# ---- moesi_bus_controller ----
**moesi_bus_controller: cell outlines without signal wires**

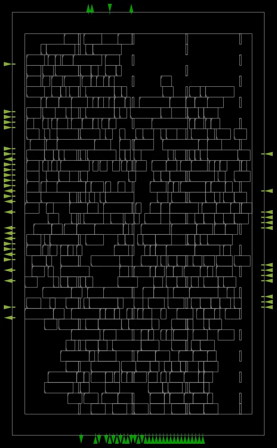
<file path="config.mk">
export PLATFORM = sky130hd
export DESIGN_NAME = moesi_bus_controller
export DESIGN_NICKNAME = d
export VERILOG_FILES = /design/src/rtl/moesi_bus_controller.sv
export SDC_FILE = /design/constraint.sdc
export NUM_CORES = 1
export LEC_CHECK = 0
export ABC_AREA = 1
export ABC_CLOCK_PERIOD_IN_PS = 1770
export CAP_MARGIN = 20
export CORE_ASPECT_RATIO = 1.75
export CORE_MARGIN = 3
export CORE_UTILIZATION = 30
export CTS_BUF_LIST = sky130_fd_sc_hd__clkbuf_8
export DETAILED_ROUTE_END_ITERATION = 6
export PLACE_DENSITY_LB_ADDON = 0.2
export SLEW_MARGIN = 20
export SYNTH_ARGS = -nofsm -noshare
export SYNTH_HDL_FRONTEND = slang
export SYNTH_SLANG_ARGS = --single-unit
</file>
<file path="constraint.sdc">
create_clock -name clock -period 1.77 [get_ports clock]
set_clock_uncertainty 0.05 [all_clocks]
set_input_delay 0.531 -clock clock [delete_from_list [all_inputs] [get_ports clock]]
set_output_delay 0.531 -clock clock [all_outputs]
set_load 0.01 [all_outputs]
</file>
<file path="src/rtl/moesi_bus_controller.sv">
// Shared-bus side of a MOESI protocol: round-robin arbitration, command broadcast,
// snoop collection and data-source selection (owning cache or memory).
module moesi_bus_controller #(
  parameter int unsigned N_CACHES = 3,
  parameter int unsigned ADDR_W   = 8
) (
  input  logic                         clock,
  input  logic                         reset,
  input  logic [N_CACHES-1:0]          req_valid,
  input  logic [N_CACHES-1:0]          req_read,
  input  logic [N_CACHES-1:0]          req_rwitm,
  input  logic [N_CACHES-1:0]          req_invalidate,
  input  logic [N_CACHES*ADDR_W-1:0]   req_address,
  input  logic [N_CACHES-1:0]          snoop_shared,
  input  logic [N_CACHES-1:0]          snoop_abort,
  input  logic [3*N_CACHES-1:0]        snoop_state,
  input  logic                         mem_ready,
  output logic [N_CACHES-1:0]          grant,
  output logic                         bus_read,
  output logic                         bus_rwitm,
  output logic                         bus_invalidate,
  output logic [ADDR_W-1:0]            bus_address,
  output logic [2:0]                   bus_from_state,
  output logic                         bus_shared,
  output logic                         mem_read,
  output logic [N_CACHES-1:0]          done
);

  localparam int unsigned IDX_W = (N_CACHES > 1) ? $clog2(N_CACHES) : 1;

  localparam logic [2:0] ST_M     = 3'b001;
  localparam logic [2:0] ST_O     = 3'b011;
  localparam logic [2:0] ST_E     = 3'b100;
  localparam logic [2:0] SRC_NONE = 3'b000;
  localparam logic [2:0] SRC_MEM  = 3'b101;

  typedef enum logic [2:0] {IDLE, BCAST, XFER, MEM, DONE} state_t;

  state_t              state;
  logic [IDX_W-1:0]    last_grant;
  logic [IDX_W-1:0]    cur_idx;

  logic [N_CACHES-1:0] eligible;
  logic [N_CACHES-1:0] snoop_mask;
  logic                arb_found;
  logic [IDX_W-1:0]    arb_idx;
  logic [ADDR_W-1:0]   arb_addr;
  logic                arb_read;
  logic                arb_rwitm;
  logic                arb_inval;
  logic                sup_found;
  logic [2:0]          sup_state;
  logic                shared_any;

  assign eligible = req_valid & (req_read | req_rwitm | req_invalidate);

  // Round-robin search upward from the cache after the previous owner.
  always_comb begin
    arb_found = 1'b0;
    arb_idx   = '0;
    for (int unsigned k = 1; k <= N_CACHES; k++) begin
      if (!arb_found && eligible[IDX_W'((32'(last_grant) + k) % N_CACHES)]) begin
        arb_found = 1'b1;
        arb_idx   = IDX_W'((32'(last_grant) + k) % N_CACHES);
      end
    end
  end

  assign arb_addr  = req_address[32'(arb_idx)*ADDR_W +: ADDR_W];
  assign arb_read  = req_read[arb_idx];
  assign arb_rwitm = req_rwitm[arb_idx];
  assign arb_inval = req_invalidate[arb_idx];

  // Snoop replies from everyone but the requester; supplier is the lowest
  // aborting cache that actually holds a dirty or exclusive copy.
  assign snoop_mask = ~grant;
  assign shared_any = |(snoop_shared & snoop_mask);

  always_comb begin
    sup_found = 1'b0;
    sup_state = SRC_MEM;
    for (int unsigned i = 0; i < N_CACHES; i++) begin
      if (!sup_found && snoop_abort[i] && snoop_mask[i] &&
          (snoop_state[3*i +: 3] inside {ST_M, ST_O, ST_E})) begin
        sup_found = 1'b1;
        sup_state = snoop_state[3*i +: 3];
      end
    end
  end

  always_ff @(posedge clock) begin
    if (reset) begin
      state          <= IDLE;
      last_grant     <= IDX_W'(N_CACHES - 1);
      cur_idx        <= '0;
      grant          <= '0;
      bus_read       <= 1'b0;
      bus_rwitm      <= 1'b0;
      bus_invalidate <= 1'b0;
      bus_address    <= '0;
      bus_from_state <= SRC_NONE;
      bus_shared     <= 1'b0;
      mem_read       <= 1'b0;
      done           <= '0;
    end else begin
      done <= '0;
      unique case (state)
        IDLE: begin
          if (arb_found) begin
            state          <= BCAST;
            cur_idx        <= arb_idx;
            grant          <= N_CACHES'(1) << arb_idx;
            bus_address    <= arb_addr;
            bus_rwitm      <= arb_rwitm;
            bus_invalidate <= !arb_rwitm && arb_inval;
            bus_read       <= !arb_rwitm && !arb_inval && arb_read;
          end
        end
        BCAST: begin
          bus_read       <= 1'b0;
          bus_rwitm      <= 1'b0;
          bus_invalidate <= 1'b0;
          bus_shared     <= shared_any;
          if (bus_invalidate) begin
            state          <= DONE;
            bus_from_state <= SRC_NONE;
            done           <= grant;
          end else if (sup_found) begin
            state          <= XFER;
            bus_from_state <= sup_state;
          end else begin
            state          <= MEM;
            bus_from_state <= SRC_MEM;
            mem_read       <= 1'b1;
          end
        end
        XFER: begin
          state <= DONE;
          done  <= grant;
        end
        MEM: begin
          if (mem_ready) begin
            state    <= DONE;
            mem_read <= 1'b0;
            done     <= grant;
          end
        end
        DONE: begin
          state          <= IDLE;
          last_grant     <= cur_idx;
          grant          <= '0;
          bus_address    <= '0;
          bus_from_state <= SRC_NONE;
          bus_shared     <= 1'b0;
        end
        default: state <= IDLE;
      endcase
    end
  end

endmodule

</file>
==> Changelog: implementation <==
## Flow update

- Max Fanout on Critical Path: 6
- Worst skew pair latency: 280 ps
- Status: finished, violations left
- Vias per cell: 4.771
- Cells after DPL: 461
- Highest clock rate: 503.2 MHz
- Final setup viols: 16
- Failing checks: setup timing
- R2R depth: 13
- Sw power: 2.135 mW
- Non-clk invs: 34
- Max stage delay on crit path: 330 ps
- Comb/total area: 41.87%
- Setup WS post-layout: -217.2 ps
- Worst reg2reg path endpoint: bus_address[6]
- Top area contributor share: 32.00%
- Fin Setup TNS: -2751 ps
- Signal buffers share of area: 32.78%
- Met3 wire length: 296 µm
- Yosys simple share: 42.90%
Notes on 'cell outlines without signal wires' of moesi_bus_controller above:
fraction of area in registers: 16.48%
Core Rows: 36
# Taps: 76
Layout fillers: 530

-- metrics by stage --
stage / util [%] / power (mW) / hold WS, ps / instance area, µm²
4_1_cts: 57.61 / 4.402 / 415.1 / 3296
3_5_place_dp: 51.90 / 3.570 / 405.6 / 2969
6_report: 61.85 / 4.757 / 411.7 / 3538
5_1_grt: 61.85 / 5.121 / 431.8 / 3538
3_3_place_gp: 51.90 / 3.552 / 402.0 / 2969
2_1_floorplan: - / 2.554 / 390.8 / 1891
-- repair_timing --
| action | 4_1_cts | 5_1_grt |
|---|---|---|
| resized | 93 | 69 |
| setup endpoints to repair | 26 | 29 |
| pin swaps | 45 | 36 |
| setup buffers | 9 | 6 |
-- cell usage in the layout (no fill, tap or decap), drive strengths merged --
master         Yosys  layout
o21ai              7       7
dlygate4sd2        0      16
ha                 2       2
clkbuf             3       8
clkdlybuf4s50      0      39
a41oi              2       2
nand2             94      94
nor2              29      29
buf                3      52
o211ai             2       2
dfxtp             29      29
nand3             34      34
o221ai             1       1
o2111ai            2       2
a21oi             25      25
inv               33      34
nand4              3       3
nor3               7       7
a22oi              1       1
a211oi             1       1
clkdlybuf4s15      0       4
dlymetal6s2s       0      11
clkinv             1       1

# ---- enc_out_gearbox ----
**enc_out_gearbox: metal layers overlaid**

The bar under the picture is 20 µm long.
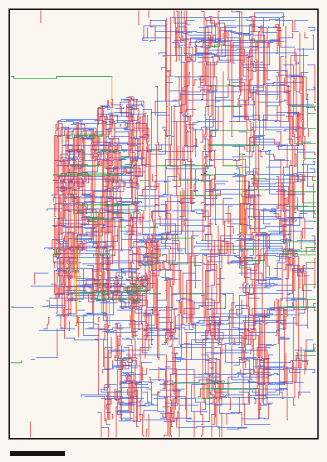
**enc_out_gearbox: metal 3**

The bar under the picture is 20 µm long.
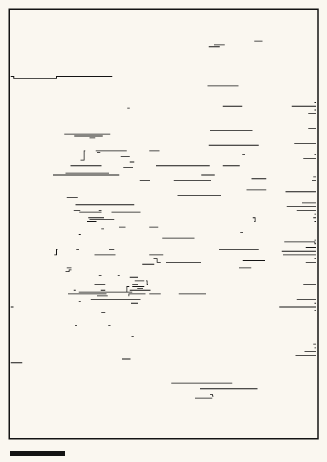
File: src/rtl/enc_pkg.sv
// Shared encoder constants plus the gearbox buffer entry format.
// Also provides the wrap-around adder used for ring-buffer pointers.
package enc_pkg;

    localparam int EGF_DIM     = 8;
    localparam int ENC_SYM     = 4;
    localparam int RSC_COD_LEN = 255;
    localparam int OUT_SYM     = 2;
    localparam int GBX_BUF_DEP = 16;

    typedef struct packed {
        logic [EGF_DIM-1:0] data;
        logic               sof;
        logic               eof;
    } gbx_entry_t;

    // Single-subtraction wrap; callers guarantee a < m and b <= m.
    function automatic int unsigned wrap_add(input int unsigned a, input int unsigned b,
                                             input int unsigned m);
        int unsigned s;
        s = a + b;
        return (s >= m) ? s - m : s;
    endfunction

endpackage

File: src/rtl/enc_gbx_tagger.sv
// Per-lane codeword position tagging (sof/eof) for one encoder beat,
// plus the next value of the codeword symbol counter.
module enc_gbx_tagger
    import enc_pkg::*;
#(
    parameter int ENC_SYM     = 4,
    parameter int RSC_COD_LEN = 255,
    parameter int CW_W        = $clog2(RSC_COD_LEN)
) (
    input  logic               in_start,
    input  logic [CW_W-1:0]    cw_cnt,
    output logic [ENC_SYM-1:0] sof,
    output logic [ENC_SYM-1:0] eof,
    output logic [CW_W-1:0]    cw_next
);

    localparam int SUM_W = $clog2(RSC_COD_LEN + ENC_SYM + 1);

    logic [SUM_W-1:0] base;
    logic [SUM_W-1:0] idx;
    logic [SUM_W-1:0] nxt;

    // base < RSC_COD_LEN, so a short beat needs at most one subtraction.
    function automatic logic [SUM_W-1:0] mod_len(input logic [SUM_W-1:0] s);
        if (ENC_SYM < RSC_COD_LEN)
            return (s >= SUM_W'(RSC_COD_LEN)) ? s - SUM_W'(RSC_COD_LEN) : s;
        else
            return s % SUM_W'(RSC_COD_LEN);
    endfunction

    always_comb begin
        base = in_start ? '0 : SUM_W'(cw_cnt);
        sof  = '0;
        eof  = '0;
        idx  = '0;
        for (int i = 0; i < ENC_SYM; i++) begin
            idx    = mod_len(base + SUM_W'(i));
            sof[i] = (idx == '0);
            eof[i] = (idx == SUM_W'(RSC_COD_LEN - 1));
        end
        nxt     = mod_len(base + SUM_W'(ENC_SYM));
        cw_next = CW_W'(nxt);
    end

endmodule

File: src/rtl/enc_out_gearbox.sv
// Re-packs ENC_SYM-wide encoder beats into OUT_SYM-wide valid/ready beats
// with codeword framing; whole beats are dropped (sticky ovf) when full.
module enc_out_gearbox
    import enc_pkg::*;
#(
    parameter int EGF_DIM     = enc_pkg::EGF_DIM,
    parameter int ENC_SYM     = enc_pkg::ENC_SYM,
    parameter int OUT_SYM     = enc_pkg::OUT_SYM,
    parameter int RSC_COD_LEN = enc_pkg::RSC_COD_LEN,
    parameter int GBX_BUF_DEP = enc_pkg::GBX_BUF_DEP
) (
    input  logic                               clk,
    input  logic                               rst,
    input  logic                               in_valid,
    input  logic                               in_start,
    input  logic [ENC_SYM*EGF_DIM-1:0]         enc_data,
    output logic                               out_valid,
    input  logic                               out_ready,
    output logic [OUT_SYM*EGF_DIM-1:0]         out_data,
    output logic                               out_sop,
    output logic                               out_eop,
    output logic [$clog2(OUT_SYM+1)-1:0]       out_eop_lane,
    output logic                               ovf,
    input  logic                               ovf_clr,
    output logic [$clog2(GBX_BUF_DEP+1)-1:0]   fill
);

    localparam int PTR_W  = $clog2(GBX_BUF_DEP);
    localparam int FILL_W = $clog2(GBX_BUF_DEP + 1);
    localparam int CW_W   = $clog2(RSC_COD_LEN);
    localparam int LANE_W = $clog2(OUT_SYM + 1);

    if (EGF_DIM != enc_pkg::EGF_DIM) begin : g_bad_dim
        $error("EGF_DIM must match the shared entry format");
    end
    if (OUT_SYM < 1 || OUT_SYM > ENC_SYM) begin : g_bad_out
        $error("OUT_SYM must be in 1..ENC_SYM");
    end
    if (RSC_COD_LEN < 2 || RSC_COD_LEN < OUT_SYM) begin : g_bad_len
        $error("RSC_COD_LEN must be >= 2 and >= OUT_SYM");
    end
    if (GBX_BUF_DEP < ENC_SYM + OUT_SYM) begin : g_bad_dep
        $error("GBX_BUF_DEP must be >= ENC_SYM + OUT_SYM");
    end

    gbx_entry_t         mem_q [GBX_BUF_DEP];
    logic [PTR_W-1:0]   wr_ptr_q;
    logic [PTR_W-1:0]   rd_ptr_q;
    logic [FILL_W-1:0]  fill_q;
    logic [CW_W-1:0]    cw_cnt_q;
    logic [CW_W-1:0]    cw_next;
    logic               ovf_q;
    logic [ENC_SYM-1:0] tag_sof;
    logic [ENC_SYM-1:0] tag_eof;
    logic [FILL_W:0]    free;
    logic               pop;
    logic               push;
    logic               drop;
    gbx_entry_t         ent;

    function automatic logic [PTR_W-1:0] ptr_at(input logic [PTR_W-1:0] p, input int unsigned off);
        return PTR_W'(wrap_add(32'(p), off, GBX_BUF_DEP));
    endfunction

    enc_gbx_tagger #(
        .ENC_SYM     (ENC_SYM),
        .RSC_COD_LEN (RSC_COD_LEN),
        .CW_W        (CW_W)
    ) u_tagger (
        .in_start (in_start),
        .cw_cnt   (cw_cnt_q),
        .sof      (tag_sof),
        .eof      (tag_eof),
        .cw_next  (cw_next)
    );

    assign out_valid = (fill_q >= FILL_W'(OUT_SYM));
    assign pop       = out_valid & out_ready;
    assign fill      = fill_q;
    assign ovf       = ovf_q;

    // Space freed by this cycle's pop counts, so a full buffer can still stream.
    always_comb begin
        free = (FILL_W+1)'(GBX_BUF_DEP) - {1'b0, fill_q} + (pop ? (FILL_W+1)'(OUT_SYM) : '0);
        push = in_valid && (free >= (FILL_W+1)'(ENC_SYM));
        drop = in_valid && !push;
    end

    always_ff @(posedge clk or posedge rst) begin
        if (rst) begin
            wr_ptr_q <= '0;
            rd_ptr_q <= '0;
            fill_q   <= '0;
            cw_cnt_q <= '0;
            ovf_q    <= 1'b0;
        end else begin
            if (in_valid) cw_cnt_q <= cw_next;
            if (push) wr_ptr_q <= ptr_at(wr_ptr_q, ENC_SYM);
            if (pop) rd_ptr_q <= ptr_at(rd_ptr_q, OUT_SYM);
            fill_q <= fill_q + (push ? FILL_W'(ENC_SYM) : '0) - (pop ? FILL_W'(OUT_SYM) : '0);
            if (drop) ovf_q <= 1'b1;
            else if (ovf_clr) ovf_q <= 1'b0;
        end
    end

    always_ff @(posedge clk) begin
        if (push) begin
            for (int i = 0; i < ENC_SYM; i++) begin
                mem_q[ptr_at(wr_ptr_q, i)] <= '{data: enc_data[i*EGF_DIM +: EGF_DIM],
                                                sof:  tag_sof[i],
                                                eof:  tag_eof[i]};
            end
        end
    end

    // Outputs are forced to zero while no beat is presented.
    always_comb begin
        out_data     = '0;
        out_sop      = 1'b0;
        out_eop      = 1'b0;
        out_eop_lane = '0;
        ent          = '0;
        if (out_valid) begin
            for (int j = 0; j < OUT_SYM; j++) begin
                ent = mem_q[ptr_at(rd_ptr_q, j)];
                out_data[j*EGF_DIM +: EGF_DIM] = ent.data;
                if (ent.eof) begin
                    out_eop      = 1'b1;
                    out_eop_lane = LANE_W'(j);
                end
            end
            out_sop = mem_q[rd_ptr_q].sof;
        end
    end

endmodule

File: config.mk
export PLATFORM = sky130hd
export DESIGN_NAME = enc_out_gearbox
export DESIGN_NICKNAME = d
export VERILOG_FILES = /design/src/rtl/enc_pkg.sv /design/src/rtl/enc_gbx_tagger.sv /design/src/rtl/enc_out_gearbox.sv
export SDC_FILE = /design/constraint.sdc
export NUM_CORES = 1
export LEC_CHECK = 0
export CAP_MARGIN = 5
export CORE_ASPECT_RATIO = 1.4
export CORE_UTILIZATION = 50
export DETAILED_ROUTE_END_ITERATION = 7
export PLACE_DENSITY = 0.8
export RECOVER_POWER = 50
export SYNTH_ARGS = -nofsm -noshare
export SYNTH_HDL_FRONTEND = slang
export SYNTH_HIERARCHICAL = 1
export SYNTH_SLANG_ARGS = --single-unit
File: constraint.sdc
create_clock -name clk -period 7.5 [get_ports clk]
set_clock_uncertainty 0.05 [all_clocks]
set_input_delay 1.125 -clock clk [delete_from_list [all_inputs] [get_ports clk]]
set_output_delay 1.125 -clock clk [all_outputs]
set_load 0.005 [all_outputs]
==> Changelog: implementation <==
## Flow update

- Layout cells sized above 1: 17.07%
- Final Max Slew Viols: 47
- Post-Synthesis Cells: 588
- Fraction of area in registers: 50.77%
- Status: finished, violations left
- Register area: 5016 µm²
- CLK BUF: 18
- Worst skew pair latency: 410 ps
- Failing checks: capacitance limit, slew limit
- Critical Path Sink: mem_q[10][0]
- Maximum Capacitance Violations: 2
- Pin count of the biggest net entering global routing: 39
- Comb area: 3256 µm²
- Post-CTS Resized: 0
- Clock Sinks: 170
- Syn Area/Cell: 14.52 µm²
- Dpl ws: 1559 ps
About 'metal layers overlaid' of enc_out_gearbox:
- M4: orange (wire length 346 µm)
- M1: blue (wire length 6890 µm)
- M3: green (wire length 744 µm)
- M2: red (wire length 10000 µm)

About 'metal 3' of enc_out_gearbox:
- nets with wire on the layer: 95
- main direction: horizontal
- longest straight run: 23.9 µm

==> where the power goes <==
part | switching, mW | internal [mW] | total, mW
logic | 0.619 | 0.652 | 1.27
registers | 0.116 | 1.28 | 1.39
clock network | 0.396 | 0.445 | 0.841
total | 1.13 | 2.37 | 3.50
==> cell usage in the layout, fill, tap and decap left out, drive strengths merged, types with 4 or more instances in the layout <==
master	instances
edfxtp	152
nor2	49
dlygate4sd3	40
mux4	38
inv	35
mux2i	27
ha	24
clkdlybuf4s50	22
nand2	21
clkbuf	19
dfrtp	18
xnor2	15
a21oi	15
o21ai	14
mux2	13
nor3	12
xor2	11
nand3	11
nand2b	9
and3	7
nor4	7
clkinv	7
and2	6
nor2b	6
or3	6
a31oi	6
buf	5
nor4b	4
or4	4
==> flip-flops by register name, summed over array words and instances, names as in the netlist <==
signal and flops:
ovf 1, rd_ptr_q 3, wr_ptr_q 2, mem_q 152, cw_cnt_q 8, fill 4
==> routing by layer <==
layer / share of wire, % / up-vias / track usage, %
met2: 56 / 194 / 40.28
met3: 4.1 / 28 / 3.253
met5: 0 / - / 0
li1: - / 2357 / -
met1: 38 / 2580 / 24.65
met4: 1.9 / 0 / 9.841

# ---- multiplier ----
**multiplier: I/O pins on the die edge**

The bar under the picture is 10 µm long. Pins as bars across the die edge, other pins in gray.
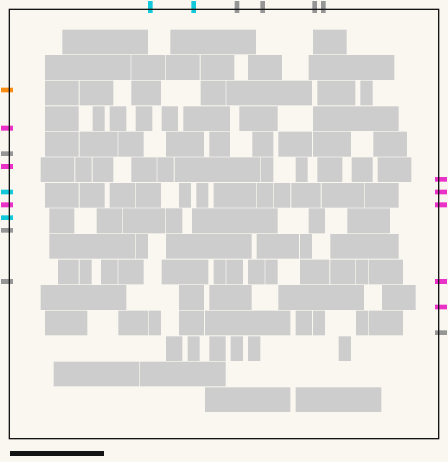
**multiplier: drive-strength map**

The bar under the picture is 10 µm long.
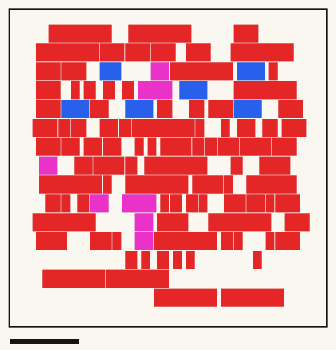
## config.mk

```make
export PLATFORM = sky130hd
export DESIGN_NAME = multiplier
export DESIGN_NICKNAME = d
export VERILOG_FILES = /design/src/rtl/multiplier.sv
export SDC_FILE = /design/constraint.sdc
export NUM_CORES = 1
export LEC_CHECK = 0
export CAP_MARGIN = 20
export CORE_MARGIN = 2
export CORE_UTILIZATION = 51
export DETAILED_ROUTE_END_ITERATION = 7
export PLACE_DENSITY = 0.82
export SETUP_SLACK_MARGIN = 0.02
export SLEW_MARGIN = 10
export SYNTH_ARGS = -nofsm -noshare
export SYNTH_HDL_FRONTEND = slang
export SYNTH_SLANG_ARGS = --single-unit
```

## constraint.sdc

```tcl
create_clock -name i_clock -period 2.6 [get_ports i_clock]
set_clock_uncertainty 0.05 [all_clocks]
set_input_delay 0.65 -clock i_clock [delete_from_list [all_inputs] [get_ports i_clock]]
set_output_delay 0.65 -clock i_clock [all_outputs]
set_load 0.05 [all_outputs]
```

## src/rtl/multiplier.sv

```systemverilog
// Sequential unsigned shift-and-add multiplier: one partial sum per RUN cycle through a
// single adder instance, result held on o_product until the next accepted start.

module adder #(
    parameter int unsigned BITS = 4
) (
    input  logic [BITS-1:0] i_augend,
    input  logic [BITS-1:0] i_addend,
    output logic [BITS-1:0] o_sum,
    output logic            o_carry
);

    assign {o_carry, o_sum} = {1'b0, i_augend} + {1'b0, i_addend};

endmodule

module multiplier #(
    parameter int unsigned BITS = 4
) (
    input  logic              i_clock,
    input  logic              i_reset_n,
    input  logic              i_start,
    input  logic [BITS-1:0]   i_multiplicand,
    input  logic [BITS-1:0]   i_multiplier,
    output logic              o_busy,
    output logic              o_done,
    output logic [2*BITS-1:0] o_product
);

    localparam int unsigned CntW = $clog2(BITS + 1);

    typedef enum logic [1:0] {
        StIdle,
        StRun,
        StDone
    } state_e;

    state_e          state_q, state_d;
    logic [BITS-1:0] a_q, a_d;
    logic [BITS-1:0] q_q, q_d;
    logic [BITS-1:0] m_q, m_d;
    logic [CntW-1:0] cnt_q, cnt_d;

    logic [BITS-1:0] addend;
    logic [BITS-1:0] sum;
    logic            carry;

    assign addend = q_q[0] ? m_q : '0;

    adder #(
        .BITS (BITS)
    ) u_adder (
        .i_augend (a_q),
        .i_addend (addend),
        .o_sum    (sum),
        .o_carry  (carry)
    );

    always_comb begin
        state_d = state_q;
        a_d     = a_q;
        q_d     = q_q;
        m_d     = m_q;
        cnt_d   = cnt_q;
        unique case (state_q)
            StIdle: begin
                if (i_start) begin
                    m_d     = i_multiplicand;
                    q_d     = i_multiplier;
                    a_d     = '0;
                    cnt_d   = '0;
                    state_d = StRun;
                end
            end
            StRun: begin
                // Carry becomes the new MSB of A so no partial-sum bit is lost.
                {a_d, q_d} = {carry, sum, q_q[BITS-1:1]};
                cnt_d      = cnt_q + 1'b1;
                if (cnt_q == CntW'(BITS - 1)) begin
                    state_d = StDone;
                end
            end
            StDone: begin
                state_d = StIdle;
            end
            default: begin
                state_d = StIdle;
            end
        endcase
    end

    always_ff @(posedge i_clock or negedge i_reset_n) begin
        if (!i_reset_n) begin
            state_q <= StIdle;
            a_q     <= '0;
            q_q     <= '0;
            m_q     <= '0;
            cnt_q   <= '0;
        end else begin
            state_q <= state_d;
            a_q     <= a_d;
            q_q     <= q_d;
            m_q     <= m_d;
            cnt_q   <= cnt_d;
        end
    end

    assign o_busy    = (state_q == StRun);
    assign o_done    = (state_q == StDone);
    assign o_product = {a_q, q_q};

endmodule

```

==> Changelog: implementation <==
## Flow update

- Final Max Slew Viols: 0
- GRT overflow: 0
- Status: finished clean
- CP Launch Type: flop
- Sequential share of power: 34.8%
- Levels on crit path: 1
- Synth top cell by count: dfrtp_1
- Delay-heaviest family, CP: buffers and inverters
- Internal reg-to-reg setup slack: 790 ps
- CLK BUF: 4
- Layout cells sized above 1: 12.26%
- Mapped Area: 880.8 µm²
- Pin count of the biggest net entering global routing: 18
- Routed WL per cell: 14.09 µm
- Signal buffers share of area: 18.40%
- Fraction of area in registers: 37.69%
- Logic pwr share: 54.9%
- Worst reg2reg path endpoint: a_q[3]
- Max Fanout on Critical Path: 7
- R2R depth: 8
- Hold_sp: cnt_q[2]
- Critical Path Sink: o_product[0]
- Sw Ratio: 45.60%
- Hold_ws: 444.6 ps
- Post-CTS Hold Buffers: 0
- Total GRT Usage: 21.03%
- Log Warnings: 26
- Top FF cell, synth: dfrtp_1
## Picture notes: 'I/O pins on the die edge' of multiplier
- i_multiplier: cyan (pins 4; direction input; edge 2 north, 2 west)
- i_clock: orange (pins 1; direction input; edge west)
- o_product: magenta (pins 8; direction output; edge 5 east, 3 west)
- all pins by edge: 9 west, 6 north, 6 east
IO Port Bufs: 20
chip height: 45.56 µm
die width: 45.56 µm

## Picture notes: 'drive-strength map' of multiplier
- x2: blue (cells 6)
- x1 and smaller: red (cells 93)
- x3 and x4: magenta (cells 7)
Setup WS post-layout: 340.8 ps
area delta synth->final: 28.12%
post-route cell area: 1129 µm²

-- worst min-delay path, delay by kind of cell, from the launching register on --
kind / cells / cell delay, ps
flops: 1 / 360
compound gates: 1 / 60
simple gates: 1 / 40
-- cells by family (layout without fill, tap and decap cells) --
kind of cell             Yosys count  count (layout)  share of synthesized area (%)
adder cells (fa/ha/maj)            7               7                          10.80
multiplexers                       4               4                          5.113
XOR/XNOR                           2               2                          1.989
AND-OR/OR-AND                     23              23                          15.91
buffers and inverters              8              32                          3.836
AND/OR/NAND/NOR                   21              21                          14.06
flip-flops                        17              17                          48.30
-- metrics by stage --
step	util [%]	setup WS (ps)
final	67.57	340.8
after global routing	67.57	263.2
after CTS	67.42	114.3
after detailed placement	65.84	447.0
after global placement	65.84	481.8
after floorplan	-	670.7
-- state kept, by name (all words and copies together), names as in the netlist --
signal	flops
cnt_q	3
state_q	2
a_q	4
q_q	4
m_q	4
-- metal layers --
| metal | track usage, % | part of all wire, % | vias up |
|---|---|---|---|
| met1 | 25.51 | 46 | 323 |
| met3 | 4.365 | 3.9 | 4 |
| met2 | 34.08 | 47 | 19 |
| met4 | 12.35 | 2.2 | 0 |
| li1 | - | - | 327 |
| met5 | 0 | 0 | - |

# ---- pool_window_packer ----
File: src/rtl/pool_window_packer.sv
// Packs a raster-scan pixel stream into non-overlapping 2x2 windows for the ALU MaxPool op.
// Top-row pixel pairs are parked in a half-row line buffer until the bottom row completes them.
module pool_window_packer #(
    parameter int PIX_W = 8,
    parameter int IMG_W = 28,
    parameter int IMG_H = 28
) (
    input  logic               clk_i,
    input  logic               rst_n_i,
    input  logic               clr_i,
    input  logic [PIX_W-1:0]   pix_i,
    input  logic               pix_vld_i,
    output logic               pix_rdy_o,
    output logic [4*PIX_W-1:0] win_o,
    output logic               win_vld_o,
    input  logic               win_rdy_i,
    output logic               win_last_o
);

    localparam int HALF_W = IMG_W / 2;
    localparam int CW     = (IMG_W > 1) ? $clog2(IMG_W) : 1;
    localparam int RW     = (IMG_H > 1) ? $clog2(IMG_H) : 1;
    localparam int LW     = (HALF_W > 1) ? $clog2(HALF_W) : 1;

    localparam logic [CW-1:0] COL_MAX = CW'(IMG_W - 1);
    localparam logic [RW-1:0] ROW_MAX = RW'(IMG_H - 1);

    typedef enum logic {ROW_TOP, ROW_BOT} state_t;

    state_t             state;
    logic [CW-1:0]      col;
    logic [RW-1:0]      row;
    logic [PIX_W-1:0]   top_l;
    logic [PIX_W-1:0]   bot_l;
    logic [2*PIX_W-1:0] lbuf [HALF_W];

    logic          accept;
    logic          col_last;
    logic          row_last;
    logic [LW-1:0] lidx;

    // Room for a beat whenever the output register is empty or draining this cycle.
    assign pix_rdy_o = !win_vld_o || win_rdy_i;
    assign accept    = pix_vld_i && pix_rdy_o && !clr_i;
    assign col_last  = (col == COL_MAX);
    assign row_last  = (row == ROW_MAX);
    assign lidx      = LW'(col >> 1);

    always_ff @(posedge clk_i or negedge rst_n_i) begin
        if (!rst_n_i) begin
            state      <= ROW_TOP;
            col        <= '0;
            row        <= '0;
            top_l      <= '0;
            bot_l      <= '0;
            win_o      <= '0;
            win_vld_o  <= 1'b0;
            win_last_o <= 1'b0;
        end else if (clr_i) begin
            state      <= ROW_TOP;
            col        <= '0;
            row        <= '0;
            win_vld_o  <= 1'b0;
            win_last_o <= 1'b0;
        end else begin
            if (win_vld_o && win_rdy_i) begin
                win_vld_o  <= 1'b0;
                win_last_o <= 1'b0;
            end
            if (accept) begin
                if (col_last) begin
                    col <= '0;
                    row <= row_last ? '0 : row + 1'b1;
                end else begin
                    col <= col + 1'b1;
                end
                case (state)
                    ROW_TOP: begin
                        if (!col[0])
                            top_l <= pix_i;
                        if (col_last)
                            state <= ROW_BOT;
                    end
                    ROW_BOT: begin
                        if (!col[0]) begin
                            bot_l <= pix_i;
                        end else begin
                            // A load in the same cycle as a drain overrides the clear above.
                            win_o      <= {pix_i, bot_l, lbuf[lidx]};
                            win_vld_o  <= 1'b1;
                            win_last_o <= row_last && col_last;
                        end
                        if (col_last)
                            state <= ROW_TOP;
                    end
                    default: state <= ROW_TOP;
                endcase
            end
        end
    end

    // Line buffer holds no control state, so it is left out of reset.
    always_ff @(posedge clk_i) begin
        if (accept && state == ROW_TOP && col[0])
            lbuf[lidx] <= {pix_i, top_l};
    end

endmodule
File: config.mk
export PLATFORM = sky130hd
export DESIGN_NAME = pool_window_packer
export DESIGN_NICKNAME = d
export VERILOG_FILES = /design/src/rtl/pool_window_packer.sv
export SDC_FILE = /design/constraint.sdc
export NUM_CORES = 1
export LEC_CHECK = 0
export CAP_MARGIN = 5
export CORE_ASPECT_RATIO = 0.9
export CORE_UTILIZATION = 32
export CTS_CLUSTER_DIAMETER = 30
export DETAILED_ROUTE_END_ITERATION = 8
export GPL_TIMING_DRIVEN = 0
export HOLD_SLACK_MARGIN = 0.05
export PLACE_DENSITY = 0.46
export SYNTH_ARGS = -nofsm -noshare
export SYNTH_HDL_FRONTEND = slang
export SYNTH_SLANG_ARGS = --single-unit
File: constraint.sdc
create_clock -name clk_i -period 5.7 [get_ports clk_i]
set_clock_uncertainty 0.1 [all_clocks]
set_input_delay 1.14 -clock clk_i [delete_from_list [all_inputs] [get_ports clk_i]]
set_output_delay 1.14 -clock clk_i [all_outputs]
set_load 0.005 [all_outputs]
**pool_window_packer: the metal 4 layer**

Supply wires on this layer in gray. Cells faint in the background.
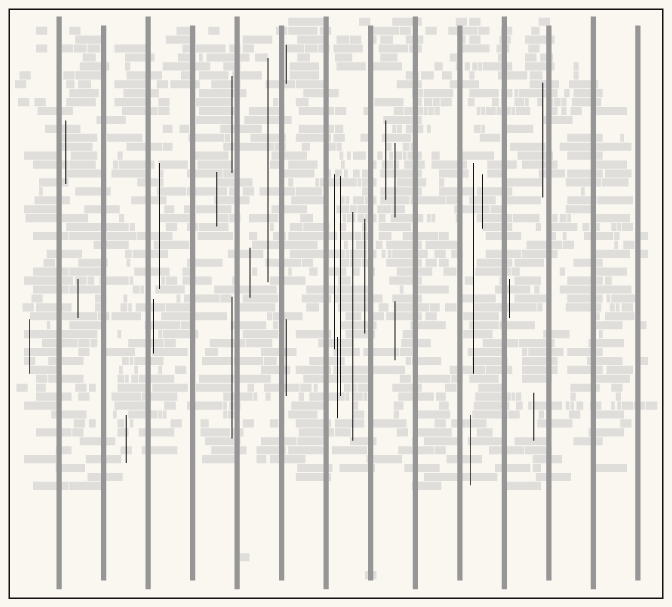
- nets with wire on the layer: 11
- share of all routed wire: 2.8%
- wire length on this layer: 796 µm

**pool_window_packer: cell outlines without signal wires**

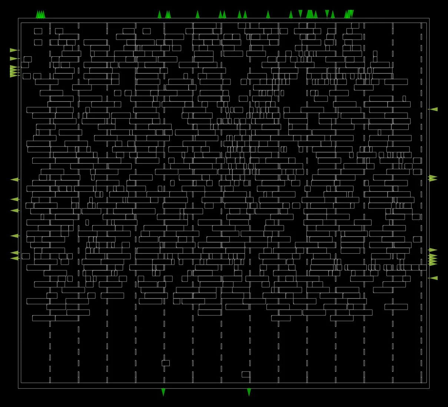
final core utilization: 41.87%
Core Rows: 64

==> Changelog: implementation <==
## Flow update

- CP Buf/Inv Count: 4
- Max stage delay on crit path: 580 ps
- Path category of the worst min-delay check: reg2reg
- Post-synth top area cell: edfxtp_1
- Non-clk invs: 2
- Status: finished clean
- Post-synthesis adder-cell area fraction: 0.2246%
- Top area contributor share: 60.36%
- Chip height: 179.0 µm
- Post-route ant nets: 0
- R2R depth: 5
- IO Port Bufs: 45
- Drt first pass iters: 4
- Flop count: 285
- Syn Area/Cell: 17.58 µm²
- Layout Nets: 768
- Yosys Instances: 634
- CP Launch Type: primary input
- Worst reg2reg path endpoint: lbuf[11][3]
- Vias in the first global route: 6539
- Vias per cell: 4.877
## routing by layer
| layer | track usage, % | vias up | wire length (µm) |
|---|---|---|---|
| met1 | 23.25 | 3159 | 13010 |
| li1 | - | 2758 | - |
| met2 | 25.47 | 156 | 12940 |
| met4 | 6.250 | 0 | 795 |
| met3 | 3.311 | 67 | 1613 |
| met5 | 0 | - | 0 |
## cells in the mapped netlist (all sizes together)
| cell | instances |
|---|---|
| nor3 | 6 |
| dfrtp | 61 |
| clkbuf | 14 |
| xor2 | 2 |
| inv | 2 |
| or3b | 1 |
| o22ai | 7 |
| nand3b | 3 |
| mux2 | 32 |
| nand4 | 4 |
| buf | 25 |
| nand3 | 5 |
| o21ai | 18 |
| nor2b | 3 |
| edfxtp | 224 |
| a21oi | 16 |
| nor2 | 55 |
| a311oi | 1 |
| a31oi | 20 |
| mux2i | 64 |
| a221oi | 16 |
| nand2 | 10 |
| mux4 | 25 |
| a21o | 1 |
| nor4 | 3 |
| and2 | 3 |
| or3 | 3 |
| and4b | 3 |
| ha | 2 |
| or4b | 2 |
| nand2b | 3 |

# ---- sensor_luz_sequencer ----
**sensor_luz_sequencer: cell outlines without signal wires**

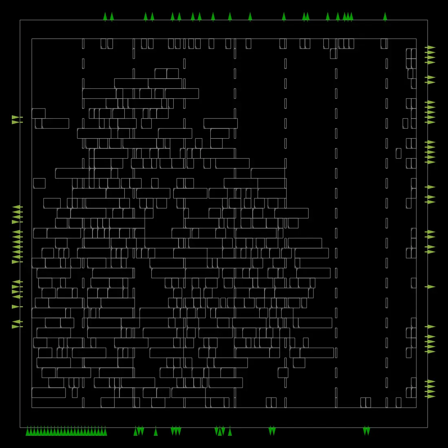
**sensor_luz_sequencer: I/O pins on the die edge**

The bar under the picture is 20 µm long. Pins as bars across the die edge, other pins in gray.
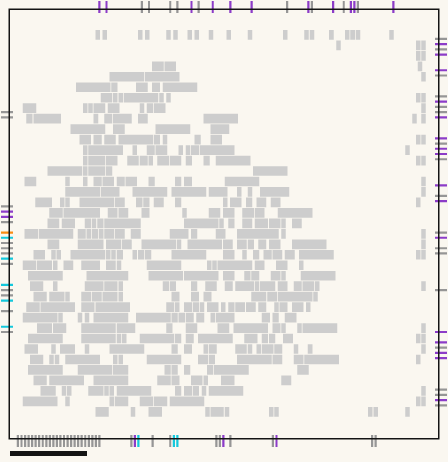
--- config.mk ---
export PLATFORM = sky130hd
export DESIGN_NAME = sensor_luz_sequencer
export DESIGN_NICKNAME = d
export VERILOG_FILES = /design/src/rtl/sensor_luz_sequencer.sv
export SDC_FILE = /design/constraint.sdc
export NUM_CORES = 1
export LEC_CHECK = 0
export CAP_MARGIN = 15
export CORE_MARGIN = 3
export CORE_UTILIZATION = 30
export DETAILED_ROUTE_END_ITERATION = 10
export SLEW_MARGIN = 20
export SYNTH_ARGS = -nofsm -noshare
export SYNTH_HDL_FRONTEND = slang
export SYNTH_SLANG_ARGS = --single-unit
export TNS_END_PERCENT = 20
--- constraint.sdc ---
create_clock -name clk_i -period 1.91 [get_ports clk_i]
set_clock_uncertainty 0.05 [all_clocks]
set_input_delay 0.2865 -clock clk_i [delete_from_list [all_inputs] [get_ports clk_i]]
set_output_delay 0.2865 -clock clk_i [all_outputs]
set_load 0.005 [all_outputs]
--- src/rtl/sensor_luz_sequencer.sv ---
// rtl/sensor_luz_sequencer.sv - ambient-light SPI sampling sequencer (register-port bus master)
// Optional 4-sample averaging is built when SENSOR_LUZ_AVG_EN is defined.
module sensor_luz_sequencer #(
  parameter int PERIOD_CYCLES  = 10_000_000,
  parameter int TIMEOUT_CYCLES = 65_535
) (
  input  logic        clk_i,
  input  logic        rst_i,
  input  logic        enable_i,
  input  logic        trigger_i,
  output logic        we_o,
  output logic [31:0] addr_o,
  output logic [31:0] wdata_o,
  input  logic [31:0] rdata_i,
  output logic [7:0]  sample_o,
  output logic        valid_o,
  output logic        busy_o,
  output logic        timeout_o
);

  localparam logic [31:0] CTRL_GO   = 32'h0000_0011;
  localparam logic [31:0] ADDR_CTRL = 32'h0000_0000;
  localparam logic [31:0] ADDR_D0   = 32'h0000_0200;
  localparam logic [31:0] ADDR_D1   = 32'h0000_0204;
  localparam int PW = (PERIOD_CYCLES  > 2) ? $clog2(PERIOD_CYCLES)  : 1;
  localparam int TW = (TIMEOUT_CYCLES > 2) ? $clog2(TIMEOUT_CYCLES) : 1;

  typedef enum logic [2:0] {
    S_IDLE,
    S_CFG,
    S_POLL,
    S_RD0,
    S_RD1,
    S_DONE,
    S_ABORT
  } state_t;

  state_t        r_state;
  state_t        w_next;
  logic [PW-1:0] r_period_cnt;
  logic [TW-1:0] r_poll_cnt;
  logic          r_pending;
  logic [4:0]    r_byte0;
  logic [2:0]    r_byte1;
  logic          w_period_hit;
  logic          w_req;
  logic [7:0]    w_value;
  logic          w_unused_rdata;

  assign w_period_hit   = enable_i && (r_period_cnt == PW'(PERIOD_CYCLES - 1));
  assign w_req          = trigger_i | w_period_hit;
  assign w_value        = {r_byte0, r_byte1};
  assign busy_o         = (r_state != S_IDLE);
  assign w_unused_rdata = ^rdata_i[31:8];

  always_ff @(posedge clk_i or negedge rst_i) begin
    if (!rst_i) begin
      r_state <= S_IDLE;
    end else begin
      r_state <= w_next;
    end
  end

  always_comb begin
    w_next  = r_state;
    we_o    = 1'b0;
    addr_o  = ADDR_CTRL;
    wdata_o = 32'h0;
    case (r_state)
      S_IDLE: begin
        if (w_req || r_pending) w_next = S_CFG;
      end
      S_CFG: begin
        we_o    = 1'b1;
        wdata_o = CTRL_GO;
        w_next  = S_POLL;
      end
      S_POLL: begin
        if (!rdata_i[0]) begin
          w_next = S_RD0;
        end else if (r_poll_cnt == TW'(TIMEOUT_CYCLES - 1)) begin
          w_next = S_ABORT;
        end
      end
      S_RD0: begin
        addr_o = ADDR_D0;
        w_next = S_RD1;
      end
      S_RD1: begin
        addr_o = ADDR_D1;
        w_next = S_DONE;
      end
      S_DONE: begin
        w_next = S_IDLE;
      end
      S_ABORT: begin
        // Clearing the send bit cancels the stuck transfer in the SPI block.
        we_o   = 1'b1;
        w_next = S_IDLE;
      end
      default: begin
        w_next = S_IDLE;
      end
    endcase
  end

  always_ff @(posedge clk_i or negedge rst_i) begin
    if (!rst_i) begin
      r_period_cnt <= '0;
    end else if (!enable_i || w_period_hit) begin
      r_period_cnt <= '0;
    end else begin
      r_period_cnt <= r_period_cnt + 1'b1;
    end
  end

  // Requests seen while busy (including DONE) collapse into one pending flag.
  always_ff @(posedge clk_i or negedge rst_i) begin
    if (!rst_i) begin
      r_pending <= 1'b0;
    end else if (r_state == S_IDLE && w_next == S_CFG) begin
      r_pending <= 1'b0;
    end else if (w_req) begin
      r_pending <= 1'b1;
    end
  end

  always_ff @(posedge clk_i or negedge rst_i) begin
    if (!rst_i) begin
      r_poll_cnt <= '0;
    end else if (r_state != S_POLL) begin
      r_poll_cnt <= '0;
    end else begin
      r_poll_cnt <= r_poll_cnt + 1'b1;
    end
  end

  always_ff @(posedge clk_i or negedge rst_i) begin
    if (!rst_i) begin
      r_byte0 <= '0;
      r_byte1 <= '0;
    end else begin
      if (r_state == S_RD0) r_byte0 <= rdata_i[4:0];
      if (r_state == S_RD1) r_byte1 <= rdata_i[7:5];
    end
  end

`ifdef SENSOR_LUZ_AVG_EN
  logic [9:0] r_acc;
  logic [1:0] r_avg_cnt;
  logic [9:0] w_acc_sum;

  assign w_acc_sum = r_acc + {2'b00, w_value};

  always_ff @(posedge clk_i or negedge rst_i) begin
    if (!rst_i) begin
      sample_o  <= '0;
      valid_o   <= 1'b0;
      timeout_o <= 1'b0;
      r_acc     <= '0;
      r_avg_cnt <= '0;
    end else begin
      valid_o <= 1'b0;
      if (r_state == S_DONE) begin
        timeout_o <= 1'b0;
        if (r_avg_cnt == 2'd3) begin
          sample_o  <= w_acc_sum[9:2];
          valid_o   <= 1'b1;
          r_acc     <= '0;
          r_avg_cnt <= '0;
        end else begin
          r_acc     <= w_acc_sum;
          r_avg_cnt <= r_avg_cnt + 1'b1;
        end
      end else if (r_state == S_ABORT) begin
        timeout_o <= 1'b1;
        r_acc     <= '0;
        r_avg_cnt <= '0;
      end
    end
  end
`else
  always_ff @(posedge clk_i or negedge rst_i) begin
    if (!rst_i) begin
      sample_o  <= '0;
      valid_o   <= 1'b0;
      timeout_o <= 1'b0;
    end else begin
      valid_o <= 1'b0;
      if (r_state == S_DONE) begin
        sample_o  <= w_value;
        valid_o   <= 1'b1;
        timeout_o <= 1'b0;
      end else if (r_state == S_ABORT) begin
        timeout_o <= 1'b1;
      end
    end
  end
`endif

endmodule
==> Changelog: implementation <==
## Flow update

- Status: finished clean
- Log Warnings: 53
- Setup WS post-layout: 42.87 ps
- I/O pin cnt: 112
- Total wire length: 6460 µm
- Path category of the worst min-delay check: reg2reg
- Comb group: 1.03 mW
- Placer congestion estimate: 0.8035
- Routed via count: 2366
- Comb/total area: 37.63%
- Flip-flops with a built-in enable: 0
- Uppermost layer routed: met4
- CP Launch Type: flop
- Non-clk invs: 10
- Yosys warning count: 0
- Met2 track utilization from global routing: 17.17%
- Worst skew pair latency: 340 ps
- Worst R2R Start: r_period_cnt[12]
- Met3 wire length: 358 µm
- Syn Area/Cell: 9.457 µm²
- Post-CTS setup buffers: 0
- Hold_sp: r_byte0[1]
- Routed WL per cell: 11.79 µm
- DP HPWL: 4508 µm
## Picture notes: 'cell outlines without signal wires' of sensor_luz_sequencer
final core utilization: 37.86%
flop count: 62
core footprint: 10560 µm²

## Picture notes: 'I/O pins on the die edge' of sensor_luz_sequencer
- wdata_o: purple (pins 32; direction output; edge 16 east, 11 north, 3 south, 2 west)
- we_o: orange (pins 1; direction output; edge west)
- sample_o: cyan (pins 8; direction output; edge 5 west, 3 south)
- all pins by edge: 39 south, 33 east, 20 north, 20 west
die width: 111.2 µm
IO Port Bufs: 27

## placed cells by master, fill, tap and decap left out, types with 3 or more instances in the layout
master and count:
nand4_1 11, nor4_1 5, o21ai_0 12, or3_1 10, clkdlybuf4s50_1 20, nand3_1 14, nand2_1 40, clkbuf_8 9
buf_4 28, and3_1 3, inv_1 8, mux2_2 8, nand3b_1 3, conb_1 60, nor2_1 32, dlygate4sd2_1 4
inv_6 3, xor2_1 16, dfrtp_1 60, and4_1 5, a21oi_1 15, xnor2_1 9
## flip-flops by register name (all words and copies together) (netlist names)
name / count
r_period_cnt: 24
sample_o: 8
timeout_o: 1
r_state: 3
r_poll_cnt: 16
valid_o: 1
r_byte1: 3
r_byte0: 5
r_pending: 1
## cells by family (layout without fill, tap and decap cells)
family                     Yosys count  in the layout  synth area share [%]
other                                1             60                0.1130
adders and majority gates            3              3                 1.131
buffers and inverters               81             83                 16.09
DFF                                 62             62                 46.74
xor gates and xnor gates            25             25                 6.596
and+or+nand+nor                    139            139                 21.45
AOI/OAI and AO/OA                   32             32                 5.164
muxes                                8              8                 2.714

# ---- mac_accumulator ----
**mac_accumulator: drive-strength map**

The bar under the picture is 50 µm long.
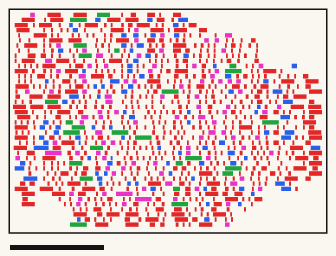
**mac_accumulator: cell outlines without signal wires**

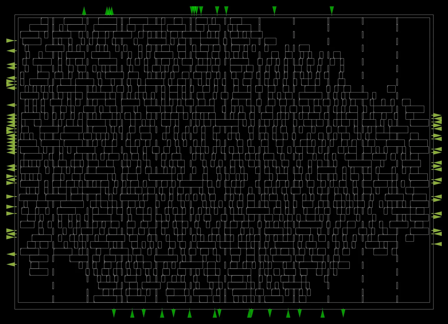
File: src/rtl/mac_accumulator_pkg.sv
// Shared types for the MAC accumulator: FSM state encoding and counter sizing.
package mac_accumulator_pkg;

  typedef enum logic {
    ST_ACCUM = 1'b0,
    ST_HOLD  = 1'b1
  } state_t;

  // Product counter width; a single-product dot-product still gets one bit.
  function automatic int cnt_width(input int len);
    return (len > 1) ? $clog2(len) : 1;
  endfunction

endpackage

File: src/rtl/sat_add.sv
// Combinational sign-extend, add and clamp of one product into the accumulator.
// Sum is formed one bit wider than the accumulator so overflow is a simple sign check.
module sat_add #(
  parameter int IN_W  = 34,
  parameter int ACC_W = 40
) (
  input  logic [ACC_W-1:0] acc,
  input  logic [IN_W-1:0]  addend,
  output logic [ACC_W-1:0] sum,
  output logic             sat
);

  localparam logic [ACC_W-1:0] ACC_MAX = {1'b0, {(ACC_W-1){1'b1}}};
  localparam logic [ACC_W-1:0] ACC_MIN = {1'b1, {(ACC_W-1){1'b0}}};

  logic [ACC_W:0] acc_ext;
  logic [ACC_W:0] add_ext;
  logic [ACC_W:0] wide;

  assign acc_ext = {acc[ACC_W-1], acc};
  assign add_ext = {{(ACC_W+1-IN_W){addend[IN_W-1]}}, addend};
  assign wide    = acc_ext + add_ext;

  // Top two bits disagree only when the true sum left the ACC_W-bit range.
  always_comb begin
    sat = 1'b0;
    sum = wide[ACC_W-1:0];
    if (wide[ACC_W] != wide[ACC_W-1]) begin
      sat = 1'b1;
      sum = wide[ACC_W] ? ACC_MIN : ACC_MAX;
    end
  end

endmodule

File: src/rtl/mac_accumulator.sv
// Sums LEN signed products into a saturating accumulator and holds each result
// on a valid/ready output; input is stalled while a result is held.
module mac_accumulator
  import mac_accumulator_pkg::*;
#(
  parameter int WIDTH     = 17,
  parameter int ACC_WIDTH = 40,
  parameter int LEN       = 8
) (
  input  logic                   clk,
  input  logic                   reset,
  input  logic                   clear,
  input  logic                   in_valid,
  output logic                   in_ready,
  input  logic [2*WIDTH-1:0]     product,
  output logic                   out_valid,
  input  logic                   out_ready,
  output logic [ACC_WIDTH-1:0]   acc_out,
  output logic                   overflow
);

  localparam int            PW   = 2 * WIDTH;
  localparam int            CW   = cnt_width(LEN);
  localparam logic [CW-1:0] LAST = CW'(LEN - 1);

  state_t                 state_q, state_d;
  logic [ACC_WIDTH-1:0]   acc_q;
  logic [CW-1:0]          cnt_q;
  logic                   ovf_q;
  logic [ACC_WIDTH-1:0]   acc_out_q;
  logic                   overflow_q;

  logic [ACC_WIDTH-1:0]   step_sum;
  logic                   step_sat;
  logic                   accept;
  logic                   last;

  sat_add #(
    .IN_W  (PW),
    .ACC_W (ACC_WIDTH)
  ) u_sat_add (
    .acc    (acc_q),
    .addend (product),
    .sum    (step_sum),
    .sat    (step_sat)
  );

  assign in_ready  = (state_q == ST_ACCUM);
  assign out_valid = (state_q == ST_HOLD);
  assign acc_out   = acc_out_q;
  assign overflow  = overflow_q;

  assign accept = in_valid && in_ready;
  assign last   = (cnt_q == LAST);

  always_ff @(posedge clk) begin
    if (!reset) begin
      state_q <= ST_ACCUM;
    end else begin
      state_q <= state_d;
    end
  end

  always_comb begin
    state_d = state_q;
    case (state_q)
      ST_ACCUM: if (accept && last) state_d = ST_HOLD;
      ST_HOLD:  if (out_ready)      state_d = ST_ACCUM;
      default:                      state_d = ST_ACCUM;
    endcase
    if (clear) state_d = ST_ACCUM;
  end

  // Clear drops both the partial sum and any product offered alongside it.
  always_ff @(posedge clk) begin
    if (!reset) begin
      acc_q      <= '0;
      cnt_q      <= '0;
      ovf_q      <= 1'b0;
      acc_out_q  <= '0;
      overflow_q <= 1'b0;
    end else if (clear) begin
      acc_q      <= '0;
      cnt_q      <= '0;
      ovf_q      <= 1'b0;
      acc_out_q  <= '0;
      overflow_q <= 1'b0;
    end else if (accept) begin
      if (last) begin
        acc_out_q  <= step_sum;
        overflow_q <= ovf_q | step_sat;
        acc_q      <= '0;
        cnt_q      <= '0;
        ovf_q      <= 1'b0;
      end else begin
        acc_q <= step_sum;
        cnt_q <= cnt_q + CW'(1);
        ovf_q <= ovf_q | step_sat;
      end
    end
  end

endmodule

File: config.mk
export PLATFORM = sky130hd
export DESIGN_NAME = mac_accumulator
export DESIGN_NICKNAME = d
export VERILOG_FILES = /design/src/rtl/mac_accumulator_pkg.sv /design/src/rtl/sat_add.sv /design/src/rtl/mac_accumulator.sv
export SDC_FILE = /design/constraint.sdc
export NUM_CORES = 1
export LEC_CHECK = 0
export ABC_AREA = 1
export CAP_MARGIN = 20
export CELL_PAD_IN_SITES_DETAIL_PLACEMENT = 2
export CELL_PAD_IN_SITES_GLOBAL_PLACEMENT = 2
export CORE_ASPECT_RATIO = 0.7
export CORE_UTILIZATION = 32
export DETAILED_ROUTE_END_ITERATION = 10
export DONT_BUFFER_PORTS = 1
export HOLD_SLACK_MARGIN = 0.02
export PLACE_DENSITY = 0.89
export SYNTH_ARGS = -nofsm -noshare
export SYNTH_HDL_FRONTEND = slang
export SYNTH_SLANG_ARGS = --single-unit
File: constraint.sdc
create_clock -name clk -period 2.85 [get_ports clk]
set_clock_uncertainty 0.1 [all_clocks]
set_input_delay 0.57 -clock clk [delete_from_list [all_inputs] [get_ports clk]]
set_output_delay 0.57 -clock clk [all_outputs]
set_load 0.01 [all_outputs]
==> Changelog: implementation <==
## Flow update

- Clk cell area share: 3.918%
- Max stage delay on crit path: 400 ps
- Final setup viols: 33
- Die width: 167.9 µm
- Failing checks: setup timing
- Seq group: 1.26 mW
- Status: finished, violations left
- Antenna fix cells: 0
- Routed via count: 7287
- Library cells used by synthesis: 38
- Hold_sp: out_ready
- Met1 Usage GRT: 39.47%
- Clock Path Buffers: 2
- Mapped Area: 6168 µm²
- Setup WS post-layout: -81.51 ps
- Period utilization: 102.9%
## Picture notes: 'drive-strength map' of mac_accumulator
- x3 and x4: magenta (cells 95)
- x1 and smaller: red (cells 825)
- x6 and larger: green (cells 25)
- x2: blue (cells 93)
post-route cell area: 7664 µm²
Setup WS post-layout: -81.51 ps
area delta synth->final: 24.24%
Repair and plain buffers: 88

## Picture notes: 'cell outlines without signal wires' of mac_accumulator
# Taps: 242
Core Rows: 42
flop count: 86
Layout fillers: 2254

## logic make-up (layout without fill, tap and decap cells)
kind of cell | Yosys count | after routing | synth area share, %
buffers and inverters | 110 | 187 | 7.586
AND/OR/NAND/NOR | 532 | 533 | 35.09
AND-OR/OR-AND | 163 | 163 | 16.88
flip-flops | 86 | 86 | 27.91
adder cells (fa/ha/maj) | 43 | 43 | 8.844
XOR/XNOR | 26 | 26 | 3.692
## path summary, 6_finish.rpt
kind	end	slack [ps]	cells after the start
setup / recovery	acc_out[11]	-80	16
hold / removal	out_valid	200	1
setup reg to reg	acc_out[11]	-80	16
hold reg to reg	acc_q[0]	380	2
## cells in the mapped netlist (4+ instances only)
cell	count
nand2_2	11
o21ai_2	12
clkbuf_1	18
a21oi_1	72
o21ai_0	20
xor2_1	19
buf_6	7
o21bai_1	8
nand3b_1	6
ha_1	42
dfxtp_1	86
nor2_2	7
nand2_1	387
nor2_1	74
a22o_1	21
nand3_1	26
a21oi_2	13
inv_1	81
a21o_1	5
nor3_1	6
nand4_1	6
xnor2_1	7
o21a_1	4
## state kept, by name, indices dropped and copies added, names as in the netlist
signal,flops
acc_out,40
out_valid,1
cnt_q,3
acc_q,40
overflow,1
ovf_q,1

# ---- bram_port_master ----
**bram_port_master: metal 3**

The bar under the picture is 20 µm long.
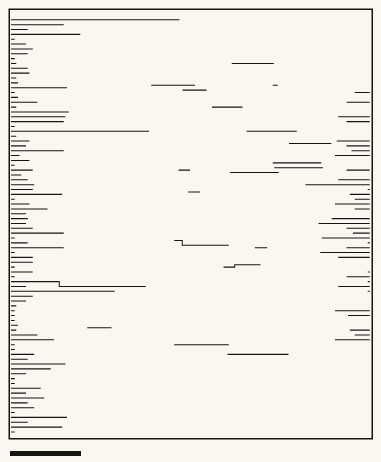
**bram_port_master: I/O pins on the die edge**

The bar under the picture is 20 µm long. Pins as bars across the die edge, other pins in gray.
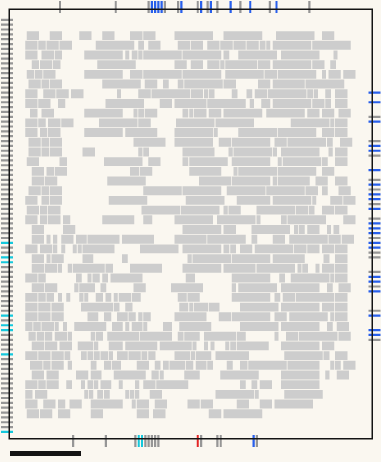
### src/rtl/bram_port_master.sv
// Single-port BRAM front end: clears the RAM on reset or on request, then serves
// valid/ready read/write requests with an in-order 3-entry read-response FIFO.
module bram_port_master #(
  parameter int unsigned ADDRLEN = 10,
  parameter int unsigned DATALEN = 32,
  parameter int unsigned DEPTH   = 1024
) (
  input  logic               clk,
  input  logic               reset_x,
  input  logic               req_valid,
  output logic               req_ready,
  input  logic               req_we,
  input  logic [ADDRLEN-1:0] req_addr,
  input  logic [DATALEN-1:0] req_wdata,
  output logic               rsp_valid,
  input  logic               rsp_ready,
  output logic [DATALEN-1:0] rsp_data,
  input  logic               init_start,
  output logic               init_busy,
  output logic [ADDRLEN-1:0] ram_addr,
  output logic [DATALEN-1:0] ram_wdata,
  output logic               ram_we,
  input  logic [DATALEN-1:0] ram_rdata
);

  localparam logic [1:0] INIT  = 2'd0;
  localparam logic [1:0] RUN   = 2'd1;
  localparam logic [1:0] DRAIN = 2'd2;

  localparam int unsigned FIFO_DEPTH = 3;
  localparam int unsigned CNT_W      = 2;

  logic [1:0]         state, state_nxt;
  logic [ADDRLEN-1:0] init_ptr, init_ptr_nxt;
  logic               inflight;
  logic [CNT_W-1:0]   fifo_count;
  logic [CNT_W-1:0]   wr_ptr, rd_ptr;
  logic [DATALEN-1:0] fifo_mem [FIFO_DEPTH];
  logic               fire, push, pop, init_last;

  function automatic logic [CNT_W-1:0] ptr_inc(input logic [CNT_W-1:0] p);
    return (p == CNT_W'(FIFO_DEPTH - 1)) ? '0 : p + CNT_W'(1);
  endfunction

  // Acceptance depends only on registered state, so it never waits on rsp_ready.
  assign req_ready = (state == RUN) &&
                     ((3'(fifo_count) + 3'(inflight)) < 3'(FIFO_DEPTH));
  assign fire      = req_valid && req_ready;
  assign push      = inflight;
  assign rsp_valid = (fifo_count != '0);
  assign pop       = rsp_valid && rsp_ready;
  assign rsp_data  = fifo_mem[rd_ptr];
  assign init_busy = (state != RUN);
  assign init_last = (init_ptr == ADDRLEN'(DEPTH - 1));

  // RAM port mux: clear sweep in INIT, pass-through in RUN, no writes in DRAIN.
  always_comb begin
    ram_we    = 1'b0;
    ram_addr  = req_addr;
    ram_wdata = req_wdata;
    case (state)
      INIT: begin
        ram_we    = 1'b1;
        ram_addr  = init_ptr;
        ram_wdata = '0;
      end
      RUN:     ram_we = fire && req_we;
      default: ram_we = 1'b0;
    endcase
  end

  always_comb begin
    state_nxt    = state;
    init_ptr_nxt = init_ptr;
    case (state)
      INIT: begin
        if (init_last) begin
          state_nxt    = RUN;
          init_ptr_nxt = '0;
        end else begin
          init_ptr_nxt = init_ptr + ADDRLEN'(1);
        end
      end
      RUN: begin
        if (init_start) state_nxt = DRAIN;
      end
      DRAIN: begin
        if (!inflight && (fifo_count == '0)) state_nxt = INIT;
      end
      default: state_nxt = INIT;
    endcase
  end

  always_ff @(posedge clk or negedge reset_x) begin
    if (!reset_x) begin
      state      <= INIT;
      init_ptr   <= '0;
      inflight   <= 1'b0;
      fifo_count <= '0;
      wr_ptr     <= '0;
      rd_ptr     <= '0;
    end else begin
      state      <= state_nxt;
      init_ptr   <= init_ptr_nxt;
      inflight   <= fire && !req_we;
      fifo_count <= fifo_count + CNT_W'(push) - CNT_W'(pop);
      if (push) wr_ptr <= ptr_inc(wr_ptr);
      if (pop)  rd_ptr <= ptr_inc(rd_ptr);
    end
  end

  // Capture the RAM read data the cycle after the read was accepted.
  always_ff @(posedge clk) begin
    if (push) fifo_mem[wr_ptr] <= ram_rdata;
  end

endmodule

### config.mk
export PLATFORM = sky130hd
export DESIGN_NAME = bram_port_master
export DESIGN_NICKNAME = d
export VERILOG_FILES = /design/src/rtl/bram_port_master.sv
export SDC_FILE = /design/constraint.sdc
export NUM_CORES = 1
export LEC_CHECK = 0
export CORE_ASPECT_RATIO = 1.2
export CORE_MARGIN = 4
export CORE_UTILIZATION = 46
export CTS_CLUSTER_DIAMETER = 50
export CTS_CLUSTER_SIZE = 14
export DETAILED_ROUTE_END_ITERATION = 6
export PLACE_DENSITY = 0.8
export SETUP_SLACK_MARGIN = 0.02
export SKIP_CTS_REPAIR_TIMING = 1
export SYNTH_ARGS = -nofsm -noshare
export SYNTH_HDL_FRONTEND = slang
export SYNTH_SLANG_ARGS = --single-unit
### constraint.sdc
create_clock -name clk -period 3.8 [get_ports clk]
set_input_delay 0.38 -clock clk [delete_from_list [all_inputs] [get_ports clk]]
set_output_delay 0.38 -clock clk [all_outputs]
set_load 0.05 [all_outputs]
==> Changelog: implementation <==
## Flow update

- Area delta synth->final: 46.19%
- Yosys warning count: 0
- DP HPWL: 7740 µm
- H-tree depth: 4
- Critical path origin: rd_ptr[0]
- Total Power: 4.615 mW
- Delay-heaviest family, CP: buffers and inverters
- Core Rows: 40
- Status: finished clean
- Post-route cell area: 7037 µm²
- CP Launch Type: flop
- Floorplan Nets: 449
- Vias in the first global route: 3502
- Die Size: 12170 µm²
- Final setup viols: 0
- TritonCTS clock tree: done
- Clock transition at path regs: 50 ps
## Picture notes: 'metal 3' of bram_port_master
- longest straight run: 46.9 µm
- nets with wire on the layer: 131
- share of all routed wire: 9.5%
- wire length on this layer: 1010 µm

## Picture notes: 'I/O pins on the die edge' of bram_port_master
- req_addr: cyan (pins 10; direction input; edge 8 west, 2 south)
- rsp_valid: red (pins 1; direction output; edge south)
- rsp_data: blue (pins 32; direction output; edge 21 east, 10 north, 1 south)
- all pins by edge: 86 west, 35 east, 21 north, 16 south
IO Port Bufs: 157
chip height: 120.1 µm

## layout make-up
type                       instances  area [µm²]  share of cell area [%]
tap                              126       157.7                   2.240
timing repair buffer             160        1594                   22.65
sequential                       115        3361                   47.76
clock inverter                    13       95.09                   1.351
multi-input combinational        224        1374                   19.52
clock buffer                      18       429.2                   6.099
inverter                           7       26.28                  0.3734
## cell families (layout without fill, tap and decap cells)
group                      count (synthesis)  after routing  synth area share (%)
AOI/OAI and AO/OA                         53             53                 6.031
buffers and inverters                     25            198                 2.054
adders and majority gates                  5              5                 1.300
xor gates and xnor gates                   6              6                 1.092
and+or+nand+nor                          128            128                 13.10
DFF                                      115            115                 69.77
muxes                                     32             32                 6.655
## registers in the layout (all words and copies together) (netlist names)
| register | flops |
|---|---|
| state | 2 |
| fifo_mem | 96 |
| wr_ptr | 2 |
| inflight | 1 |
| fifo_count | 2 |
| rd_ptr | 2 |
| init_ptr | 10 |
## routing by layer
layer | routed length [µm] | share of wire, % | vias up
met5 | 0 | 0 | -
met4 | 112 | 1.0 | 0
met3 | 1011 | 9.4 | 10
met2 | 5543 | 52 | 153
met1 | 4037 | 38 | 1554
li1 | - | - | 1627

# ---- alu_cmd_sequencer ----
**alu_cmd_sequencer: I/O pins on the die edge**

The bar under the picture is 50 µm long. Pins as bars across the die edge, other pins in gray.
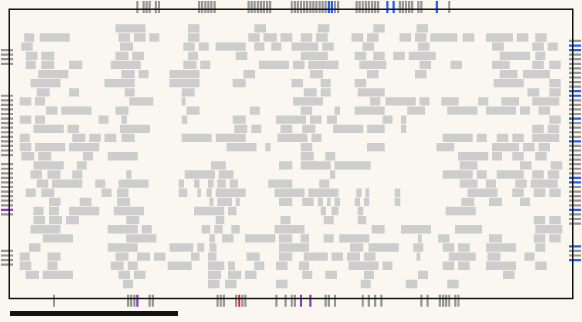
**alu_cmd_sequencer: metal layers overlaid**

The bar under the picture is 50 µm long.
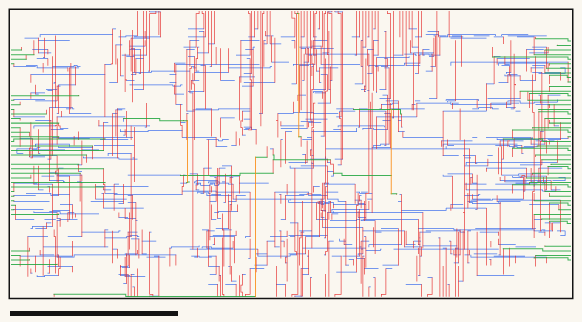
<file path="src/rtl/alu_cmd_sequencer.sv">
// Single-outstanding command sequencer: registers operands into an attached ALU, captures the
// class-selected result. Define ALU_SEQ_TIMEOUT_EN to wait for matching class flags with a timeout.
module alu_cmd_sequencer #(
   parameter int unsigned WIDTH       = 16,
   parameter int unsigned TIMEOUT_CYC = 8
) (
   input  logic             CLK,
   input  logic             RST,
   input  logic             cmd_valid,
   output logic             cmd_ready,
   input  logic [3:0]       cmd_fun,
   input  logic [WIDTH-1:0] cmd_a,
   input  logic [WIDTH-1:0] cmd_b,
   output logic             rsp_valid,
   input  logic             rsp_ready,
   output logic [WIDTH-1:0] rsp_data,
   output logic             rsp_carry,
   output logic [3:0]       rsp_class,
   output logic             rsp_err,
   output logic [WIDTH-1:0] alu_a,
   output logic [WIDTH-1:0] alu_b,
   output logic [3:0]       alu_fun,
   input  logic [WIDTH-1:0] alu_arith_out,
   input  logic [WIDTH-1:0] alu_logic_out,
   input  logic [WIDTH-1:0] alu_cmp_out,
   input  logic [WIDTH-1:0] alu_shift_out,
   input  logic             alu_carry_out,
   input  logic [3:0]       alu_flags
);

   typedef enum logic [1:0] {StIdle, StIssue, StWait, StResp} state_e;

   state_e           state_q, state_d;
   logic [WIDTH-1:0] alu_a_q, alu_a_d, alu_b_q, alu_b_d;
   logic [3:0]       alu_fun_q, alu_fun_d;
   logic [WIDTH-1:0] rsp_data_q, rsp_data_d;
   logic [3:0]       rsp_class_q, rsp_class_d;
   logic             rsp_carry_q, rsp_carry_d;
   logic             rsp_err_q, rsp_err_d;

   logic [WIDTH-1:0] sel_data;
   logic             sel_carry;
   logic [3:0]       exp_class;
   logic             class_ok;

`ifdef ALU_SEQ_TIMEOUT_EN
   localparam int unsigned CntW = $clog2(TIMEOUT_CYC + 1);
   localparam logic [CntW-1:0] CntLast = CntW'(TIMEOUT_CYC - 1);
   logic [CntW-1:0] cnt_q, cnt_d;
`else
   // The timeout depth only matters when the timeout feature is built in.
   logic timeout_unused;
   assign timeout_unused = ^TIMEOUT_CYC;
`endif

   // Gating with RST keeps cmd_ready low for the whole reset pulse.
   assign cmd_ready = (state_q == StIdle) && !RST;
   assign rsp_valid = (state_q == StResp);
   assign rsp_data  = rsp_data_q;
   assign rsp_carry = rsp_carry_q;
   assign rsp_class = rsp_class_q;
   assign rsp_err   = rsp_err_q;
   assign alu_a     = alu_a_q;
   assign alu_b     = alu_b_q;
   assign alu_fun   = alu_fun_q;

   assign exp_class = 4'b0001 << alu_fun_q[3:2];
   assign class_ok  = (alu_flags == exp_class);

   always_comb begin
      sel_data  = alu_arith_out;
      sel_carry = 1'b0;
      unique case (alu_fun_q[3:2])
         2'b00: begin
            sel_data  = alu_arith_out;
            sel_carry = alu_carry_out;
         end
         2'b01:   sel_data = alu_logic_out;
         2'b10:   sel_data = alu_cmp_out;
         default: sel_data = alu_shift_out;
      endcase
   end

   always_comb begin
      state_d     = state_q;
      alu_a_d     = alu_a_q;
      alu_b_d     = alu_b_q;
      alu_fun_d   = alu_fun_q;
      rsp_data_d  = rsp_data_q;
      rsp_carry_d = rsp_carry_q;
      rsp_class_d = rsp_class_q;
      rsp_err_d   = rsp_err_q;
`ifdef ALU_SEQ_TIMEOUT_EN
      cnt_d       = cnt_q;
`endif
      case (state_q)
         StIdle: begin
            if (cmd_valid && cmd_ready) begin
               alu_a_d   = cmd_a;
               alu_b_d   = cmd_b;
               alu_fun_d = cmd_fun;
               state_d   = StIssue;
            end
         end
         StIssue: begin
            state_d = StWait;
`ifdef ALU_SEQ_TIMEOUT_EN
            cnt_d   = '0;
`endif
         end
         StWait: begin
`ifdef ALU_SEQ_TIMEOUT_EN
            if (class_ok) begin
               rsp_data_d  = sel_data;
               rsp_carry_d = sel_carry;
               rsp_class_d = alu_flags;
               rsp_err_d   = 1'b0;
               state_d     = StResp;
            end else if (cnt_q == CntLast) begin
               rsp_data_d  = '0;
               rsp_carry_d = 1'b0;
               rsp_class_d = alu_flags;
               rsp_err_d   = 1'b1;
               state_d     = StResp;
            end else begin
               cnt_d = cnt_q + 1'b1;
            end
`else
            rsp_data_d  = sel_data;
            rsp_carry_d = sel_carry;
            rsp_class_d = alu_flags;
            rsp_err_d   = !class_ok;
            state_d     = StResp;
`endif
         end
         StResp: begin
            if (rsp_ready) state_d = StIdle;
         end
         default: state_d = StIdle;
      endcase
   end

   always_ff @(posedge CLK or posedge RST) begin
      if (RST) begin
         state_q     <= StIdle;
         alu_a_q     <= '0;
         alu_b_q     <= '0;
         alu_fun_q   <= '0;
         rsp_data_q  <= '0;
         rsp_carry_q <= 1'b0;
         rsp_class_q <= '0;
         rsp_err_q   <= 1'b0;
      end else begin
         state_q     <= state_d;
         alu_a_q     <= alu_a_d;
         alu_b_q     <= alu_b_d;
         alu_fun_q   <= alu_fun_d;
         rsp_data_q  <= rsp_data_d;
         rsp_carry_q <= rsp_carry_d;
         rsp_class_q <= rsp_class_d;
         rsp_err_q   <= rsp_err_d;
      end
   end

`ifdef ALU_SEQ_TIMEOUT_EN
   always_ff @(posedge CLK or posedge RST) begin
      if (RST) cnt_q <= '0;
      else     cnt_q <= cnt_d;
   end
`endif

endmodule

</file>
<file path="config.mk">
export PLATFORM = sky130hd
export DESIGN_NAME = alu_cmd_sequencer
export DESIGN_NICKNAME = d
export VERILOG_FILES = /design/src/rtl/alu_cmd_sequencer.sv
export SDC_FILE = /design/constraint.sdc
export NUM_CORES = 1
export LEC_CHECK = 0
export CAP_MARGIN = 20
export CELL_PAD_IN_SITES_DETAIL_PLACEMENT = 1
export CELL_PAD_IN_SITES_GLOBAL_PLACEMENT = 2
export CORE_ASPECT_RATIO = 0.5
export CORE_MARGIN = 2
export CORE_UTILIZATION = 21
export CTS_BUF_LIST = sky130_fd_sc_hd__clkbuf_2
export DETAILED_ROUTE_END_ITERATION = 10
export PLACE_DENSITY_LB_ADDON = 0.05
export SETUP_SLACK_MARGIN = 0.02
export SKIP_LAST_GASP = 1
export SLEW_MARGIN = 0
export SYNTH_ARGS = -nofsm -noshare
export SYNTH_HDL_FRONTEND = slang
export SYNTH_SLANG_ARGS = --single-unit
</file>
<file path="constraint.sdc">
create_clock -name CLK -period 2.1 [get_ports CLK]
set_input_delay 0.63 -clock CLK [delete_from_list [all_inputs] [get_ports CLK]]
set_output_delay 0.63 -clock CLK [all_outputs]
set_load 0.02 [all_outputs]
</file>
==> Changelog: implementation <==
## Flow update

- Hold_sp: rsp_data[15]
- Worst Hold Depth: 1
- Status: finished, violations left
- Hold Fails Final Rpt: 0
- Vias in the first global route: 2526
- Clock Path Buffers: 2
- Top power group: combinational cells
- Highest clock rate: 501.5 MHz
- Path category of the worst min-delay check: reg2reg
- Area delta synth->final: 72.61%
- Post-route ant nets: 0
- RSZ-0062 raised after global routing: true
- Die Size: 14350 µm²
- Top FF cell, synth: dfrtp_1
- Synth top cell by count: dfrtp_1
- Log Warnings: 31
- Post-synth top area cell: dfrtp_1
- Worst skew pair latency: 500 ps
- Power Density: 1325 nW/µm²
- Compound Share, Synth: 2.364%
- Post-CTS setup buffers: 0
- Dpl ws: -369.3 ps
- Failing checks: DRC
- Top cell excl fill/tap: clkdlybuf4s50_1
- Remaining routing DRC violations: 12
About 'I/O pins on the die edge' of alu_cmd_sequencer:
- rsp_valid: red (pins 1; direction output; edge south)
- alu_fun: purple (pins 4; direction output; edge 3 south, 1 west)
- rsp_data: blue (pins 16; direction output; edge 11 east, 5 north)
- all pins by edge: 55 north, 45 east, 35 south, 34 west

About 'metal layers overlaid' of alu_cmd_sequencer:
- M2: red (wire length 4250 µm)
- M4: orange (wire length 122 µm)
- M1: blue (wire length 3110 µm)
- M3: green (wire length 979 µm)
Total GRT Usage: 12.21%
total wire length: 8466 µm
Routed WL per cell: 15.97 µm
routed via count: 2207

[routing by layer]
metal	GRT usage, %	routed length (µm)
met4	3.715	121
met3	6.784	979
met2	21.84	4251
met1	12.40	3113
met5	0	0
[metrics by stage]
| stage | hold WS (ps) | utilization, % | instance area, µm² | power [mW] | std cells |
|---|---|---|---|---|---|
| 6_report | 521.4 | 37.70 | 4842 | 6.416 | 530 |
| 5_1_grt | 534.6 | 37.70 | 4842 | 6.879 | 530 |
| 4_1_cts | 515.7 | 37.33 | 4795 | 6.490 | 528 |
| 3_5_place_dp | 492.2 | 37.18 | 4776 | 6.185 | 513 |
| 3_3_place_gp | 487.8 | 37.18 | 4776 | 6.104 | 513 |
| 2_1_floorplan | 570.6 | - | 2809 | 4.359 | 174 |
[area by class of cell]
| type | count | area [µm²] |
|---|---|---|
| clock buffer | 9 | 45.04 |
| sequential | 60 | 1501 |
| multi-input combinational | 98 | 1225 |
| fill | 1359 | 8003 |
| clock inverter | 6 | 56.30 |
| tap | 170 | 212.7 |
| timing repair buffer | 182 | 1779 |
| inverter | 5 | 22.52 |
[worst max-delay path, cell delays in order]
cell and delay [ps]:
clkdlybuf4s50_1 470, nor2b_4 140, buf_6 120

# ---- tree_sum_accumulator ----
File: src/rtl/tree_sum_accumulator.sv
// tree_sum_accumulator
//   Accumulates a programmable number of consecutive tree sums into one wider
//   result and returns it over a valid/ready handshake. The adder tree carries
//   no valid signal, so the issuing side's valid is delayed here by the tree
//   latency to line it up with sum_in.
//
// Ports
//   clk        rising-edge clock
//   reset      synchronous, active-high reset
//   start      single-cycle pulse that begins a new accumulation
//   len        number of tree sums to accumulate, sampled with start
//   in_valid   high in the cycle the tree inputs are presented
//   sum_in     tree output, unsigned
//   out_data   accumulated result (equals the accumulator register)
//   out_valid  result available
//   out_ready  consumer accepts the result
//   busy       high while accumulating or holding a result
//   overflow   sticky saturation flag, cleared by an accepted start
//   drop       sticky flag: an aligned valid arrived outside accumulation
module tree_sum_accumulator #(
  parameter int IN_W  = 16,
  parameter int ACC_W = 24,
  parameter int LAT   = 5,
  parameter int LEN_W = 8
) (
  input  logic             clk,
  input  logic             reset,
  input  logic             start,
  input  logic [LEN_W-1:0] len,
  input  logic             in_valid,
  input  logic [IN_W-1:0]  sum_in,
  output logic [ACC_W-1:0] out_data,
  output logic             out_valid,
  input  logic             out_ready,
  output logic             busy,
  output logic             overflow,
  output logic             drop
);

  typedef enum logic [1:0] {S_IDLE, S_ACC, S_HOLD} state_t;

  state_t           state_q;
  logic [LAT-1:0]   vdly_q;
  logic [LAT-1:0]   vdly_d;
  logic             v_al;
  logic [LEN_W-1:0] cnt_q;
  logic [ACC_W-1:0] acc_q;
  logic             busy_q;
  logic             out_valid_q;
  logic             overflow_q;
  logic             drop_q;
  logic [ACC_W:0]   sum_wide;
  logic             add_ovf;
  logic [ACC_W-1:0] acc_d;
  logic             start_ok;

  // Valid delay line; a single-stage line has nothing to shift from.
  generate
    if (LAT == 1) begin : g_dly_one
      assign vdly_d = in_valid;
    end else begin : g_dly_many
      assign vdly_d = {vdly_q[LAT-2:0], in_valid};
    end
  endgenerate

  assign v_al = vdly_q[LAT-1];

  // One extra bit catches the carry; once saturated, any non-zero addend
  // carries out again, so the accumulator stays pinned at all-ones.
  assign sum_wide = {1'b0, acc_q} + (ACC_W+1)'(sum_in);
  assign add_ovf  = sum_wide[ACC_W];
  assign acc_d    = add_ovf ? '1 : sum_wide[ACC_W-1:0];

  assign start_ok = start && (len != '0);

  always_ff @(posedge clk) begin
    if (reset) begin
      state_q     <= S_IDLE;
      vdly_q      <= '0;
      cnt_q       <= '0;
      acc_q       <= '0;
      busy_q      <= 1'b0;
      out_valid_q <= 1'b0;
      overflow_q  <= 1'b0;
      drop_q      <= 1'b0;
    end else begin
      vdly_q <= vdly_d;
      case (state_q)
        S_IDLE: begin
          if (v_al) drop_q <= 1'b1;
          if (start_ok) begin
            state_q    <= S_ACC;
            cnt_q      <= len;
            acc_q      <= '0;
            overflow_q <= 1'b0;
            // A valid landing on the start edge belongs to no pass yet.
            drop_q     <= v_al;
            busy_q     <= 1'b1;
          end
        end
        S_ACC: begin
          if (v_al) begin
            acc_q <= acc_d;
            if (add_ovf) overflow_q <= 1'b1;
            cnt_q <= cnt_q - LEN_W'(1);
            if (cnt_q == LEN_W'(1)) begin
              state_q     <= S_HOLD;
              busy_q      <= 1'b1;
              out_valid_q <= 1'b1;
            end
          end
        end
        S_HOLD: begin
          if (v_al) drop_q <= 1'b1;
          if (out_ready) begin
            state_q     <= S_IDLE;
            out_valid_q <= 1'b0;
            busy_q      <= 1'b0;
            if (start_ok) begin
              state_q    <= S_ACC;
              cnt_q      <= len;
              acc_q      <= '0;
              overflow_q <= 1'b0;
              drop_q     <= v_al;
              busy_q     <= 1'b1;
            end
          end
        end
        default: begin
          state_q     <= S_IDLE;
          busy_q      <= 1'b0;
          out_valid_q <= 1'b0;
        end
      endcase
    end
  end

  assign out_data  = acc_q;
  assign out_valid = out_valid_q;
  assign busy      = busy_q;
  assign overflow  = overflow_q;
  assign drop      = drop_q;

endmodule

File: config.mk
export PLATFORM = sky130hd
export DESIGN_NAME = tree_sum_accumulator
export DESIGN_NICKNAME = d
export VERILOG_FILES = /design/src/rtl/tree_sum_accumulator.sv
export SDC_FILE = /design/constraint.sdc
export NUM_CORES = 1
export LEC_CHECK = 0
export CAP_MARGIN = 30
export CORE_MARGIN = 2
export CORE_UTILIZATION = 30
export DETAILED_ROUTE_END_ITERATION = 7
export GPL_TIMING_DRIVEN = 0
export PLACE_DENSITY = 0.57
export SETUP_SLACK_MARGIN = 0.15
export SYNTH_ARGS = -nofsm -noshare
export SYNTH_HDL_FRONTEND = slang
export SYNTH_SLANG_ARGS = --single-unit
File: constraint.sdc
create_clock -name clk -period 2.9 [get_ports clk]
set_input_delay 0.58 -clock clk [delete_from_list [all_inputs] [get_ports clk]]
set_output_delay 0.58 -clock clk [all_outputs]
set_load 0.01 [all_outputs]
**tree_sum_accumulator: I/O pins on the die edge**

The bar under the picture is 20 µm long. Pins as bars across the die edge, other pins in gray.
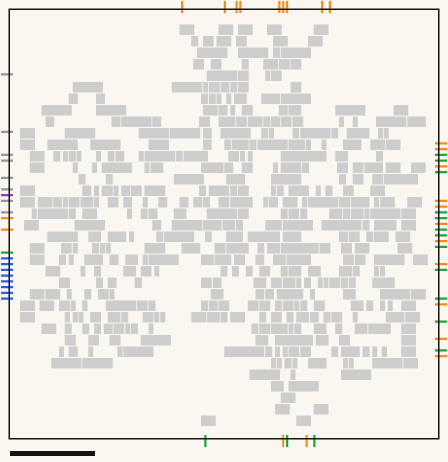
- sum_in: green (pins 16; direction input; edge 12 east, 3 south, 1 west)
- len: blue (pins 8; direction input; edge west)
- busy: purple (pins 1; direction output; edge west)
- out_data: orange (pins 24; direction output; edge 11 east, 9 north, 2 south, 2 west)
- all pins by edge: 23 east, 20 west, 9 north, 5 south

**tree_sum_accumulator: metal layers overlaid**

The bar under the picture is 20 µm long.
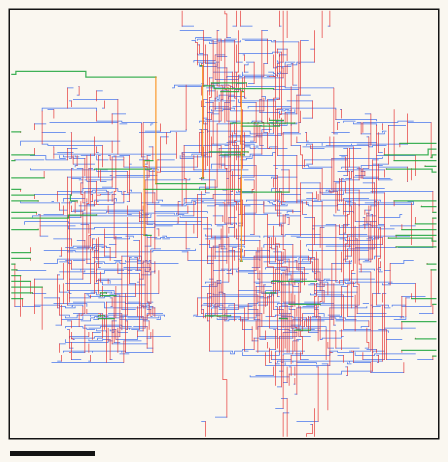
- M4: orange (wire length 110 µm)
- M1: blue (wire length 3840 µm)
- M3: green (wire length 450 µm)
- M2: red (wire length 3670 µm)
Routed WL per cell: 14.94 µm
Total GRT Usage: 15.59%
routed via count: 2934

==> Changelog: implementation <==
## Flow update

- Maximum Capacitance Violations: 0
- Post-synth top area cell: dfxtp_1
- Remaining routing DRC violations: 0
- Status: finished clean
- Area delta synth->final: 38.60%
- Vias per cell: 5.433
- TritonCTS clock tree: done
- Met3 track demand over resource: 2.761%
- GRT overflow: 0
- Compound Share, Synth: 29.91%
- Post-Synthesis Cells: 347
- Syn Area/Cell: 8.174 µm²
- Non-clk invs: 8
- Clock transition at path regs: 80 ps
- Slew HR: 54.71%
- Worst skew pair latency: 300 ps
- CP cell instances: clkdlybuf4s50_1 -> ha_4 -> and2_4 -> nand2_2 -> o41a_4 -> buf_6 -> a21o_4 -> or3_1 -> a21oi_1
- Required @ worst endpoint: 3130 ps
- Vias in the first global route: 2710
- Critical Path Sink: out_data[16]
- Post-CTS Hold Buffers: 0
- RSZ-0062 raised after global routing: true
- Library cells used by synthesis: 60
- DP Area: 3526 µm²
- DP HPWL: 5837 µm
- Die width: 101.2 µm
- Fin Setup TNS: 0 ps
- Antenna fix cells: 0
- Yosys simple share: 23.07%
power breakdown:
group / switching [mW] / internal (mW)
clock: 0.226 / 0.284
sequential: 0.0170 / 0.609
combinational: 0.139 / 0.121
total: 0.382 / 1.01
what timing repair did:
item | CTS | global route
pin swaps | 5 | 6
gates resized | 11 | 23
endpoints found under the setup margin | 25 | 20
setup buffers | 10 | 8
cloned | 1 | 0
cells in the final DEF (no fill, tap or decap), drive strengths merged, types with 7 or more instances in the layout:
cell | netlist | routed
nand3 | 11 | 11
buf | 9 | 27
a21oi | 26 | 26
nand2 | 49 | 49
nor2 | 17 | 17
clkdlybuf4s50 | 0 | 54
a21o | 9 | 9
inv | 8 | 9
dfxtp | 43 | 43
o21ai | 31 | 31
clkbuf | 7 | 14
nor2b | 9 | 9
ha | 18 | 18
or4 | 7 | 7
nand2b | 7 | 7
xnor2 | 9 | 9
a22oi | 10 | 10
flip-flops by register name, indices dropped and copies added, names as in the netlist:
register,cells
cnt_q,8
drop,1
out_valid,1
state_q,2
busy,1
out_data,24
overflow,1
vdly_q,5

# ---- div_unit ----
**div_unit: drive-strength map**

The bar under the picture is 50 µm long.
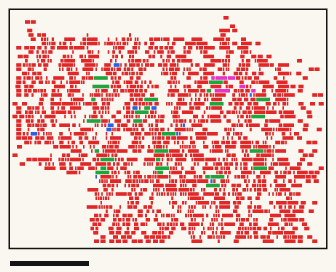
$ cat src/rtl/div_unit.sv
// Multicycle restoring divider for DIV/DIVU: quotient -> lo_out, remainder -> hi_out.
// One quotient bit per clock; signs are stripped on entry and reapplied in FIX.
module div_unit #(
   parameter int WIDTH = 32
) (
   input  logic             clk,
   input  logic             reset,
   input  logic             div_start,
   input  logic             div_unsig,
   input  logic [WIDTH-1:0] dividend,
   input  logic [WIDTH-1:0] divisor,
   output logic [WIDTH-1:0] hi_out,
   output logic [WIDTH-1:0] lo_out,
   output logic             div_busy,
   output logic             div_done,
   output logic             div_zero
);

   localparam int CW = $clog2(WIDTH + 1);

   typedef enum logic [1:0] {S_IDLE, S_CALC, S_FIX, S_DONE} state_t;

   state_t           r_state;
   state_t           w_next;
   logic [CW-1:0]    r_cnt;
   logic [WIDTH-1:0] r_acc;
   logic [WIDTH-1:0] r_q;
   logic [WIDTH-1:0] r_dvs;
   logic             r_sign_a;
   logic             r_sign_b;
   logic             r_zero;

   logic             w_a_neg;
   logic             w_b_neg;
   logic [WIDTH-1:0] w_a_mag;
   logic [WIDTH-1:0] w_b_mag;
   logic [WIDTH:0]   w_shift;
   logic             w_ge;
   logic [WIDTH-1:0] w_diff;
   logic [WIDTH-1:0] w_quot_fix;
   logic [WIDTH-1:0] w_rem_fix;

   assign w_a_neg = ~div_unsig & dividend[WIDTH-1];
   assign w_b_neg = ~div_unsig & divisor[WIDTH-1];
   assign w_a_mag = w_a_neg ? -dividend : dividend;
   assign w_b_mag = w_b_neg ? -divisor  : divisor;

   // The compare uses the full WIDTH+1 shifted value; the difference is always < divisor,
   // so its low WIDTH bits are exact.
   assign w_shift = {r_acc, r_q[WIDTH-1]};
   assign w_ge    = (w_shift >= {1'b0, r_dvs});
   assign w_diff  = w_shift[WIDTH-1:0] - r_dvs;

   assign w_quot_fix = (r_sign_a ^ r_sign_b) ? -r_q : r_q;
   assign w_rem_fix  = r_sign_a ? -r_acc : r_acc;

   always_ff @(posedge clk) begin
      if (!reset) r_state <= S_IDLE;
      else        r_state <= w_next;
   end

   always_comb begin
      w_next   = r_state;
      div_busy = 1'b0;
      div_done = 1'b0;
      div_zero = 1'b0;
      case (r_state)
         S_IDLE: begin
            if (div_start) w_next = (divisor == '0) ? S_DONE : S_CALC;
         end
         S_CALC: begin
            div_busy = 1'b1;
            if (r_cnt == CW'(1)) w_next = S_FIX;
         end
         S_FIX: begin
            div_busy = 1'b1;
            w_next   = S_DONE;
         end
         S_DONE: begin
            div_done = 1'b1;
            div_zero = r_zero;
            w_next   = S_IDLE;
         end
         default: w_next = S_IDLE;
      endcase
   end

   always_ff @(posedge clk) begin
      if (!reset) begin
         r_cnt    <= '0;
         r_acc    <= '0;
         r_q      <= '0;
         r_dvs    <= '0;
         r_sign_a <= 1'b0;
         r_sign_b <= 1'b0;
         r_zero   <= 1'b0;
         hi_out   <= '0;
         lo_out   <= '0;
      end else begin
         case (r_state)
            S_IDLE: begin
               if (div_start) begin
                  r_zero <= (divisor == '0);
                  if (divisor != '0) begin
                     r_acc    <= '0;
                     r_q      <= w_a_mag;
                     r_dvs    <= w_b_mag;
                     r_sign_a <= w_a_neg;
                     r_sign_b <= w_b_neg;
                     r_cnt    <= CW'(WIDTH);
                  end
               end
            end
            S_CALC: begin
               r_acc <= w_ge ? w_diff : w_shift[WIDTH-1:0];
               r_q   <= {r_q[WIDTH-2:0], w_ge};
               r_cnt <= r_cnt - CW'(1);
            end
            S_FIX: begin
               hi_out <= w_rem_fix;
               lo_out <= w_quot_fix;
            end
            default: ;
         endcase
      end
   end

endmodule

$ cat config.mk
export PLATFORM = sky130hd
export DESIGN_NAME = div_unit
export DESIGN_NICKNAME = d
export VERILOG_FILES = /design/src/rtl/div_unit.sv
export SDC_FILE = /design/constraint.sdc
export NUM_CORES = 1
export LEC_CHECK = 0
export CORE_ASPECT_RATIO = 0.75
export CORE_UTILIZATION = 37
export DETAILED_ROUTE_END_ITERATION = 8
export GPL_TIMING_DRIVEN = 0
export PLACE_DENSITY_LB_ADDON = 0.3
export RECOVER_POWER = 50
export SLEW_MARGIN = 0
export SYNTH_ARGS = -nofsm -noshare
export SYNTH_HDL_FRONTEND = slang
export SYNTH_SLANG_ARGS = --single-unit
$ cat constraint.sdc
create_clock -name clk -period 4.68 [get_ports clk]
set_input_delay 0.936 -clock clk [delete_from_list [all_inputs] [get_ports clk]]
set_output_delay 0.936 -clock clk [all_outputs]
set_load 0.01 [all_outputs]
==> Changelog: implementation <==
## Flow update

- Post-Synthesis Cells: 1410
- Setup WS post-layout: 465.5 ps
- Floorplan Nets: 1522
- RSZ-0062 raised after global routing: false
- Final setup skew: 16.00 ps
- Layout cells sized above 1: 2.794%
- FFs w/ async S/R, synth: 0%
- Worst R2R Start: r_acc[13]
- Syn Area/Cell: 7.703 µm²
- Period utilization: 90.05%
- Post-synth top area cell: dfxtp_1
- Top area contributor share: 31.52%
- IO Port Bufs: 133
- Status: finished clean
- Hold_ws: 456.6 ps
- Vias per cell: 5.482
- Hold path endpoint: r_zero
- Flip-flops with a built-in enable: 0
- Yosys reg bits: 171
- Hold Fails Final Rpt: 0
- CTS buffer count: 17
- Cells after DPL: 1928
About 'drive-strength map' of div_unit:
- x3 and x4: magenta (cells 6)
- x6 and larger: green (cells 27)
- x1 and smaller: red (cells 1531)
- x2: blue (cells 11)

==> per-layer routing <==
metal  global-route usage [%]  part of all wire (%)  up-vias
li1                         -                     -     5317
met1                    37.25                    51     4971
met2                    31.46                    38      429
met3                    5.376                   9.9       27
met4                    4.924                   1.1        0
met5                        0                     0        -
==> report_power, final <==
group / switching, mW / internal (mW) / leakage [nW]
combinational: 1.83 / 1.18 / 3.41
clock: 0.676 / 0.756 / 0.285
sequential: 0.365 / 1.82 / 1.40
==> Yosys cell counts (13+ instances only) <==
| cell type | n |
|---|---|
| dfxtp_1 | 171 |
| nor2_1 | 162 |
| nand2_1 | 159 |
| o21ai_0 | 116 |
| a21oi_1 | 93 |
| xor2_1 | 85 |
| clkbuf_1 | 82 |
| a211oi_1 | 75 |
| xnor2_1 | 62 |
| inv_1 | 60 |
| ha_1 | 43 |
| mux2i_1 | 34 |
| nor3_1 | 29 |
| o31ai_1 | 24 |
| nand3_1 | 18 |
| a21o_1 | 17 |
| o41ai_1 | 15 |
| nor4_1 | 13 |
| or3_1 | 13 |

# ---- pwm_capture ----
--- config.mk ---
export PLATFORM = sky130hd
export DESIGN_NAME = pwm_capture
export DESIGN_NICKNAME = d
export VERILOG_FILES = /design/src/rtl/pwm_capture.sv
export SDC_FILE = /design/constraint.sdc
export NUM_CORES = 1
export LEC_CHECK = 0
export ABC_AREA = 1
export CELL_PAD_IN_SITES_DETAIL_PLACEMENT = 1
export CELL_PAD_IN_SITES_GLOBAL_PLACEMENT = 1
export CORE_UTILIZATION = 43
export DETAILED_ROUTE_END_ITERATION = 16
export GPL_ROUTABILITY_DRIVEN = 0
export PLACE_DENSITY = 0.8
export RECOVER_POWER = 25
export SYNTH_ARGS = -nofsm -noshare
export SYNTH_HDL_FRONTEND = slang
export SYNTH_SLANG_ARGS = --single-unit
--- constraint.sdc ---
create_clock -name clk_i -period 2.1 [get_ports clk_i]
set_input_delay 0.21 -clock clk_i [delete_from_list [all_inputs] [get_ports clk_i]]
set_output_delay 0.21 -clock clk_i [all_outputs]
set_load 0.01 [all_outputs]
--- src/rtl/pwm_capture.sv ---
// Measures PWM duty (high clocks per rising-edge period), flags period errors and stuck inputs.
// Latency: 3 cycles from pwm_i edge to valid_o, or 5 when PWM_CAPTURE_FILTER_EN adds the glitch filter.
// Backpressure: none; valid_o is a one-cycle strobe and the outputs hold until the next strobe.
module pwm_capture #(
  parameter int PERIOD  = 256,
  parameter int TIMEOUT = 512
) (
  input  logic       clk_i,
  input  logic       rst_ni,
  input  logic       pwm_i,
  output logic [7:0] duty_cycle_o,
  output logic       valid_o,
  output logic       period_err_o,
  output logic       stuck_o
);

  localparam int CNT_W = $clog2(TIMEOUT + 1);
  localparam logic [CNT_W-1:0] CNT_MAX = '1;
  localparam logic [CNT_W-1:0] CNT_ONE = CNT_W'(1);

  typedef enum logic [1:0] {IDLE, MEASURE, STUCK} state_t;

  logic             r_sync1, r_sync2;
  logic             r_lvl_d;
  logic             r_rise, r_fall;
  logic             w_lvl, w_rise, w_fall;
  state_t           r_state, w_state_nxt;
  logic [CNT_W-1:0] r_per, r_hi, w_per_nxt, w_hi_nxt, w_per_inc, w_hi_inc;
  logic [7:0]       r_duty, w_duty_nxt, w_duty_sat;
  logic             r_valid, w_valid_nxt;
  logic             r_err, w_err_nxt;
  logic             r_stuck, w_stuck_nxt;

  always_ff @(posedge clk_i or negedge rst_ni) begin
    if (!rst_ni) begin
      r_sync1 <= 1'b0;
      r_sync2 <= 1'b0;
    end else begin
      r_sync1 <= pwm_i;
      r_sync2 <= r_sync1;
    end
  end

`ifdef PWM_CAPTURE_FILTER_EN
  // Level follows the synchronized input only once three consecutive samples agree.
  logic [1:0] r_hist;
  logic       r_filt;
  logic       w_filt;

  assign w_filt = (r_sync2 == r_hist[0] && r_sync2 == r_hist[1]) ? r_sync2 : r_filt;

  always_ff @(posedge clk_i or negedge rst_ni) begin
    if (!rst_ni) begin
      r_hist <= 2'b00;
      r_filt <= 1'b0;
    end else begin
      r_hist <= {r_hist[0], r_sync2};
      r_filt <= w_filt;
    end
  end

  assign w_lvl = w_filt;
`else
  assign w_lvl = r_sync2;
`endif

  assign w_rise = w_lvl & ~r_lvl_d;
  assign w_fall = ~w_lvl & r_lvl_d;

  // Edges are registered; r_lvl_d is the level aligned with r_rise/r_fall.
  always_ff @(posedge clk_i or negedge rst_ni) begin
    if (!rst_ni) begin
      r_lvl_d <= 1'b0;
      r_rise  <= 1'b0;
      r_fall  <= 1'b0;
    end else begin
      r_lvl_d <= w_lvl;
      r_rise  <= w_rise;
      r_fall  <= w_fall;
    end
  end

  assign w_per_inc  = (r_per == CNT_MAX) ? r_per : r_per + CNT_ONE;
  assign w_hi_inc   = (!r_lvl_d || r_hi == CNT_MAX) ? r_hi : r_hi + CNT_ONE;
  assign w_duty_sat = (r_hi > CNT_W'(255)) ? 8'hFF : r_hi[7:0];

  always_comb begin
    w_state_nxt = r_state;
    w_per_nxt   = w_per_inc;
    w_hi_nxt    = w_hi_inc;
    w_duty_nxt  = r_duty;
    w_valid_nxt = 1'b0;
    w_err_nxt   = r_err;
    w_stuck_nxt = r_stuck;
    case (r_state)
      IDLE: begin
        w_hi_nxt = '0;
        if (r_rise) begin
          w_per_nxt   = CNT_ONE;
          w_hi_nxt    = CNT_ONE;
          w_state_nxt = MEASURE;
        end else if (r_per == CNT_W'(TIMEOUT)) begin
          w_state_nxt = STUCK;
          w_duty_nxt  = r_lvl_d ? 8'hFF : 8'h00;
          w_stuck_nxt = 1'b1;
          w_err_nxt   = 1'b0;
          w_valid_nxt = 1'b1;
        end
      end
      MEASURE: begin
        if (r_rise) begin
          w_duty_nxt  = w_duty_sat;
          w_err_nxt   = (r_per != CNT_W'(PERIOD));
          w_stuck_nxt = 1'b0;
          w_valid_nxt = 1'b1;
          w_per_nxt   = CNT_ONE;
          w_hi_nxt    = CNT_ONE;
        end else if (r_per == CNT_W'(TIMEOUT)) begin
          w_state_nxt = STUCK;
          w_duty_nxt  = r_lvl_d ? 8'hFF : 8'h00;
          w_stuck_nxt = 1'b1;
          w_err_nxt   = 1'b0;
          w_valid_nxt = 1'b1;
        end
      end
      STUCK: begin
        // stuck_o stays set until a full period has been measured again.
        if (r_rise) begin
          w_per_nxt   = CNT_ONE;
          w_hi_nxt    = CNT_ONE;
          w_state_nxt = MEASURE;
        end else if (r_fall) begin
          w_duty_nxt  = 8'h00;
          w_valid_nxt = 1'b1;
        end
      end
      default: w_state_nxt = IDLE;
    endcase
  end

  always_ff @(posedge clk_i or negedge rst_ni) begin
    if (!rst_ni) begin
      r_state <= IDLE;
      r_per   <= '0;
      r_hi    <= '0;
      r_duty  <= 8'h00;
      r_valid <= 1'b0;
      r_err   <= 1'b0;
      r_stuck <= 1'b0;
    end else begin
      r_state <= w_state_nxt;
      r_per   <= w_per_nxt;
      r_hi    <= w_hi_nxt;
      r_duty  <= w_duty_nxt;
      r_valid <= w_valid_nxt;
      r_err   <= w_err_nxt;
      r_stuck <= w_stuck_nxt;
    end
  end

  assign duty_cycle_o = r_duty;
  assign valid_o      = r_valid;
  assign period_err_o = r_err;
  assign stuck_o      = r_stuck;

endmodule
==> Changelog: implementation <==
## Flow update

- Critical path endpoint category: flop
- Hold_ws: 60.86 ps
- Vias per cell: 5.102
- GRT overflow: 0
- Yosys Instances: 325
- Internal reg-to-reg setup slack: 340 ps
- CTS buffer count: 5
- Drt first pass iters: 4
- Post-route cell area: 2590 µm²
- Status: finished clean
- Non-Filler Instances: 413
- Layout Nets: 353
- Yosys reg bits: 38
- Synth top cell by count: nand2_1
- DRT iter0 DRCs: 56
- Layout fillers: 725
- Root Driver: clkbuf_8
- Top post-synthesis cells by count: nand2_1 (105), inv_1 (43), dfrtp_1 (38)
- Final setup skew: 7.048 ps
- MUX share of area: 0%
- CP cell instances: inv_1 -> ha_1 -> a21oi_2 -> o21ai_2 -> buf_4 -> nand2_1 -> nand2_1
- Routed WL per cell: 13.47 µm
- H-tree depth: 2
- Clock transition at path regs: 80 ps
- Levels on crit path: 7
- Compound Share, Synth: 10.17%
- YS chip area: 2313 µm²
- Required @ worst endpoint: 2340 ps
- Yosys warning count: 0
- Crit Path Class: reg2reg
what timing repair did:
| item | CTS | global route |
|---|---|---|
| gates resized | 0 | 1 |
| setup endpoints to repair | 0 | 1 |
| hold buffers | 0 | 0 |
registers in the layout, summed over array words and instances, names as in the netlist:
name          cells
period_err_o      1
stuck_o           1
r_fall            1
r_sync2           1
r_sync1           1
r_hi             10
r_lvl_d           1
r_rise            1
duty_cycle_o      8
r_per            10
r_state           2
valid_o           1
power by group:
part / switching [mW] / internal, mW
clock network: 0.267 / 0.223
logic: 0.535 / 0.421
registers: 0.139 / 0.877
total: 0.941 / 1.52
layout make-up:
class                   count  area share [%]
repair buffers             16           5.701
well taps                  70           3.382
clock inverters             2          0.3865
inverters                  48           6.957
flip-flops and latches     38           36.72
multi-input cells         234           44.20
clock buffers               5           2.657
layer usage:
| layer | vias to the layer above | routed length [µm] |
|---|---|---|
| li1 | 1057 | - |
| met1 | 1021 | 2533 |
| met2 | 22 | 2835 |
| met3 | 7 | 120 |
| met4 | 0 | 73 |
| met5 | - | 0 |
**pwm_capture: I/O pins on the die edge**

The bar under the picture is 20 µm long. Pins as bars across the die edge, other pins in gray.
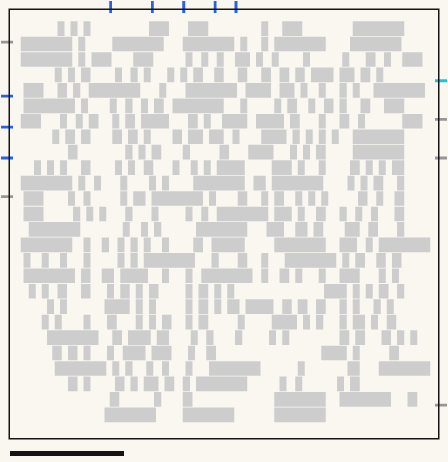
- duty_cycle_o: blue (pins 8; direction output; edge 5 north, 3 west)
- stuck_o: cyan (pins 1; direction output; edge east)
- all pins by edge: 5 west, 5 north, 4 east
chip height: 75.35 µm
die width: 75.35 µm
IO Port Bufs: 13

**pwm_capture: drive-strength map**

The bar under the picture is 20 µm long.
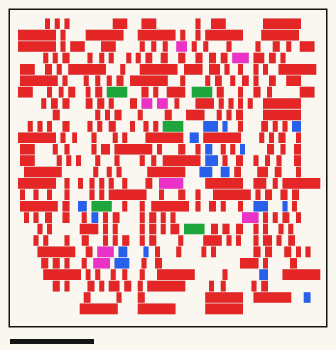
- x2: blue (cells 18)
- x6 and larger: green (cells 5)
- x1 and smaller: red (cells 312)
- x3 and x4: magenta (cells 8)
Setup WS post-layout: 341.7 ps
Repair and plain buffers: 16


# ---- mux_scan_seq ----
**mux_scan_seq: I/O pins on the die edge**

The bar under the picture is 20 µm long. Pins as bars across the die edge, other pins in gray.
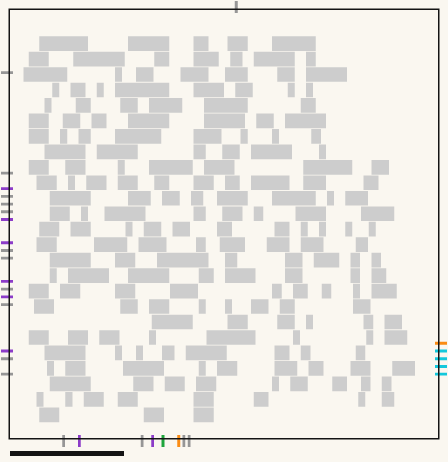
**mux_scan_seq: metal 3**

The bar under the picture is 20 µm long.
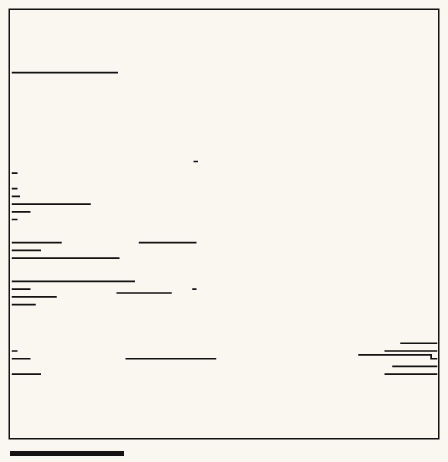
[src/rtl/mux_scan_seq.sv]
// Round-robin channel scanner feeding a 4-to-1 mux.
//
// The scanner drives sel, waits DWELL cycles for the selected input to settle,
// and then captures mux_in. Each sample leaves on a valid/ready stream together
// with its channel number. Channels whose ch_mask bit is clear are skipped.
//
// Build option MUX_SCAN_OVERRUN_EN:
//   undefined - the scanner stalls in HOLD until the sample is accepted.
//               overrun is tied to 0.
//   defined   - free-running scan with no HOLD state. An unaccepted sample is
//               overwritten by the next capture, which sets the sticky overrun
//               flag.
module mux_scan_seq #(
  parameter int unsigned DW    = 8,
  parameter int unsigned DWELL = 4
) (
  input  logic          clk,
  input  logic          rst,
  input  logic          en,
  input  logic [3:0]    ch_mask,
  output logic [1:0]    sel,
  input  logic [DW-1:0] mux_in,
  output logic [DW-1:0] data_out,
  output logic [1:0]    ch_out,
  output logic          valid,
  input  logic          ready,
  output logic          busy,
  output logic          overrun
);

  typedef enum logic [1:0] {
    StIdle,
    StSettle,
    StHold
  } state_e;

  // Settle count at which the capture happens. sel is stable for counts 0..DWELL-1.
  localparam logic [7:0] CntLast = 8'(DWELL - 1);

  state_e          state_q, state_d;
  logic [1:0]      sel_q, sel_d;
  logic [7:0]      cnt_q, cnt_d;
  logic [DW-1:0]   data_q, data_d;
  logic [1:0]      ch_q, ch_d;
  logic            valid_q, valid_d;
  logic            ovr_q, ovr_d;

  logic            mask_any;
  logic            handshake;

  // Return the first enabled channel at or after p (inclusive search), or after
  // p (exclusive search), wrapping from 3 back to 0. If no channel is enabled,
  // p is returned unchanged.
  function automatic logic [1:0] nxt(input logic [1:0] p, input logic [3:0] m,
                                     input logic incl);
    logic [1:0] res;
    logic [1:0] c;
    logic       found;
    res   = p;
    found = 1'b0;
    for (int i = 0; i < 4; i++) begin
      c = p + 2'(i) + (incl ? 2'd0 : 2'd1);
      if (!found && m[c]) begin
        res   = c;
        found = 1'b1;
      end
    end
    return res;
  endfunction

  assign mask_any  = |ch_mask;
  assign handshake = valid_q & ready;

  // Next-state logic: scan sequencing, sample capture and stream handshake.
  always_comb begin
    state_d = state_q;
    sel_d   = sel_q;
    cnt_d   = cnt_q;
    data_d  = data_q;
    ch_d    = ch_q;
    valid_d = valid_q;
    ovr_d   = ovr_q;

    // An accepted sample leaves the stream. A capture on the same edge
    // overrides this below, so a new sample replaces the accepted one.
    if (handshake) begin
      valid_d = 1'b0;
    end

    unique case (state_q)
      StIdle: begin
        // ch_mask is sampled only here and at the advance after a capture.
        if (en && mask_any) begin
          sel_d   = nxt(sel_q, ch_mask, 1'b1);
          cnt_d   = '0;
          state_d = StSettle;
        end
      end

      StSettle: begin
        if (!en) begin
          state_d = StIdle;
        end else if (cnt_q == CntLast) begin
          data_d  = mux_in;
          ch_d    = sel_q;
          valid_d = 1'b1;
`ifdef MUX_SCAN_OVERRUN_EN
          // The previous sample is still pending and is not taken on this
          // edge, so it is lost.
          if (valid_q && !ready) begin
            ovr_d = 1'b1;
          end
          if (mask_any) begin
            sel_d = nxt(sel_q, ch_mask, 1'b0);
            cnt_d = '0;
          end else begin
            state_d = StIdle;
          end
`else
          state_d = StHold;
`endif
        end else begin
          cnt_d = cnt_q + 8'd1;
        end
      end

      StHold: begin
`ifndef MUX_SCAN_OVERRUN_EN
        // valid is always set in HOLD. Without ready, every output stays frozen.
        if (ready) begin
          if (en && mask_any) begin
            sel_d   = nxt(sel_q, ch_mask, 1'b0);
            cnt_d   = '0;
            state_d = StSettle;
          end else begin
            state_d = StIdle;
          end
        end
`else
        state_d = StIdle;
`endif
      end

      default: begin
        state_d = StIdle;
      end
    endcase
  end

  // State register with synchronous reset. Reset discards any pending sample.
  always_ff @(posedge clk) begin
    if (rst) begin
      state_q <= StIdle;
      sel_q   <= '0;
      cnt_q   <= '0;
      data_q  <= '0;
      ch_q    <= '0;
      valid_q <= 1'b0;
      ovr_q   <= 1'b0;
    end else begin
      state_q <= state_d;
      sel_q   <= sel_d;
      cnt_q   <= cnt_d;
      data_q  <= data_d;
      ch_q    <= ch_d;
      valid_q <= valid_d;
      ovr_q   <= ovr_d;
    end
  end

  assign sel      = sel_q;
  assign data_out = data_q;
  assign ch_out   = ch_q;
  assign valid    = valid_q;
  assign busy     = (state_q != StIdle);
  assign overrun  = ovr_q;

endmodule

[config.mk]
export PLATFORM = sky130hd
export DESIGN_NAME = mux_scan_seq
export DESIGN_NICKNAME = d
export VERILOG_FILES = /design/src/rtl/mux_scan_seq.sv
export SDC_FILE = /design/constraint.sdc
export NUM_CORES = 1
export LEC_CHECK = 0
export CELL_PAD_IN_SITES_DETAIL_PLACEMENT = 2
export CELL_PAD_IN_SITES_GLOBAL_PLACEMENT = 2
export CORE_MARGIN = 2
export CORE_UTILIZATION = 27
export CTS_BUF_LIST = sky130_fd_sc_hd__clkbuf_8
export DETAILED_ROUTE_END_ITERATION = 6
export GPL_TIMING_DRIVEN = 0
export PLACE_DENSITY_LB_ADDON = 0.1
export REMOVE_ABC_BUFFERS = 1
export SETUP_SLACK_MARGIN = 0.3
export SLEW_MARGIN = 20
export SYNTH_ARGS = -nofsm -noshare
export SYNTH_HDL_FRONTEND = slang
export SYNTH_SLANG_ARGS = --single-unit
[constraint.sdc]
create_clock -name clk -period 2 [get_ports clk]
set_clock_uncertainty 0.05 [all_clocks]
set_input_delay 0.3 -clock clk [delete_from_list [all_inputs] [get_ports clk]]
set_output_delay 0.3 -clock clk [all_outputs]
set_load 0.01 [all_outputs]
==> Changelog: implementation <==
## Flow update

- Status: finished, violations left
- Failing checks: setup timing
- DRT iter0 DRCs: 37
- CTS buffer count: 3
- Post-CTS Hold Buffers: 0
- Fin Setup TNS: -112.1 ps
- Non-Filler Instances: 257
- Total Power: 0.9819 mW
- Met2 track utilization from global routing: 30.21%
- Hold Fails Final Rpt: 0
- Antenna fix cells: 0
- Top FF cell, synth: dfxtp_1
- Worst R2R Start: cnt_q[0]
- Hold_ws: 455.2 ps
- Final setup viols: 5
- Comb group: 0.208 mW
- Total GRT Usage: 17.02%
- Met1 Usage GRT: 20.44%
- Yosys simple share: 25.27%
- Setup WS post-layout: -47.64 ps
- Pin count of the biggest net entering global routing: 19
## Picture notes: 'I/O pins on the die edge' of mux_scan_seq
- data_out: purple (pins 8; direction output; edge 6 west, 2 south)
- ch_mask: cyan (pins 4; direction input; edge east)
- valid: green (pins 1; direction output; edge south)
- sel: orange (pins 2; direction output; edge 1 south, 1 east)
IO Port Bufs: 29
die width: 75.27 µm

## Picture notes: 'metal 3' of mux_scan_seq
- wire length on this layer: 196 µm
- longest straight run: 21.4 µm

[cells in the final DEF, fill, tap and decap left out, drive strengths merged, types with 5 or more instances in the layout]
cell and n:
buf 12, clkbuf 6, a21oi 8, nand2 5
xor2 6, nor2 26, mux2i 13, clkdlybuf4s50 23
dfxtp 23, o2111ai 5
[area by class of cell]
type                    instances  area, µm²
clock buffers                   3      41.29
inverters                       3      11.26
well taps                      67      83.83
multi-input cells             118      992.2
repair buffers                 42      420.4
flip-flops and latches         23      474.2
fillers                       525       2790
clock inverters                 1      3.754
[cell families after synthesis]
logic type	Yosys count
buf+inv	15
compound gates	33
other cells	1
mux	16
fa+ha+maj	1
flops	23
simple gates	61
xor+xnor	6
[state kept, by name, summed over array words and instances (netlist names)]
register  cells
cnt_q         8
data_out      8
ch_out        2
valid         1
state_q       2
sel           2
[timing repair]
| item | CTS | global route |
|---|---|---|
| pin swaps | 10 | 5 |
| buffers inserted | 10 | 1 |
| gates cloned | 1 | 1 |
| endpoints found under the setup margin | 26 | 23 |
| gates resized | 38 | 16 |
[critical path: stages (launching register included)]
cell	delay, ps
dfxtp_4	370
ha_4	130
or4b_4	470
o41a_4	430
o2111ai_4	250
xor2_2	180
nor2_1	60

# ---- jtkicker_vtimer_adj_flat ----
**jtkicker_vtimer_adj_flat: drive-strength map**

The bar under the picture is 20 µm long.
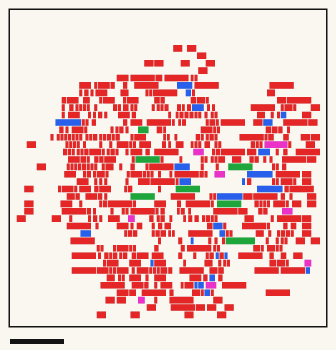
**jtkicker_vtimer_adj_flat: cell outlines without signal wires**

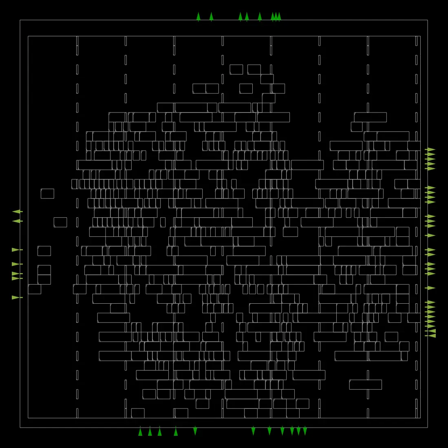
File: src/rtl/jtkicker_vtimer_adj_pkg.sv
// Shared timing defaults (Kicker / Yie Ar) and the modular window helpers
// used by the video timer and its window comparators.
package jtkicker_vtimer_adj_pkg;

  localparam int DEF_CW       = 9;
  localparam int DEF_HCNT_END = 383;
  localparam int DEF_HB_START = 255;
  localparam int DEF_HB_END   = 383;
  localparam int DEF_HS_START = 300;
  localparam int DEF_HS_END   = 318;
  localparam int DEF_VCNT_END = 263;
  localparam int DEF_VB_START = 239;
  localparam int DEF_VB_END   = 15;
  localparam int DEF_VS_START = 254;
  localparam int DEF_VS_END   = 2;
  localparam int DEF_AHEAD    = 1;
  localparam int DEF_AW       = 4;

  // Half-open modular window [wstart, wend); an empty window is never active.
  function automatic logic in_window(input int pos, input int wstart, input int wend);
    if (wstart == wend) return 1'b0;
    if (wstart < wend) return (pos >= wstart) && (pos < wend);
    return (pos >= wstart) || (pos < wend);
  endfunction

  // base + signed off, folded back into 0..period-1 (|off| < period).
  function automatic int wrap_add(input int base, input int off, input int period);
    int s;
    s = base + off;
    if (s < 0) s = s + period;
    else if (s >= period) s = s - period;
    return s;
  endfunction

endpackage

File: src/rtl/jtkicker_vtimer_adj_if.sv
// Video timing bus: pixel enable and sync adjust in, counters and flags out.
interface jtkicker_vtimer_adj_if
  import jtkicker_vtimer_adj_pkg::*;
#(
  parameter int CW = DEF_CW,
  parameter int AW = DEF_AW
) ();
  logic          pxl_cen;
  logic [AW-1:0] hadj;
  logic [AW-1:0] vadj;
  logic [CW-1:0] hdump;
  logic [CW-1:0] vdump;
  logic [CW-1:0] vrender;
  logic [CW-1:0] vrender1;
  logic          hinit;
  logic          vinit;
  logic          LHBL;
  logic          LVBL;
  logic          HS;
  logic          VS;

  modport master (
    input  pxl_cen, hadj, vadj,
    output hdump, vdump, vrender, vrender1, hinit, vinit, LHBL, LVBL, HS, VS
  );

  modport slave (
    output pxl_cen, hadj, vadj,
    input  hdump, vdump, vrender, vrender1, hinit, vinit, LHBL, LVBL, HS, VS
  );
endinterface

File: src/rtl/jtkicker_vtimer_adj_win.sv
// Modular window comparator: is pos inside [win_start+offset, win_end+offset)
// taken modulo PERIOD.
module jtkicker_vtimer_adj_win
  import jtkicker_vtimer_adj_pkg::*;
#(
  parameter int CW     = DEF_CW,
  parameter int PERIOD = DEF_HCNT_END + 1
) (
  input  logic [CW-1:0]        pos,
  input  logic [CW-1:0]        win_start,
  input  logic [CW-1:0]        win_end,
  input  logic signed [CW+1:0] offset,
  output logic                 active
);

  // Shift both edges by the same offset, then test membership.
  always_comb begin
    active = in_window(int'(pos),
                       wrap_add(int'(win_start), int'(offset), PERIOD),
                       wrap_add(int'(win_end), int'(offset), PERIOD));
  end

endmodule

File: src/rtl/jtkicker_vtimer_adj.sv
// Video timing generator with frame-latched signed H/V sync centring.
// Flags are computed from the next counter values so they are registered
// alongside the counters and always describe the count shown in the same cycle.
module jtkicker_vtimer_adj
  import jtkicker_vtimer_adj_pkg::*;
#(
  parameter int CW       = DEF_CW,
  parameter int HCNT_END = DEF_HCNT_END,
  parameter int HB_START = DEF_HB_START,
  parameter int HB_END   = DEF_HB_END,
  parameter int HS_START = DEF_HS_START,
  parameter int HS_END   = DEF_HS_END,
  parameter int VCNT_END = DEF_VCNT_END,
  parameter int VB_START = DEF_VB_START,
  parameter int VB_END   = DEF_VB_END,
  parameter int VS_START = DEF_VS_START,
  parameter int VS_END   = DEF_VS_END,
  parameter int AHEAD    = DEF_AHEAD,
  parameter int AW       = DEF_AW
) (
  input logic                   clk,
  input logic                   rst_n,
  jtkicker_vtimer_adj_if.master vid
);

  localparam int HP = HCNT_END + 1;
  localparam int VP = VCNT_END + 1;
  localparam logic [CW-1:0] H_LAST  = CW'(HCNT_END);
  localparam logic [CW-1:0] V_LAST  = CW'(VCNT_END);
  localparam logic [CW-1:0] VR_RST  = CW'(AHEAD % VP);
  localparam logic [CW-1:0] VR1_RST = CW'((AHEAD + 1) % VP);
  localparam logic LHBL_RST = !in_window(0, HB_START, HB_END);
  localparam logic LVBL_RST = !in_window(0, VB_START, VB_END);
  localparam logic HS_RST   = in_window(0, HS_START, HS_END);
  localparam logic VS_RST   = in_window(0, VS_START, VS_END);

  if (HCNT_END >= (1 << CW) || VCNT_END >= (1 << CW)) begin : g_bad_cw
    $error("count end does not fit in CW bits");
  end
  if (HB_START > HCNT_END || HB_END > HCNT_END ||
      HS_START > HCNT_END || HS_END > HCNT_END) begin : g_bad_hpos
    $error("horizontal position beyond HCNT_END");
  end
  if (VB_START > VCNT_END || VB_END > VCNT_END ||
      VS_START > VCNT_END || VS_END > VCNT_END) begin : g_bad_vpos
    $error("vertical position beyond VCNT_END");
  end
  if ((1 << (AW - 1)) >= HP || (1 << (AW - 1)) >= VP) begin : g_bad_aw
    $error("adjust range not smaller than the H/V period");
  end
  if (AHEAD > VCNT_END) begin : g_bad_ahead
    $error("AHEAD beyond VCNT_END");
  end

  logic [CW-1:0] hcnt_q, hcnt_d, vcnt_q, vcnt_d;
  logic [CW-1:0] vr_q, vr_d, vr1_q, vr1_d;
  logic [AW-1:0] ha_q, ha_d, va_q, va_d;
  logic          lhbl_q, lhbl_d, lvbl_q, lvbl_d, hs_q, hs_d, vs_q, vs_d;
  logic          hinit_q, hinit_d, vinit_q, vinit_d;
  logic signed [CW+1:0] ha_x, va_x;
  logic [CW-1:0] hs_start_eff;
  logic          hb_act, vb_act, hs_act, vs_act;

  function automatic logic [CW-1:0] vinc(input logic [CW-1:0] x);
    return (x == V_LAST) ? '0 : x + CW'(1);
  endfunction

  // Counter advance; adjust registers latch on the last pixel of the frame.
  always_comb begin
    hcnt_d = hcnt_q;
    vcnt_d = vcnt_q;
    vr_d   = vr_q;
    vr1_d  = vr1_q;
    ha_d   = ha_q;
    va_d   = va_q;
    if (vid.pxl_cen) begin
      if (vinit_q) begin
        ha_d = vid.hadj;
        va_d = vid.vadj;
      end
      if (hcnt_q == H_LAST) begin
        hcnt_d = '0;
        vcnt_d = vinc(vcnt_q);
        vr_d   = vinc(vr_q);
        vr1_d  = vinc(vr1_q);
      end else begin
        hcnt_d = hcnt_q + CW'(1);
      end
    end
  end

  assign ha_x = signed'({{(CW + 2 - AW){ha_d[AW-1]}}, ha_d});
  assign va_x = signed'({{(CW + 2 - AW){va_d[AW-1]}}, va_d});

  // Effective HS start, used to keep VS edges aligned to HS.
  always_comb begin
    hs_start_eff = CW'(wrap_add(HS_START, int'(ha_x), HP));
  end

  jtkicker_vtimer_adj_win #(.CW(CW), .PERIOD(HP)) u_hb (
    .pos(hcnt_d), .win_start(CW'(HB_START)), .win_end(CW'(HB_END)),
    .offset('0), .active(hb_act)
  );
  jtkicker_vtimer_adj_win #(.CW(CW), .PERIOD(VP)) u_vb (
    .pos(vcnt_d), .win_start(CW'(VB_START)), .win_end(CW'(VB_END)),
    .offset('0), .active(vb_act)
  );
  jtkicker_vtimer_adj_win #(.CW(CW), .PERIOD(HP)) u_hs (
    .pos(hcnt_d), .win_start(CW'(HS_START)), .win_end(CW'(HS_END)),
    .offset(ha_x), .active(hs_act)
  );
  jtkicker_vtimer_adj_win #(.CW(CW), .PERIOD(VP)) u_vs (
    .pos(vcnt_d), .win_start(CW'(VS_START)), .win_end(CW'(VS_END)),
    .offset(va_x), .active(vs_act)
  );

  // Flags for the count about to be presented.
  always_comb begin
    lhbl_d  = lhbl_q;
    lvbl_d  = lvbl_q;
    hs_d    = hs_q;
    vs_d    = vs_q;
    hinit_d = hinit_q;
    vinit_d = vinit_q;
    if (vid.pxl_cen) begin
      lhbl_d  = ~hb_act;
      lvbl_d  = ~vb_act;
      hs_d    = hs_act;
      if (hcnt_d == hs_start_eff) vs_d = vs_act;
      hinit_d = (hcnt_d == H_LAST);
      vinit_d = (hcnt_d == H_LAST) && (vcnt_d == V_LAST);
    end
  end

  // State register with asynchronous reset to the (0,0) zero-adjust state.
  always_ff @(posedge clk or negedge rst_n) begin
    if (!rst_n) begin
      hcnt_q  <= '0;
      vcnt_q  <= '0;
      vr_q    <= VR_RST;
      vr1_q   <= VR1_RST;
      ha_q    <= '0;
      va_q    <= '0;
      lhbl_q  <= LHBL_RST;
      lvbl_q  <= LVBL_RST;
      hs_q    <= HS_RST;
      vs_q    <= VS_RST;
      hinit_q <= 1'b0;
      vinit_q <= 1'b0;
    end else begin
      hcnt_q  <= hcnt_d;
      vcnt_q  <= vcnt_d;
      vr_q    <= vr_d;
      vr1_q   <= vr1_d;
      ha_q    <= ha_d;
      va_q    <= va_d;
      lhbl_q  <= lhbl_d;
      lvbl_q  <= lvbl_d;
      hs_q    <= hs_d;
      vs_q    <= vs_d;
      hinit_q <= hinit_d;
      vinit_q <= vinit_d;
    end
  end

  assign vid.hdump    = hcnt_q;
  assign vid.vdump    = vcnt_q;
  assign vid.vrender  = vr_q;
  assign vid.vrender1 = vr1_q;
  assign vid.hinit    = hinit_q;
  assign vid.vinit    = vinit_q;
  assign vid.LHBL     = lhbl_q;
  assign vid.LVBL     = lvbl_q;
  assign vid.HS       = hs_q;
  assign vid.VS       = vs_q;

endmodule

File: src/flat_wrapper.sv
// flat-port wrapper written by rule: the top's interface ports become plain ports
module jtkicker_vtimer_adj_flat import jtkicker_vtimer_adj_pkg::*;
#(
  parameter int CW       = DEF_CW,
  parameter int HCNT_END = DEF_HCNT_END,
  parameter int HB_START = DEF_HB_START,
  parameter int HB_END   = DEF_HB_END,
  parameter int HS_START = DEF_HS_START,
  parameter int HS_END   = DEF_HS_END,
  parameter int VCNT_END = DEF_VCNT_END,
  parameter int VB_START = DEF_VB_START,
  parameter int VB_END   = DEF_VB_END,
  parameter int VS_START = DEF_VS_START,
  parameter int VS_END   = DEF_VS_END,
  parameter int AHEAD    = DEF_AHEAD,
  parameter int AW       = DEF_AW
)
  (clk, rst_n, vid_pxl_cen, vid_hadj, vid_vadj, vid_hdump, vid_vdump, vid_vrender, vid_vrender1, vid_hinit, vid_vinit, vid_LHBL, vid_LVBL, vid_HS, vid_VS);
  jtkicker_vtimer_adj_if #(.CW(CW), .AW(AW)) vid_i ();
  input logic clk;
  input logic rst_n;
  input wire logic [$bits(vid_i.pxl_cen)-1:0] vid_pxl_cen;
  input wire logic [$bits(vid_i.hadj)-1:0] vid_hadj;
  input wire logic [$bits(vid_i.vadj)-1:0] vid_vadj;
  output wire logic [$bits(vid_i.hdump)-1:0] vid_hdump;
  output wire logic [$bits(vid_i.vdump)-1:0] vid_vdump;
  output wire logic [$bits(vid_i.vrender)-1:0] vid_vrender;
  output wire logic [$bits(vid_i.vrender1)-1:0] vid_vrender1;
  output wire logic [$bits(vid_i.hinit)-1:0] vid_hinit;
  output wire logic [$bits(vid_i.vinit)-1:0] vid_vinit;
  output wire logic [$bits(vid_i.LHBL)-1:0] vid_LHBL;
  output wire logic [$bits(vid_i.LVBL)-1:0] vid_LVBL;
  output wire logic [$bits(vid_i.HS)-1:0] vid_HS;
  output wire logic [$bits(vid_i.VS)-1:0] vid_VS;
  assign vid_i.pxl_cen = vid_pxl_cen;
  assign vid_i.hadj = vid_hadj;
  assign vid_i.vadj = vid_vadj;
  assign vid_hdump = vid_i.hdump;
  assign vid_vdump = vid_i.vdump;
  assign vid_vrender = vid_i.vrender;
  assign vid_vrender1 = vid_i.vrender1;
  assign vid_hinit = vid_i.hinit;
  assign vid_vinit = vid_i.vinit;
  assign vid_LHBL = vid_i.LHBL;
  assign vid_LVBL = vid_i.LVBL;
  assign vid_HS = vid_i.HS;
  assign vid_VS = vid_i.VS;
  jtkicker_vtimer_adj #(.CW(CW), .HCNT_END(HCNT_END), .HB_START(HB_START), .HB_END(HB_END), .HS_START(HS_START), .HS_END(HS_END), .VCNT_END(VCNT_END), .VB_START(VB_START), .VB_END(VB_END), .VS_START(VS_START), .VS_END(VS_END), .AHEAD(AHEAD), .AW(AW)) u_core (.clk(clk), .rst_n(rst_n), .vid(vid_i));
endmodule
File: config.mk
export PLATFORM = sky130hd
export DESIGN_NAME = jtkicker_vtimer_adj_flat
export DESIGN_NICKNAME = d
export VERILOG_FILES = /design/src/rtl/jtkicker_vtimer_adj_pkg.sv /design/src/rtl/jtkicker_vtimer_adj_if.sv /design/src/rtl/jtkicker_vtimer_adj_win.sv /design/src/rtl/jtkicker_vtimer_adj.sv /design/src/flat_wrapper.sv
export SDC_FILE = /design/constraint.sdc
export NUM_CORES = 1
export LEC_CHECK = 0
export ABC_AREA = 1
export CAP_MARGIN = 20
export CORE_MARGIN = 2
export CORE_UTILIZATION = 30
export DETAILED_ROUTE_END_ITERATION = 8
export GPL_ROUTABILITY_DRIVEN = 0
export SLEW_MARGIN = 20
export SYNTH_ARGS = -nofsm -noshare
export SYNTH_HDL_FRONTEND = slang
export SYNTH_SLANG_ARGS = --single-unit
export TNS_END_PERCENT = 50
File: constraint.sdc
create_clock -name clk -period 11.3 [get_ports clk]
set_clock_uncertainty 0.2 [all_clocks]
set_input_delay 2.26 -clock clk [delete_from_list [all_inputs] [get_ports clk]]
set_output_delay 2.26 -clock clk [all_outputs]
set_load 0.03 [all_outputs]
==> Changelog: implementation <==
## Flow update

- RSZ-0062 raised after global routing: false
- Routed via count: 3312
- Top area contributor share: 30.52%
- Clk cell area share: 3.746%
- Floorplan Nets: 554
- Status: finished clean
- Fin Setup TNS: 0 ps
- Required @ worst endpoint: 11320 ps
- Post-CTS setup buffers: 0
- GRT overflow: 0
- Leak Pwr: 2.283 nW
- Mapped Area: 3771 µm²
- Sw Ratio: 39.55%
- Hold_ws: 283.8 ps
- Largest cell class: multi-input combinational cells
- YS chip area: 3771 µm²
## Picture notes: 'drive-strength map' of jtkicker_vtimer_adj_flat
- x6 and larger: green (cells 7)
- x1 and smaller: red (cells 511)
- x3 and x4: magenta (cells 8)
- x2: blue (cells 25)
Repair and plain buffers: 54
Setup WS post-layout: 4868 ps
area delta synth->final: 23.13%
post-route cell area: 4643 µm²

## Picture notes: 'cell outlines without signal wires' of jtkicker_vtimer_adj_flat
fraction of area in registers: 27.05%
Layout fillers: 1242

==> worst max-delay path, delay by kind of cell <==
| kind | cells | cell delay (ps) |
|---|---|---|
| AND-OR/OR-AND | 1 | 500 |
| XOR/XNOR | 1 | 200 |
| adder cells (fa/ha/maj) | 3 | 820 |
| buffers and inverters | 7 | 1060 |
| AND/OR/NAND/NOR | 20 | 1610 |
==> logic make-up (layout without fill, tap and decap cells) <==
family	Yosys count	after routing	share of synthesized area [%]
AOI/OAI and AO/OA	60	60	8.660
DFF	50	50	33.31
adders and majority gates	48	48	15.93
buffers and inverters	90	146	9.489
and+or+nand+nor	228	228	27.70
muxes	2	2	0.5640
xor gates and xnor gates	17	17	4.347
==> worst paths after layout <==
path,start,end,slack [ps],cells past startpoint
max reg2reg,u_core.vid.vinit,u_core.vid.VS,7070,30
max,vid_pxl_cen,u_core.vid.VS,4870,32
min,u_core.vid.hinit,u_core.vid.hinit,280,1
min reg2reg,u_core.vid.hinit,u_core.vid.hinit,280,1
min in group asynchronous,rst_n,u_core.vid.vrender1[7],1880,2
max in group asynchronous,rst_n,u_core.vid.LVBL,8550,2

# ---- seq_scan_ctrl_flat ----
--- config.mk ---
export PLATFORM = sky130hd
export DESIGN_NAME = seq_scan_ctrl_flat
export DESIGN_NICKNAME = d
export VERILOG_FILES = /design/src/rtl/seq_scan_pkg.sv /design/src/rtl/seq_scan_if.sv /design/src/rtl/seq_scan_ctrl_window.sv /design/src/rtl/seq_scan_ctrl.sv /design/src/flat_wrapper.sv
export SDC_FILE = /design/constraint.sdc
export NUM_CORES = 1
export LEC_CHECK = 0
export ABC_AREA = 1
export CORE_ASPECT_RATIO = 1.5
export CORE_UTILIZATION = 49
export DETAILED_ROUTE_END_ITERATION = 10
export PLACE_DENSITY_LB_ADDON = 0.08
export SYNTH_ARGS = -nofsm -noshare
export SYNTH_HDL_FRONTEND = slang
export SYNTH_SLANG_ARGS = --single-unit
--- constraint.sdc ---
create_clock -name clk -period 2 [get_ports clk]
set_input_delay 0.4 -clock clk [delete_from_list [all_inputs] [get_ports clk]]
set_output_delay 0.4 -clock clk [all_outputs]
set_load 0.1 [all_outputs]
--- src/rtl/seq_scan_pkg.sv ---
// ============================================================================
// Module   : seq_scan_pkg
// Brief    : Shared state encoding and width helpers for the serial-pattern
//            scan controller.
// Revision : 1.0 - initial release
// ============================================================================
`default_nettype none

package seq_scan_pkg;

   localparam int unsigned c_state_w = 2;

   typedef enum logic [c_state_w-1:0] {
      S_IDLE = 2'd0,
      S_SCAN = 2'd1,
      S_DONE = 2'd2
   } state_t;

   // Width able to hold a pattern length of 0..pat_w inclusive.
   function automatic int unsigned len_w(input int unsigned pat_w);
      return $clog2(pat_w + 1);
   endfunction

endpackage

`default_nettype wire

--- src/rtl/seq_scan_if.sv ---
// ============================================================================
// Module   : seq_scan_if
// Brief    : Serial bit stream valid/ready handshake between a bit source
//            (master) and the scan controller (slave).
// Revision : 1.0 - initial release
// ============================================================================
`default_nettype none

interface seq_scan_if;

   logic bit_valid;
   logic bit_in;
   logic bit_ready;

   modport master (
      output bit_valid,
      output bit_in,
      input  bit_ready
   );

   modport slave (
      input  bit_valid,
      input  bit_in,
      output bit_ready
   );

endinterface

`default_nettype wire

--- src/rtl/seq_scan_ctrl_window.sv ---
// ============================================================================
// Module   : seq_window
// Brief    : Bit history shift register, fill count and length-masked
//            pattern compare; hit reflects the window after the current shift.
// Revision : 1.0 - initial release
// ============================================================================
`default_nettype none

module seq_window
   import seq_scan_pkg::*;
#(
   parameter int PAT_W = 8,
   parameter int LEN_W = $clog2(PAT_W + 1)
) (
   input  logic             clk,
   input  logic             rst,
   input  logic             clr,
   input  logic             shift_en,
   input  logic             bit_in,
   input  logic [LEN_W-1:0] len,
   input  logic [PAT_W-1:0] pattern,
   input  logic             clr_fill,
   output logic             hit
);

   logic [PAT_W-1:0] r_window;
   logic [PAT_W-1:0] w_window_nxt;
   logic [PAT_W-1:0] w_mask;
   logic [LEN_W-1:0] r_fill;
   logic [LEN_W-1:0] w_fill_nxt;

   assign w_window_nxt = {r_window[PAT_W-2:0], bit_in};
   assign w_fill_nxt   = (r_fill == LEN_W'(PAT_W)) ? r_fill : r_fill + LEN_W'(1);

   always_comb begin
      w_mask = '0;
      for (int i = 0; i < PAT_W; i++) begin
         w_mask[i] = (i < int'(len));
      end
   end

   // Compare against the post-shift window so the result can be registered
   // on the same edge that accepts the bit.
   assign hit = shift_en
              && (len != '0)
              && (((w_window_nxt ^ pattern) & w_mask) == '0)
              && (w_fill_nxt >= len);

   always_ff @(posedge clk or posedge rst) begin
      if (rst) begin
         r_window <= '0;
         r_fill   <= '0;
      end else if (clr) begin
         r_window <= '0;
         r_fill   <= '0;
      end else if (shift_en) begin
         r_window <= w_window_nxt;
         r_fill   <= clr_fill ? '0 : w_fill_nxt;
      end
   end

endmodule

`default_nettype wire

--- src/rtl/seq_scan_ctrl.sv ---
// ============================================================================
// Module   : seq_scan_ctrl
// Brief    : Programmable serial-pattern scan controller: counts pattern
//            matches over a frame of handshaked bits and pulses done at the end.
//            Define SEQ_SCAN_FIRST_IDX_EN to add first-match index capture.
// Revision : 1.0 - initial release
// ============================================================================
`default_nettype none

module seq_scan_ctrl
   import seq_scan_pkg::*;
#(
   parameter int PAT_W = 8,
   parameter int CNT_W = 8
) (
   input  logic                         clk,
   input  logic                         rst,
   input  logic [PAT_W-1:0]             cfg_pattern,
   input  logic [$clog2(PAT_W+1)-1:0]   cfg_len,
   input  logic                         cfg_overlap,
   input  logic [CNT_W-1:0]             cfg_frame_len,
   input  logic                         start,
   input  logic                         abort,
   seq_scan_if.slave                    bit_if,
   output logic                         busy,
   output logic                         match_pulse,
   output logic [CNT_W-1:0]             match_count,
   output logic                         done
`ifdef SEQ_SCAN_FIRST_IDX_EN
   ,
   output logic                         first_vld,
   output logic [CNT_W-1:0]             first_idx
`endif
);

   localparam int unsigned        c_len_w   = len_w(PAT_W);
   localparam logic [CNT_W-1:0]   c_cnt_max = '1;

   state_t             r_state;
   state_t             w_state_nxt;

   logic [PAT_W-1:0]   r_pattern;
   logic [c_len_w-1:0] r_len;
   logic               r_overlap;
   logic [CNT_W-1:0]   r_frame_len;
   logic [CNT_W-1:0]   r_bit_cnt;
   logic               r_match_pulse;
   logic [CNT_W-1:0]   r_match_count;

   logic               w_bit_ready;
   logic               w_busy;
   logic               w_done;
   logic               w_start;
   logic               w_accept;
   logic               w_last;
   logic               w_hit;
   logic [CNT_W-1:0]   w_bit_cnt_inc;

   assign w_start       = (r_state == S_IDLE) && start;
   assign w_accept      = bit_if.bit_valid && w_bit_ready;
   assign w_bit_cnt_inc = r_bit_cnt + CNT_W'(1);
   assign w_last        = w_accept && (w_bit_cnt_inc == r_frame_len);

   always_ff @(posedge clk or posedge rst) begin
      if (rst) begin
         r_state <= S_IDLE;
      end else begin
         r_state <= w_state_nxt;
      end
   end

   always_comb begin
      w_state_nxt = r_state;
      case (r_state)
         S_IDLE: begin
            if (start) begin
               w_state_nxt = (cfg_frame_len == '0) ? S_DONE : S_SCAN;
            end
         end
         S_SCAN: begin
            if (abort) begin
               w_state_nxt = S_IDLE;
            end else if (w_last) begin
               w_state_nxt = S_DONE;
            end
         end
         S_DONE:  w_state_nxt = S_IDLE;
         default: w_state_nxt = S_IDLE;
      endcase
   end

   always_comb begin
      w_bit_ready = 1'b0;
      w_busy      = 1'b0;
      w_done      = 1'b0;
      case (r_state)
         S_SCAN: begin
            w_bit_ready = ~abort;
            w_busy      = 1'b1;
         end
         S_DONE: begin
            w_busy = 1'b1;
            w_done = 1'b1;
         end
         default: ;
      endcase
   end

   seq_window #(
      .PAT_W (PAT_W),
      .LEN_W (c_len_w)
   ) u_window (
      .clk      (clk),
      .rst      (rst),
      .clr      (w_start),
      .shift_en (w_accept),
      .bit_in   (bit_if.bit_in),
      .len      (r_len),
      .pattern  (r_pattern),
      .clr_fill (w_hit && !r_overlap),
      .hit      (w_hit)
   );

   always_ff @(posedge clk or posedge rst) begin
      if (rst) begin
         r_pattern     <= '0;
         r_len         <= '0;
         r_overlap     <= 1'b0;
         r_frame_len   <= '0;
         r_bit_cnt     <= '0;
         r_match_pulse <= 1'b0;
         r_match_count <= '0;
      end else if (w_start) begin
         r_pattern     <= cfg_pattern;
         r_len         <= (cfg_len > c_len_w'(PAT_W)) ? c_len_w'(PAT_W) : cfg_len;
         r_overlap     <= cfg_overlap;
         r_frame_len   <= cfg_frame_len;
         r_bit_cnt     <= '0;
         r_match_pulse <= 1'b0;
         r_match_count <= '0;
      end else begin
         r_match_pulse <= w_hit;
         // Pulse keeps firing once the counter pins at its maximum.
         if (w_hit && (r_match_count != c_cnt_max)) begin
            r_match_count <= r_match_count + CNT_W'(1);
         end
         if (w_accept) begin
            r_bit_cnt <= w_bit_cnt_inc;
         end
      end
   end

   assign bit_if.bit_ready = w_bit_ready;
   assign busy             = w_busy;
   assign done             = w_done;
   assign match_pulse      = r_match_pulse;
   assign match_count      = r_match_count;

`ifdef SEQ_SCAN_FIRST_IDX_EN
   logic             r_first_vld;
   logic [CNT_W-1:0] r_first_idx;

   always_ff @(posedge clk or posedge rst) begin
      if (rst) begin
         r_first_vld <= 1'b0;
         r_first_idx <= '0;
      end else if (w_start) begin
         r_first_vld <= 1'b0;
         r_first_idx <= '0;
      end else if (w_hit && !r_first_vld) begin
         r_first_vld <= 1'b1;
         r_first_idx <= r_bit_cnt;
      end
   end

   assign first_vld = r_first_vld;
   assign first_idx = r_first_idx;
`endif

endmodule

`default_nettype wire

--- src/flat_wrapper.sv ---
// flat-port wrapper written by rule: the top's interface ports become plain ports
module seq_scan_ctrl_flat import seq_scan_pkg::*;
#(
   parameter int PAT_W = 8,
   parameter int CNT_W = 8
)
  (clk, rst, cfg_pattern, cfg_len, cfg_overlap, cfg_frame_len, start, abort, busy, match_pulse, match_count, done, bit_if_bit_valid, bit_if_bit_in, bit_if_bit_ready);
  seq_scan_if bit_if_i ();
  input  logic clk;
  input  logic rst;
  input  logic [PAT_W-1:0] cfg_pattern;
  input  logic [$clog2(PAT_W+1)-1:0] cfg_len;
  input  logic cfg_overlap;
  input  logic [CNT_W-1:0] cfg_frame_len;
  input  logic start;
  input  logic abort;
  output logic busy;
  output logic match_pulse;
  output logic [CNT_W-1:0] match_count;
  output logic done;
  input wire logic [$bits(bit_if_i.bit_valid)-1:0] bit_if_bit_valid;
  input wire logic [$bits(bit_if_i.bit_in)-1:0] bit_if_bit_in;
  output wire logic [$bits(bit_if_i.bit_ready)-1:0] bit_if_bit_ready;
  assign bit_if_i.bit_valid = bit_if_bit_valid;
  assign bit_if_i.bit_in = bit_if_bit_in;
  assign bit_if_bit_ready = bit_if_i.bit_ready;
  seq_scan_ctrl #(.PAT_W(PAT_W), .CNT_W(CNT_W)) u_core (.clk(clk), .rst(rst), .cfg_pattern(cfg_pattern), .cfg_len(cfg_len), .cfg_overlap(cfg_overlap), .cfg_frame_len(cfg_frame_len), .start(start), .abort(abort), .bit_if(bit_if_i), .busy(busy), .match_pulse(match_pulse), .match_count(match_count), .done(done));
endmodule
**seq_scan_ctrl_flat: I/O pins on the die edge**

The bar under the picture is 20 µm long. Pins as bars across the die edge, other pins in gray.
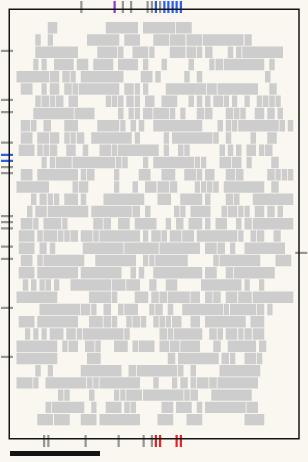
- busy: purple (pins 1; direction output; edge north)
- cfg_len: red (pins 4; direction input; edge south)
- cfg_frame_len: blue (pins 8; direction input; edge 6 north, 2 west)
- all pins by edge: 15 west, 13 north, 10 south, 1 east

**seq_scan_ctrl_flat: metal layers overlaid**

The bar under the picture is 20 µm long.
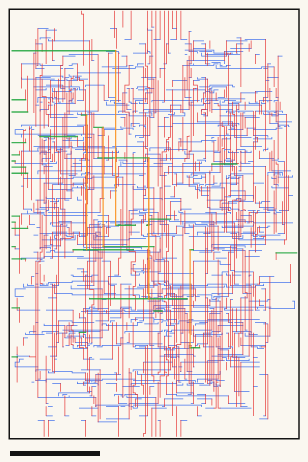
- M2: red (wire length 3670 µm)
- M4: orange (wire length 148 µm)
- M1: blue (wire length 2830 µm)
- M3: green (wire length 149 µm)

## cell type report
type | count | share of cell area [%]
sequential | 51 | 34.33
inverter | 44 | 4.430
timing repair buffer | 57 | 15.57
clock buffer | 5 | 1.846
multi-input combinational | 268 | 39.66
clock inverter | 3 | 1.812
tap | 70 | 2.349
## routing by layer
| layer | vias to the layer above | routed length, µm | track usage, % |
|---|---|---|---|
| li1 | 1304 | - | - |
| met1 | 1236 | 2830 | 28.27 |
| met2 | 36 | 3669 | 45.48 |
| met3 | 11 | 149 | 3.947 |
| met4 | 0 | 148 | 8.902 |
| met5 | - | 0 | 0 |
## through the flow
| stage | total power, mW | util, % | hold slack (ps) | setup TNS [ps] |
|---|---|---|---|---|
| floorplan | 2.971 | - | 462.0 | 0 |
| global placement | 3.648 | 62.26 | 483.4 | -420.4 |
| detailed placement | 3.675 | 62.26 | 486.8 | -881.3 |
| CTS | 4.646 | 65.67 | 357.1 | -680.3 |
| global route | 5.116 | 67.39 | 378.6 | -2784 |
| finish | 4.793 | 67.39 | 345.3 | -1168 |
## repair_timing
item	in CTS	in global routing
setup endpoints to repair	12	13
cloned	1	0
resized	8	18
buffers inserted	2	2
pin swaps	2	10
endpoints found under the hold margin	0	0
==> Changelog: implementation <==
## Flow update

- Status: finished, violations left
- Failing checks: setup timing
- P_int: 2.727 mW
- Combinational family with the most area after synthesis: simple AND/OR/NAND/NOR gates
- CP Buf/Inv Count: 2
- Area delta synth->final: 31.74%
- Seq group: 1.55 mW
- Top area contributor share: 45.09%
- Core utilization before placement: 51.15%
- DP HPWL: 4781 µm
- Sw Ratio: 43.11%
- Sequential share of power: 32.3%
- Core footprint: 5533 µm²
- Crit Path Class: reg2reg
- Total wire length: 6798 µm
- R2R depth: 13
- Top post-synthesis cells by count: nand2_1 (120), dfrtp_1 (51), inv_1 (42)
- Vias in the first global route: 2579
- Top cells, area: dfrtp_1 (45%), nand2_1 (16%), nand3_1 (6.9%), inv_1 (5.6%), ha_1 (4.9%)
- Post-route cell area: 3729 µm²
- Routed via count: 2587
- Setup WS post-layout: -145.4 ps
- GRT overflow: 0
- Final setup viols: 12
- Top cell excl fill/tap: nand2_1

# ---- ex_operand_stage ----
**ex_operand_stage: the metal 4 layer**

Supply wires on this layer in gray. Cells faint in the background.
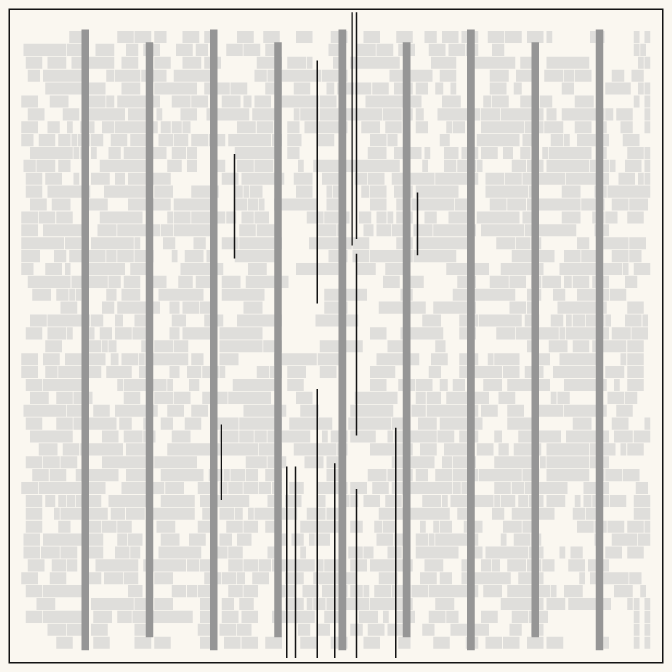
**ex_operand_stage: cell outlines without signal wires**

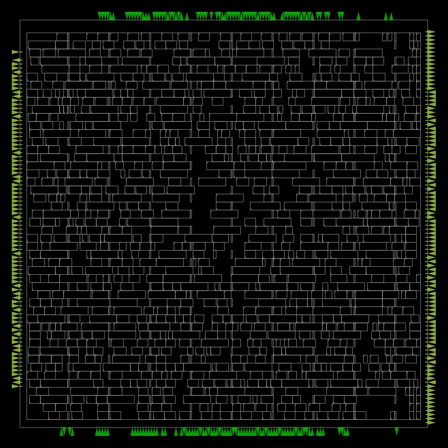
$ cat config.mk
export PLATFORM = sky130hd
export DESIGN_NAME = ex_operand_stage
export DESIGN_NICKNAME = d
export VERILOG_FILES = /design/src/rtl/ex_operand_stage.sv
export SDC_FILE = /design/constraint.sdc
export NUM_CORES = 1
export LEC_CHECK = 0
export ABC_CLOCK_PERIOD_IN_PS = 6700
export CAP_MARGIN = 20
export CORE_MARGIN = 2
export CORE_UTILIZATION = 48
export DETAILED_ROUTE_END_ITERATION = 16
export PLACE_DENSITY_LB_ADDON = 0.05
export SYNTH_ARGS = -nofsm -noshare
export SYNTH_HDL_FRONTEND = slang
export SYNTH_SLANG_ARGS = --single-unit
$ cat constraint.sdc
create_clock -name clk -period 6.7 [get_ports clk]
set_input_delay 1.005 -clock clk [delete_from_list [all_inputs] [get_ports clk]]
set_output_delay 1.005 -clock clk [all_outputs]
set_load 0.1 [all_outputs]
$ cat src/rtl/ex_operand_stage.sv
// ex_operand_stage: ID/EX register stage that feeds the 32-bit adder/subtractor.
//
// The stage holds one decoded instruction. It chooses the A operand (rs1 or PC)
// and the B operand (rs2 or immediate). While an entry is held, it forwards
// results from EX/MEM and MEM/WB into rs1 and rs2. When a load-use hazard
// occurs, it inserts a one-cycle bubble.
//
// Build option: EX_OPERAND_STALL_CNT_EN
//   defined   -> stall_cnt counts the cycles in which in_valid & ~in_ready
//   undefined -> stall_cnt is tied to 0
//
// Ports:
//   clk, rst_n           clock, asynchronous active-low reset
//   in_valid/in_ready    decode handshake
//   in_rs*_data/addr/used, in_imm, in_pc, in_use_pc, in_use_imm,
//   in_sub, in_is_load, in_rd
//                        decoded instruction fields
//   flush                synchronous kill of the held entry
//   out_valid/out_ready  AU-side handshake
//   au_a, au_b, au_cin   AU operands; B is raw because the AU inverts it on Cin
//   out_rd, out_is_load  registered destination register and load flag
//   exm_*, wb_*          forwarding sources (EX/MEM has priority)
//   stall_cnt            stall cycle counter
module ex_operand_stage #(
    parameter int unsigned WIDTH = 32,
    parameter int unsigned RADDR = 5
) (
    input  logic             clk,
    input  logic             rst_n,
    input  logic             in_valid,
    output logic             in_ready,
    input  logic [WIDTH-1:0] in_rs1_data,
    input  logic [WIDTH-1:0] in_rs2_data,
    input  logic [RADDR-1:0] in_rs1_addr,
    input  logic [RADDR-1:0] in_rs2_addr,
    input  logic             in_rs1_used,
    input  logic             in_rs2_used,
    input  logic [WIDTH-1:0] in_imm,
    input  logic [WIDTH-1:0] in_pc,
    input  logic             in_use_pc,
    input  logic             in_use_imm,
    input  logic             in_sub,
    input  logic             in_is_load,
    input  logic [RADDR-1:0] in_rd,
    input  logic             flush,
    output logic             out_valid,
    input  logic             out_ready,
    output logic [WIDTH-1:0] au_a,
    output logic [WIDTH-1:0] au_b,
    output logic             au_cin,
    output logic [RADDR-1:0] out_rd,
    output logic             out_is_load,
    input  logic             exm_we,
    input  logic [RADDR-1:0] exm_rd,
    input  logic [WIDTH-1:0] exm_data,
    input  logic             wb_we,
    input  logic [RADDR-1:0] wb_rd,
    input  logic [WIDTH-1:0] wb_data,
    output logic [31:0]      stall_cnt
);

    logic             valid_q;
    logic [WIDTH-1:0] rs1_data_q;
    logic [WIDTH-1:0] rs2_data_q;
    logic [RADDR-1:0] rs1_addr_q;
    logic [RADDR-1:0] rs2_addr_q;
    logic [WIDTH-1:0] imm_q;
    logic [WIDTH-1:0] pc_q;
    logic             use_pc_q;
    logic             use_imm_q;
    logic             sub_q;
    logic             is_load_q;
    logic [RADDR-1:0] rd_q;

    logic             hazard;
    logic             accept;
    logic [WIDTH-1:0] fwd_rs1;
    logic [WIDTH-1:0] fwd_rs2;

    // A held load's result is not ready yet, so a dependent instruction must wait.
    always_comb begin
        hazard = 1'b0;
        if (in_valid && valid_q && is_load_q && (rd_q != '0)) begin
            hazard = (in_rs1_used && (in_rs1_addr == rd_q)) ||
                     (in_rs2_used && (in_rs2_addr == rd_q));
        end
    end

    assign in_ready = (~valid_q | out_ready) & ~hazard;
    // A flush in the same cycle drops the accept even though in_ready may be high.
    assign accept   = in_valid & in_ready & ~flush;

    always_ff @(posedge clk or negedge rst_n) begin
        if (!rst_n) begin
            valid_q <= 1'b0;
        end else if (flush) begin
            valid_q <= 1'b0;
        end else if (in_valid && in_ready) begin
            valid_q <= 1'b1;
        end else if (out_ready && valid_q) begin
            valid_q <= 1'b0;
        end
    end

    always_ff @(posedge clk or negedge rst_n) begin
        if (!rst_n) begin
            rs1_data_q <= '0;
            rs2_data_q <= '0;
            rs1_addr_q <= '0;
            rs2_addr_q <= '0;
            imm_q      <= '0;
            pc_q       <= '0;
            use_pc_q   <= 1'b0;
            use_imm_q  <= 1'b0;
            sub_q      <= 1'b0;
            is_load_q  <= 1'b0;
            rd_q       <= '0;
        end else if (accept) begin
            rs1_data_q <= in_rs1_data;
            rs2_data_q <= in_rs2_data;
            rs1_addr_q <= in_rs1_addr;
            rs2_addr_q <= in_rs2_addr;
            imm_q      <= in_imm;
            pc_q       <= in_pc;
            use_pc_q   <= in_use_pc;
            use_imm_q  <= in_use_imm;
            sub_q      <= in_sub;
            is_load_q  <= in_is_load;
            rd_q       <= in_rd;
        end
    end

    // Forwarding is re-evaluated every cycle so a stalled entry picks up late results.
    always_comb begin
        fwd_rs1 = rs1_data_q;
        if (exm_we && (exm_rd != '0) && (exm_rd == rs1_addr_q)) begin
            fwd_rs1 = exm_data;
        end else if (wb_we && (wb_rd != '0) && (wb_rd == rs1_addr_q)) begin
            fwd_rs1 = wb_data;
        end
    end

    always_comb begin
        fwd_rs2 = rs2_data_q;
        if (exm_we && (exm_rd != '0) && (exm_rd == rs2_addr_q)) begin
            fwd_rs2 = exm_data;
        end else if (wb_we && (wb_rd != '0) && (wb_rd == rs2_addr_q)) begin
            fwd_rs2 = wb_data;
        end
    end

    assign au_a        = use_pc_q  ? pc_q  : fwd_rs1;
    assign au_b        = use_imm_q ? imm_q : fwd_rs2;
    assign au_cin      = sub_q;
    assign out_valid   = valid_q;
    assign out_rd      = rd_q;
    assign out_is_load = is_load_q;

`ifdef EX_OPERAND_STALL_CNT_EN
    logic [31:0] stall_cnt_q;

    always_ff @(posedge clk or negedge rst_n) begin
        if (!rst_n) begin
            stall_cnt_q <= '0;
        end else if (in_valid && !in_ready) begin
            stall_cnt_q <= stall_cnt_q + 32'd1;
        end
    end

    assign stall_cnt = stall_cnt_q;
`else
    assign stall_cnt = '0;
`endif

endmodule
==> Changelog: implementation <==
## Flow update

- Status: finished clean
- Worst Hold Depth: 1
- Top cell excl fill/tap: clkdlybuf4s50_1
- Top cells excl fill/tap: clkdlybuf4s50_1 (237), dfrtp_1 (146), mux2_2 (136), buf_4 (72), o31ai_1 (44)
- TritonCTS clock tree: done
- H-tree depth: 4
- Top post-synthesis cells by count: dfrtp_1 (148), mux2_2 (136), o31ai_1 (44)
- Path category of the worst min-delay check: reg2reg
- Leak Pwr: 4.974 nW
- Top power group: combinational cells
- Highest clock rate: 191.6 MHz
- Top area contributor share: 43.21%
- Synth Seq Share: 43.21%
- Setup WS post-layout: 1482 ps
- RSZ-0062 raised after global routing: false
- Sequential share of power: 28.6%
- Final setup viols: 0
- IO Port Bufs: 302
- CP cell instances: clkdlybuf4s50_1 -> or4_1 -> o21a_2 -> nand3_2 -> a221oi_1 -> o31ai_1 -> buf_4
- Critical Path Sink: au_b[23]
- Yosys reg bits: 148
- Clock Path Buffers: 2
- CP Launch Type: primary input
- FFs w/ async S/R, synth: 100.0%
- Logic pwr share: 45.9%
Notes on 'the metal 4 layer' of ex_operand_stage above:
- longest straight run: 56.4 µm
- share of all routed wire: 1.9%
- main direction: vertical
- nets with wire on the layer: 11
- wire length on this layer: 497 µm
total wire length: 25660 µm
routed via count: 6945

Notes on 'cell outlines without signal wires' of ex_operand_stage above:
Layout fillers: 1380
final core utilization: 68.62%
# Taps: 225
Core Rows: 48

how the worst min path moves through the flow:
| stage | start | endpoint | slack [ps] |
|---|---|---|---|
| 6_report | pc_q[25] | pc_q[25] | 500 |
| 5_1_grt | rs1_data_q[18] | rs1_data_q[18] | 510 |
| 4_1_cts | pc_q[18] | pc_q[18] | 500 |
| 3_5_place_dp | pc_q[18] | pc_q[18] | 490 |
| 3_3_place_gp | pc_q[17] | pc_q[17] | 480 |
| 2_1_floorplan | pc_q[31] | pc_q[31] | 470 |
final cells by class:
class / instances / area, µm² / share of cell area [%]
diodes: 4 / 10.01 / 0.08404
clock buffers: 18 / 429.2 / 3.603
clock inverters: 13 / 207.7 / 1.744
inverters: 21 / 78.83 / 0.6618
multi-input cells: 504 / 4185 / 35.14
flip-flops and latches: 148 / 3706 / 31.12
well taps: 225 / 281.5 / 2.364
repair buffers: 314 / 3012 / 25.29
per-layer routing:
| layer | wire length (µm) | up-vias | track usage [%] |
|---|---|---|---|
| met3 | 2242 | 28 | 8.425 |
| met4 | 497 | 0 | 8.820 |
| li1 | - | 3179 | - |
| met1 | 10060 | 3450 | 31.68 |
| met5 | 0 | - | 0 |
| met2 | 12860 | 288 | 46.08 |

# ---- control_sequencer ----
**control_sequencer: drive-strength map**

The bar under the picture is 20 µm long.
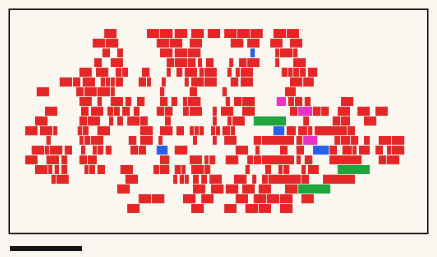
**control_sequencer: metal layers overlaid**

The bar under the picture is 20 µm long.
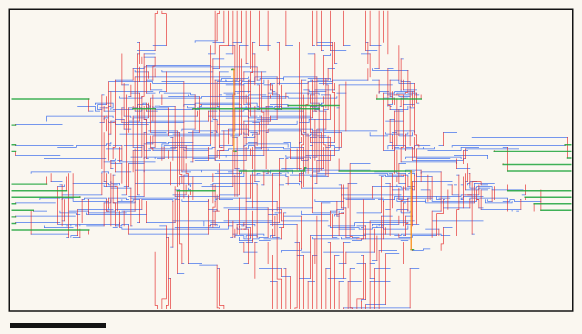
<file path="config.mk">
export PLATFORM = sky130hd
export DESIGN_NAME = control_sequencer
export DESIGN_NICKNAME = d
export VERILOG_FILES = /design/src/rtl/control_sequencer.sv
export SDC_FILE = /design/constraint.sdc
export NUM_CORES = 1
export LEC_CHECK = 0
export ABC_CLOCK_PERIOD_IN_PS = 5400
export CAP_MARGIN = 25
export CORE_ASPECT_RATIO = 0.5
export CORE_MARGIN = 4
export CORE_UTILIZATION = 25
export CTS_CLUSTER_DIAMETER = 100
export DETAILED_ROUTE_END_ITERATION = 10
export REMOVE_ABC_BUFFERS = 1
export SLEW_MARGIN = 20
export SYNTH_ARGS = -nofsm -noshare
export SYNTH_HDL_FRONTEND = slang
export SYNTH_SLANG_ARGS = --single-unit
</file>
<file path="constraint.sdc">
create_clock -name clk -period 5.4 [get_ports clk]
set_clock_uncertainty 0.1 [all_clocks]
set_input_delay 0.54 -clock clk [delete_from_list [all_inputs] [get_ports clk]]
set_output_delay 0.54 -clock clk [all_outputs]
set_load 0.02 [all_outputs]
</file>
<file path="src/rtl/control_sequencer.sv">
// Hardwired control unit for CPU_Datapath: sequences the T0..T6 fetch/decode/execute
// steps and decodes IR fields into register selects and the ALU operation.
module control_sequencer #(
    parameter int unsigned NREG    = 16,
    parameter logic [4:0]  OP_MUL  = 5'b01101,
    parameter logic [4:0]  OP_DIV  = 5'b01110,
    parameter logic [4:0]  OP_NOP  = 5'b11010,
    parameter logic [4:0]  OP_HALT = 5'b11111
) (
    input  logic            clk,
    input  logic            clr,
    input  logic            run,
    input  logic            mem_ready,
    input  logic [31:0]     IR,
    output logic            PCout,
    output logic            MARin,
    output logic            IncPC,
    output logic            PCin,
    output logic            Read,
    output logic            MDRin,
    output logic            MDRout,
    output logic            IRin,
    output logic            Yin,
    output logic            Zin,
    output logic            ZLOout,
    output logic            ZHIout,
    output logic            ZLowSelect,
    output logic            HIin,
    output logic            Loin,
    output logic [NREG-1:0] Rin,
    output logic [NREG-1:0] Rout,
    output logic [4:0]      ALUSelection,
    output logic            busy,
    output logic            halted,
    output logic            illegal
);

    typedef enum logic [3:0] {
        S_IDLE, S_T0, S_T1, S_T2, S_T3, S_T4, S_T5, S_T6, S_HALT
    } state_t;

    state_t state_q, state_d;
    logic   pcin_done_q, pcin_done_d;
    logic   illegal_q, illegal_d;

    logic [4:0] op;
    logic [3:0] ra, rb, rc;
    logic       is_alu, is_md;
    logic       unused_ir_low;

    assign op            = IR[31:27];
    assign ra            = IR[26:23];
    assign rb            = IR[22:19];
    assign rc            = IR[18:15];
    assign unused_ir_low = ^IR[14:0];
    assign is_alu        = (op >= 5'd1) && (op <= 5'd12);
    assign is_md         = (op == OP_MUL) || (op == OP_DIV);

    function automatic logic [NREG-1:0] onehot(input logic [3:0] idx);
        logic [NREG-1:0] one;
        one = '0;
        one[0] = 1'b1;
        return one << idx;
    endfunction

    always_ff @(posedge clk or negedge clr) begin
        if (!clr) begin
            state_q     <= S_IDLE;
            pcin_done_q <= 1'b0;
            illegal_q   <= 1'b0;
        end else begin
            state_q     <= state_d;
            pcin_done_q <= pcin_done_d;
            illegal_q   <= illegal_d;
        end
    end

    always_comb begin
        state_d      = state_q;
        pcin_done_d  = 1'b0;
        illegal_d    = illegal_q;
        PCout        = 1'b0;
        MARin        = 1'b0;
        IncPC        = 1'b0;
        PCin         = 1'b0;
        Read         = 1'b0;
        MDRin        = 1'b0;
        MDRout       = 1'b0;
        IRin         = 1'b0;
        Yin          = 1'b0;
        Zin          = 1'b0;
        ZLOout       = 1'b0;
        ZHIout       = 1'b0;
        ZLowSelect   = 1'b0;
        HIin         = 1'b0;
        Loin         = 1'b0;
        Rin          = '0;
        Rout         = '0;
        ALUSelection = '0;
        unique case (state_q)
            S_IDLE: if (run) state_d = S_T0;
            S_T0: begin
                PCout = 1'b1; MARin = 1'b1; IncPC = 1'b1; Zin = 1'b1;
                state_d = S_T1;
            end
            S_T1: begin
                // PCin only on the first T1 cycle so memory stalls do not re-increment PC
                ZLOout = 1'b1; ZLowSelect = 1'b1; Read = 1'b1; MDRin = 1'b1;
                PCin        = !pcin_done_q;
                pcin_done_d = 1'b1;
                if (mem_ready) state_d = S_T2;
            end
            S_T2: begin
                MDRout = 1'b1; IRin = 1'b1;
                state_d = S_T3;
            end
            S_T3: begin
                if (is_alu) begin
                    Rout = onehot(rb); Yin = 1'b1; state_d = S_T4;
                end else if (is_md) begin
                    Rout = onehot(ra); Yin = 1'b1; state_d = S_T4;
                end else if (op == OP_NOP) begin
                    state_d = run ? S_T0 : S_IDLE;
                end else if (op == OP_HALT) begin
                    state_d = S_HALT;
                end else begin
                    illegal_d = 1'b1;
                    state_d   = S_HALT;
                end
            end
            S_T4: begin
                Rout         = is_md ? onehot(rb) : onehot(rc);
                ALUSelection = op;
                Zin          = 1'b1;
                state_d      = S_T5;
            end
            S_T5: begin
                ZLOout = 1'b1; ZLowSelect = 1'b1;
                if (is_md) begin
                    Loin = 1'b1; state_d = S_T6;
                end else begin
                    Rin = onehot(ra); state_d = run ? S_T0 : S_IDLE;
                end
            end
            S_T6: begin
                ZHIout = 1'b1; HIin = 1'b1;
                state_d = run ? S_T0 : S_IDLE;
            end
            S_HALT: state_d = S_HALT;
            default: state_d = S_IDLE;
        endcase
    end

    assign busy    = (state_q != S_IDLE) && (state_q != S_HALT);
    assign halted  = (state_q == S_HALT);
    assign illegal = illegal_q;

endmodule

</file>
==> Changelog: implementation <==
## Flow update

- Pin count of the biggest net entering global routing: 22
- Top FF cell, synth: dfrtp_1
- Power Density: 256.9 nW/µm²
- Chip height: 62.32 µm
- Hold_ws: 370.5 ps
- Total Power: 0.5849 mW
- Comb_multi_in: 192
- CLK BUF: 3
- Yosys simple share: 43.43%
- Register area: 150.1 µm²
- Top cells, area: mux2i_1 (22%), nor2_1 (12%), dfrtp_1 (10%), nor3_1 (9.8%), nand2b_1 (6.8%)
- Layout fillers: 599
- Die Size: 7268 µm²
- Slew @ Worst Pin: 961.3 ps
- First-pass GRT wire length: 8756 µm
- Uppermost layer routed: met4
- Synth Area in XOR/XNOR: 0.5937%
- GRT overflow: 0
- Non-Filler Instances: 355
- Remaining routing DRC violations: 0
- Internal reg-to-reg setup slack: 3560 ps
- CTS buffer count: 3
- Comb area: 1184 µm²
- DRT iter0 DRCs: 93
- Antenna fix cells: 0
- Maximum Capacitance Violations: 0
- Status: finished clean
## Picture notes: 'drive-strength map' of control_sequencer
- x2: blue (cells 4)
- x1 and smaller: red (cells 272)
- x3 and x4: magenta (cells 3)
- x6 and larger: green (cells 3)

## Picture notes: 'metal layers overlaid' of control_sequencer
- M2: red (wire length 2580 µm)
- M4: orange (wire length 33.3 µm)
- M3: green (wire length 242 µm)
- M1: blue (wire length 2490 µm)
routed via count: 1847
total wire length: 5337 µm

## registers in the layout (all words and copies together), names as in the netlist
| name | count |
|---|---|
| state_q | 4 |
| pcin_done_q | 1 |
| illegal | 1 |
## worst max-delay path by stage
stage / startpoint / end / slack, ps / cells after the start
floorplan: IR[29] / Rout[0] / 2530 / 4
global placement: IR[29] / Rout[2] / 1090 / 6
detailed placement: IR[29] / Rout[11] / 1050 / 6
CTS: IR[29] / Rout[11] / 1040 / 6
global route: IR[29] / Rout[1] / 810 / 6
finish: IR[29] / Rout[3] / 1000 / 6
## kinds of logic (layout without fill, tap and decap cells)
group / count (synthesis) / count (layout)
AND/OR/NAND/NOR: 128 / 128
flip-flops: 6 / 6
AND-OR/OR-AND: 31 / 31
buffers and inverters: 27 / 84
multiplexers: 32 / 32
XOR/XNOR: 1 / 1
## cell usage after synthesis (2+ instances only)
library cell	count
nor4_1	4
o21ai_0	2
mux2i_1	32
dfrtp_1	6
a21o_1	2
o22ai_1	16
nor2_1	49
buf_6	2
a21oi_1	2
buf_1	2
buf_4	6
and2_1	4
inv_1	4
nand3_1	5
nand2_1	7
nand3b_1	3
nand2b_1	16
clkbuf_1	10
nor3_1	29
nor2b_1	2
buf_2	2

# ---- wb_traffic_gen ----
**wb_traffic_gen: metal layers overlaid**

The bar under the picture is 20 µm long.
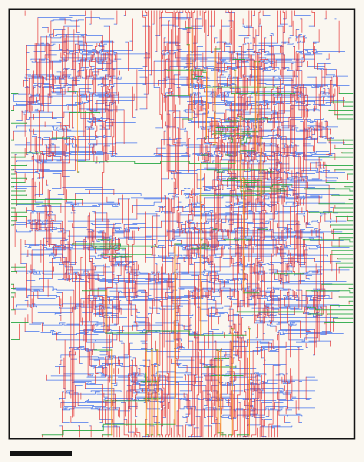
File: src/rtl/wb_traffic_gen.sv
// Wishbone write-then-readback traffic generator for SDRAM bring-up.
// Optional bus watchdog enabled by defining WB_TG_TIMEOUT_EN.
module wb_traffic_gen #(
  parameter int unsigned DW        = 32,
  parameter int unsigned AW        = 26,
  parameter int unsigned NUM_WORDS = 16
) (
  input  logic            wb_clk_i,
  input  logic            wb_rst_i,
  input  logic            start_i,
  input  logic            sdr_init_done_i,
  input  logic [AW-1:0]   base_addr_i,
  input  logic [DW-1:0]   seed_i,
  output logic [AW-1:0]   wb_addr_o,
  output logic [DW-1:0]   wb_dat_o,
  output logic [DW/8-1:0] wb_sel_o,
  output logic            wb_we_o,
  output logic            wb_stb_o,
  output logic            wb_cyc_o,
  input  logic            wb_ack_i,
  input  logic [DW-1:0]   wb_dat_i,
  output logic            busy_o,
  output logic            done_o,
  output logic            pass_o,
  output logic [15:0]     err_cnt_o,
  output logic            timeout_o
);

  typedef enum logic [2:0] {
    StIdle,
    StWaitInit,
    StWrite,
    StWgap,
    StRead,
    StRgap,
    StDone
  } state_e;

  state_e state_q, state_d;

  logic [AW-1:0] base_q;
  logic [DW-1:0] seed_q;
  logic [7:0]    idx_q;
  logic [15:0]   err_q;
  logic          done_q;

  logic          start_acc;
  logic          in_xfer;
  logic          last_word;
  logic          wdog_expire;
  logic [DW-1:0] cur_dat;

  assign start_acc = start_i && ((state_q == StIdle) || (state_q == StDone));
  assign in_xfer   = (state_q == StWrite) || (state_q == StRead);
  assign last_word = (idx_q == 8'(NUM_WORDS - 1));
  assign cur_dat   = seed_q + DW'(idx_q);

`ifdef WB_TG_TIMEOUT_EN
  logic [7:0] wdog_q;
  logic       timeout_q;

  // Counter restarts every transaction; expiry lands on the 255th unacked strobe cycle.
  always_ff @(posedge wb_clk_i or posedge wb_rst_i) begin
    if (wb_rst_i) begin
      wdog_q    <= '0;
      timeout_q <= 1'b0;
    end else begin
      if (!in_xfer || wb_ack_i) begin
        wdog_q <= '0;
      end else begin
        wdog_q <= wdog_q + 8'd1;
      end
      if (start_acc) begin
        timeout_q <= 1'b0;
      end else if (wdog_expire) begin
        timeout_q <= 1'b1;
      end
    end
  end

  assign wdog_expire = in_xfer && !wb_ack_i && (wdog_q == 8'd254);
  assign timeout_o   = timeout_q;
`else
  assign wdog_expire = 1'b0;
  assign timeout_o   = 1'b0;
`endif

  // State register
  always_ff @(posedge wb_clk_i or posedge wb_rst_i) begin
    if (wb_rst_i) begin
      state_q <= StIdle;
    end else begin
      state_q <= state_d;
    end
  end

  // Next-state logic
  always_comb begin
    state_d = state_q;
    case (state_q)
      StIdle: begin
        if (start_acc) state_d = StWaitInit;
      end
      StWaitInit: begin
        if (sdr_init_done_i) state_d = StWrite;
      end
      StWrite: begin
        if (wdog_expire) begin
          state_d = StDone;
        end else if (wb_ack_i) begin
          state_d = StWgap;
        end
      end
      StWgap: begin
        state_d = last_word ? StRead : StWrite;
      end
      StRead: begin
        if (wdog_expire) begin
          state_d = StDone;
        end else if (wb_ack_i) begin
          state_d = StRgap;
        end
      end
      StRgap: begin
        state_d = last_word ? StDone : StRead;
      end
      StDone: begin
        if (start_acc) state_d = StWaitInit;
      end
      default: state_d = StIdle;
    endcase
  end

  // Output decode
  always_comb begin
    wb_stb_o = 1'b0;
    wb_we_o  = 1'b0;
    busy_o   = 1'b0;
    case (state_q)
      StWrite: begin
        wb_stb_o = 1'b1;
        wb_we_o  = 1'b1;
        busy_o   = 1'b1;
      end
      StRead: begin
        wb_stb_o = 1'b1;
        busy_o   = 1'b1;
      end
      StWaitInit, StWgap, StRgap: busy_o = 1'b1;
      default: ;
    endcase
    wb_cyc_o = wb_stb_o;
    wb_sel_o = {(DW/8){wb_stb_o}};
  end

  // Word index advances during the gap so the ack cycle still sees the acked word.
  always_ff @(posedge wb_clk_i or posedge wb_rst_i) begin
    if (wb_rst_i) begin
      base_q <= '0;
      seed_q <= '0;
      idx_q  <= '0;
      err_q  <= '0;
      done_q <= 1'b0;
    end else if (start_acc) begin
      base_q <= base_addr_i;
      seed_q <= seed_i;
      idx_q  <= '0;
      err_q  <= '0;
      done_q <= 1'b0;
    end else begin
      if (state_q == StWgap) begin
        idx_q <= last_word ? 8'd0 : idx_q + 8'd1;
      end
      if ((state_q == StRgap) && !last_word) begin
        idx_q <= idx_q + 8'd1;
      end
      if ((state_q == StRead) && wb_ack_i && (wb_dat_i != cur_dat) && (err_q != 16'hFFFF)) begin
        err_q <= err_q + 16'd1;
      end
      if ((state_d == StDone) && (state_q != StDone)) begin
        done_q <= 1'b1;
      end
    end
  end

  assign wb_addr_o = base_q + AW'({idx_q, 2'b00});
  assign wb_dat_o  = cur_dat;
  assign done_o    = done_q;
  assign err_cnt_o = err_q;
  assign pass_o    = done_q && (err_q == 16'd0) && !timeout_o;

endmodule

File: config.mk
export PLATFORM = sky130hd
export DESIGN_NAME = wb_traffic_gen
export DESIGN_NICKNAME = d
export VERILOG_FILES = /design/src/rtl/wb_traffic_gen.sv
export SDC_FILE = /design/constraint.sdc
export NUM_CORES = 1
export LEC_CHECK = 0
export ABC_AREA = 1
export CAP_MARGIN = 15
export CORE_ASPECT_RATIO = 1.25
export CORE_UTILIZATION = 45
export DETAILED_ROUTE_END_ITERATION = 8
export GPL_TIMING_DRIVEN = 1
export PLACE_DENSITY = 0.75
export SYNTH_ARGS = -nofsm -noshare
export SYNTH_HDL_FRONTEND = slang
export SYNTH_SLANG_ARGS = --single-unit
File: constraint.sdc
create_clock -name wb_clk_i -period 5.7 [get_ports wb_clk_i]
set_input_delay 0.855 -clock wb_clk_i [delete_from_list [all_inputs] [get_ports wb_clk_i]]
set_output_delay 0.855 -clock wb_clk_i [all_outputs]
set_load 0.01 [all_outputs]
==> Changelog: implementation <==
## Flow update

- Status: finished clean
- Repair and plain buffers: 181
- First-pass GRT wire length: 29800 µm
- Floorplan Nets: 1128
- Remaining routing DRC violations: 0
- Flop count: 86
- Power Density: 453.6 nW/µm²
- Library cells used by synthesis: 45
- Clk cell area share: 3.452%
- Final core utilization: 61.14%
- Post-CTS setup buffers: 0
- Layout Nets: 1292
- Final setup viols: 0
- CP cell instances: ha_1 -> inv_1 -> fa_1 -> o21ai_0 -> nand2_1 -> nand2_1 -> a21oi_1 -> o21ai_0 -> nand4_1 -> nor2_1 -> nand2_1 -> nor3_1 -> xor2_1 -> clkdlybuf4s50_1
- Layout cells sized above 1: 3.472%
- Clock group: 0.614 mW
- Setup WS post-layout: 929.2 ps
- Final Max Slew Viols: 0
- Chip height: 137.3 µm
- I/O pin cnt: 180
- DRT iter0 DRCs: 393
- Max stage delay on crit path: 560 ps
- Core utilization before placement: 45.93%
- # Taps: 178
- Top cells excl fill/tap: nand2_1 (368), clkdlybuf4s50_1 (178), inv_1 (138), nand3_1 (105), dfrtp_1 (86)
- DP Area: 8468 µm²
- YS chip area: 6589 µm²
- CP Buf/Inv Count: 2
- CLK BUF: 13
- H-tree depth: 3
## Picture notes: 'metal layers overlaid' of wb_traffic_gen
- M3: green (wire length 1050 µm)
- M2: red (wire length 9330 µm)
- M4: orange (wire length 640 µm)
- M1: blue (wire length 7990 µm)

==> worst paths after layout <==
path | start | end | slack (ps) | cells past startpoint
setup reg to reg | idx_q[0] | err_cnt_o[12] | 2400 | 19
hold / removal | base_q[7] | base_q[7] | 490 | 2
min in group asynchronous | wb_rst_i | seed_q[19] | 1010 | 2
max in group asynchronous | wb_rst_i | seed_q[5] | 3670 | 3
hold reg to reg | base_q[7] | base_q[7] | 490 | 2
setup / recovery | idx_q[0] | wb_addr_o[24] | 930 | 14
==> layer usage <==
metal	vias to the layer above	share of wire, %	global-route usage (%)
li1	3537	-	-
met1	3174	42	31.29
met2	227	49	44.55
met3	46	5.5	4.068
met4	0	3.4	11.62
met5	-	0	0
==> synthesized netlist by cell type, drive strengths merged, types with 17 or more instances <==
cell type    n
nor3        25
o21ai       40
inv        142
nor2        73
xor2        29
clkbuf      17
a21oi       19
ha          19
dfrtp       86
nand2      373
nand3      110
nand4       20
==> flip-flops by register name, summed over array words and instances, names as in the netlist <==
register and cells:
seed_q 32, base_q 26, err_cnt_o 16, idx_q 8, state_q 3, done_o 1

# ---- boot_loader ----
===== src/rtl/boot_pkg.sv =====
// Shared types and constants for the UART program boot loader.
package boot_pkg;

    typedef enum logic [2:0] {
        IDLE,
        HDR,
        BODY,
        RUN,
        ERR
    } boot_state_t;

    localparam int unsigned WORD_BYTES = 4;
    localparam int unsigned WORD_WIDTH = 32;
    localparam int unsigned BYTE_WIDTH = 8;

endpackage


===== src/rtl/byte_packer.sv =====
// Packs big-endian UART bytes into 32-bit words; flags the word on its 4th byte.
module byte_packer
    import boot_pkg::*;
(
    input  logic                  clk,
    input  logic                  rst,
    input  logic                  clear,
    input  logic                  rx_valid,
    input  logic [BYTE_WIDTH-1:0] rx_data,
    output logic                  word_valid_c,
    output logic [WORD_WIDTH-1:0] word_c
);

    localparam int unsigned CNT_W   = $clog2(WORD_BYTES);
    localparam int unsigned SHIFT_W = WORD_WIDTH - BYTE_WIDTH;

    logic [CNT_W-1:0]   byte_cnt;
    logic [SHIFT_W-1:0] shift;

    // The completing byte is taken straight from the input so the word is usable in the same cycle.
    assign word_valid_c = rx_valid && !clear && (byte_cnt == CNT_W'(WORD_BYTES - 1));
    assign word_c       = {shift, rx_data};

    // Byte counter and shift register of the earlier bytes of the current word.
    always_ff @(posedge clk or posedge rst) begin
        if (rst) begin
            byte_cnt <= '0;
            shift    <= '0;
        end else if (clear) begin
            byte_cnt <= '0;
        end else if (rx_valid) begin
            byte_cnt <= byte_cnt + CNT_W'(1);
            shift    <= {shift[SHIFT_W-BYTE_WIDTH-1:0], rx_data};
        end
    end

endmodule


===== src/rtl/boot_loader.sv =====
// Loads a length-prefixed program from the UART into instruction memory, then releases the CPU.
module boot_loader
    import boot_pkg::*;
#(
    parameter int unsigned INST_MEM_WIDTH = 5,
    parameter int unsigned TIMEOUT_CYCLES = 1000000
) (
    input  logic                      CLK,
    input  logic                      RST,
    input  logic                      load_req,
    input  logic                      rx_valid,
    input  logic [BYTE_WIDTH-1:0]     rx_data,
    output logic                      inst_we,
    output logic [INST_MEM_WIDTH-1:0] inst_addr,
    output logic [WORD_WIDTH-1:0]     inst_wdata,
    output logic                      cpu_rst,
    output logic                      cpu_run,
    output logic                      busy,
    output logic                      err,
    output logic [INST_MEM_WIDTH:0]   inst_count
);

    localparam int unsigned CNT_W = INST_MEM_WIDTH + 1;
    localparam int unsigned TMO_W = $clog2(TIMEOUT_CYCLES + 1);
    localparam logic [TMO_W-1:0]      TMO_LAST  = TMO_W'(TIMEOUT_CYCLES - 1);
    localparam logic [WORD_WIDTH-1:0] MAX_WORDS = WORD_WIDTH'(1) << INST_MEM_WIDTH;

    boot_state_t           state;
    logic [CNT_W-1:0]      word_cnt;
    logic [TMO_W-1:0]      tmo_cnt;
    logic                  seen_byte;

    logic                  loading_c;
    logic                  pk_valid_c;
    logic                  pk_clear_c;
    logic                  timeout_c;
    logic                  word_valid_c;
    logic [WORD_WIDTH-1:0] word_c;

    // Bytes only count while loading; load_req beats a coincident byte, and a timeout drops the partial word.
    assign loading_c  = (state == HDR) || (state == BODY);
    assign pk_valid_c = rx_valid && loading_c && !load_req;
    assign timeout_c  = loading_c && seen_byte && !rx_valid && (tmo_cnt == TMO_LAST);
    assign pk_clear_c = load_req || !loading_c || timeout_c;

    byte_packer u_byte_packer (
        .clk          (CLK),
        .rst          (RST),
        .clear        (pk_clear_c),
        .rx_valid     (pk_valid_c),
        .rx_data      (rx_data),
        .word_valid_c (word_valid_c),
        .word_c       (word_c)
    );

    // Load sequencer: header length, body writes, inter-byte timeout and all registered outputs.
    always_ff @(posedge CLK or posedge RST) begin
        if (RST) begin
            state      <= IDLE;
            word_cnt   <= '0;
            tmo_cnt    <= '0;
            seen_byte  <= 1'b0;
            inst_we    <= 1'b0;
            inst_addr  <= '0;
            inst_wdata <= '0;
            cpu_rst    <= 1'b1;
            cpu_run    <= 1'b0;
            busy       <= 1'b0;
            err        <= 1'b0;
            inst_count <= '0;
        end else begin
            inst_we <= 1'b0;
            if (load_req) begin
                state     <= HDR;
                word_cnt  <= '0;
                tmo_cnt   <= '0;
                seen_byte <= 1'b0;
                err       <= 1'b0;
                cpu_rst   <= 1'b1;
                cpu_run   <= 1'b0;
                busy      <= 1'b1;
            end else begin
                case (state)
                    HDR, BODY: begin
                        if (pk_valid_c) begin
                            seen_byte <= 1'b1;
                            tmo_cnt   <= '0;
                        end else if (timeout_c) begin
                            state <= ERR;
                            err   <= 1'b1;
                            busy  <= 1'b0;
                        end else if (seen_byte) begin
                            tmo_cnt <= tmo_cnt + TMO_W'(1);
                        end

                        if (word_valid_c) begin
                            if (state == HDR) begin
                                if (word_c == '0) begin
                                    state      <= RUN;
                                    inst_count <= '0;
                                    cpu_rst    <= 1'b0;
                                    cpu_run    <= 1'b1;
                                    busy       <= 1'b0;
                                end else if (word_c > MAX_WORDS) begin
                                    state <= ERR;
                                    err   <= 1'b1;
                                    busy  <= 1'b0;
                                end else begin
                                    state      <= BODY;
                                    inst_count <= word_c[INST_MEM_WIDTH:0];
                                end
                            end else begin
                                inst_we    <= 1'b1;
                                inst_addr  <= word_cnt[INST_MEM_WIDTH-1:0];
                                inst_wdata <= word_c;
                                word_cnt   <= word_cnt + CNT_W'(1);
                                if ((word_cnt + CNT_W'(1)) == inst_count) begin
                                    state   <= RUN;
                                    cpu_rst <= 1'b0;
                                    cpu_run <= 1'b1;
                                    busy    <= 1'b0;
                                end
                            end
                        end
                    end
                    default: begin
                        // IDLE, RUN and ERR hold until the next load_req.
                    end
                endcase
            end
        end
    end

endmodule


===== config.mk =====
export PLATFORM = sky130hd
export DESIGN_NAME = boot_loader
export DESIGN_NICKNAME = d
export VERILOG_FILES = /design/src/rtl/boot_pkg.sv /design/src/rtl/byte_packer.sv /design/src/rtl/boot_loader.sv
export SDC_FILE = /design/constraint.sdc
export NUM_CORES = 1
export LEC_CHECK = 0
export CAP_MARGIN = 15
export CORE_MARGIN = 8
export CORE_UTILIZATION = 45
export CTS_CLUSTER_SIZE = 14
export DETAILED_ROUTE_END_ITERATION = 8
export GPL_TIMING_DRIVEN = 0
export PLACE_DENSITY = 0.67
export SYNTH_ARGS = -nofsm -noshare
export SYNTH_HDL_FRONTEND = slang
export SYNTH_SLANG_ARGS = --single-unit
export TNS_END_PERCENT = 1

===== constraint.sdc =====
create_clock -name CLK -period 4.32 [get_ports CLK]
set_clock_uncertainty 0.15 [all_clocks]
set_input_delay 0.648 -clock CLK [delete_from_list [all_inputs] [get_ports CLK]]
set_output_delay 0.648 -clock CLK [all_outputs]
set_load 0.1 [all_outputs]

**boot_loader: metal 3**

The bar under the picture is 20 µm long.
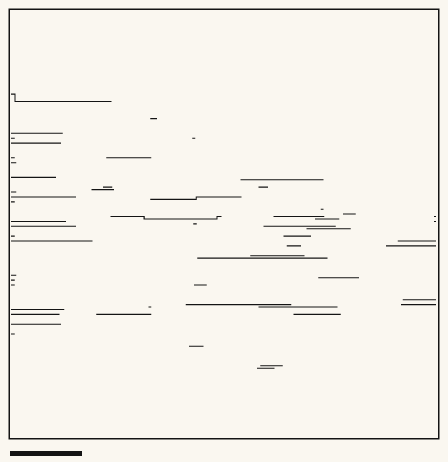
- share of all routed wire: 4.9%
- nets with wire on the layer: 46
- wire length on this layer: 564 µm
- main direction: horizontal

==> Changelog: implementation <==
## Flow update

- MUX share of area: 7.507%
- Worst R2R Start: state[1]
- DRT iter0 DRCs: 274
- Uppermost layer routed: met4
- Critical path endpoint category: flop
- Slew @ Worst Pin: 1002 ps
- Hold path endpoint: inst_wdata[21]
- Placer congestion estimate: 0.8123
- Post-route ant nets: 0
- RSZ-0062 raised after global routing: false
- Total Power: 1.948 mW
- Period utilization: 68.29%
- Met2 wire length: 5447 µm
- H-tree depth: 3
- Antenna fix cells: 0
- TritonCTS clock tree: done
- Post-Synthesis Cells: 473
- Die Size: 14140 µm²
- Final setup viols: 0
- Top area contributor share: 54.07%
- Met1 Usage GRT: 22.00%
- Top post-synthesis cells by count: nand2_1 (139), dfrtp_1 (103), mux2_2 (30)
- Yosys warning count: 0
- Area delta synth->final: 21.47%
- Status: finished clean
- Clock Sinks: 104
- Max stage delay on crit path: 640 ps
- Max Fanout on Critical Path: 10
**boot_loader: drive-strength map**

The bar under the picture is 20 µm long.
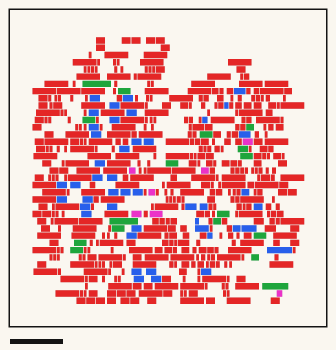
- x2: blue (cells 45)
- x1 and smaller: red (cells 480)
- x3 and x4: magenta (cells 7)
- x6 and larger: green (cells 17)

state kept, by name, indices dropped and copies added, names as in the netlist:
signal / count
inst_we: 1
inst_addr: 5
word_cnt: 6
state: 3
cpu_run: 1
u_byte_packer.byte_cnt: 2
u_byte_packer.shift: 24
cpu_rst: 1
inst_count: 6
tmo_cnt: 20
seen_byte: 1
inst_wdata: 32
busy: 1
err: 1
through the flow:
stage / hold slack [ps] / instance area, µm² / TNS, ps / setup WS [ps]
after floorplan: 307.3 / 4767 / 0 / 791.5
after global placement: 309.3 / 5528 / -75220 / -739.5
after detailed placement: 311.4 / 5558 / 0 / 1000
after CTS: 338.9 / 5791 / 0 / 1398
after global routing: 358.4 / 5791 / 0 / 1233
final: 335.4 / 5791 / 0 / 1370
report_power, final:
part / total, mW / internal, mW / switching [mW]
clock: 0.708 / 0.350 / 0.358
sequential: 1.10 / 1.03 / 0.0640
combinational: 0.142 / 0.0733 / 0.0682
total: 1.95 / 1.46 / 0.490
worst min-delay path, delay by kind of cell (launching register included):
kind,cells,cell delay [ps]
flip-flops,1,360
AND/OR/NAND/NOR,2,100

# ---- digit_split_seq ----
===== config.mk =====
export PLATFORM = sky130hd
export DESIGN_NAME = digit_split_seq
export DESIGN_NICKNAME = d
export VERILOG_FILES = /design/src/rtl/digit_split_seq_pkg.sv /design/src/rtl/digit_split_seq_div10_step.sv /design/src/rtl/digit_split_seq.sv
export SDC_FILE = /design/constraint.sdc
export NUM_CORES = 1
export LEC_CHECK = 0
export ABC_AREA = 1
export CAP_MARGIN = 20
export CORE_MARGIN = 4
export CORE_UTILIZATION = 49
export DETAILED_ROUTE_END_ITERATION = 12
export PLACE_DENSITY = 0.86
export RECOVER_POWER = 100
export SLEW_MARGIN = 20
export SYNTH_ARGS = -nofsm -noshare
export SYNTH_HDL_FRONTEND = slang
export SYNTH_SLANG_ARGS = --single-unit
export TNS_END_PERCENT = 1

===== constraint.sdc =====
create_clock -name clk -period 1.9 [get_ports clk]
set_input_delay 0.57 -clock clk [delete_from_list [all_inputs] [get_ports clk]]
set_output_delay 0.57 -clock clk [all_outputs]
set_load 0.01 [all_outputs]

===== src/rtl/digit_split_seq_pkg.sv =====
// Shared definitions for the sequential decimal digit splitter.
package digit_split_seq_pkg;

    localparam int DATA_W   = 16;
    localparam int DEC_BASE = 10;
    localparam int NDIG     = 4;
    localparam int DIG_W    = 4;

    typedef enum logic [1:0] {
        IDLE,
        DIV,
        FIN,
        DONE
    } state_t;

endpackage


===== src/rtl/digit_split_seq_div10_step.sv =====
// One restoring divide-by-10 step: shifts one dividend bit into the partial remainder.
module div10_step
    import digit_split_seq_pkg::*;
(
    input  logic [DIG_W-1:0] rem_in,
    input  logic             bit_in,
    output logic [DIG_W-1:0] rem_out,
    output logic             q_bit
);

    logic [DIG_W:0] t;

    assign t       = {rem_in, bit_in};
    assign q_bit   = (t >= (DIG_W+1)'(DEC_BASE));
    assign rem_out = q_bit ? DIG_W'(t - (DIG_W+1)'(DEC_BASE)) : t[DIG_W-1:0];

endmodule


===== src/rtl/digit_split_seq.sv =====
// Converts a signed 16-bit result into sign plus four BCD digits using one
// time-shared divide-by-10 step, 16 cycles per digit.
module digit_split_seq
    import digit_split_seq_pkg::*;
#(
    parameter bit SAT = 1'b1
)
(
    input  logic                     clk,
    input  logic                     rst,
    input  logic                     in_valid,
    output logic                     in_ready,
    input  logic signed [DATA_W-1:0] v,
    output logic                     out_valid,
    input  logic                     out_ready,
    output logic [DIG_W-1:0]         thd,
    output logic [DIG_W-1:0]         hud,
    output logic [DIG_W-1:0]         ten,
    output logic [DIG_W-1:0]         one,
    output logic                     neg,
    output logic                     ovf
);

    localparam logic [3:0] LAST_BIT = 4'(DATA_W - 1);
    localparam logic [1:0] LAST_DIG = 2'(NDIG - 1);

    state_t            state;
    logic [DATA_W-1:0] mag;
    logic [DATA_W-1:0] v_abs;
    logic [DIG_W-1:0]  rem;
    logic [DIG_W-1:0]  rem_nxt;
    logic              q_bit;
    logic [3:0]        bit_cnt;
    logic [1:0]        dig_idx;
    logic [DIG_W-1:0]  dig [NDIG];
    logic              neg_r;
    logic              ovf_r;

    // 0x8000 negates to itself, which read unsigned is the required 32768.
    assign v_abs = v[DATA_W-1] ? (~$unsigned(v)) + DATA_W'(1) : $unsigned(v);

    div10_step u_step (
        .rem_in  (rem),
        .bit_in  (mag[DATA_W-1]),
        .rem_out (rem_nxt),
        .q_bit   (q_bit)
    );

    always_ff @(posedge clk) begin
        if (rst) begin
            state     <= IDLE;
            in_ready  <= 1'b1;
            out_valid <= 1'b0;
            rem       <= '0;
            bit_cnt   <= '0;
            dig_idx   <= '0;
            neg_r     <= 1'b0;
            ovf_r     <= 1'b0;
            for (int i = 0; i < NDIG; i++) begin
                dig[i] <= '0;
            end
        end else begin
            case (state)
                IDLE: begin
                    if (in_valid) begin
                        mag      <= v_abs;
                        neg_r    <= v[DATA_W-1];
                        rem      <= '0;
                        bit_cnt  <= '0;
                        dig_idx  <= '0;
                        in_ready <= 1'b0;
                        state    <= DIV;
                    end
                end
                DIV: begin
                    // The quotient replaces the dividend in place, so the next
                    // digit divides the running quotient again.
                    mag     <= {mag[DATA_W-2:0], q_bit};
                    bit_cnt <= bit_cnt + 4'd1;
                    if (bit_cnt == LAST_BIT) begin
                        dig[dig_idx] <= rem_nxt;
                        rem          <= '0;
                        dig_idx      <= dig_idx + 2'd1;
                        if (dig_idx == LAST_DIG) begin
                            state <= FIN;
                        end
                    end else begin
                        rem <= rem_nxt;
                    end
                end
                FIN: begin
                    ovf_r <= (mag != '0);
                    if (SAT && (mag != '0)) begin
                        for (int i = 0; i < NDIG; i++) begin
                            dig[i] <= DIG_W'(DEC_BASE - 1);
                        end
                    end
                    out_valid <= 1'b1;
                    state     <= DONE;
                end
                DONE: begin
                    if (out_ready) begin
                        out_valid <= 1'b0;
                        in_ready  <= 1'b1;
                        state     <= IDLE;
                    end
                end
                default: state <= IDLE;
            endcase
        end
    end

    assign one = dig[0];
    assign ten = dig[1];
    assign hud = dig[2];
    assign thd = dig[3];
    assign neg = neg_r;
    assign ovf = ovf_r;

endmodule


==> Changelog: implementation <==
## Flow update

- Status: finished clean
- Path category of the worst min-delay check: reg2reg
- Max Fanout on Critical Path: 1
- Largest cell class: sequential cells
- Met3 track demand over resource: 4.276%
- Crit Path Class: reg2out
- CP cell instances: dlygate4sd3_1
- Sw power: 1.166 mW
- Max stage delay on crit path: 610 ps
- TritonCTS clock tree: done
- Final setup viols: 0
- Core footprint: 5172 µm²
- Core Rows: 26
- I/O pin cnt: 40
- CP Launch Type: flop
- Top cells excl fill/tap: nand2_1 (94), nor2_1 (46), edfxtp_1 (32), nand3_1 (31), inv_1 (28)
- Area delta synth->final: 29.47%
- Clock Path Buffers: 2
- Post-CTS Resized: 0
- Remaining routing DRC violations: 0
- Log Warnings: 32
## power by group through the flow
stage | logic, mW | registers, mW | clock network, mW
global route | 1.35 | 1.53 | 0.823
finish | 1.21 | 1.51 | 0.757
detailed placement | 1.27 | 1.54 | 0
floorplan | 0.640 | 1.59 | 0
global placement | 1.22 | 1.53 | 0
CTS | 1.28 | 1.52 | 0.764
## sequential cells by signal, summed over array words and instances (netlist names)
register   count
dig           16
mag           16
bit_cnt        4
rem            4
dig_idx        2
state          2
in_ready       1
neg            1
out_valid      1
ovf            1
## synth_stat cells (2+ instances only)
cell | n | share of area, %
nor2_1 | 46 | 6.5
dfxtp_1 | 16 | 12
ha_1 | 11 | 5.2
nand2_1 | 90 | 13
o21ai_0 | 13 | 2.5
edfxtp_1 | 32 | 36
nand3_1 | 31 | 5.9
nand4_1 | 9 | 2.1
buf_2 | 2 | 0.38
a21oi_1 | 22 | 4.2
nor3_1 | 5 | 0.95
clkbuf_1 | 4 | 0.57
inv_1 | 28 | 4.0
clkinv_1 | 3 | 0.43
nand2_2 | 5 | 1.2
**digit_split_seq: metal layers overlaid**

The bar under the picture is 20 µm long.
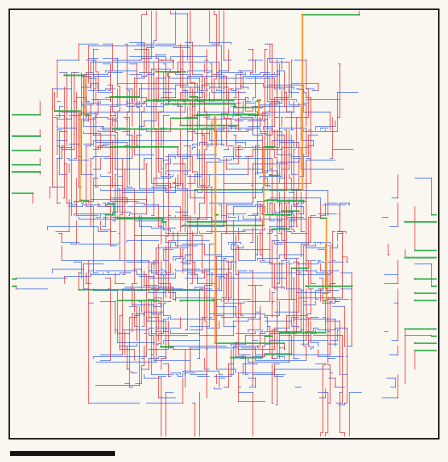
- M4: orange (wire length 135 µm)
- M1: blue (wire length 2520 µm)
- M3: green (wire length 376 µm)
- M2: red (wire length 3180 µm)
Total GRT Usage: 19.64%
Routed WL per cell: 13.01 µm
routed via count: 2518
total wire length: 6206 µm


# ---- pc_redirect ----
**pc_redirect: drive-strength map**

The bar under the picture is 20 µm long.
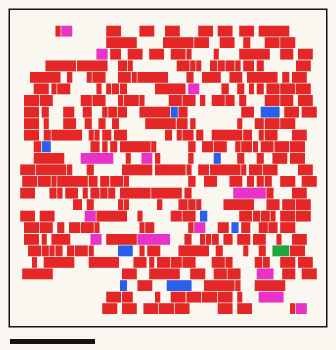
**pc_redirect: cell outlines without signal wires**

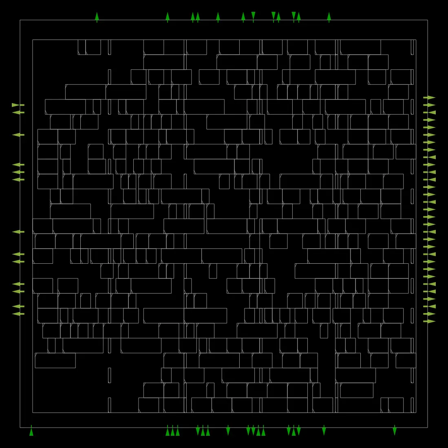
**pc_redirect: metal 3**

The bar under the picture is 20 µm long.
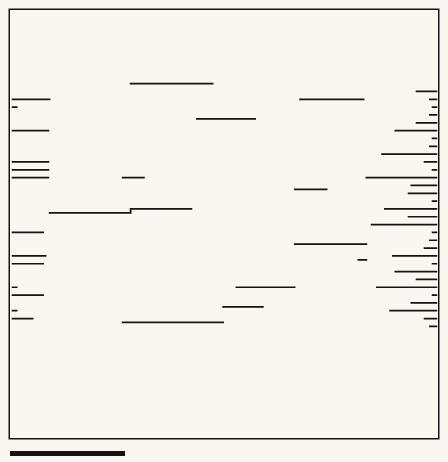
`config.mk`:
```
export PLATFORM = sky130hd
export DESIGN_NAME = pc_redirect
export DESIGN_NICKNAME = d
export VERILOG_FILES = /design/src/rtl/pc_redirect.sv
export SDC_FILE = /design/constraint.sdc
export NUM_CORES = 1
export LEC_CHECK = 0
export CAP_MARGIN = 15
export CORE_MARGIN = 2
export CORE_UTILIZATION = 40
export CTS_BUF_LIST = sky130_fd_sc_hd__clkbuf_4
export DETAILED_ROUTE_END_ITERATION = 8
export GPL_TIMING_DRIVEN = 0
export PLACE_DENSITY = 0.69
export SYNTH_ARGS = -nofsm -noshare
export SYNTH_HDL_FRONTEND = slang
export SYNTH_SLANG_ARGS = --single-unit
```
`constraint.sdc`:
```
create_clock -name clk -period 5.1 [get_ports clk]
set_clock_uncertainty 0.15 [all_clocks]
set_input_delay 1.02 -clock clk [delete_from_list [all_inputs] [get_ports clk]]
set_output_delay 1.02 -clock clk [all_outputs]
set_load 0.05 [all_outputs]
```
`src/rtl/pc_redirect.sv`:
```
// pc_redirect: fetch program counter with branch/jump redirect, one-cycle
// post-redirect flush, HALT freeze and a saturating taken-redirect counter.
module pc_redirect #(
    parameter logic [15:0] RESET_PC = 16'h0000,
    // Saturation ceiling of redirect_cnt; lowered only to exercise saturation quickly
    parameter logic [15:0] CNT_MAX  = 16'hFFFF
) (
    input  logic        clk,
    input  logic        rst,
    input  logic        stall,
    input  logic        br_valid,
    input  logic        br_taken,
    input  logic        jmp,
    input  logic [15:0] br_target,
    input  logic        halt,
    output logic [15:0] pc,
    output logic [15:0] pc_inc,
    output logic        flush,
    output logic        halted,
    output logic [15:0] redirect_cnt
);

    typedef enum logic [1:0] {
        RUN   = 2'd0,
        FLUSH = 2'd1,
        HALT  = 2'd2
    } state_t;

    state_t      state, state_nxt;
    logic [15:0] pc_q, pc_nxt;
    logic [15:0] cnt_q, cnt_nxt;
    logic        redirect;

    // A jump is taken regardless of the condition result
    assign redirect = br_valid & (br_taken | jmp);
    assign pc_inc   = pc_q + 16'd2;

    // Next-state: redirect > halt > stall > increment in RUN; FLUSH always
    // advances past the target and drops wrong-path requests; HALT freezes.
    always_comb begin
        state_nxt = state;
        pc_nxt    = pc_q;
        cnt_nxt   = cnt_q;
        case (state)
            RUN: begin
                if (redirect) begin
                    pc_nxt    = {br_target[15:1], 1'b0};
                    state_nxt = FLUSH;
                    if (cnt_q != CNT_MAX)
                        cnt_nxt = cnt_q + 16'd1;
                end else if (halt && !stall) begin
                    state_nxt = HALT;
                end else if (!stall) begin
                    pc_nxt = pc_inc;
                end
            end
            FLUSH: begin
                pc_nxt    = pc_inc;
                state_nxt = RUN;
            end
            HALT: begin
                state_nxt = HALT;
            end
            default: begin
                state_nxt = RUN;
            end
        endcase
    end

    // State, PC and counter registers; synchronous reset overrides everything
    always_ff @(posedge clk) begin
        if (rst) begin
            state <= RUN;
            pc_q  <= RESET_PC;
            cnt_q <= 16'd0;
        end else begin
            state <= state_nxt;
            pc_q  <= pc_nxt;
            cnt_q <= cnt_nxt;
        end
    end

    assign pc           = pc_q;
    assign flush        = (state == FLUSH);
    assign halted       = (state == HALT);
    assign redirect_cnt = cnt_q;

endmodule

```
==> Changelog: implementation <==
## Flow update

- Clock Sinks: 33
- Hold Fails Final Rpt: 0
- Post-route cell area: 2805 µm²
- M1 WL: 2502 µm
- Library cells used by synthesis: 50
- Area delta synth->final: 41.81%
- Yosys simple share: 30.74%
- Top cells, area: dfxtp_1 (33%), xnor2_1 (8.9%), nor2_1 (4.7%), nor3_1 (3.8%), a21oi_1 (3.5%)
- Leak Pwr: 0.9769 nW
- Total wire length: 5221 µm
- DP Area: 2756 µm²
- Cells after DPL: 378
- Met3 track demand over resource: 5.285%
- Total Power: 0.6426 mW
- Critical path origin: pc[1]
- Layout fillers: 472
- Top post-synthesis cells by count: dfxtp_1 (33), nor2_1 (25), xnor2_1 (20)
- Power Density: 229.1 nW/µm²
- Vias in the first global route: 1851
- R2R depth: 7
- Maximum VDD drop: 0.1390 mV
- TritonCTS clock tree: done
- Status: finished clean
- MUX share of area: 1.012%
- First-pass GRT wire length: 8528 µm
- Routed WL per cell: 13.56 µm
- Fin Setup TNS: 0 ps
- Chip height: 74.33 µm
- Post-synthesis adder-cell area fraction: 1.265%
## Picture notes: 'drive-strength map' of pc_redirect
- x1 and smaller: red (cells 295)
- x3 and x4: magenta (cells 13)
- x2: blue (cells 9)
- x6 and larger: green (cells 1)

## Picture notes: 'cell outlines without signal wires' of pc_redirect
core footprint: 4755 µm²
Core Rows: 25

## Picture notes: 'metal 3' of pc_redirect
- nets with wire on the layer: 51
- wire length on this layer: 304 µm
- share of all routed wire: 5.8%
- longest straight run: 17.5 µm
- main direction: horizontal

-- where the power goes --
part / total (mW) / internal [mW] / leakage (nW) / switching [mW]
Clock: 0.142 / 0.0554 / 0.0292 / 0.0870
Sequential: 0.287 / 0.269 / 0.268 / 0.0184
Combinational: 0.213 / 0.0784 / 0.680 / 0.134
-- area by class of cell --
| cell class | count | area, µm² | area share (%) |
|---|---|---|---|
| flip-flops and latches | 33 | 660.6 | 23.55 |
| well taps | 67 | 83.83 | 2.988 |
| multi-input cells | 185 | 1210 | 43.13 |
| inverters | 10 | 37.54 | 1.338 |
| plain buffers | 14 | 73.82 | 2.632 |
| repair buffers | 69 | 690.7 | 24.62 |
| clock inverters | 1 | 3.754 | 0.1338 |
| clock buffers | 6 | 45.04 | 1.606 |
-- kinds of logic (layout without fill, tap and decap cells) --
group | after synthesis | in the layout
AND-OR/OR-AND | 46 | 46
multiplexers | 2 | 2
other | 1 | 2
AND/OR/NAND/NOR | 108 | 108
adder cells (fa/ha/maj) | 2 | 2
buffers and inverters | 24 | 100
XOR/XNOR | 25 | 25
flip-flops | 33 | 33
-- flip-flops by register name, indices dropped and copies added (netlist names) --
name and cells:
pc 15, state 2, redirect_cnt 16

# ---- reaction_stats ----
### config.mk
export PLATFORM = sky130hd
export DESIGN_NAME = reaction_stats
export DESIGN_NICKNAME = d
export VERILOG_FILES = /design/src/rtl/reaction_stats.sv
export SDC_FILE = /design/constraint.sdc
export NUM_CORES = 1
export LEC_CHECK = 0
export CAP_MARGIN = 20
export CELL_PAD_IN_SITES_DETAIL_PLACEMENT = 0
export CELL_PAD_IN_SITES_GLOBAL_PLACEMENT = 1
export CORE_MARGIN = 1
export CORE_UTILIZATION = 50
export DETAILED_ROUTE_END_ITERATION = 16
export PLACE_DENSITY_LB_ADDON = 0.1
export SLEW_MARGIN = 10
export SYNTH_ARGS = -nofsm -noshare
export SYNTH_HDL_FRONTEND = slang
export SYNTH_SLANG_ARGS = --single-unit
### constraint.sdc
create_clock -name Clk -period 7.2 [get_ports Clk]
set_input_delay 2.16 -clock Clk [delete_from_list [all_inputs] [get_ports Clk]]
set_output_delay 2.16 -clock Clk [all_outputs]
set_load 0.03 [all_outputs]
### src/rtl/reaction_stats.sv
// ---------------------------------------------------------------------------
// reaction_stats
//
// Running statistics over the reaction timer's per-trial results. Keeps the
// best and worst valid time since the last clear, and the mean of the last
// min(TrialCount, DEPTH) valid times. Also counts valid, cheat and slow trials.
// Runs in the millisecond clock domain.
//
// Each valid trial runs through this sequence:
//   UPDATE (1 cycle) -> DIVIDE (one cycle per dividend bit) -> DONE (1 cycle)
// AvgTime and a one-cycle StatsValid pulse are registered when DONE ends.
//
// Optional build macro: REACTION_STATS_ROUND_EN
//   When defined, the average is rounded half-up instead of truncated.
//   The dividend gains one bit, so the result arrives one cycle later.
//
// Ports:
//   Clk          millisecond clock
//   Rst          synchronous active-high reset
//   Clear        synchronous statistics clear (same effect as Rst)
//   ResultValid  one-cycle strobe: a trial finished
//   ResultTime   reaction time in ms
//   ResultCheat  trial was a cheat
//   ResultSlow   trial timed out
//   BestTime     minimum valid time since clear (all ones when none)
//   WorstTime    maximum valid time since clear
//   AvgTime      windowed mean of valid times
//   TrialCount   valid trials since clear (saturating)
//   CheatCount   cheat trials since clear (saturating)
//   SlowCount    slow trials since clear (saturating)
//   StatsValid   one-cycle pulse: all statistics updated
//   Busy         an update is in progress
//   Overrun      sticky: a ResultValid arrived while Busy
// ---------------------------------------------------------------------------
module reaction_stats #(
    parameter int TIME_W     = 10,
    parameter int LOG2_DEPTH = 3,
    parameter int CNT_W      = 8
) (
    input  logic              Clk,
    input  logic              Rst,
    input  logic              Clear,
    input  logic              ResultValid,
    input  logic [TIME_W-1:0] ResultTime,
    input  logic              ResultCheat,
    input  logic              ResultSlow,
    output logic [TIME_W-1:0] BestTime,
    output logic [TIME_W-1:0] WorstTime,
    output logic [TIME_W-1:0] AvgTime,
    output logic [CNT_W-1:0]  TrialCount,
    output logic [CNT_W-1:0]  CheatCount,
    output logic [CNT_W-1:0]  SlowCount,
    output logic              StatsValid,
    output logic              Busy,
    output logic              Overrun
);

    localparam int DEPTH  = 1 << LOG2_DEPTH;
    localparam int SUM_W  = TIME_W + LOG2_DEPTH;
    localparam int FILL_W = LOG2_DEPTH + 1;
    // The remainder is always below fill, which is at most DEPTH.
    localparam int REM_W  = LOG2_DEPTH + 1;
`ifdef REACTION_STATS_ROUND_EN
    localparam int DVD_W  = SUM_W + 1;
`else
    localparam int DVD_W  = SUM_W;
`endif
    localparam int DCNT_W = $clog2(DVD_W);

    localparam logic [1:0] IDLE   = 2'd0;
    localparam logic [1:0] UPDATE = 2'd1;
    localparam logic [1:0] DIVIDE = 2'd2;
    localparam logic [1:0] DONE   = 2'd3;

    logic [1:0]            state_reg;
    logic [TIME_W-1:0]     t_reg;
    logic [SUM_W-1:0]      sum_reg;
    logic [FILL_W-1:0]     fill_reg;
    logic [LOG2_DEPTH-1:0] wptr_reg;
    logic [TIME_W-1:0]     rd_data_reg;
    logic [DVD_W-1:0]      dvd_reg;
    logic [REM_W-1:0]      rem_reg;
    logic [DCNT_W-1:0]     div_cnt_reg;

    // Window of the most recent valid times. This block RAM has a
    // registered read port.
    logic [TIME_W-1:0]     window [DEPTH];

    logic                  full;
    logic [TIME_W-1:0]     old_time;
    logic [SUM_W-1:0]      sum_next;
    logic [FILL_W-1:0]     fill_next;
    logic [DVD_W-1:0]      dvd_init;
    logic [REM_W:0]        rem_shift;
    logic [REM_W:0]        fill_ext;
    logic                  rem_ge;

    // wptr only moves in UPDATE. The window is only written in UPDATE.
    // So while IDLE, rd_data_reg already holds the entry that is about
    // to be overwritten.
    always_ff @(posedge Clk) begin
        if (state_reg == UPDATE) begin
            window[wptr_reg] <= t_reg;
        end
        rd_data_reg <= window[wptr_reg];
    end

    always_comb begin
        full      = (fill_reg == FILL_W'(DEPTH));
        old_time  = full ? rd_data_reg : '0;
        // Intermediate wrap is harmless: the final sum always fits SUM_W.
        sum_next  = sum_reg + SUM_W'(t_reg) - SUM_W'(old_time);
        fill_next = full ? fill_reg : fill_reg + 1'b1;
`ifdef REACTION_STATS_ROUND_EN
        dvd_init  = DVD_W'(sum_next) + DVD_W'(fill_next >> 1);
`else
        dvd_init  = DVD_W'(sum_next);
`endif
        // One restoring-division step. The quotient bits shift into the
        // dividend register from the right.
        rem_shift = {rem_reg, dvd_reg[DVD_W-1]};
        fill_ext  = {1'b0, fill_reg};
        rem_ge    = (rem_shift >= fill_ext);
    end

    assign Busy = (state_reg != IDLE);

    always_ff @(posedge Clk) begin
        if (Rst || Clear) begin
            state_reg   <= IDLE;
            t_reg       <= '0;
            sum_reg     <= '0;
            fill_reg    <= '0;
            wptr_reg    <= '0;
            dvd_reg     <= '0;
            rem_reg     <= '0;
            div_cnt_reg <= '0;
            BestTime    <= '1;
            WorstTime   <= '0;
            AvgTime     <= '0;
            TrialCount  <= '0;
            CheatCount  <= '0;
            SlowCount   <= '0;
            StatsValid  <= 1'b0;
            Overrun     <= 1'b0;
        end else begin
            StatsValid <= 1'b0;
            if (ResultValid && state_reg != IDLE) begin
                Overrun <= 1'b1;
            end
            case (state_reg)
                IDLE: begin
                    if (ResultValid) begin
                        if (ResultCheat) begin
                            if (CheatCount != '1) CheatCount <= CheatCount + 1'b1;
                        end else if (ResultSlow) begin
                            if (SlowCount != '1) SlowCount <= SlowCount + 1'b1;
                        end else begin
                            t_reg     <= ResultTime;
                            state_reg <= UPDATE;
                        end
                    end
                end
                UPDATE: begin
                    sum_reg  <= sum_next;
                    fill_reg <= fill_next;
                    wptr_reg <= wptr_reg + 1'b1;
                    if (t_reg < BestTime)  BestTime  <= t_reg;
                    if (t_reg > WorstTime) WorstTime <= t_reg;
                    if (TrialCount != '1) TrialCount <= TrialCount + 1'b1;
                    dvd_reg     <= dvd_init;
                    rem_reg     <= '0;
                    div_cnt_reg <= '0;
                    state_reg   <= DIVIDE;
                end
                DIVIDE: begin
                    rem_reg     <= rem_ge ? REM_W'(rem_shift - fill_ext) : REM_W'(rem_shift);
                    dvd_reg     <= {dvd_reg[DVD_W-2:0], rem_ge};
                    div_cnt_reg <= div_cnt_reg + 1'b1;
                    if (div_cnt_reg == DCNT_W'(DVD_W - 1)) begin
                        state_reg <= DONE;
                    end
                end
                DONE: begin
                    AvgTime    <= dvd_reg[TIME_W-1:0];
                    StatsValid <= 1'b1;
                    state_reg  <= IDLE;
                end
                default: state_reg <= IDLE;
            endcase
        end
    end

endmodule

==> Changelog: implementation <==
## Flow update

- Status: finished clean
- Remaining routing DRC violations: 0
- Sw power: 0.4913 mW
- Mapped Area: 9236 µm²
- Clock transition at path regs: 70 ps
- H-tree depth: 4
- Clock Sinks: 199
- Flip-flops with a built-in enable: 80
- Die Size: 19020 µm²
- Power Density: 209.9 nW/µm²
- Layout cells sized above 1: 8.868%
- Combinational family with the most area after synthesis: simple AND/OR/NAND/NOR gates
- Top area contributor share: 26.01%
- Hold Fails Final Rpt: 0
- MUX share of area: 10.97%
- Worst Path Arrival: 1980 ps
- Slew HR: 32.80%
- Log Warnings: 31
- Antenna fix cells: 0
- Synth Seq Share: 51.80%
==> cell type report <==
type	instances	area share, %
flip-flops and latches	199	44.02
multi-input cells	537	37.08
repair buffers	86	7.759
clock buffers	25	4.697
inverters	82	2.832
well taps	229	2.636
clock inverters	7	0.9785
==> metal layers <==
layer  track usage (%)  vias up  wire (µm)
li1                  -     3110          -
met5                 0        -          0
met2             35.17      127       9123
met3             4.459       13        746
met4             4.891        0        148
met1             30.14     3027       9274
==> final timing paths <==
| path | to | cells after the start | startpoint |
|---|---|---|---|
| setup / recovery | Busy | 4 | state_reg[0] |
| hold reg to reg | Overrun | 2 | Overrun |
| setup reg to reg | dvd_reg[12] | 14 | fill_reg[0] |
| hold / removal | Overrun | 2 | Overrun |
==> metrics by stage <==
stage               setup slack, ps  util, %  area (µm²)
finish                         3060    60.30       10870
global route                   2976    60.30       10870
CTS                            3042    59.95       10810
detailed placement             2906    56.53       10190
global placement               2973    56.53       10190
floorplan                      3709        -        9236
==> worst min-delay path, stage by stage (launching register included) <==
cell	delay (ps)
dfxtp_1	340
a21oi_1	40
nor2_1	70
**reaction_stats: metal 3**

The bar under the picture is 50 µm long.
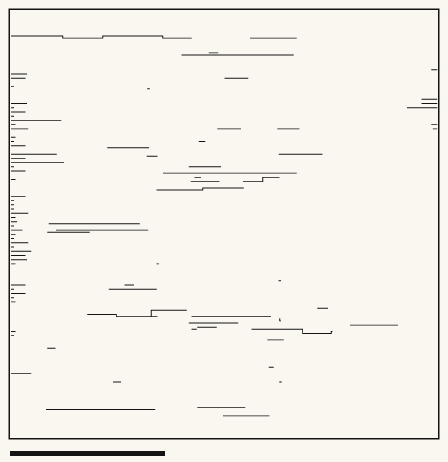
- wire length on this layer: 746 µm
- share of all routed wire: 3.9%
met3 track demand over resource: 4.459%
total wire length: 19290 µm
routed via count: 6277


# ---- tap_controller_flat ----
==> src/rtl/tap_if.sv <==
// Serial test-port bundle between a TAP controller and the test equipment / scan chain.
// The slave side is the controller; the master side drives TMS/TDI and the chain's serial output.
interface tap_if #(
   parameter int IR_W = 3
);
   logic            tms;
   logic            tdi;
   logic            bsr_tdo;
   logic            tdo;
   logic            tdo_en;
   logic            shift_dr;
   logic            clock_dr;
   logic            update_dr;
   logic            mode;
   logic [3:0]      state;
   logic [IR_W-1:0] ir;

   modport slave (
      input  tms, tdi, bsr_tdo,
      output tdo, tdo_en, shift_dr, clock_dr, update_dr, mode, state, ir
   );

   modport master (
      output tms, tdi, bsr_tdo,
      input  tdo, tdo_en, shift_dr, clock_dr, update_dr, mode, state, ir
   );
endinterface

==> src/rtl/tap_controller.sv <==
// IEEE 1149.1 style TAP controller: 16-state FSM, instruction register, ID and bypass
// data registers, and gated ClockDR/UpdateDR strobes for an external boundary-scan chain.
module tap_controller #(
   parameter logic [31:0] IDCODE_VAL = 32'h1000_0001,
   parameter int          IR_W       = 3
) (
   input  logic  i_tck,
   input  logic  i_rst,
   tap_if.slave  io_tap
);
   localparam logic [3:0] S_TLR   = 4'hF;
   localparam logic [3:0] S_RTI   = 4'hC;
   localparam logic [3:0] S_SELDR = 4'h7;
   localparam logic [3:0] S_CAPDR = 4'h6;
   localparam logic [3:0] S_SHDR  = 4'h2;
   localparam logic [3:0] S_EX1DR = 4'h1;
   localparam logic [3:0] S_PAUDR = 4'h3;
   localparam logic [3:0] S_EX2DR = 4'h0;
   localparam logic [3:0] S_UPDDR = 4'h5;
   localparam logic [3:0] S_SELIR = 4'h4;
   localparam logic [3:0] S_CAPIR = 4'hE;
   localparam logic [3:0] S_SHIR  = 4'hA;
   localparam logic [3:0] S_EX1IR = 4'h9;
   localparam logic [3:0] S_PAUIR = 4'hB;
   localparam logic [3:0] S_EX2IR = 4'h8;
   localparam logic [3:0] S_UPDIR = 4'hD;

   // Codes not listed here fall through to the bypass register.
   localparam logic [IR_W-1:0] I_EXTEST = IR_W'(0);
   localparam logic [IR_W-1:0] I_SAMPLE = IR_W'(1);
   localparam logic [IR_W-1:0] I_IDCODE = IR_W'(2);
   localparam logic [IR_W-1:0] I_CAPT   = IR_W'(1);

   logic [3:0]      r_state;
   logic [3:0]      w_state_next;
   logic [IR_W-1:0] r_ir;
   logic [IR_W-1:0] r_ir_sr;
   logic [31:0]     r_id;
   logic            r_bypass;
   logic            r_shift_dr;
   logic            r_en_clk;
   logic            r_tdo;
   logic            r_tdo_en;
   logic            w_bsr_sel;
   logic            w_id_sel;
   logic            w_dr_tdo;

   assign w_bsr_sel = (r_ir == I_EXTEST) || (r_ir == I_SAMPLE);
   assign w_id_sel  = (r_ir == I_IDCODE);
   assign w_dr_tdo  = w_bsr_sel ? io_tap.bsr_tdo : (w_id_sel ? r_id[0] : r_bypass);

   always_comb begin
      w_state_next = r_state;
      case (r_state)
         S_TLR:   w_state_next = io_tap.tms ? S_TLR   : S_RTI;
         S_RTI:   w_state_next = io_tap.tms ? S_SELDR : S_RTI;
         S_SELDR: w_state_next = io_tap.tms ? S_SELIR : S_CAPDR;
         S_SELIR: w_state_next = io_tap.tms ? S_TLR   : S_CAPIR;
         S_CAPDR: w_state_next = io_tap.tms ? S_EX1DR : S_SHDR;
         S_SHDR:  w_state_next = io_tap.tms ? S_EX1DR : S_SHDR;
         S_EX1DR: w_state_next = io_tap.tms ? S_UPDDR : S_PAUDR;
         S_PAUDR: w_state_next = io_tap.tms ? S_EX2DR : S_PAUDR;
         S_EX2DR: w_state_next = io_tap.tms ? S_UPDDR : S_SHDR;
         S_UPDDR: w_state_next = io_tap.tms ? S_SELDR : S_RTI;
         S_CAPIR: w_state_next = io_tap.tms ? S_EX1IR : S_SHIR;
         S_SHIR:  w_state_next = io_tap.tms ? S_EX1IR : S_SHIR;
         S_EX1IR: w_state_next = io_tap.tms ? S_UPDIR : S_PAUIR;
         S_PAUIR: w_state_next = io_tap.tms ? S_EX2IR : S_PAUIR;
         S_EX2IR: w_state_next = io_tap.tms ? S_UPDIR : S_SHIR;
         S_UPDIR: w_state_next = io_tap.tms ? S_SELDR : S_RTI;
         default: w_state_next = S_TLR;
      endcase
   end

   // Rising TCK: state advance plus capture/shift of the internal registers.
   always_ff @(posedge i_tck or posedge i_rst) begin
      if (i_rst) begin
         r_state  <= S_TLR;
         r_ir_sr  <= I_CAPT;
         r_id     <= IDCODE_VAL;
         r_bypass <= 1'b0;
      end else begin
         r_state <= w_state_next;
         case (r_state)
            S_CAPIR: r_ir_sr <= I_CAPT;
            S_SHIR:  r_ir_sr <= {io_tap.tdi, r_ir_sr[IR_W-1:1]};
            S_CAPDR: begin
               r_bypass <= 1'b0;
               if (w_id_sel) r_id <= IDCODE_VAL;
            end
            S_SHDR: begin
               r_bypass <= io_tap.tdi;
               if (w_id_sel) r_id <= {io_tap.tdi, r_id[31:1]};
            end
            default: ;
         endcase
      end
   end

   // Falling TCK: outputs and gating enables settle half a cycle before the next rising edge.
   always_ff @(negedge i_tck or posedge i_rst) begin
      if (i_rst) begin
         r_ir       <= I_IDCODE;
         r_shift_dr <= 1'b0;
         r_en_clk   <= 1'b0;
         r_tdo      <= 1'b0;
         r_tdo_en   <= 1'b0;
      end else begin
         if (r_state == S_TLR)
            r_ir <= I_IDCODE;
         else if (r_state == S_UPDIR)
            r_ir <= r_ir_sr;
         r_shift_dr <= (r_state == S_SHDR);
         r_en_clk   <= ((r_state == S_CAPDR) || (r_state == S_SHDR)) && w_bsr_sel;
         r_tdo_en   <= (r_state == S_SHIR) || (r_state == S_SHDR);
         case (r_state)
            S_SHIR:  r_tdo <= r_ir_sr[0];
            S_SHDR:  r_tdo <= w_dr_tdo;
            default: r_tdo <= 1'b0;
         endcase
      end
   end

   assign io_tap.clock_dr  = i_tck & r_en_clk;
   assign io_tap.update_dr = ~i_tck & (r_state == S_UPDDR) & w_bsr_sel;
   assign io_tap.shift_dr  = r_shift_dr;
   assign io_tap.mode      = (r_ir == I_EXTEST);
   assign io_tap.tdo       = r_tdo;
   assign io_tap.tdo_en    = r_tdo_en;
   assign io_tap.state     = r_state;
   assign io_tap.ir        = r_ir;
endmodule
==> src/flat_wrapper.sv <==
// flat-port wrapper written by rule: the top's interface ports become plain ports
module tap_controller_flat 
#(
   parameter logic [31:0] IDCODE_VAL = 32'h1000_0001,
   parameter int          IR_W       = 3
)
  (i_tck, i_rst, io_tap_tms, io_tap_tdi, io_tap_bsr_tdo, io_tap_tdo, io_tap_tdo_en, io_tap_shift_dr, io_tap_clock_dr, io_tap_update_dr, io_tap_mode, io_tap_state, io_tap_ir);
  tap_if #(.IR_W(IR_W)) io_tap_i ();
  input  logic i_tck;
  input  logic i_rst;
  input wire logic [$bits(io_tap_i.tms)-1:0] io_tap_tms;
  input wire logic [$bits(io_tap_i.tdi)-1:0] io_tap_tdi;
  input wire logic [$bits(io_tap_i.bsr_tdo)-1:0] io_tap_bsr_tdo;
  output wire logic [$bits(io_tap_i.tdo)-1:0] io_tap_tdo;
  output wire logic [$bits(io_tap_i.tdo_en)-1:0] io_tap_tdo_en;
  output wire logic [$bits(io_tap_i.shift_dr)-1:0] io_tap_shift_dr;
  output wire logic [$bits(io_tap_i.clock_dr)-1:0] io_tap_clock_dr;
  output wire logic [$bits(io_tap_i.update_dr)-1:0] io_tap_update_dr;
  output wire logic [$bits(io_tap_i.mode)-1:0] io_tap_mode;
  output wire logic [$bits(io_tap_i.state)-1:0] io_tap_state;
  output wire logic [$bits(io_tap_i.ir)-1:0] io_tap_ir;
  assign io_tap_i.tms = io_tap_tms;
  assign io_tap_i.tdi = io_tap_tdi;
  assign io_tap_i.bsr_tdo = io_tap_bsr_tdo;
  assign io_tap_tdo = io_tap_i.tdo;
  assign io_tap_tdo_en = io_tap_i.tdo_en;
  assign io_tap_shift_dr = io_tap_i.shift_dr;
  assign io_tap_clock_dr = io_tap_i.clock_dr;
  assign io_tap_update_dr = io_tap_i.update_dr;
  assign io_tap_mode = io_tap_i.mode;
  assign io_tap_state = io_tap_i.state;
  assign io_tap_ir = io_tap_i.ir;
  tap_controller #(.IDCODE_VAL(IDCODE_VAL), .IR_W(IR_W)) u_core (.i_tck(i_tck), .i_rst(i_rst), .io_tap(io_tap_i));
endmodule
==> config.mk <==
export PLATFORM = sky130hd
export DESIGN_NAME = tap_controller_flat
export DESIGN_NICKNAME = d
export VERILOG_FILES = /design/src/rtl/tap_if.sv /design/src/rtl/tap_controller.sv /design/src/flat_wrapper.sv
export SDC_FILE = /design/constraint.sdc
export NUM_CORES = 1
export LEC_CHECK = 0
export ABC_AREA = 1
export CAP_MARGIN = 20
export CORE_MARGIN = 2
export CORE_UTILIZATION = 30
export CTS_CLUSTER_DIAMETER = 200
export DETAILED_ROUTE_END_ITERATION = 8
export GPL_TIMING_DRIVEN = 0
export SETUP_SLACK_MARGIN = 0.15
export SLEW_MARGIN = 20
export SYNTH_ARGS = -nofsm -noshare
export SYNTH_HDL_FRONTEND = slang
export SYNTH_SLANG_ARGS = --single-unit
==> constraint.sdc <==
create_clock -name i_tck -period 1.45 [get_ports i_tck]
set_clock_uncertainty 0.1 [all_clocks]
set_input_delay 0.2175 -clock i_tck [delete_from_list [all_inputs] [get_ports i_tck]]
set_output_delay 0.2175 -clock i_tck [all_outputs]
set_load 0.03 [all_outputs]
**tap_controller_flat: metal layers overlaid**

The bar under the picture is 20 µm long.
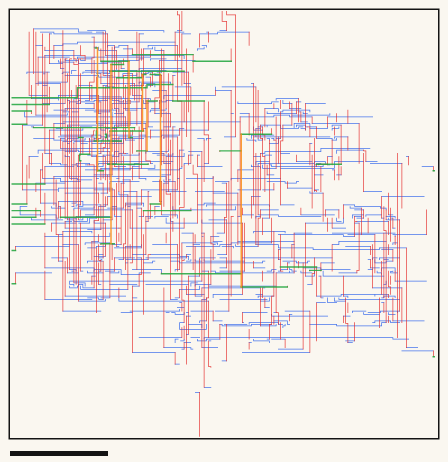
- M3: green (wire length 267 µm)
- M4: orange (wire length 157 µm)
- M1: blue (wire length 2600 µm)
- M2: red (wire length 2870 µm)
Total GRT Usage: 15.25%
Routed WL per cell: 13.90 µm
routed via count: 1963
total wire length: 5893 µm

**tap_controller_flat: cell outlines without signal wires**

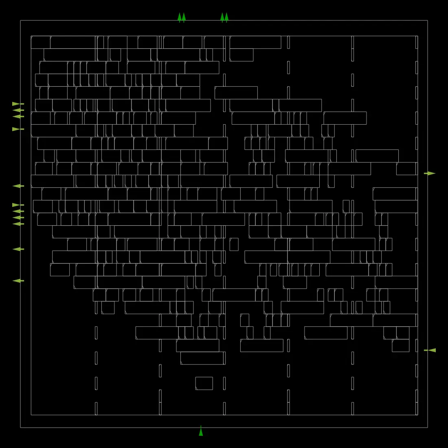
fraction of area in registers: 35.83%
final core utilization: 48.88%
Core Rows: 30
core footprint: 6794 µm²
flop count: 47

==> Changelog: implementation <==
## Flow update

- Flip-flops with a built-in enable: 0
- Status: finished, violations left
- Fin Setup TNS: -33970 ps
- Layout Nets: 331
- Pin count of the biggest net entering global routing: 24
- Failing checks: setup timing
- Die Size: 7688 µm²
- Post-synth top area cell: dfrtp_1
- Levels on crit path: 4
- Mapped Area: 2101 µm²
- Required @ worst endpoint: 1130 ps
- Post-route cell area: 3321 µm²
- Synth Seq Share: 56.46%
- Clk cell area share: 6.443%
- Setup WS post-layout: -942.2 ps
- Final setup viols: 63
**tap_controller_flat: the metal 4 layer**

Supply wires on this layer in gray. Cells faint in the background.
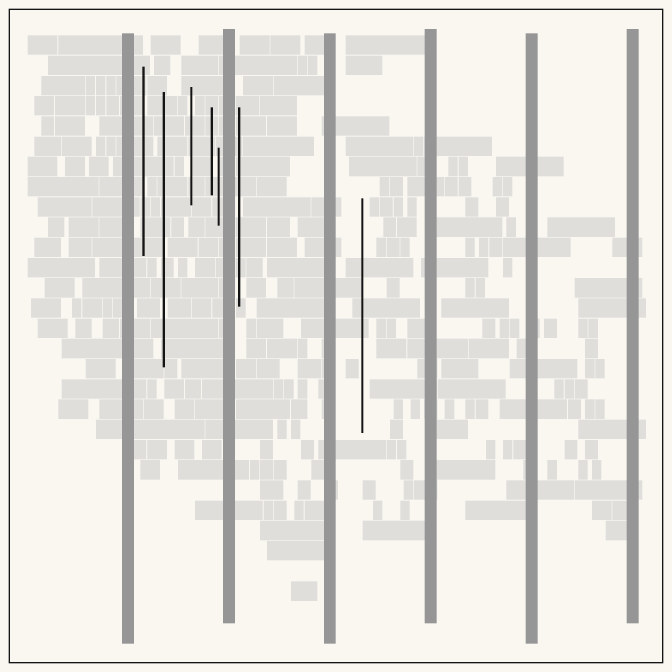
- nets with wire on the layer: 7
- longest straight run: 36.7 µm

## repair_timing
action / 4_1_cts / 5_1_grt
gates resized: 126 / 30
gates cloned: 2 / 0
setup buffers: 37 / 13
pin swaps: 15 / 13
endpoints found under the hold margin: 0 / 0
setup endpoints to repair: 68 / 63
## logic make-up after synthesis
group / after synthesis / share of synthesized area, %
AND/OR/NAND/NOR: 147 / 30.67
flip-flops: 47 / 56.46
buffers and inverters: 31 / 7.564
AND-OR/OR-AND: 21 / 5.300
## layer usage
layer | routed length (µm) | up-vias | track usage [%] | part of all wire [%]
li1 | - | 941 | - | -
met1 | 2599 | 941 | 18.73 | 44
met2 | 2869 | 64 | 23.35 | 49
met3 | 266 | 17 | 6.221 | 4.5
met4 | 157 | 0 | 7.273 | 2.7
met5 | 0 | - | 0 | 0
## power by group through the flow
stage,combinational (mW),clock (mW),sequential (mW)
after CTS,3.07,1.49,1.87
after global routing,3.91,1.56,1.93
after global placement,1.94,0.0678,1.96
after detailed placement,1.94,0.0678,1.95
after floorplan,1.21,0.0472,2.13
final,3.66,1.45,1.90

# ---- iter_divider ----
**iter_divider: drive-strength map**

The bar under the picture is 50 µm long.
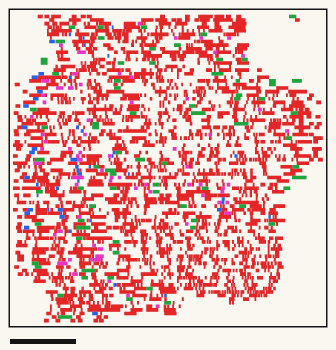
**iter_divider: metal 3**

The bar under the picture is 50 µm long.
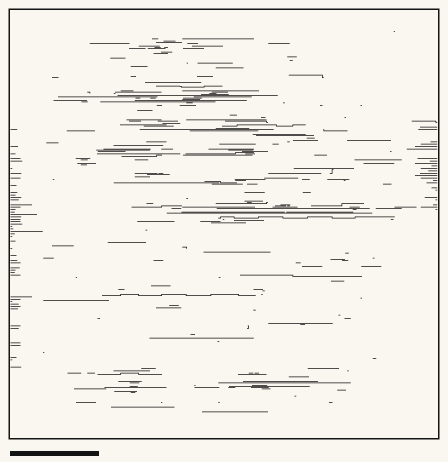
<file path="src/rtl/iter_divider.sv">
// iter_divider: multi-cycle radix-2 restoring signed/unsigned integer divider for the EX stage.
// Latency: o_done WIDTH+3 cycles after the request cycle; 2 cycles for divide-by-zero and signed overflow.
// Backpressure: o_stall holds upstream pipeline registers from the request cycle through FIX; i_start ignored while busy.
// Ports: clk, resetn (async, active-low); i_start/i_signed/i_dividend/i_divisor request a divide;
//        i_flush aborts an operation in flight; o_stall/o_busy/o_done status; o_quotient/o_remainder results.
module iter_divider #(
  parameter int WIDTH = 32
) (
  input  logic             clk,
  input  logic             resetn,
  input  logic             i_start,
  input  logic             i_signed,
  input  logic [WIDTH-1:0] i_dividend,
  input  logic [WIDTH-1:0] i_divisor,
  input  logic             i_flush,
  output logic             o_stall,
  output logic             o_busy,
  output logic             o_done,
  output logic [WIDTH-1:0] o_quotient,
  output logic [WIDTH-1:0] o_remainder
);

  localparam int CW = $clog2(WIDTH);

  typedef enum logic [2:0] {IDLE, PREP, CALC, FIX, DONE} state_t;

  state_t state, state_nxt;

  logic [WIDTH-1:0] dvd_raw;     // dividend as latched
  logic [WIDTH-1:0] dvs_raw;     // divisor as latched
  logic             sgn;         // signed operation
  logic [WIDTH-1:0] dvs_abs_r;   // working divisor magnitude
  logic [WIDTH-1:0] work;        // dividend bits shift out, quotient bits shift in
  logic [WIDTH:0]   prem;        // partial remainder
  logic [CW-1:0]    cnt;
  logic             q_neg;
  logic             r_neg;

  // PREP-stage decode of the latched operands
  logic             dvd_neg, dvs_neg;
  logic [WIDTH-1:0] dvd_abs, dvs_abs;
  logic             div_zero, ovf;

  assign dvd_neg  = sgn & dvd_raw[WIDTH-1];
  assign dvs_neg  = sgn & dvs_raw[WIDTH-1];
  assign dvd_abs  = dvd_neg ? ('0 - dvd_raw) : dvd_raw;
  assign dvs_abs  = dvs_neg ? ('0 - dvs_raw) : dvs_raw;
  assign div_zero = (dvs_raw == '0);
  assign ovf      = sgn && (dvd_raw == {1'b1, {(WIDTH-1){1'b0}}}) && (dvs_raw == '1);

  // One restoring step: shift {prem, work} left, trial-subtract the divisor.
  // Carried one bit wider than prem so the borrow lands in the top bit.
  logic [WIDTH+1:0] shifted, trial;
  logic             q_bit;

  assign shifted = {prem, work[WIDTH-1]};
  assign trial   = shifted - {2'b00, dvs_abs_r};
  assign q_bit   = ~trial[WIDTH+1];

  logic last_step;
  assign last_step = (cnt == CW'(WIDTH - 1));

  always_ff @(posedge clk or negedge resetn) begin
    if (!resetn) begin
      state <= IDLE;
    end else begin
      state <= state_nxt;
    end
  end

  always_comb begin
    state_nxt = state;
    o_stall   = 1'b0;
    o_busy    = 1'b0;
    o_done    = 1'b0;
    case (state)
      IDLE: begin
        if (i_start && !i_flush) begin
          state_nxt = PREP;
          o_stall   = 1'b1;
        end
      end
      PREP: begin
        o_stall = 1'b1;
        o_busy  = 1'b1;
        if (i_flush)               state_nxt = IDLE;
        else if (div_zero || ovf)  state_nxt = DONE;
        else                       state_nxt = CALC;
      end
      CALC: begin
        o_stall = 1'b1;
        o_busy  = 1'b1;
        if (i_flush)        state_nxt = IDLE;
        else if (last_step) state_nxt = FIX;
      end
      FIX: begin
        o_stall   = 1'b1;
        o_busy    = 1'b1;
        state_nxt = i_flush ? IDLE : DONE;
      end
      DONE: begin
        o_done    = 1'b1;
        state_nxt = IDLE;
      end
      default: state_nxt = IDLE;
    endcase
  end

  // A flush freezes the datapath; the state register alone returns to IDLE,
  // so the visible results keep their previous values.
  always_ff @(posedge clk or negedge resetn) begin
    if (!resetn) begin
      dvd_raw     <= '0;
      dvs_raw     <= '0;
      sgn         <= 1'b0;
      dvs_abs_r   <= '0;
      work        <= '0;
      prem        <= '0;
      cnt         <= '0;
      q_neg       <= 1'b0;
      r_neg       <= 1'b0;
      o_quotient  <= '0;
      o_remainder <= '0;
    end else if (!i_flush) begin
      case (state)
        IDLE: begin
          if (i_start) begin
            dvd_raw <= i_dividend;
            dvs_raw <= i_divisor;
            sgn     <= i_signed;
          end
        end
        PREP: begin
          q_neg     <= dvd_neg ^ dvs_neg;
          r_neg     <= dvd_neg;
          work      <= dvd_abs;
          dvs_abs_r <= dvs_abs;
          prem      <= '0;
          cnt       <= '0;
          if (div_zero) begin
            o_quotient  <= '1;
            o_remainder <= dvd_raw;
          end else if (ovf) begin
            o_quotient  <= dvd_raw;
            o_remainder <= '0;
          end
        end
        CALC: begin
          prem <= q_bit ? trial[WIDTH:0] : shifted[WIDTH:0];
          work <= {work[WIDTH-2:0], q_bit};
          cnt  <= cnt + 1'b1;
        end
        FIX: begin
          o_quotient  <= q_neg ? ('0 - work) : work;
          o_remainder <= r_neg ? ('0 - prem[WIDTH-1:0]) : prem[WIDTH-1:0];
        end
        default: ;
      endcase
    end
  end

endmodule

</file>
<file path="config.mk">
export PLATFORM = sky130hd
export DESIGN_NAME = iter_divider
export DESIGN_NICKNAME = d
export VERILOG_FILES = /design/src/rtl/iter_divider.sv
export SDC_FILE = /design/constraint.sdc
export NUM_CORES = 1
export LEC_CHECK = 0
export ABC_AREA = 1
export ABC_CLOCK_PERIOD_IN_PS = 2900
export CAP_MARGIN = 25
export CORE_MARGIN = 2
export CORE_UTILIZATION = 30
export CTS_BUF_LIST = sky130_fd_sc_hd__clkbuf_4 sky130_fd_sc_hd__clkbuf_8
export DETAILED_ROUTE_END_ITERATION = 10
export PLACE_DENSITY_LB_ADDON = 0.15
export SLEW_MARGIN = 15
export SYNTH_ARGS = -nofsm -noshare
export SYNTH_HDL_FRONTEND = slang
export SYNTH_SLANG_ARGS = --single-unit
</file>
<file path="constraint.sdc">
create_clock -name clk -period 2.9 [get_ports clk]
set_input_delay 0.29 -clock clk [delete_from_list [all_inputs] [get_ports clk]]
set_output_delay 0.29 -clock clk [all_outputs]
set_load 0.03 [all_outputs]
</file>
==> Changelog: implementation <==
## Flow update

- Status: finished clean
- I/O pin cnt: 136
- Remaining routing DRC violations: 0
- Synth Area in XOR/XNOR: 2.355%
- Synth Seq Share: 35.28%
- Mapped Area: 16740 µm²
- Hold Fails Final Rpt: 0
- CP cell instances: inv_2 -> ha_1 -> nand3_4 -> nor2_4 -> nand2_2 -> nor2_4 -> nand3b_1 -> nor2_1 -> nand2_1 -> nand2_2 -> nand2_2 -> clkinv_2 -> buf_12 -> nand2_1 -> nand2_1
- Core utilization before placement: 30.38%
- Register area: 5906 µm²
- Library cells used by synthesis: 46
- Log Warnings: 30
- Root Driver: clkbuf_8
- CLK BUF: 70
- Top area contributor share: 35.28%
- Max Fanout on Critical Path: 30
- Post-route ant nets: 0
- Minimum clock period: 2767 ps
- Antenna fix cells: 2
- Top cells excl fill/tap: nand2_1 (813), inv_1 (295), nand3_1 (247), dfrtp_1 (236), nor2_1 (224)
- Slew HR: 43.69%
## Picture notes: 'drive-strength map' of iter_divider
- x2: blue (cells 49)
- x3 and x4: magenta (cells 73)
- x6 and larger: green (cells 74)
- x1 and smaller: red (cells 2535)
post-route cell area: 20200 µm²
area delta synth->final: 20.68%

## Picture notes: 'metal 3' of iter_divider
- nets with wire on the layer: 224
- wire length on this layer: 4080 µm
- longest straight run: 115 µm
- main direction: horizontal
met3 track demand over resource: 3.892%
routed via count: 17280
total wire length: 63370 µm

## metrics by stage
step                      util, %  std cells  area, µm²  setup WS (ps)  hold WS, ps
final                       36.67       3481      20200          132.9        228.7
after global routing        36.66       3480      20200          9.231        213.0
after CTS                   36.60       3478      20170          15.97        173.2
after detailed placement    34.52       3390      19020          56.83        329.9
after global placement      34.52       3390      19020          100.6        336.1
after floorplan                 -       2555      16740          800.8       -5.591
## registers in the layout, summed over array words and instances (netlist names)
name         flops
o_quotient      32
cnt              5
work            32
o_remainder     32
dvd_raw         32
dvs_raw         32
r_neg            1
sgn              1
dvs_abs_r       32
state            3
q_neg            1
prem            33
## path summary, 6_finish.rpt
path,from,end,depth (start not counted)
max,dvd_raw[0],o_remainder[23],15
min,i_divisor[24],dvs_raw[24],3
max reg2reg,dvd_raw[0],o_remainder[23],15
min reg2reg,dvs_abs_r[31],dvs_abs_r[31],2
max in group asynchronous,resetn,cnt[0],3
min in group asynchronous,resetn,work[13],2
## report_power, final
group          total (mW)  internal, mW  switching (mW)  leakage [nW]
sequential           5.82          4.47            1.36          2.94
clock                4.14          2.51            1.63         0.595
combinational        9.88          3.18            6.70          6.56

# ---- ps2_key_decoder_flat ----
**src/rtl/tetris_pkg.sv**
```systemverilog
// Shared Tetris constants: game key codes, PS/2 scan codes and the scan-code to key map.
package tetris_pkg;

    localparam logic [1:0] KEY_UP    = 2'b00;
    localparam logic [1:0] KEY_LEFT  = 2'b01;
    localparam logic [1:0] KEY_RIGHT = 2'b10;
    localparam logic [1:0] KEY_ENTER = 2'b11;

    localparam logic [7:0] SC_E0        = 8'hE0;
    localparam logic [7:0] SC_F0        = 8'hF0;
    localparam logic [7:0] SC_UP_EXT    = 8'h75;
    localparam logic [7:0] SC_W         = 8'h1D;
    localparam logic [7:0] SC_LEFT_EXT  = 8'h6B;
    localparam logic [7:0] SC_A         = 8'h1C;
    localparam logic [7:0] SC_RIGHT_EXT = 8'h74;
    localparam logic [7:0] SC_D         = 8'h23;
    localparam logic [7:0] SC_ENTER     = 8'h5A;

    typedef struct packed {
        logic       hit;
        logic [1:0] code;
    } key_map_t;

    // Enter is accepted with or without the E0 prefix (main and keypad Enter).
    function automatic key_map_t map_scan(input logic ext, input logic [7:0] sc);
        key_map_t m;
        m.hit  = 1'b1;
        m.code = KEY_UP;
        if (sc == SC_ENTER)                   m.code = KEY_ENTER;
        else if (ext && sc == SC_UP_EXT)      m.code = KEY_UP;
        else if (ext && sc == SC_LEFT_EXT)    m.code = KEY_LEFT;
        else if (ext && sc == SC_RIGHT_EXT)   m.code = KEY_RIGHT;
        else if (!ext && sc == SC_W)          m.code = KEY_UP;
        else if (!ext && sc == SC_A)          m.code = KEY_LEFT;
        else if (!ext && sc == SC_D)          m.code = KEY_RIGHT;
        else                                  m.hit  = 1'b0;
        return m;
    endfunction

endpackage

```
**src/rtl/ps2_key_decoder_if.sv**
```systemverilog
// PS/2 pins in, game key events out; slave is the decoder side.
interface ps2_key_decoder_if;
    logic       ps2_clk;
    logic       ps2_data;
    logic [1:0] key_code;
    logic       key_valid;
    logic [3:0] key_held;
    logic       frame_err;

    modport master (output ps2_clk, ps2_data,
                    input  key_code, key_valid, key_held, frame_err);
    modport slave  (input  ps2_clk, ps2_data,
                    output key_code, key_valid, key_held, frame_err);
endinterface

```
**src/rtl/ps2_rx.sv**
```systemverilog
// PS/2 frame receiver: pin synchronizers, falling-edge sampling, frame check and timeout.
module ps2_rx #(
    parameter int TIMEOUT_CYC = 200_000
) (
    input  logic       clk,
    input  logic       rst,
    input  logic       ps2_clk,
    input  logic       ps2_data,
    output logic [7:0] rx_byte,
    output logic       rx_valid,
    output logic       rx_err
);
    localparam int TW = $clog2(TIMEOUT_CYC + 1);

    logic [2:0]    clk_sync;
    logic [1:0]    data_sync;
    logic [3:0]    bit_cnt;
    logic [TW-1:0] tcnt;
    logic [9:0]    shift;
    logic [10:0]   frame;
    logic          fall;
    logic          last_bit;
    logic          timeout;
    logic          frame_ok;

    // Stage p0: synchronize pins; clk_sync[2] is the previous synced sample for edge detect
    always_ff @(posedge clk) begin
        if (rst) begin
            clk_sync  <= 3'b111;
            data_sync <= 2'b11;
        end else begin
            clk_sync  <= {clk_sync[1:0], ps2_clk};
            data_sync <= {data_sync[0], ps2_data};
        end
    end

    assign fall     = clk_sync[2] & ~clk_sync[1];
    assign last_bit = fall && (bit_cnt == 4'd10);
    // An edge in the same cycle wins over an expiring timeout.
    assign timeout  = !fall && (bit_cnt != 4'd0) && (tcnt == TW'(TIMEOUT_CYC - 1));

    // Frame as seen including the stop bit arriving this cycle: {stop, parity, d7..d0, start}
    assign frame    = {data_sync[1], shift};
    assign frame_ok = ~frame[0] & frame[10] & (^frame[9:1]);
    assign rx_byte  = frame[8:1];
    assign rx_valid = last_bit & frame_ok;
    assign rx_err   = (last_bit & ~frame_ok) | timeout;

    always_ff @(posedge clk) begin
        if (rst) begin
            bit_cnt <= 4'd0;
            tcnt    <= '0;
        end else if (fall) begin
            tcnt    <= '0;
            bit_cnt <= (bit_cnt == 4'd10) ? 4'd0 : bit_cnt + 4'd1;
        end else if (bit_cnt != 4'd0) begin
            if (timeout) begin
                bit_cnt <= 4'd0;
                tcnt    <= '0;
            end else begin
                tcnt <= tcnt + 1'b1;
            end
        end else begin
            tcnt <= '0;
        end
    end

    always_ff @(posedge clk) begin
        if (fall) shift <= {data_sync[1], shift[9:1]};
    end

endmodule

```
**src/rtl/ps2_key_decoder.sv**
```systemverilog
// PS/2 keyboard to Tetris key events: prefix tracking, key map, held state, auto-repeat filter.
module ps2_key_decoder
    import tetris_pkg::*;
#(
    parameter int TIMEOUT_CYC = 200_000,
    parameter bit REPEAT_EN   = 1'b0
) (
    input  logic                clk,
    input  logic                rst,
    ps2_key_decoder_if.slave    bus
);
    logic [7:0] rx_byte;
    logic       rx_valid;
    logic       rx_err;
    logic       ext;
    logic       brk;
    logic [1:0] code_p1;
    logic       valid_p1;
    logic [3:0] held_p1;
    logic       err_p1;
    key_map_t   hit;

    ps2_rx #(.TIMEOUT_CYC(TIMEOUT_CYC)) u_rx (
        .clk      (clk),
        .rst      (rst),
        .ps2_clk  (bus.ps2_clk),
        .ps2_data (bus.ps2_data),
        .rx_byte  (rx_byte),
        .rx_valid (rx_valid),
        .rx_err   (rx_err)
    );

    assign hit = map_scan(ext, rx_byte);

    // Stage p1: decode byte, update held state and register the one-cycle strobes
    always_ff @(posedge clk) begin
        if (rst) begin
            ext      <= 1'b0;
            brk      <= 1'b0;
            code_p1  <= KEY_UP;
            valid_p1 <= 1'b0;
            held_p1  <= 4'b0000;
            err_p1   <= 1'b0;
        end else begin
            valid_p1 <= 1'b0;
            err_p1   <= rx_err;
            if (rx_err) begin
                ext <= 1'b0;
                brk <= 1'b0;
            end else if (rx_valid) begin
                if (rx_byte == SC_E0) begin
                    ext <= 1'b1;
                end else if (rx_byte == SC_F0) begin
                    brk <= 1'b1;
                end else begin
                    ext <= 1'b0;
                    brk <= 1'b0;
                    if (hit.hit) begin
                        if (brk) begin
                            held_p1[hit.code] <= 1'b0;
                        end else begin
                            held_p1[hit.code] <= 1'b1;
                            if (REPEAT_EN || !held_p1[hit.code]) begin
                                valid_p1 <= 1'b1;
                                code_p1  <= hit.code;
                            end
                        end
                    end
                end
            end
        end
    end

    assign bus.key_code  = code_p1;
    assign bus.key_valid = valid_p1;
    assign bus.key_held  = held_p1;
    assign bus.frame_err = err_p1;

endmodule

```
**src/flat_wrapper.sv**
```systemverilog
// flat-port wrapper written by rule: the top's interface ports become plain ports
module ps2_key_decoder_flat import tetris_pkg::*;
#(
    parameter int TIMEOUT_CYC = 200_000,
    parameter bit REPEAT_EN   = 1'b0
)
  (clk, rst, bus_ps2_clk, bus_ps2_data, bus_key_code, bus_key_valid, bus_key_held, bus_frame_err);
  ps2_key_decoder_if bus_i ();
  input  logic clk;
  input  logic rst;
  input wire logic [$bits(bus_i.ps2_clk)-1:0] bus_ps2_clk;
  input wire logic [$bits(bus_i.ps2_data)-1:0] bus_ps2_data;
  output wire logic [$bits(bus_i.key_code)-1:0] bus_key_code;
  output wire logic [$bits(bus_i.key_valid)-1:0] bus_key_valid;
  output wire logic [$bits(bus_i.key_held)-1:0] bus_key_held;
  output wire logic [$bits(bus_i.frame_err)-1:0] bus_frame_err;
  assign bus_i.ps2_clk = bus_ps2_clk;
  assign bus_i.ps2_data = bus_ps2_data;
  assign bus_key_code = bus_i.key_code;
  assign bus_key_valid = bus_i.key_valid;
  assign bus_key_held = bus_i.key_held;
  assign bus_frame_err = bus_i.frame_err;
  ps2_key_decoder #(.TIMEOUT_CYC(TIMEOUT_CYC), .REPEAT_EN(REPEAT_EN)) u_core (.clk(clk), .rst(rst), .bus(bus_i));
endmodule
```
**config.mk**
```make
export PLATFORM = sky130hd
export DESIGN_NAME = ps2_key_decoder_flat
export DESIGN_NICKNAME = d
export VERILOG_FILES = /design/src/rtl/tetris_pkg.sv /design/src/rtl/ps2_key_decoder_if.sv /design/src/rtl/ps2_rx.sv /design/src/rtl/ps2_key_decoder.sv /design/src/flat_wrapper.sv
export SDC_FILE = /design/constraint.sdc
export NUM_CORES = 1
export LEC_CHECK = 0
export CAP_MARGIN = 20
export CELL_PAD_IN_SITES_DETAIL_PLACEMENT = 2
export CELL_PAD_IN_SITES_GLOBAL_PLACEMENT = 2
export CORE_AREA = 3 3 80 82
export DETAILED_ROUTE_END_ITERATION = 10
export DIE_AREA = 0 0 83 85
export HOLD_SLACK_MARGIN = 0.05
export PLACE_DENSITY_LB_ADDON = 0.1
export SYNTH_ARGS = -nofsm -noshare
export SYNTH_HDL_FRONTEND = slang
export SYNTH_SLANG_ARGS = --single-unit
export TNS_END_PERCENT = 100
```
**constraint.sdc**
```tcl
create_clock -name clk -period 4.1 [get_ports clk]
set_clock_uncertainty 0.15 [all_clocks]
set_input_delay 0.615 -clock clk [delete_from_list [all_inputs] [get_ports clk]]
set_output_delay 0.615 -clock clk [all_outputs]
set_load 0.02 [all_outputs]
```
==> Changelog: implementation <==
## Flow update

- Mapped Area: 2342 µm²
- Period utilization: 67.69%
- Top cell excl fill/tap: nor2_1
- Yosys reg bits: 47
- Placer congestion estimate: 0.7214
- Final core utilization: 45.61%
- Log Warnings: 38
- Worst Path Arrival: 2860 ps
- Critical path endpoint category: flop
- Core utilization before placement: 40.28%
- Maximum Capacitance Violations: 0
- Status: finished clean
- Met3 wire length: 95 µm
- Core footprint: 5816 µm²
- Sw power: 0.1846 mW
- Final setup viols: 0
- Max Fanout on Critical Path: 7
area by class of cell:
class                           count  area [µm²]
Timing Repair Buffer               11       110.1
Clock buffer                        6       72.57
Fill cell                         633        3163
Clock inverter                      2       60.06
Tap cell                           75       93.84
Inverter                           18       67.56
Multi-Input combinational cell    175        1207
Sequential cell                    47        1041
kinds of logic (layout without fill, tap and decap cells):
kind of cell    after synthesis  after routing  synth area share [%]
mux                           3              3                 1.335
compound gates               27             27                 8.815
simple gates                108            108                 24.09
flops                        47             47                 44.44
buf+inv                      23             37                 4.006
xor+xnor                     19             19                 7.692
fa+ha+maj                    18             18                 9.616
through the flow:
step	worst slack, ps	hold WS, ps	area (µm²)
after floorplan	1611	239.5	2342
after global placement	1451	240.8	2520
after detailed placement	1338	251.0	2520
after CTS	1319	272.4	2653
after global routing	1158	289.6	2653
final	1325	270.3	2653
critical path, delay by kind of cell (launching register included):
family | cells | cell delay (ps)
buf+inv | 1 | 90
fa+ha+maj | 1 | 280
xor+xnor | 2 | 600
compound gates | 2 | 350
simple gates | 2 | 820
flops | 1 | 430
**ps2_key_decoder_flat: drive-strength map**

The bar under the picture is 20 µm long.
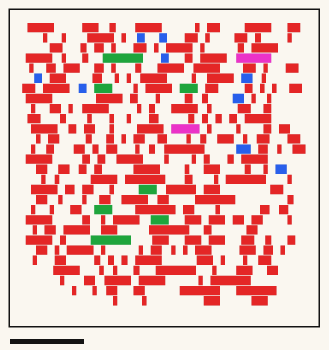
- x3 and x4: magenta (cells 2)
- x2: blue (cells 9)
- x1 and smaller: red (cells 241)
- x6 and larger: green (cells 7)

**ps2_key_decoder_flat: metal 3**

The bar under the picture is 20 µm long.
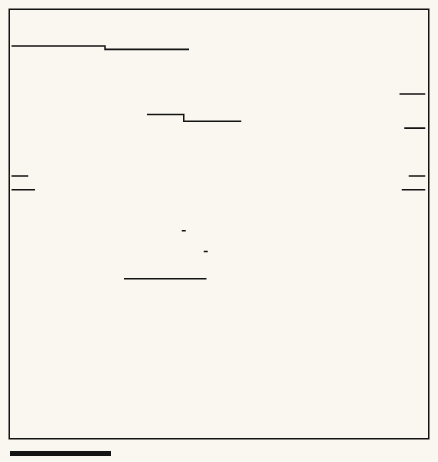
- nets with wire on the layer: 8
- share of all routed wire: 1.8%
- wire length on this layer: 95.4 µm
- main direction: horizontal
- longest straight run: 18.4 µm

**ps2_key_decoder_flat: I/O pins on the die edge**

The bar under the picture is 20 µm long. Pins as bars across the die edge, other pins in gray.
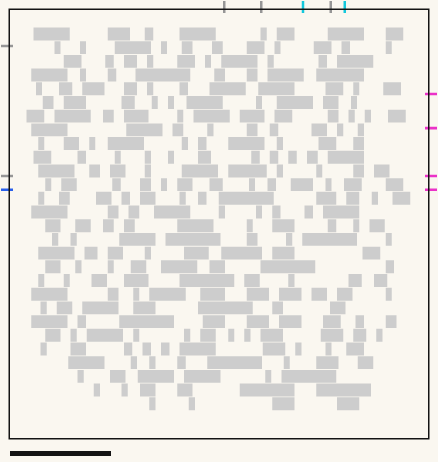
- bus_key_code: cyan (pins 2; direction output; edge north)
- bus_key_held: magenta (pins 4; direction output; edge east)
- rst: blue (pins 1; direction input; edge west)
- all pins by edge: 5 north, 4 east, 3 west


# ---- sw_encoder ----
**sw_encoder: cell outlines without signal wires**

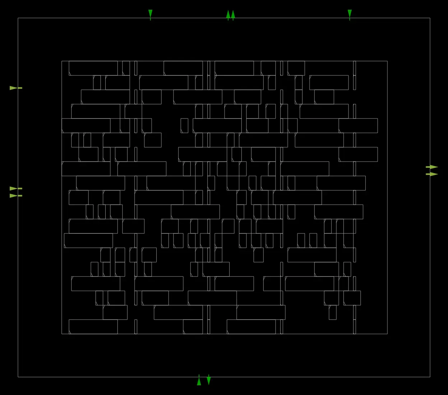
--- config.mk ---
export PLATFORM = sky130hd
export DESIGN_NAME = sw_encoder
export DESIGN_NICKNAME = d
export VERILOG_FILES = /design/src/rtl/sw_encoder.sv
export SDC_FILE = /design/constraint.sdc
export NUM_CORES = 1
export LEC_CHECK = 0
export ABC_AREA = 1
export CAP_MARGIN = 20
export CELL_PAD_IN_SITES_DETAIL_PLACEMENT = 1
export CELL_PAD_IN_SITES_GLOBAL_PLACEMENT = 1
export CORE_AREA = 8 8 70 60
export CTS_CLUSTER_SIZE = 40
export DETAILED_ROUTE_END_ITERATION = 12
export DIE_AREA = 0 0 78 68
export GPL_ROUTABILITY_DRIVEN = 0
export PLACE_DENSITY = 0.81
export SLEW_MARGIN = 40
export SYNTH_ARGS = -nofsm -noshare
export SYNTH_HDL_FRONTEND = slang
export SYNTH_SLANG_ARGS = --single-unit
--- constraint.sdc ---
create_clock -name clk -period 1.62 [get_ports clk]
set_input_delay 0.486 -clock clk [delete_from_list [all_inputs] [get_ports clk]]
set_output_delay 0.486 -clock clk [all_outputs]
set_load 0.05 [all_outputs]
--- src/rtl/sw_encoder.sv ---
// sw_encoder -- debounced 4-to-2 priority encoder for board slide switches.
//
// Each raw switch is passed through a two-flop synchronizer and an
// independent debouncer. The debounced vector is priority-encoded, with the
// highest-numbered active switch winning. The result is registered together
// with a one-cycle strobe that marks every change of {valid, multi, code}.
//
// Parameters:
//   DEBOUNCE_CYCLES  consecutive cycles a synchronized switch must disagree
//                    with its stable value before it is accepted (2..65535)
// Ports:
//   clk     system clock, all state on the rising edge
//   rst_n   asynchronous active-low reset
//   sw      raw asynchronous switch inputs
//   code    index of the highest set debounced switch (0 when none)
//   valid   any debounced switch is high
//   multi   two or more debounced switches are high
//   strobe  one-cycle pulse whenever {valid, multi, code} changes
module sw_encoder #(
  parameter int DEBOUNCE_CYCLES = 16
) (
  input  logic       clk,
  input  logic       rst_n,
  input  logic [3:0] sw,
  output logic [1:0] code,
  output logic       valid,
  output logic       multi,
  output logic       strobe
);

  localparam int CW = $clog2(DEBOUNCE_CYCLES);
  localparam logic [CW-1:0] CNT_MAX = CW'(DEBOUNCE_CYCLES - 1);

  logic [3:0] sync1_reg;
  logic [3:0] sync2_reg;
  logic [3:0] stable_vec;

  logic [1:0] code_next;
  logic       valid_next;
  logic       multi_next;

  logic [1:0] code_reg;
  logic       valid_reg;
  logic       multi_reg;
  logic       strobe_reg;

  // Two-flop synchronizer for the asynchronous switch pins.
  always_ff @(posedge clk or negedge rst_n) begin
    if (!rst_n) begin
      sync1_reg <= '0;
      sync2_reg <= '0;
    end else begin
      sync1_reg <= sw;
      sync2_reg <= sync1_reg;
    end
  end

  // One debouncer per switch. Any cycle where the synchronized input agrees
  // with the stable value clears the counter, so a short glitch never
  // accumulates. The counter reaches DEBOUNCE_CYCLES-1 and then commits the
  // new value instead of wrapping.
  generate
    for (genvar gi = 0; gi < 4; gi++) begin : g_deb
      logic          stable_bit_reg;
      logic [CW-1:0] cnt_reg;

      always_ff @(posedge clk or negedge rst_n) begin
        if (!rst_n) begin
          stable_bit_reg <= 1'b0;
          cnt_reg        <= '0;
        end else if (sync2_reg[gi] == stable_bit_reg) begin
          cnt_reg <= '0;
        end else if (cnt_reg == CNT_MAX) begin
          stable_bit_reg <= sync2_reg[gi];
          cnt_reg        <= '0;
        end else begin
          cnt_reg <= cnt_reg + CW'(1);
        end
      end

      assign stable_vec[gi] = stable_bit_reg;
    end
  endgenerate

  // Priority encode; x & (x-1) clears the lowest set bit, so it is nonzero
  // exactly when at least two bits are set.
  always_comb begin
    code_next = 2'd0;
    if (stable_vec[3])      code_next = 2'd3;
    else if (stable_vec[2]) code_next = 2'd2;
    else if (stable_vec[1]) code_next = 2'd1;
    valid_next = |stable_vec;
    multi_next = (stable_vec & (stable_vec - 4'd1)) != 4'd0;
  end

  // Output registers. The strobe compares the incoming value against what is
  // currently presented, so it is high for exactly the cycle in which the
  // new value first appears. Reset clears both sides, so releasing reset
  // never produces a strobe on its own.
  always_ff @(posedge clk or negedge rst_n) begin
    if (!rst_n) begin
      code_reg   <= 2'd0;
      valid_reg  <= 1'b0;
      multi_reg  <= 1'b0;
      strobe_reg <= 1'b0;
    end else begin
      code_reg   <= code_next;
      valid_reg  <= valid_next;
      multi_reg  <= multi_next;
      strobe_reg <= {valid_next, multi_next, code_next} != {valid_reg, multi_reg, code_reg};
    end
  end

  assign code   = code_reg;
  assign valid  = valid_reg;
  assign multi  = multi_reg;
  assign strobe = strobe_reg;

endmodule

==> Changelog: implementation <==
## Flow update

- Worst reg2reg path endpoint: g_deb[0].stable_bit_reg
- Core Rows: 19
- Post-CTS Resized: 0
- Status: finished clean
- Fin Setup TNS: 0 ps
- Initial antenna violation count: 0
- Repair and plain buffers: 11
- Slew HR: 80.71%
- Non-clk invs: 10
- Largest cell class: sequential cells
- Delay-heaviest family, CP: flip-flops
- Top cells, area: dfrtp_1 (63%), nor2_1 (5.5%), nand2_1 (5.2%), nand3_1 (4.2%), ha_1 (3.8%)
- Vias per cell: 4.769
- Setup WS post-layout: 248.4 ps
- Antenna fix cells: 0
- Routed via count: 868
About 'cell outlines without signal wires' of sw_encoder:
flop count: 33
core footprint: 3186 µm²
# Taps: 42
Layout fillers: 359

-- metrics by stage --
step / std cells / cell area [µm²] / hold WS, ps / total power [mW]
after detailed placement: 174 / 1529 / 336.2 / 1.003
after global routing: 182 / 1612 / 353.8 / 1.651
after floorplan: 121 / 1306 / 190.4 / 0.9436
final: 182 / 1612 / 344.8 / 1.570
after global placement: 174 / 1529 / 333.7 / 0.9912
after CTS: 182 / 1612 / 350.2 / 1.607
-- per-layer routing --
layer | track usage, % | part of all wire, % | routed length, µm | up-vias
li1 | - | - | - | 416
met1 | 12.37 | 42 | 1058 | 436
met2 | 19.56 | 52 | 1296 | 11
met3 | 4.462 | 3.6 | 91 | 5
met4 | 6.912 | 2.4 | 61 | 0
met5 | 0 | 0 | 0 | -
-- cell families after synthesis --
logic type / after synthesis / synth area share (%)
DFF: 33 / 63.22
xor gates and xnor gates: 9 / 6.034
buffers and inverters: 10 / 2.874
AOI/OAI and AO/OA: 4 / 1.820
and+or+nand+nor: 59 / 20.50
muxes: 2 / 1.724
adders and majority gates: 4 / 3.832

# ---- pc_sequencer ----
**pc_sequencer: metal 3**

The bar under the picture is 20 µm long.
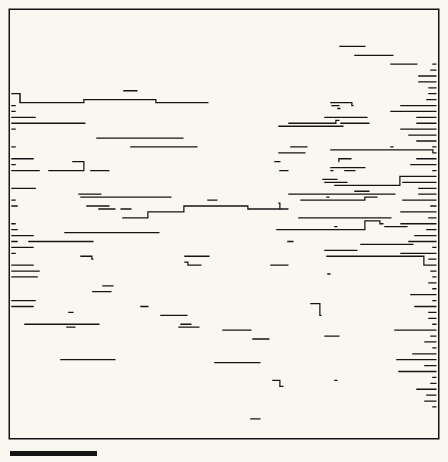
**pc_sequencer: drive-strength map**

The bar under the picture is 20 µm long.
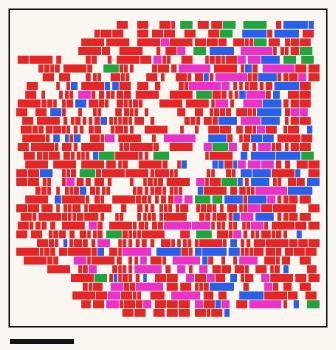
--- src/rtl/pc_sequencer.sv ---
// Fetch-stage controller: owns the PC, selects PC+4 or the ID-stage redirect target,
// and runs the instruction-memory handshake with a not-ready watchdog and halt support.
module pc_sequencer #(
  parameter logic [31:0] RESET_PC = 32'h0000_3000,
  parameter int unsigned TIMEOUT  = 16,
  parameter int unsigned CNT_W    = 32
) (
  input  logic             clk,
  input  logic             reset,
  input  logic             stall,
  input  logic             redirect,
  input  logic [31:0]      redirect_pc,
  input  logic             halt,
  input  logic             im_ready,
  output logic [31:0]      pc,
  output logic [31:0]      pc4,
  output logic             im_req,
  output logic             ifid_we,
  output logic             fetch_stall,
  output logic             fetch_err,
  output logic [CNT_W-1:0] fetch_count,
  output logic [1:0]       state
);

  localparam logic [1:0] StBoot   = 2'd0;
  localparam logic [1:0] StFetch  = 2'd1;
  localparam logic [1:0] StWait   = 2'd2;
  localparam logic [1:0] StHalted = 2'd3;

  logic [1:0]       state_q, state_d;
  logic [31:0]      pc_q, pc_d;
  logic [CNT_W-1:0] cnt_q, cnt_d;
  logic             err_q, err_d;
  logic [7:0]       wait_q, wait_d;
  logic             accept;
  logic             waiting;
  logic             timeout;

  always_comb begin
    im_req  = (state_q == StFetch) || (state_q == StWait);
    waiting = im_req & ~im_ready;
    accept  = im_req & im_ready & ~stall;

    // Not-ready run length counts regardless of stall; any other cycle breaks the run.
    wait_d  = waiting ? wait_q + 8'd1 : 8'd0;
    timeout = waiting && (wait_d == 8'(TIMEOUT));

    pc4     = pc_q + 32'd4;
    pc_d    = accept ? (redirect ? redirect_pc : pc4) : pc_q;
    cnt_d   = accept ? cnt_q + CNT_W'(1) : cnt_q;
    err_d   = err_q | timeout;

    state_d = state_q;
    case (state_q)
      StBoot: state_d = StFetch;
      StFetch, StWait: begin
        // Halt wins over accept for the next state, but an accepted fetch still completes.
        if ((halt && !stall) || timeout) begin
          state_d = StHalted;
        end else if (accept) begin
          state_d = StFetch;
        end else if (waiting) begin
          state_d = StWait;
        end
      end
      StHalted: state_d = StHalted;
      default:  state_d = StBoot;
    endcase
  end

  always_ff @(posedge clk) begin
    if (reset) begin
      state_q <= StBoot;
      pc_q    <= RESET_PC;
      cnt_q   <= '0;
      err_q   <= 1'b0;
      wait_q  <= 8'd0;
    end else begin
      state_q <= state_d;
      pc_q    <= pc_d;
      cnt_q   <= cnt_d;
      err_q   <= err_d;
      wait_q  <= wait_d;
    end
  end

  assign ifid_we     = accept;
  assign fetch_stall = waiting;
  assign pc          = pc_q;
  assign fetch_count = cnt_q;
  assign fetch_err   = err_q;
  assign state       = state_q;

endmodule

--- config.mk ---
export PLATFORM = sky130hd
export DESIGN_NAME = pc_sequencer
export DESIGN_NICKNAME = d
export VERILOG_FILES = /design/src/rtl/pc_sequencer.sv
export SDC_FILE = /design/constraint.sdc
export NUM_CORES = 1
export LEC_CHECK = 0
export ABC_AREA = 1
export CORE_MARGIN = 1.5
export CORE_UTILIZATION = 45
export CTS_CLUSTER_SIZE = 20
export DETAILED_ROUTE_END_ITERATION = 8
export GPL_TIMING_DRIVEN = 0
export MAX_ROUTING_LAYER = met4
export PLACE_DENSITY = 0.82
export SKIP_LAST_GASP = 1
export SLEW_MARGIN = 20
export SYNTH_ARGS = -nofsm -noshare
export SYNTH_HDL_FRONTEND = slang
export SYNTH_SLANG_ARGS = --single-unit
--- constraint.sdc ---
create_clock -name clk -period 2.35 [get_ports clk]
set_input_delay 0.235 -clock clk [delete_from_list [all_inputs] [get_ports clk]]
set_output_delay 0.235 -clock clk [all_outputs]
set_load 0.05 [all_outputs]
==> Changelog: implementation <==
## Flow update

- Fraction of area in registers: 24.07%
- Combinational family with the most area after synthesis: simple AND/OR/NAND/NOR gates
- Slew HR: 57.46%
- I/O pin cnt: 140
- Levels on crit path: 5
- Post-Synthesis Cells: 585
- Setup WS post-layout: -109.3 ps
- DP Area: 5893 µm²
- GRT overflow: 0
- Most common cell on crit path: buf_4
- Failing checks: setup timing
- Flip-flops with a built-in enable: 0
- Critical path origin: pc[2]
- Core Rows: 34
- Final setup viols: 13
- Floorplan Nets: 628
- DP HPWL: 9904 µm
- Register area: 1533 µm²
- Core footprint: 8763 µm²
- R2R depth: 10
- Worst reg2reg path endpoint: fetch_count[13]
- Signal buffers share of area: 25.38%
- Status: finished, violations left
## Picture notes: 'metal 3' of pc_sequencer
- share of all routed wire: 6.7%
- longest straight run: 24.4 µm
- main direction: horizontal
- nets with wire on the layer: 133
total wire length: 13740 µm
routed via count: 4724
met3 track demand over resource: 4.326%

## Picture notes: 'drive-strength map' of pc_sequencer
- x6 and larger: green (cells 23)
- x1 and smaller: red (cells 605)
- x2: blue (cells 70)
- x3 and x4: magenta (cells 64)

-- cell families (layout without fill, tap and decap cells) --
logic type | Yosys count | after routing
simple gates | 286 | 286
compound gates | 102 | 102
buf+inv | 83 | 260
flops | 75 | 75
xor+xnor | 34 | 34
fa+ha+maj | 5 | 5
-- synthesized netlist by cell type, types with 5 or more instances --
master | number | area, µm²
a21oi_1 | 50 | 250.2
a22oi_1 | 25 | 187.7
clkbuf_1 | 15 | 56.30
dfxtp_1 | 75 | 1501
ha_1 | 5 | 62.56
inv_1 | 61 | 229.0
nand2_1 | 124 | 465.5
nand2_2 | 6 | 37.54
nand3_1 | 29 | 145.1
nand4_1 | 14 | 87.58
nor2_1 | 68 | 255.2
nor3_1 | 21 | 105.1
nor4_1 | 6 | 37.54
o21ai_0 | 16 | 80.08
xnor2_1 | 10 | 87.58
xor2_1 | 23 | 201.4
-- how the worst max path moves through the flow --
stage                         end  slack, ps
after floorplan            pc[24]        -40
after global placement    pc4[24]       -470
after detailed placement  pc4[24]       -500
after CTS                 pc4[27]       -150
after global routing      pc4[27]       -210
final                      pc4[4]       -110
-- registers in the layout (all words and copies together) (netlist names) --
signal / flops
fetch_count: 32
state: 2
pc: 32
fetch_err: 1
wait_q: 8


==> gallery <==
Cell outlines without signal wires.
picture 1
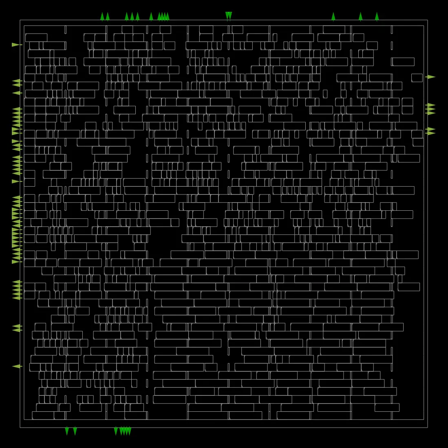
picture 2
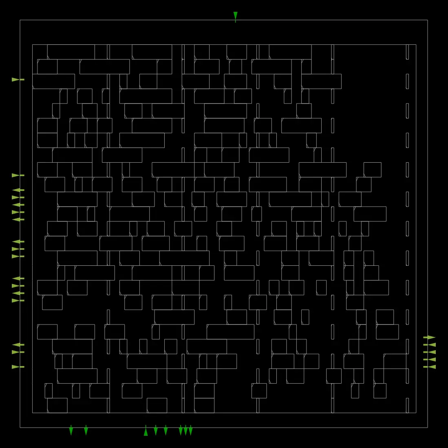
picture 3
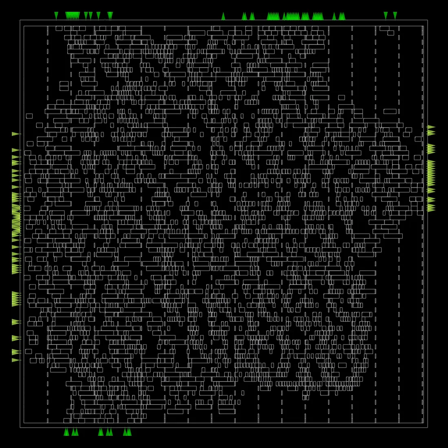
picture 4
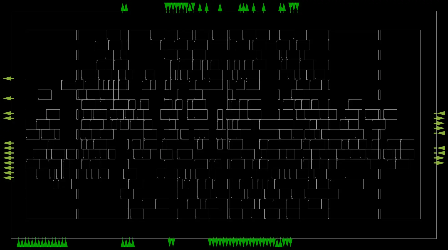
picture 5
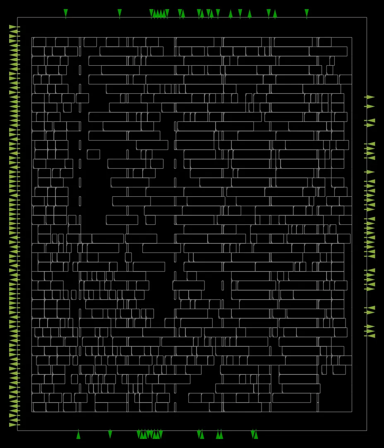
picture 6
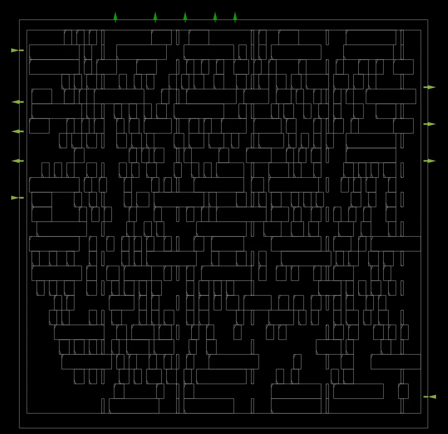
picture 5 -> bram_port_master
picture 4 -> control_sequencer
picture 6 -> pwm_capture
picture 1 -> reaction_stats
picture 3 -> iter_divider
picture 2 -> mux_scan_seq
The one with the most sequential cells is picture 3.
The one with the most cells is picture 3.


==> layout pictures side by side <==
Drive-strength map.
The bar under the picture is 20 µm long.
(a)
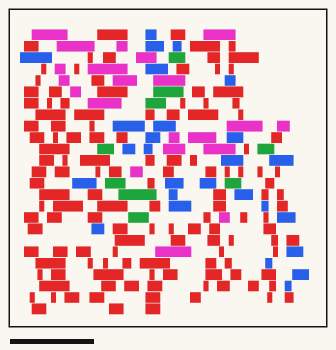
(b)
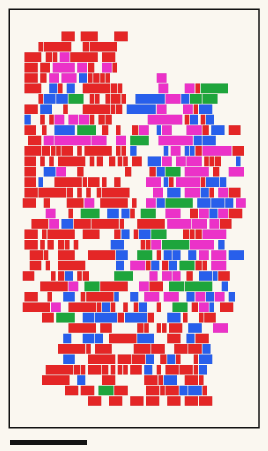
(c)
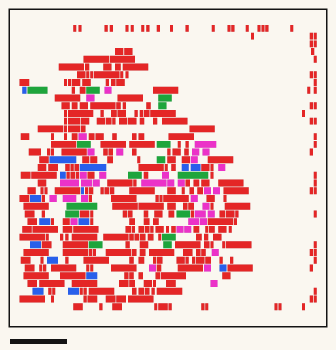
(d)
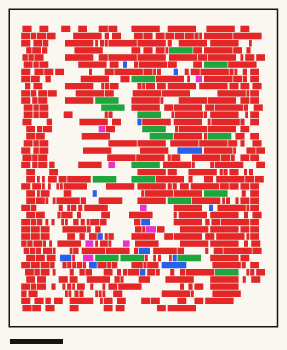
(e)
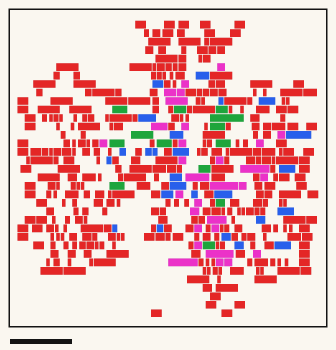
(f)
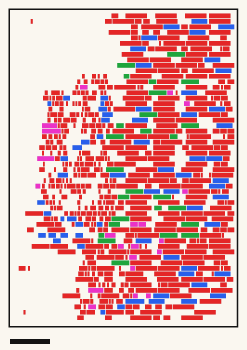
- fewest cells: (a)
- most cells: (f)
(b) -> moesi_bus_controller
(a) -> mux_scan_seq
(c) -> sensor_luz_sequencer
(d) -> bram_port_master
(e) -> tree_sum_accumulator
(f) -> enc_out_gearbox

Power and IR drop assume default switching activity.
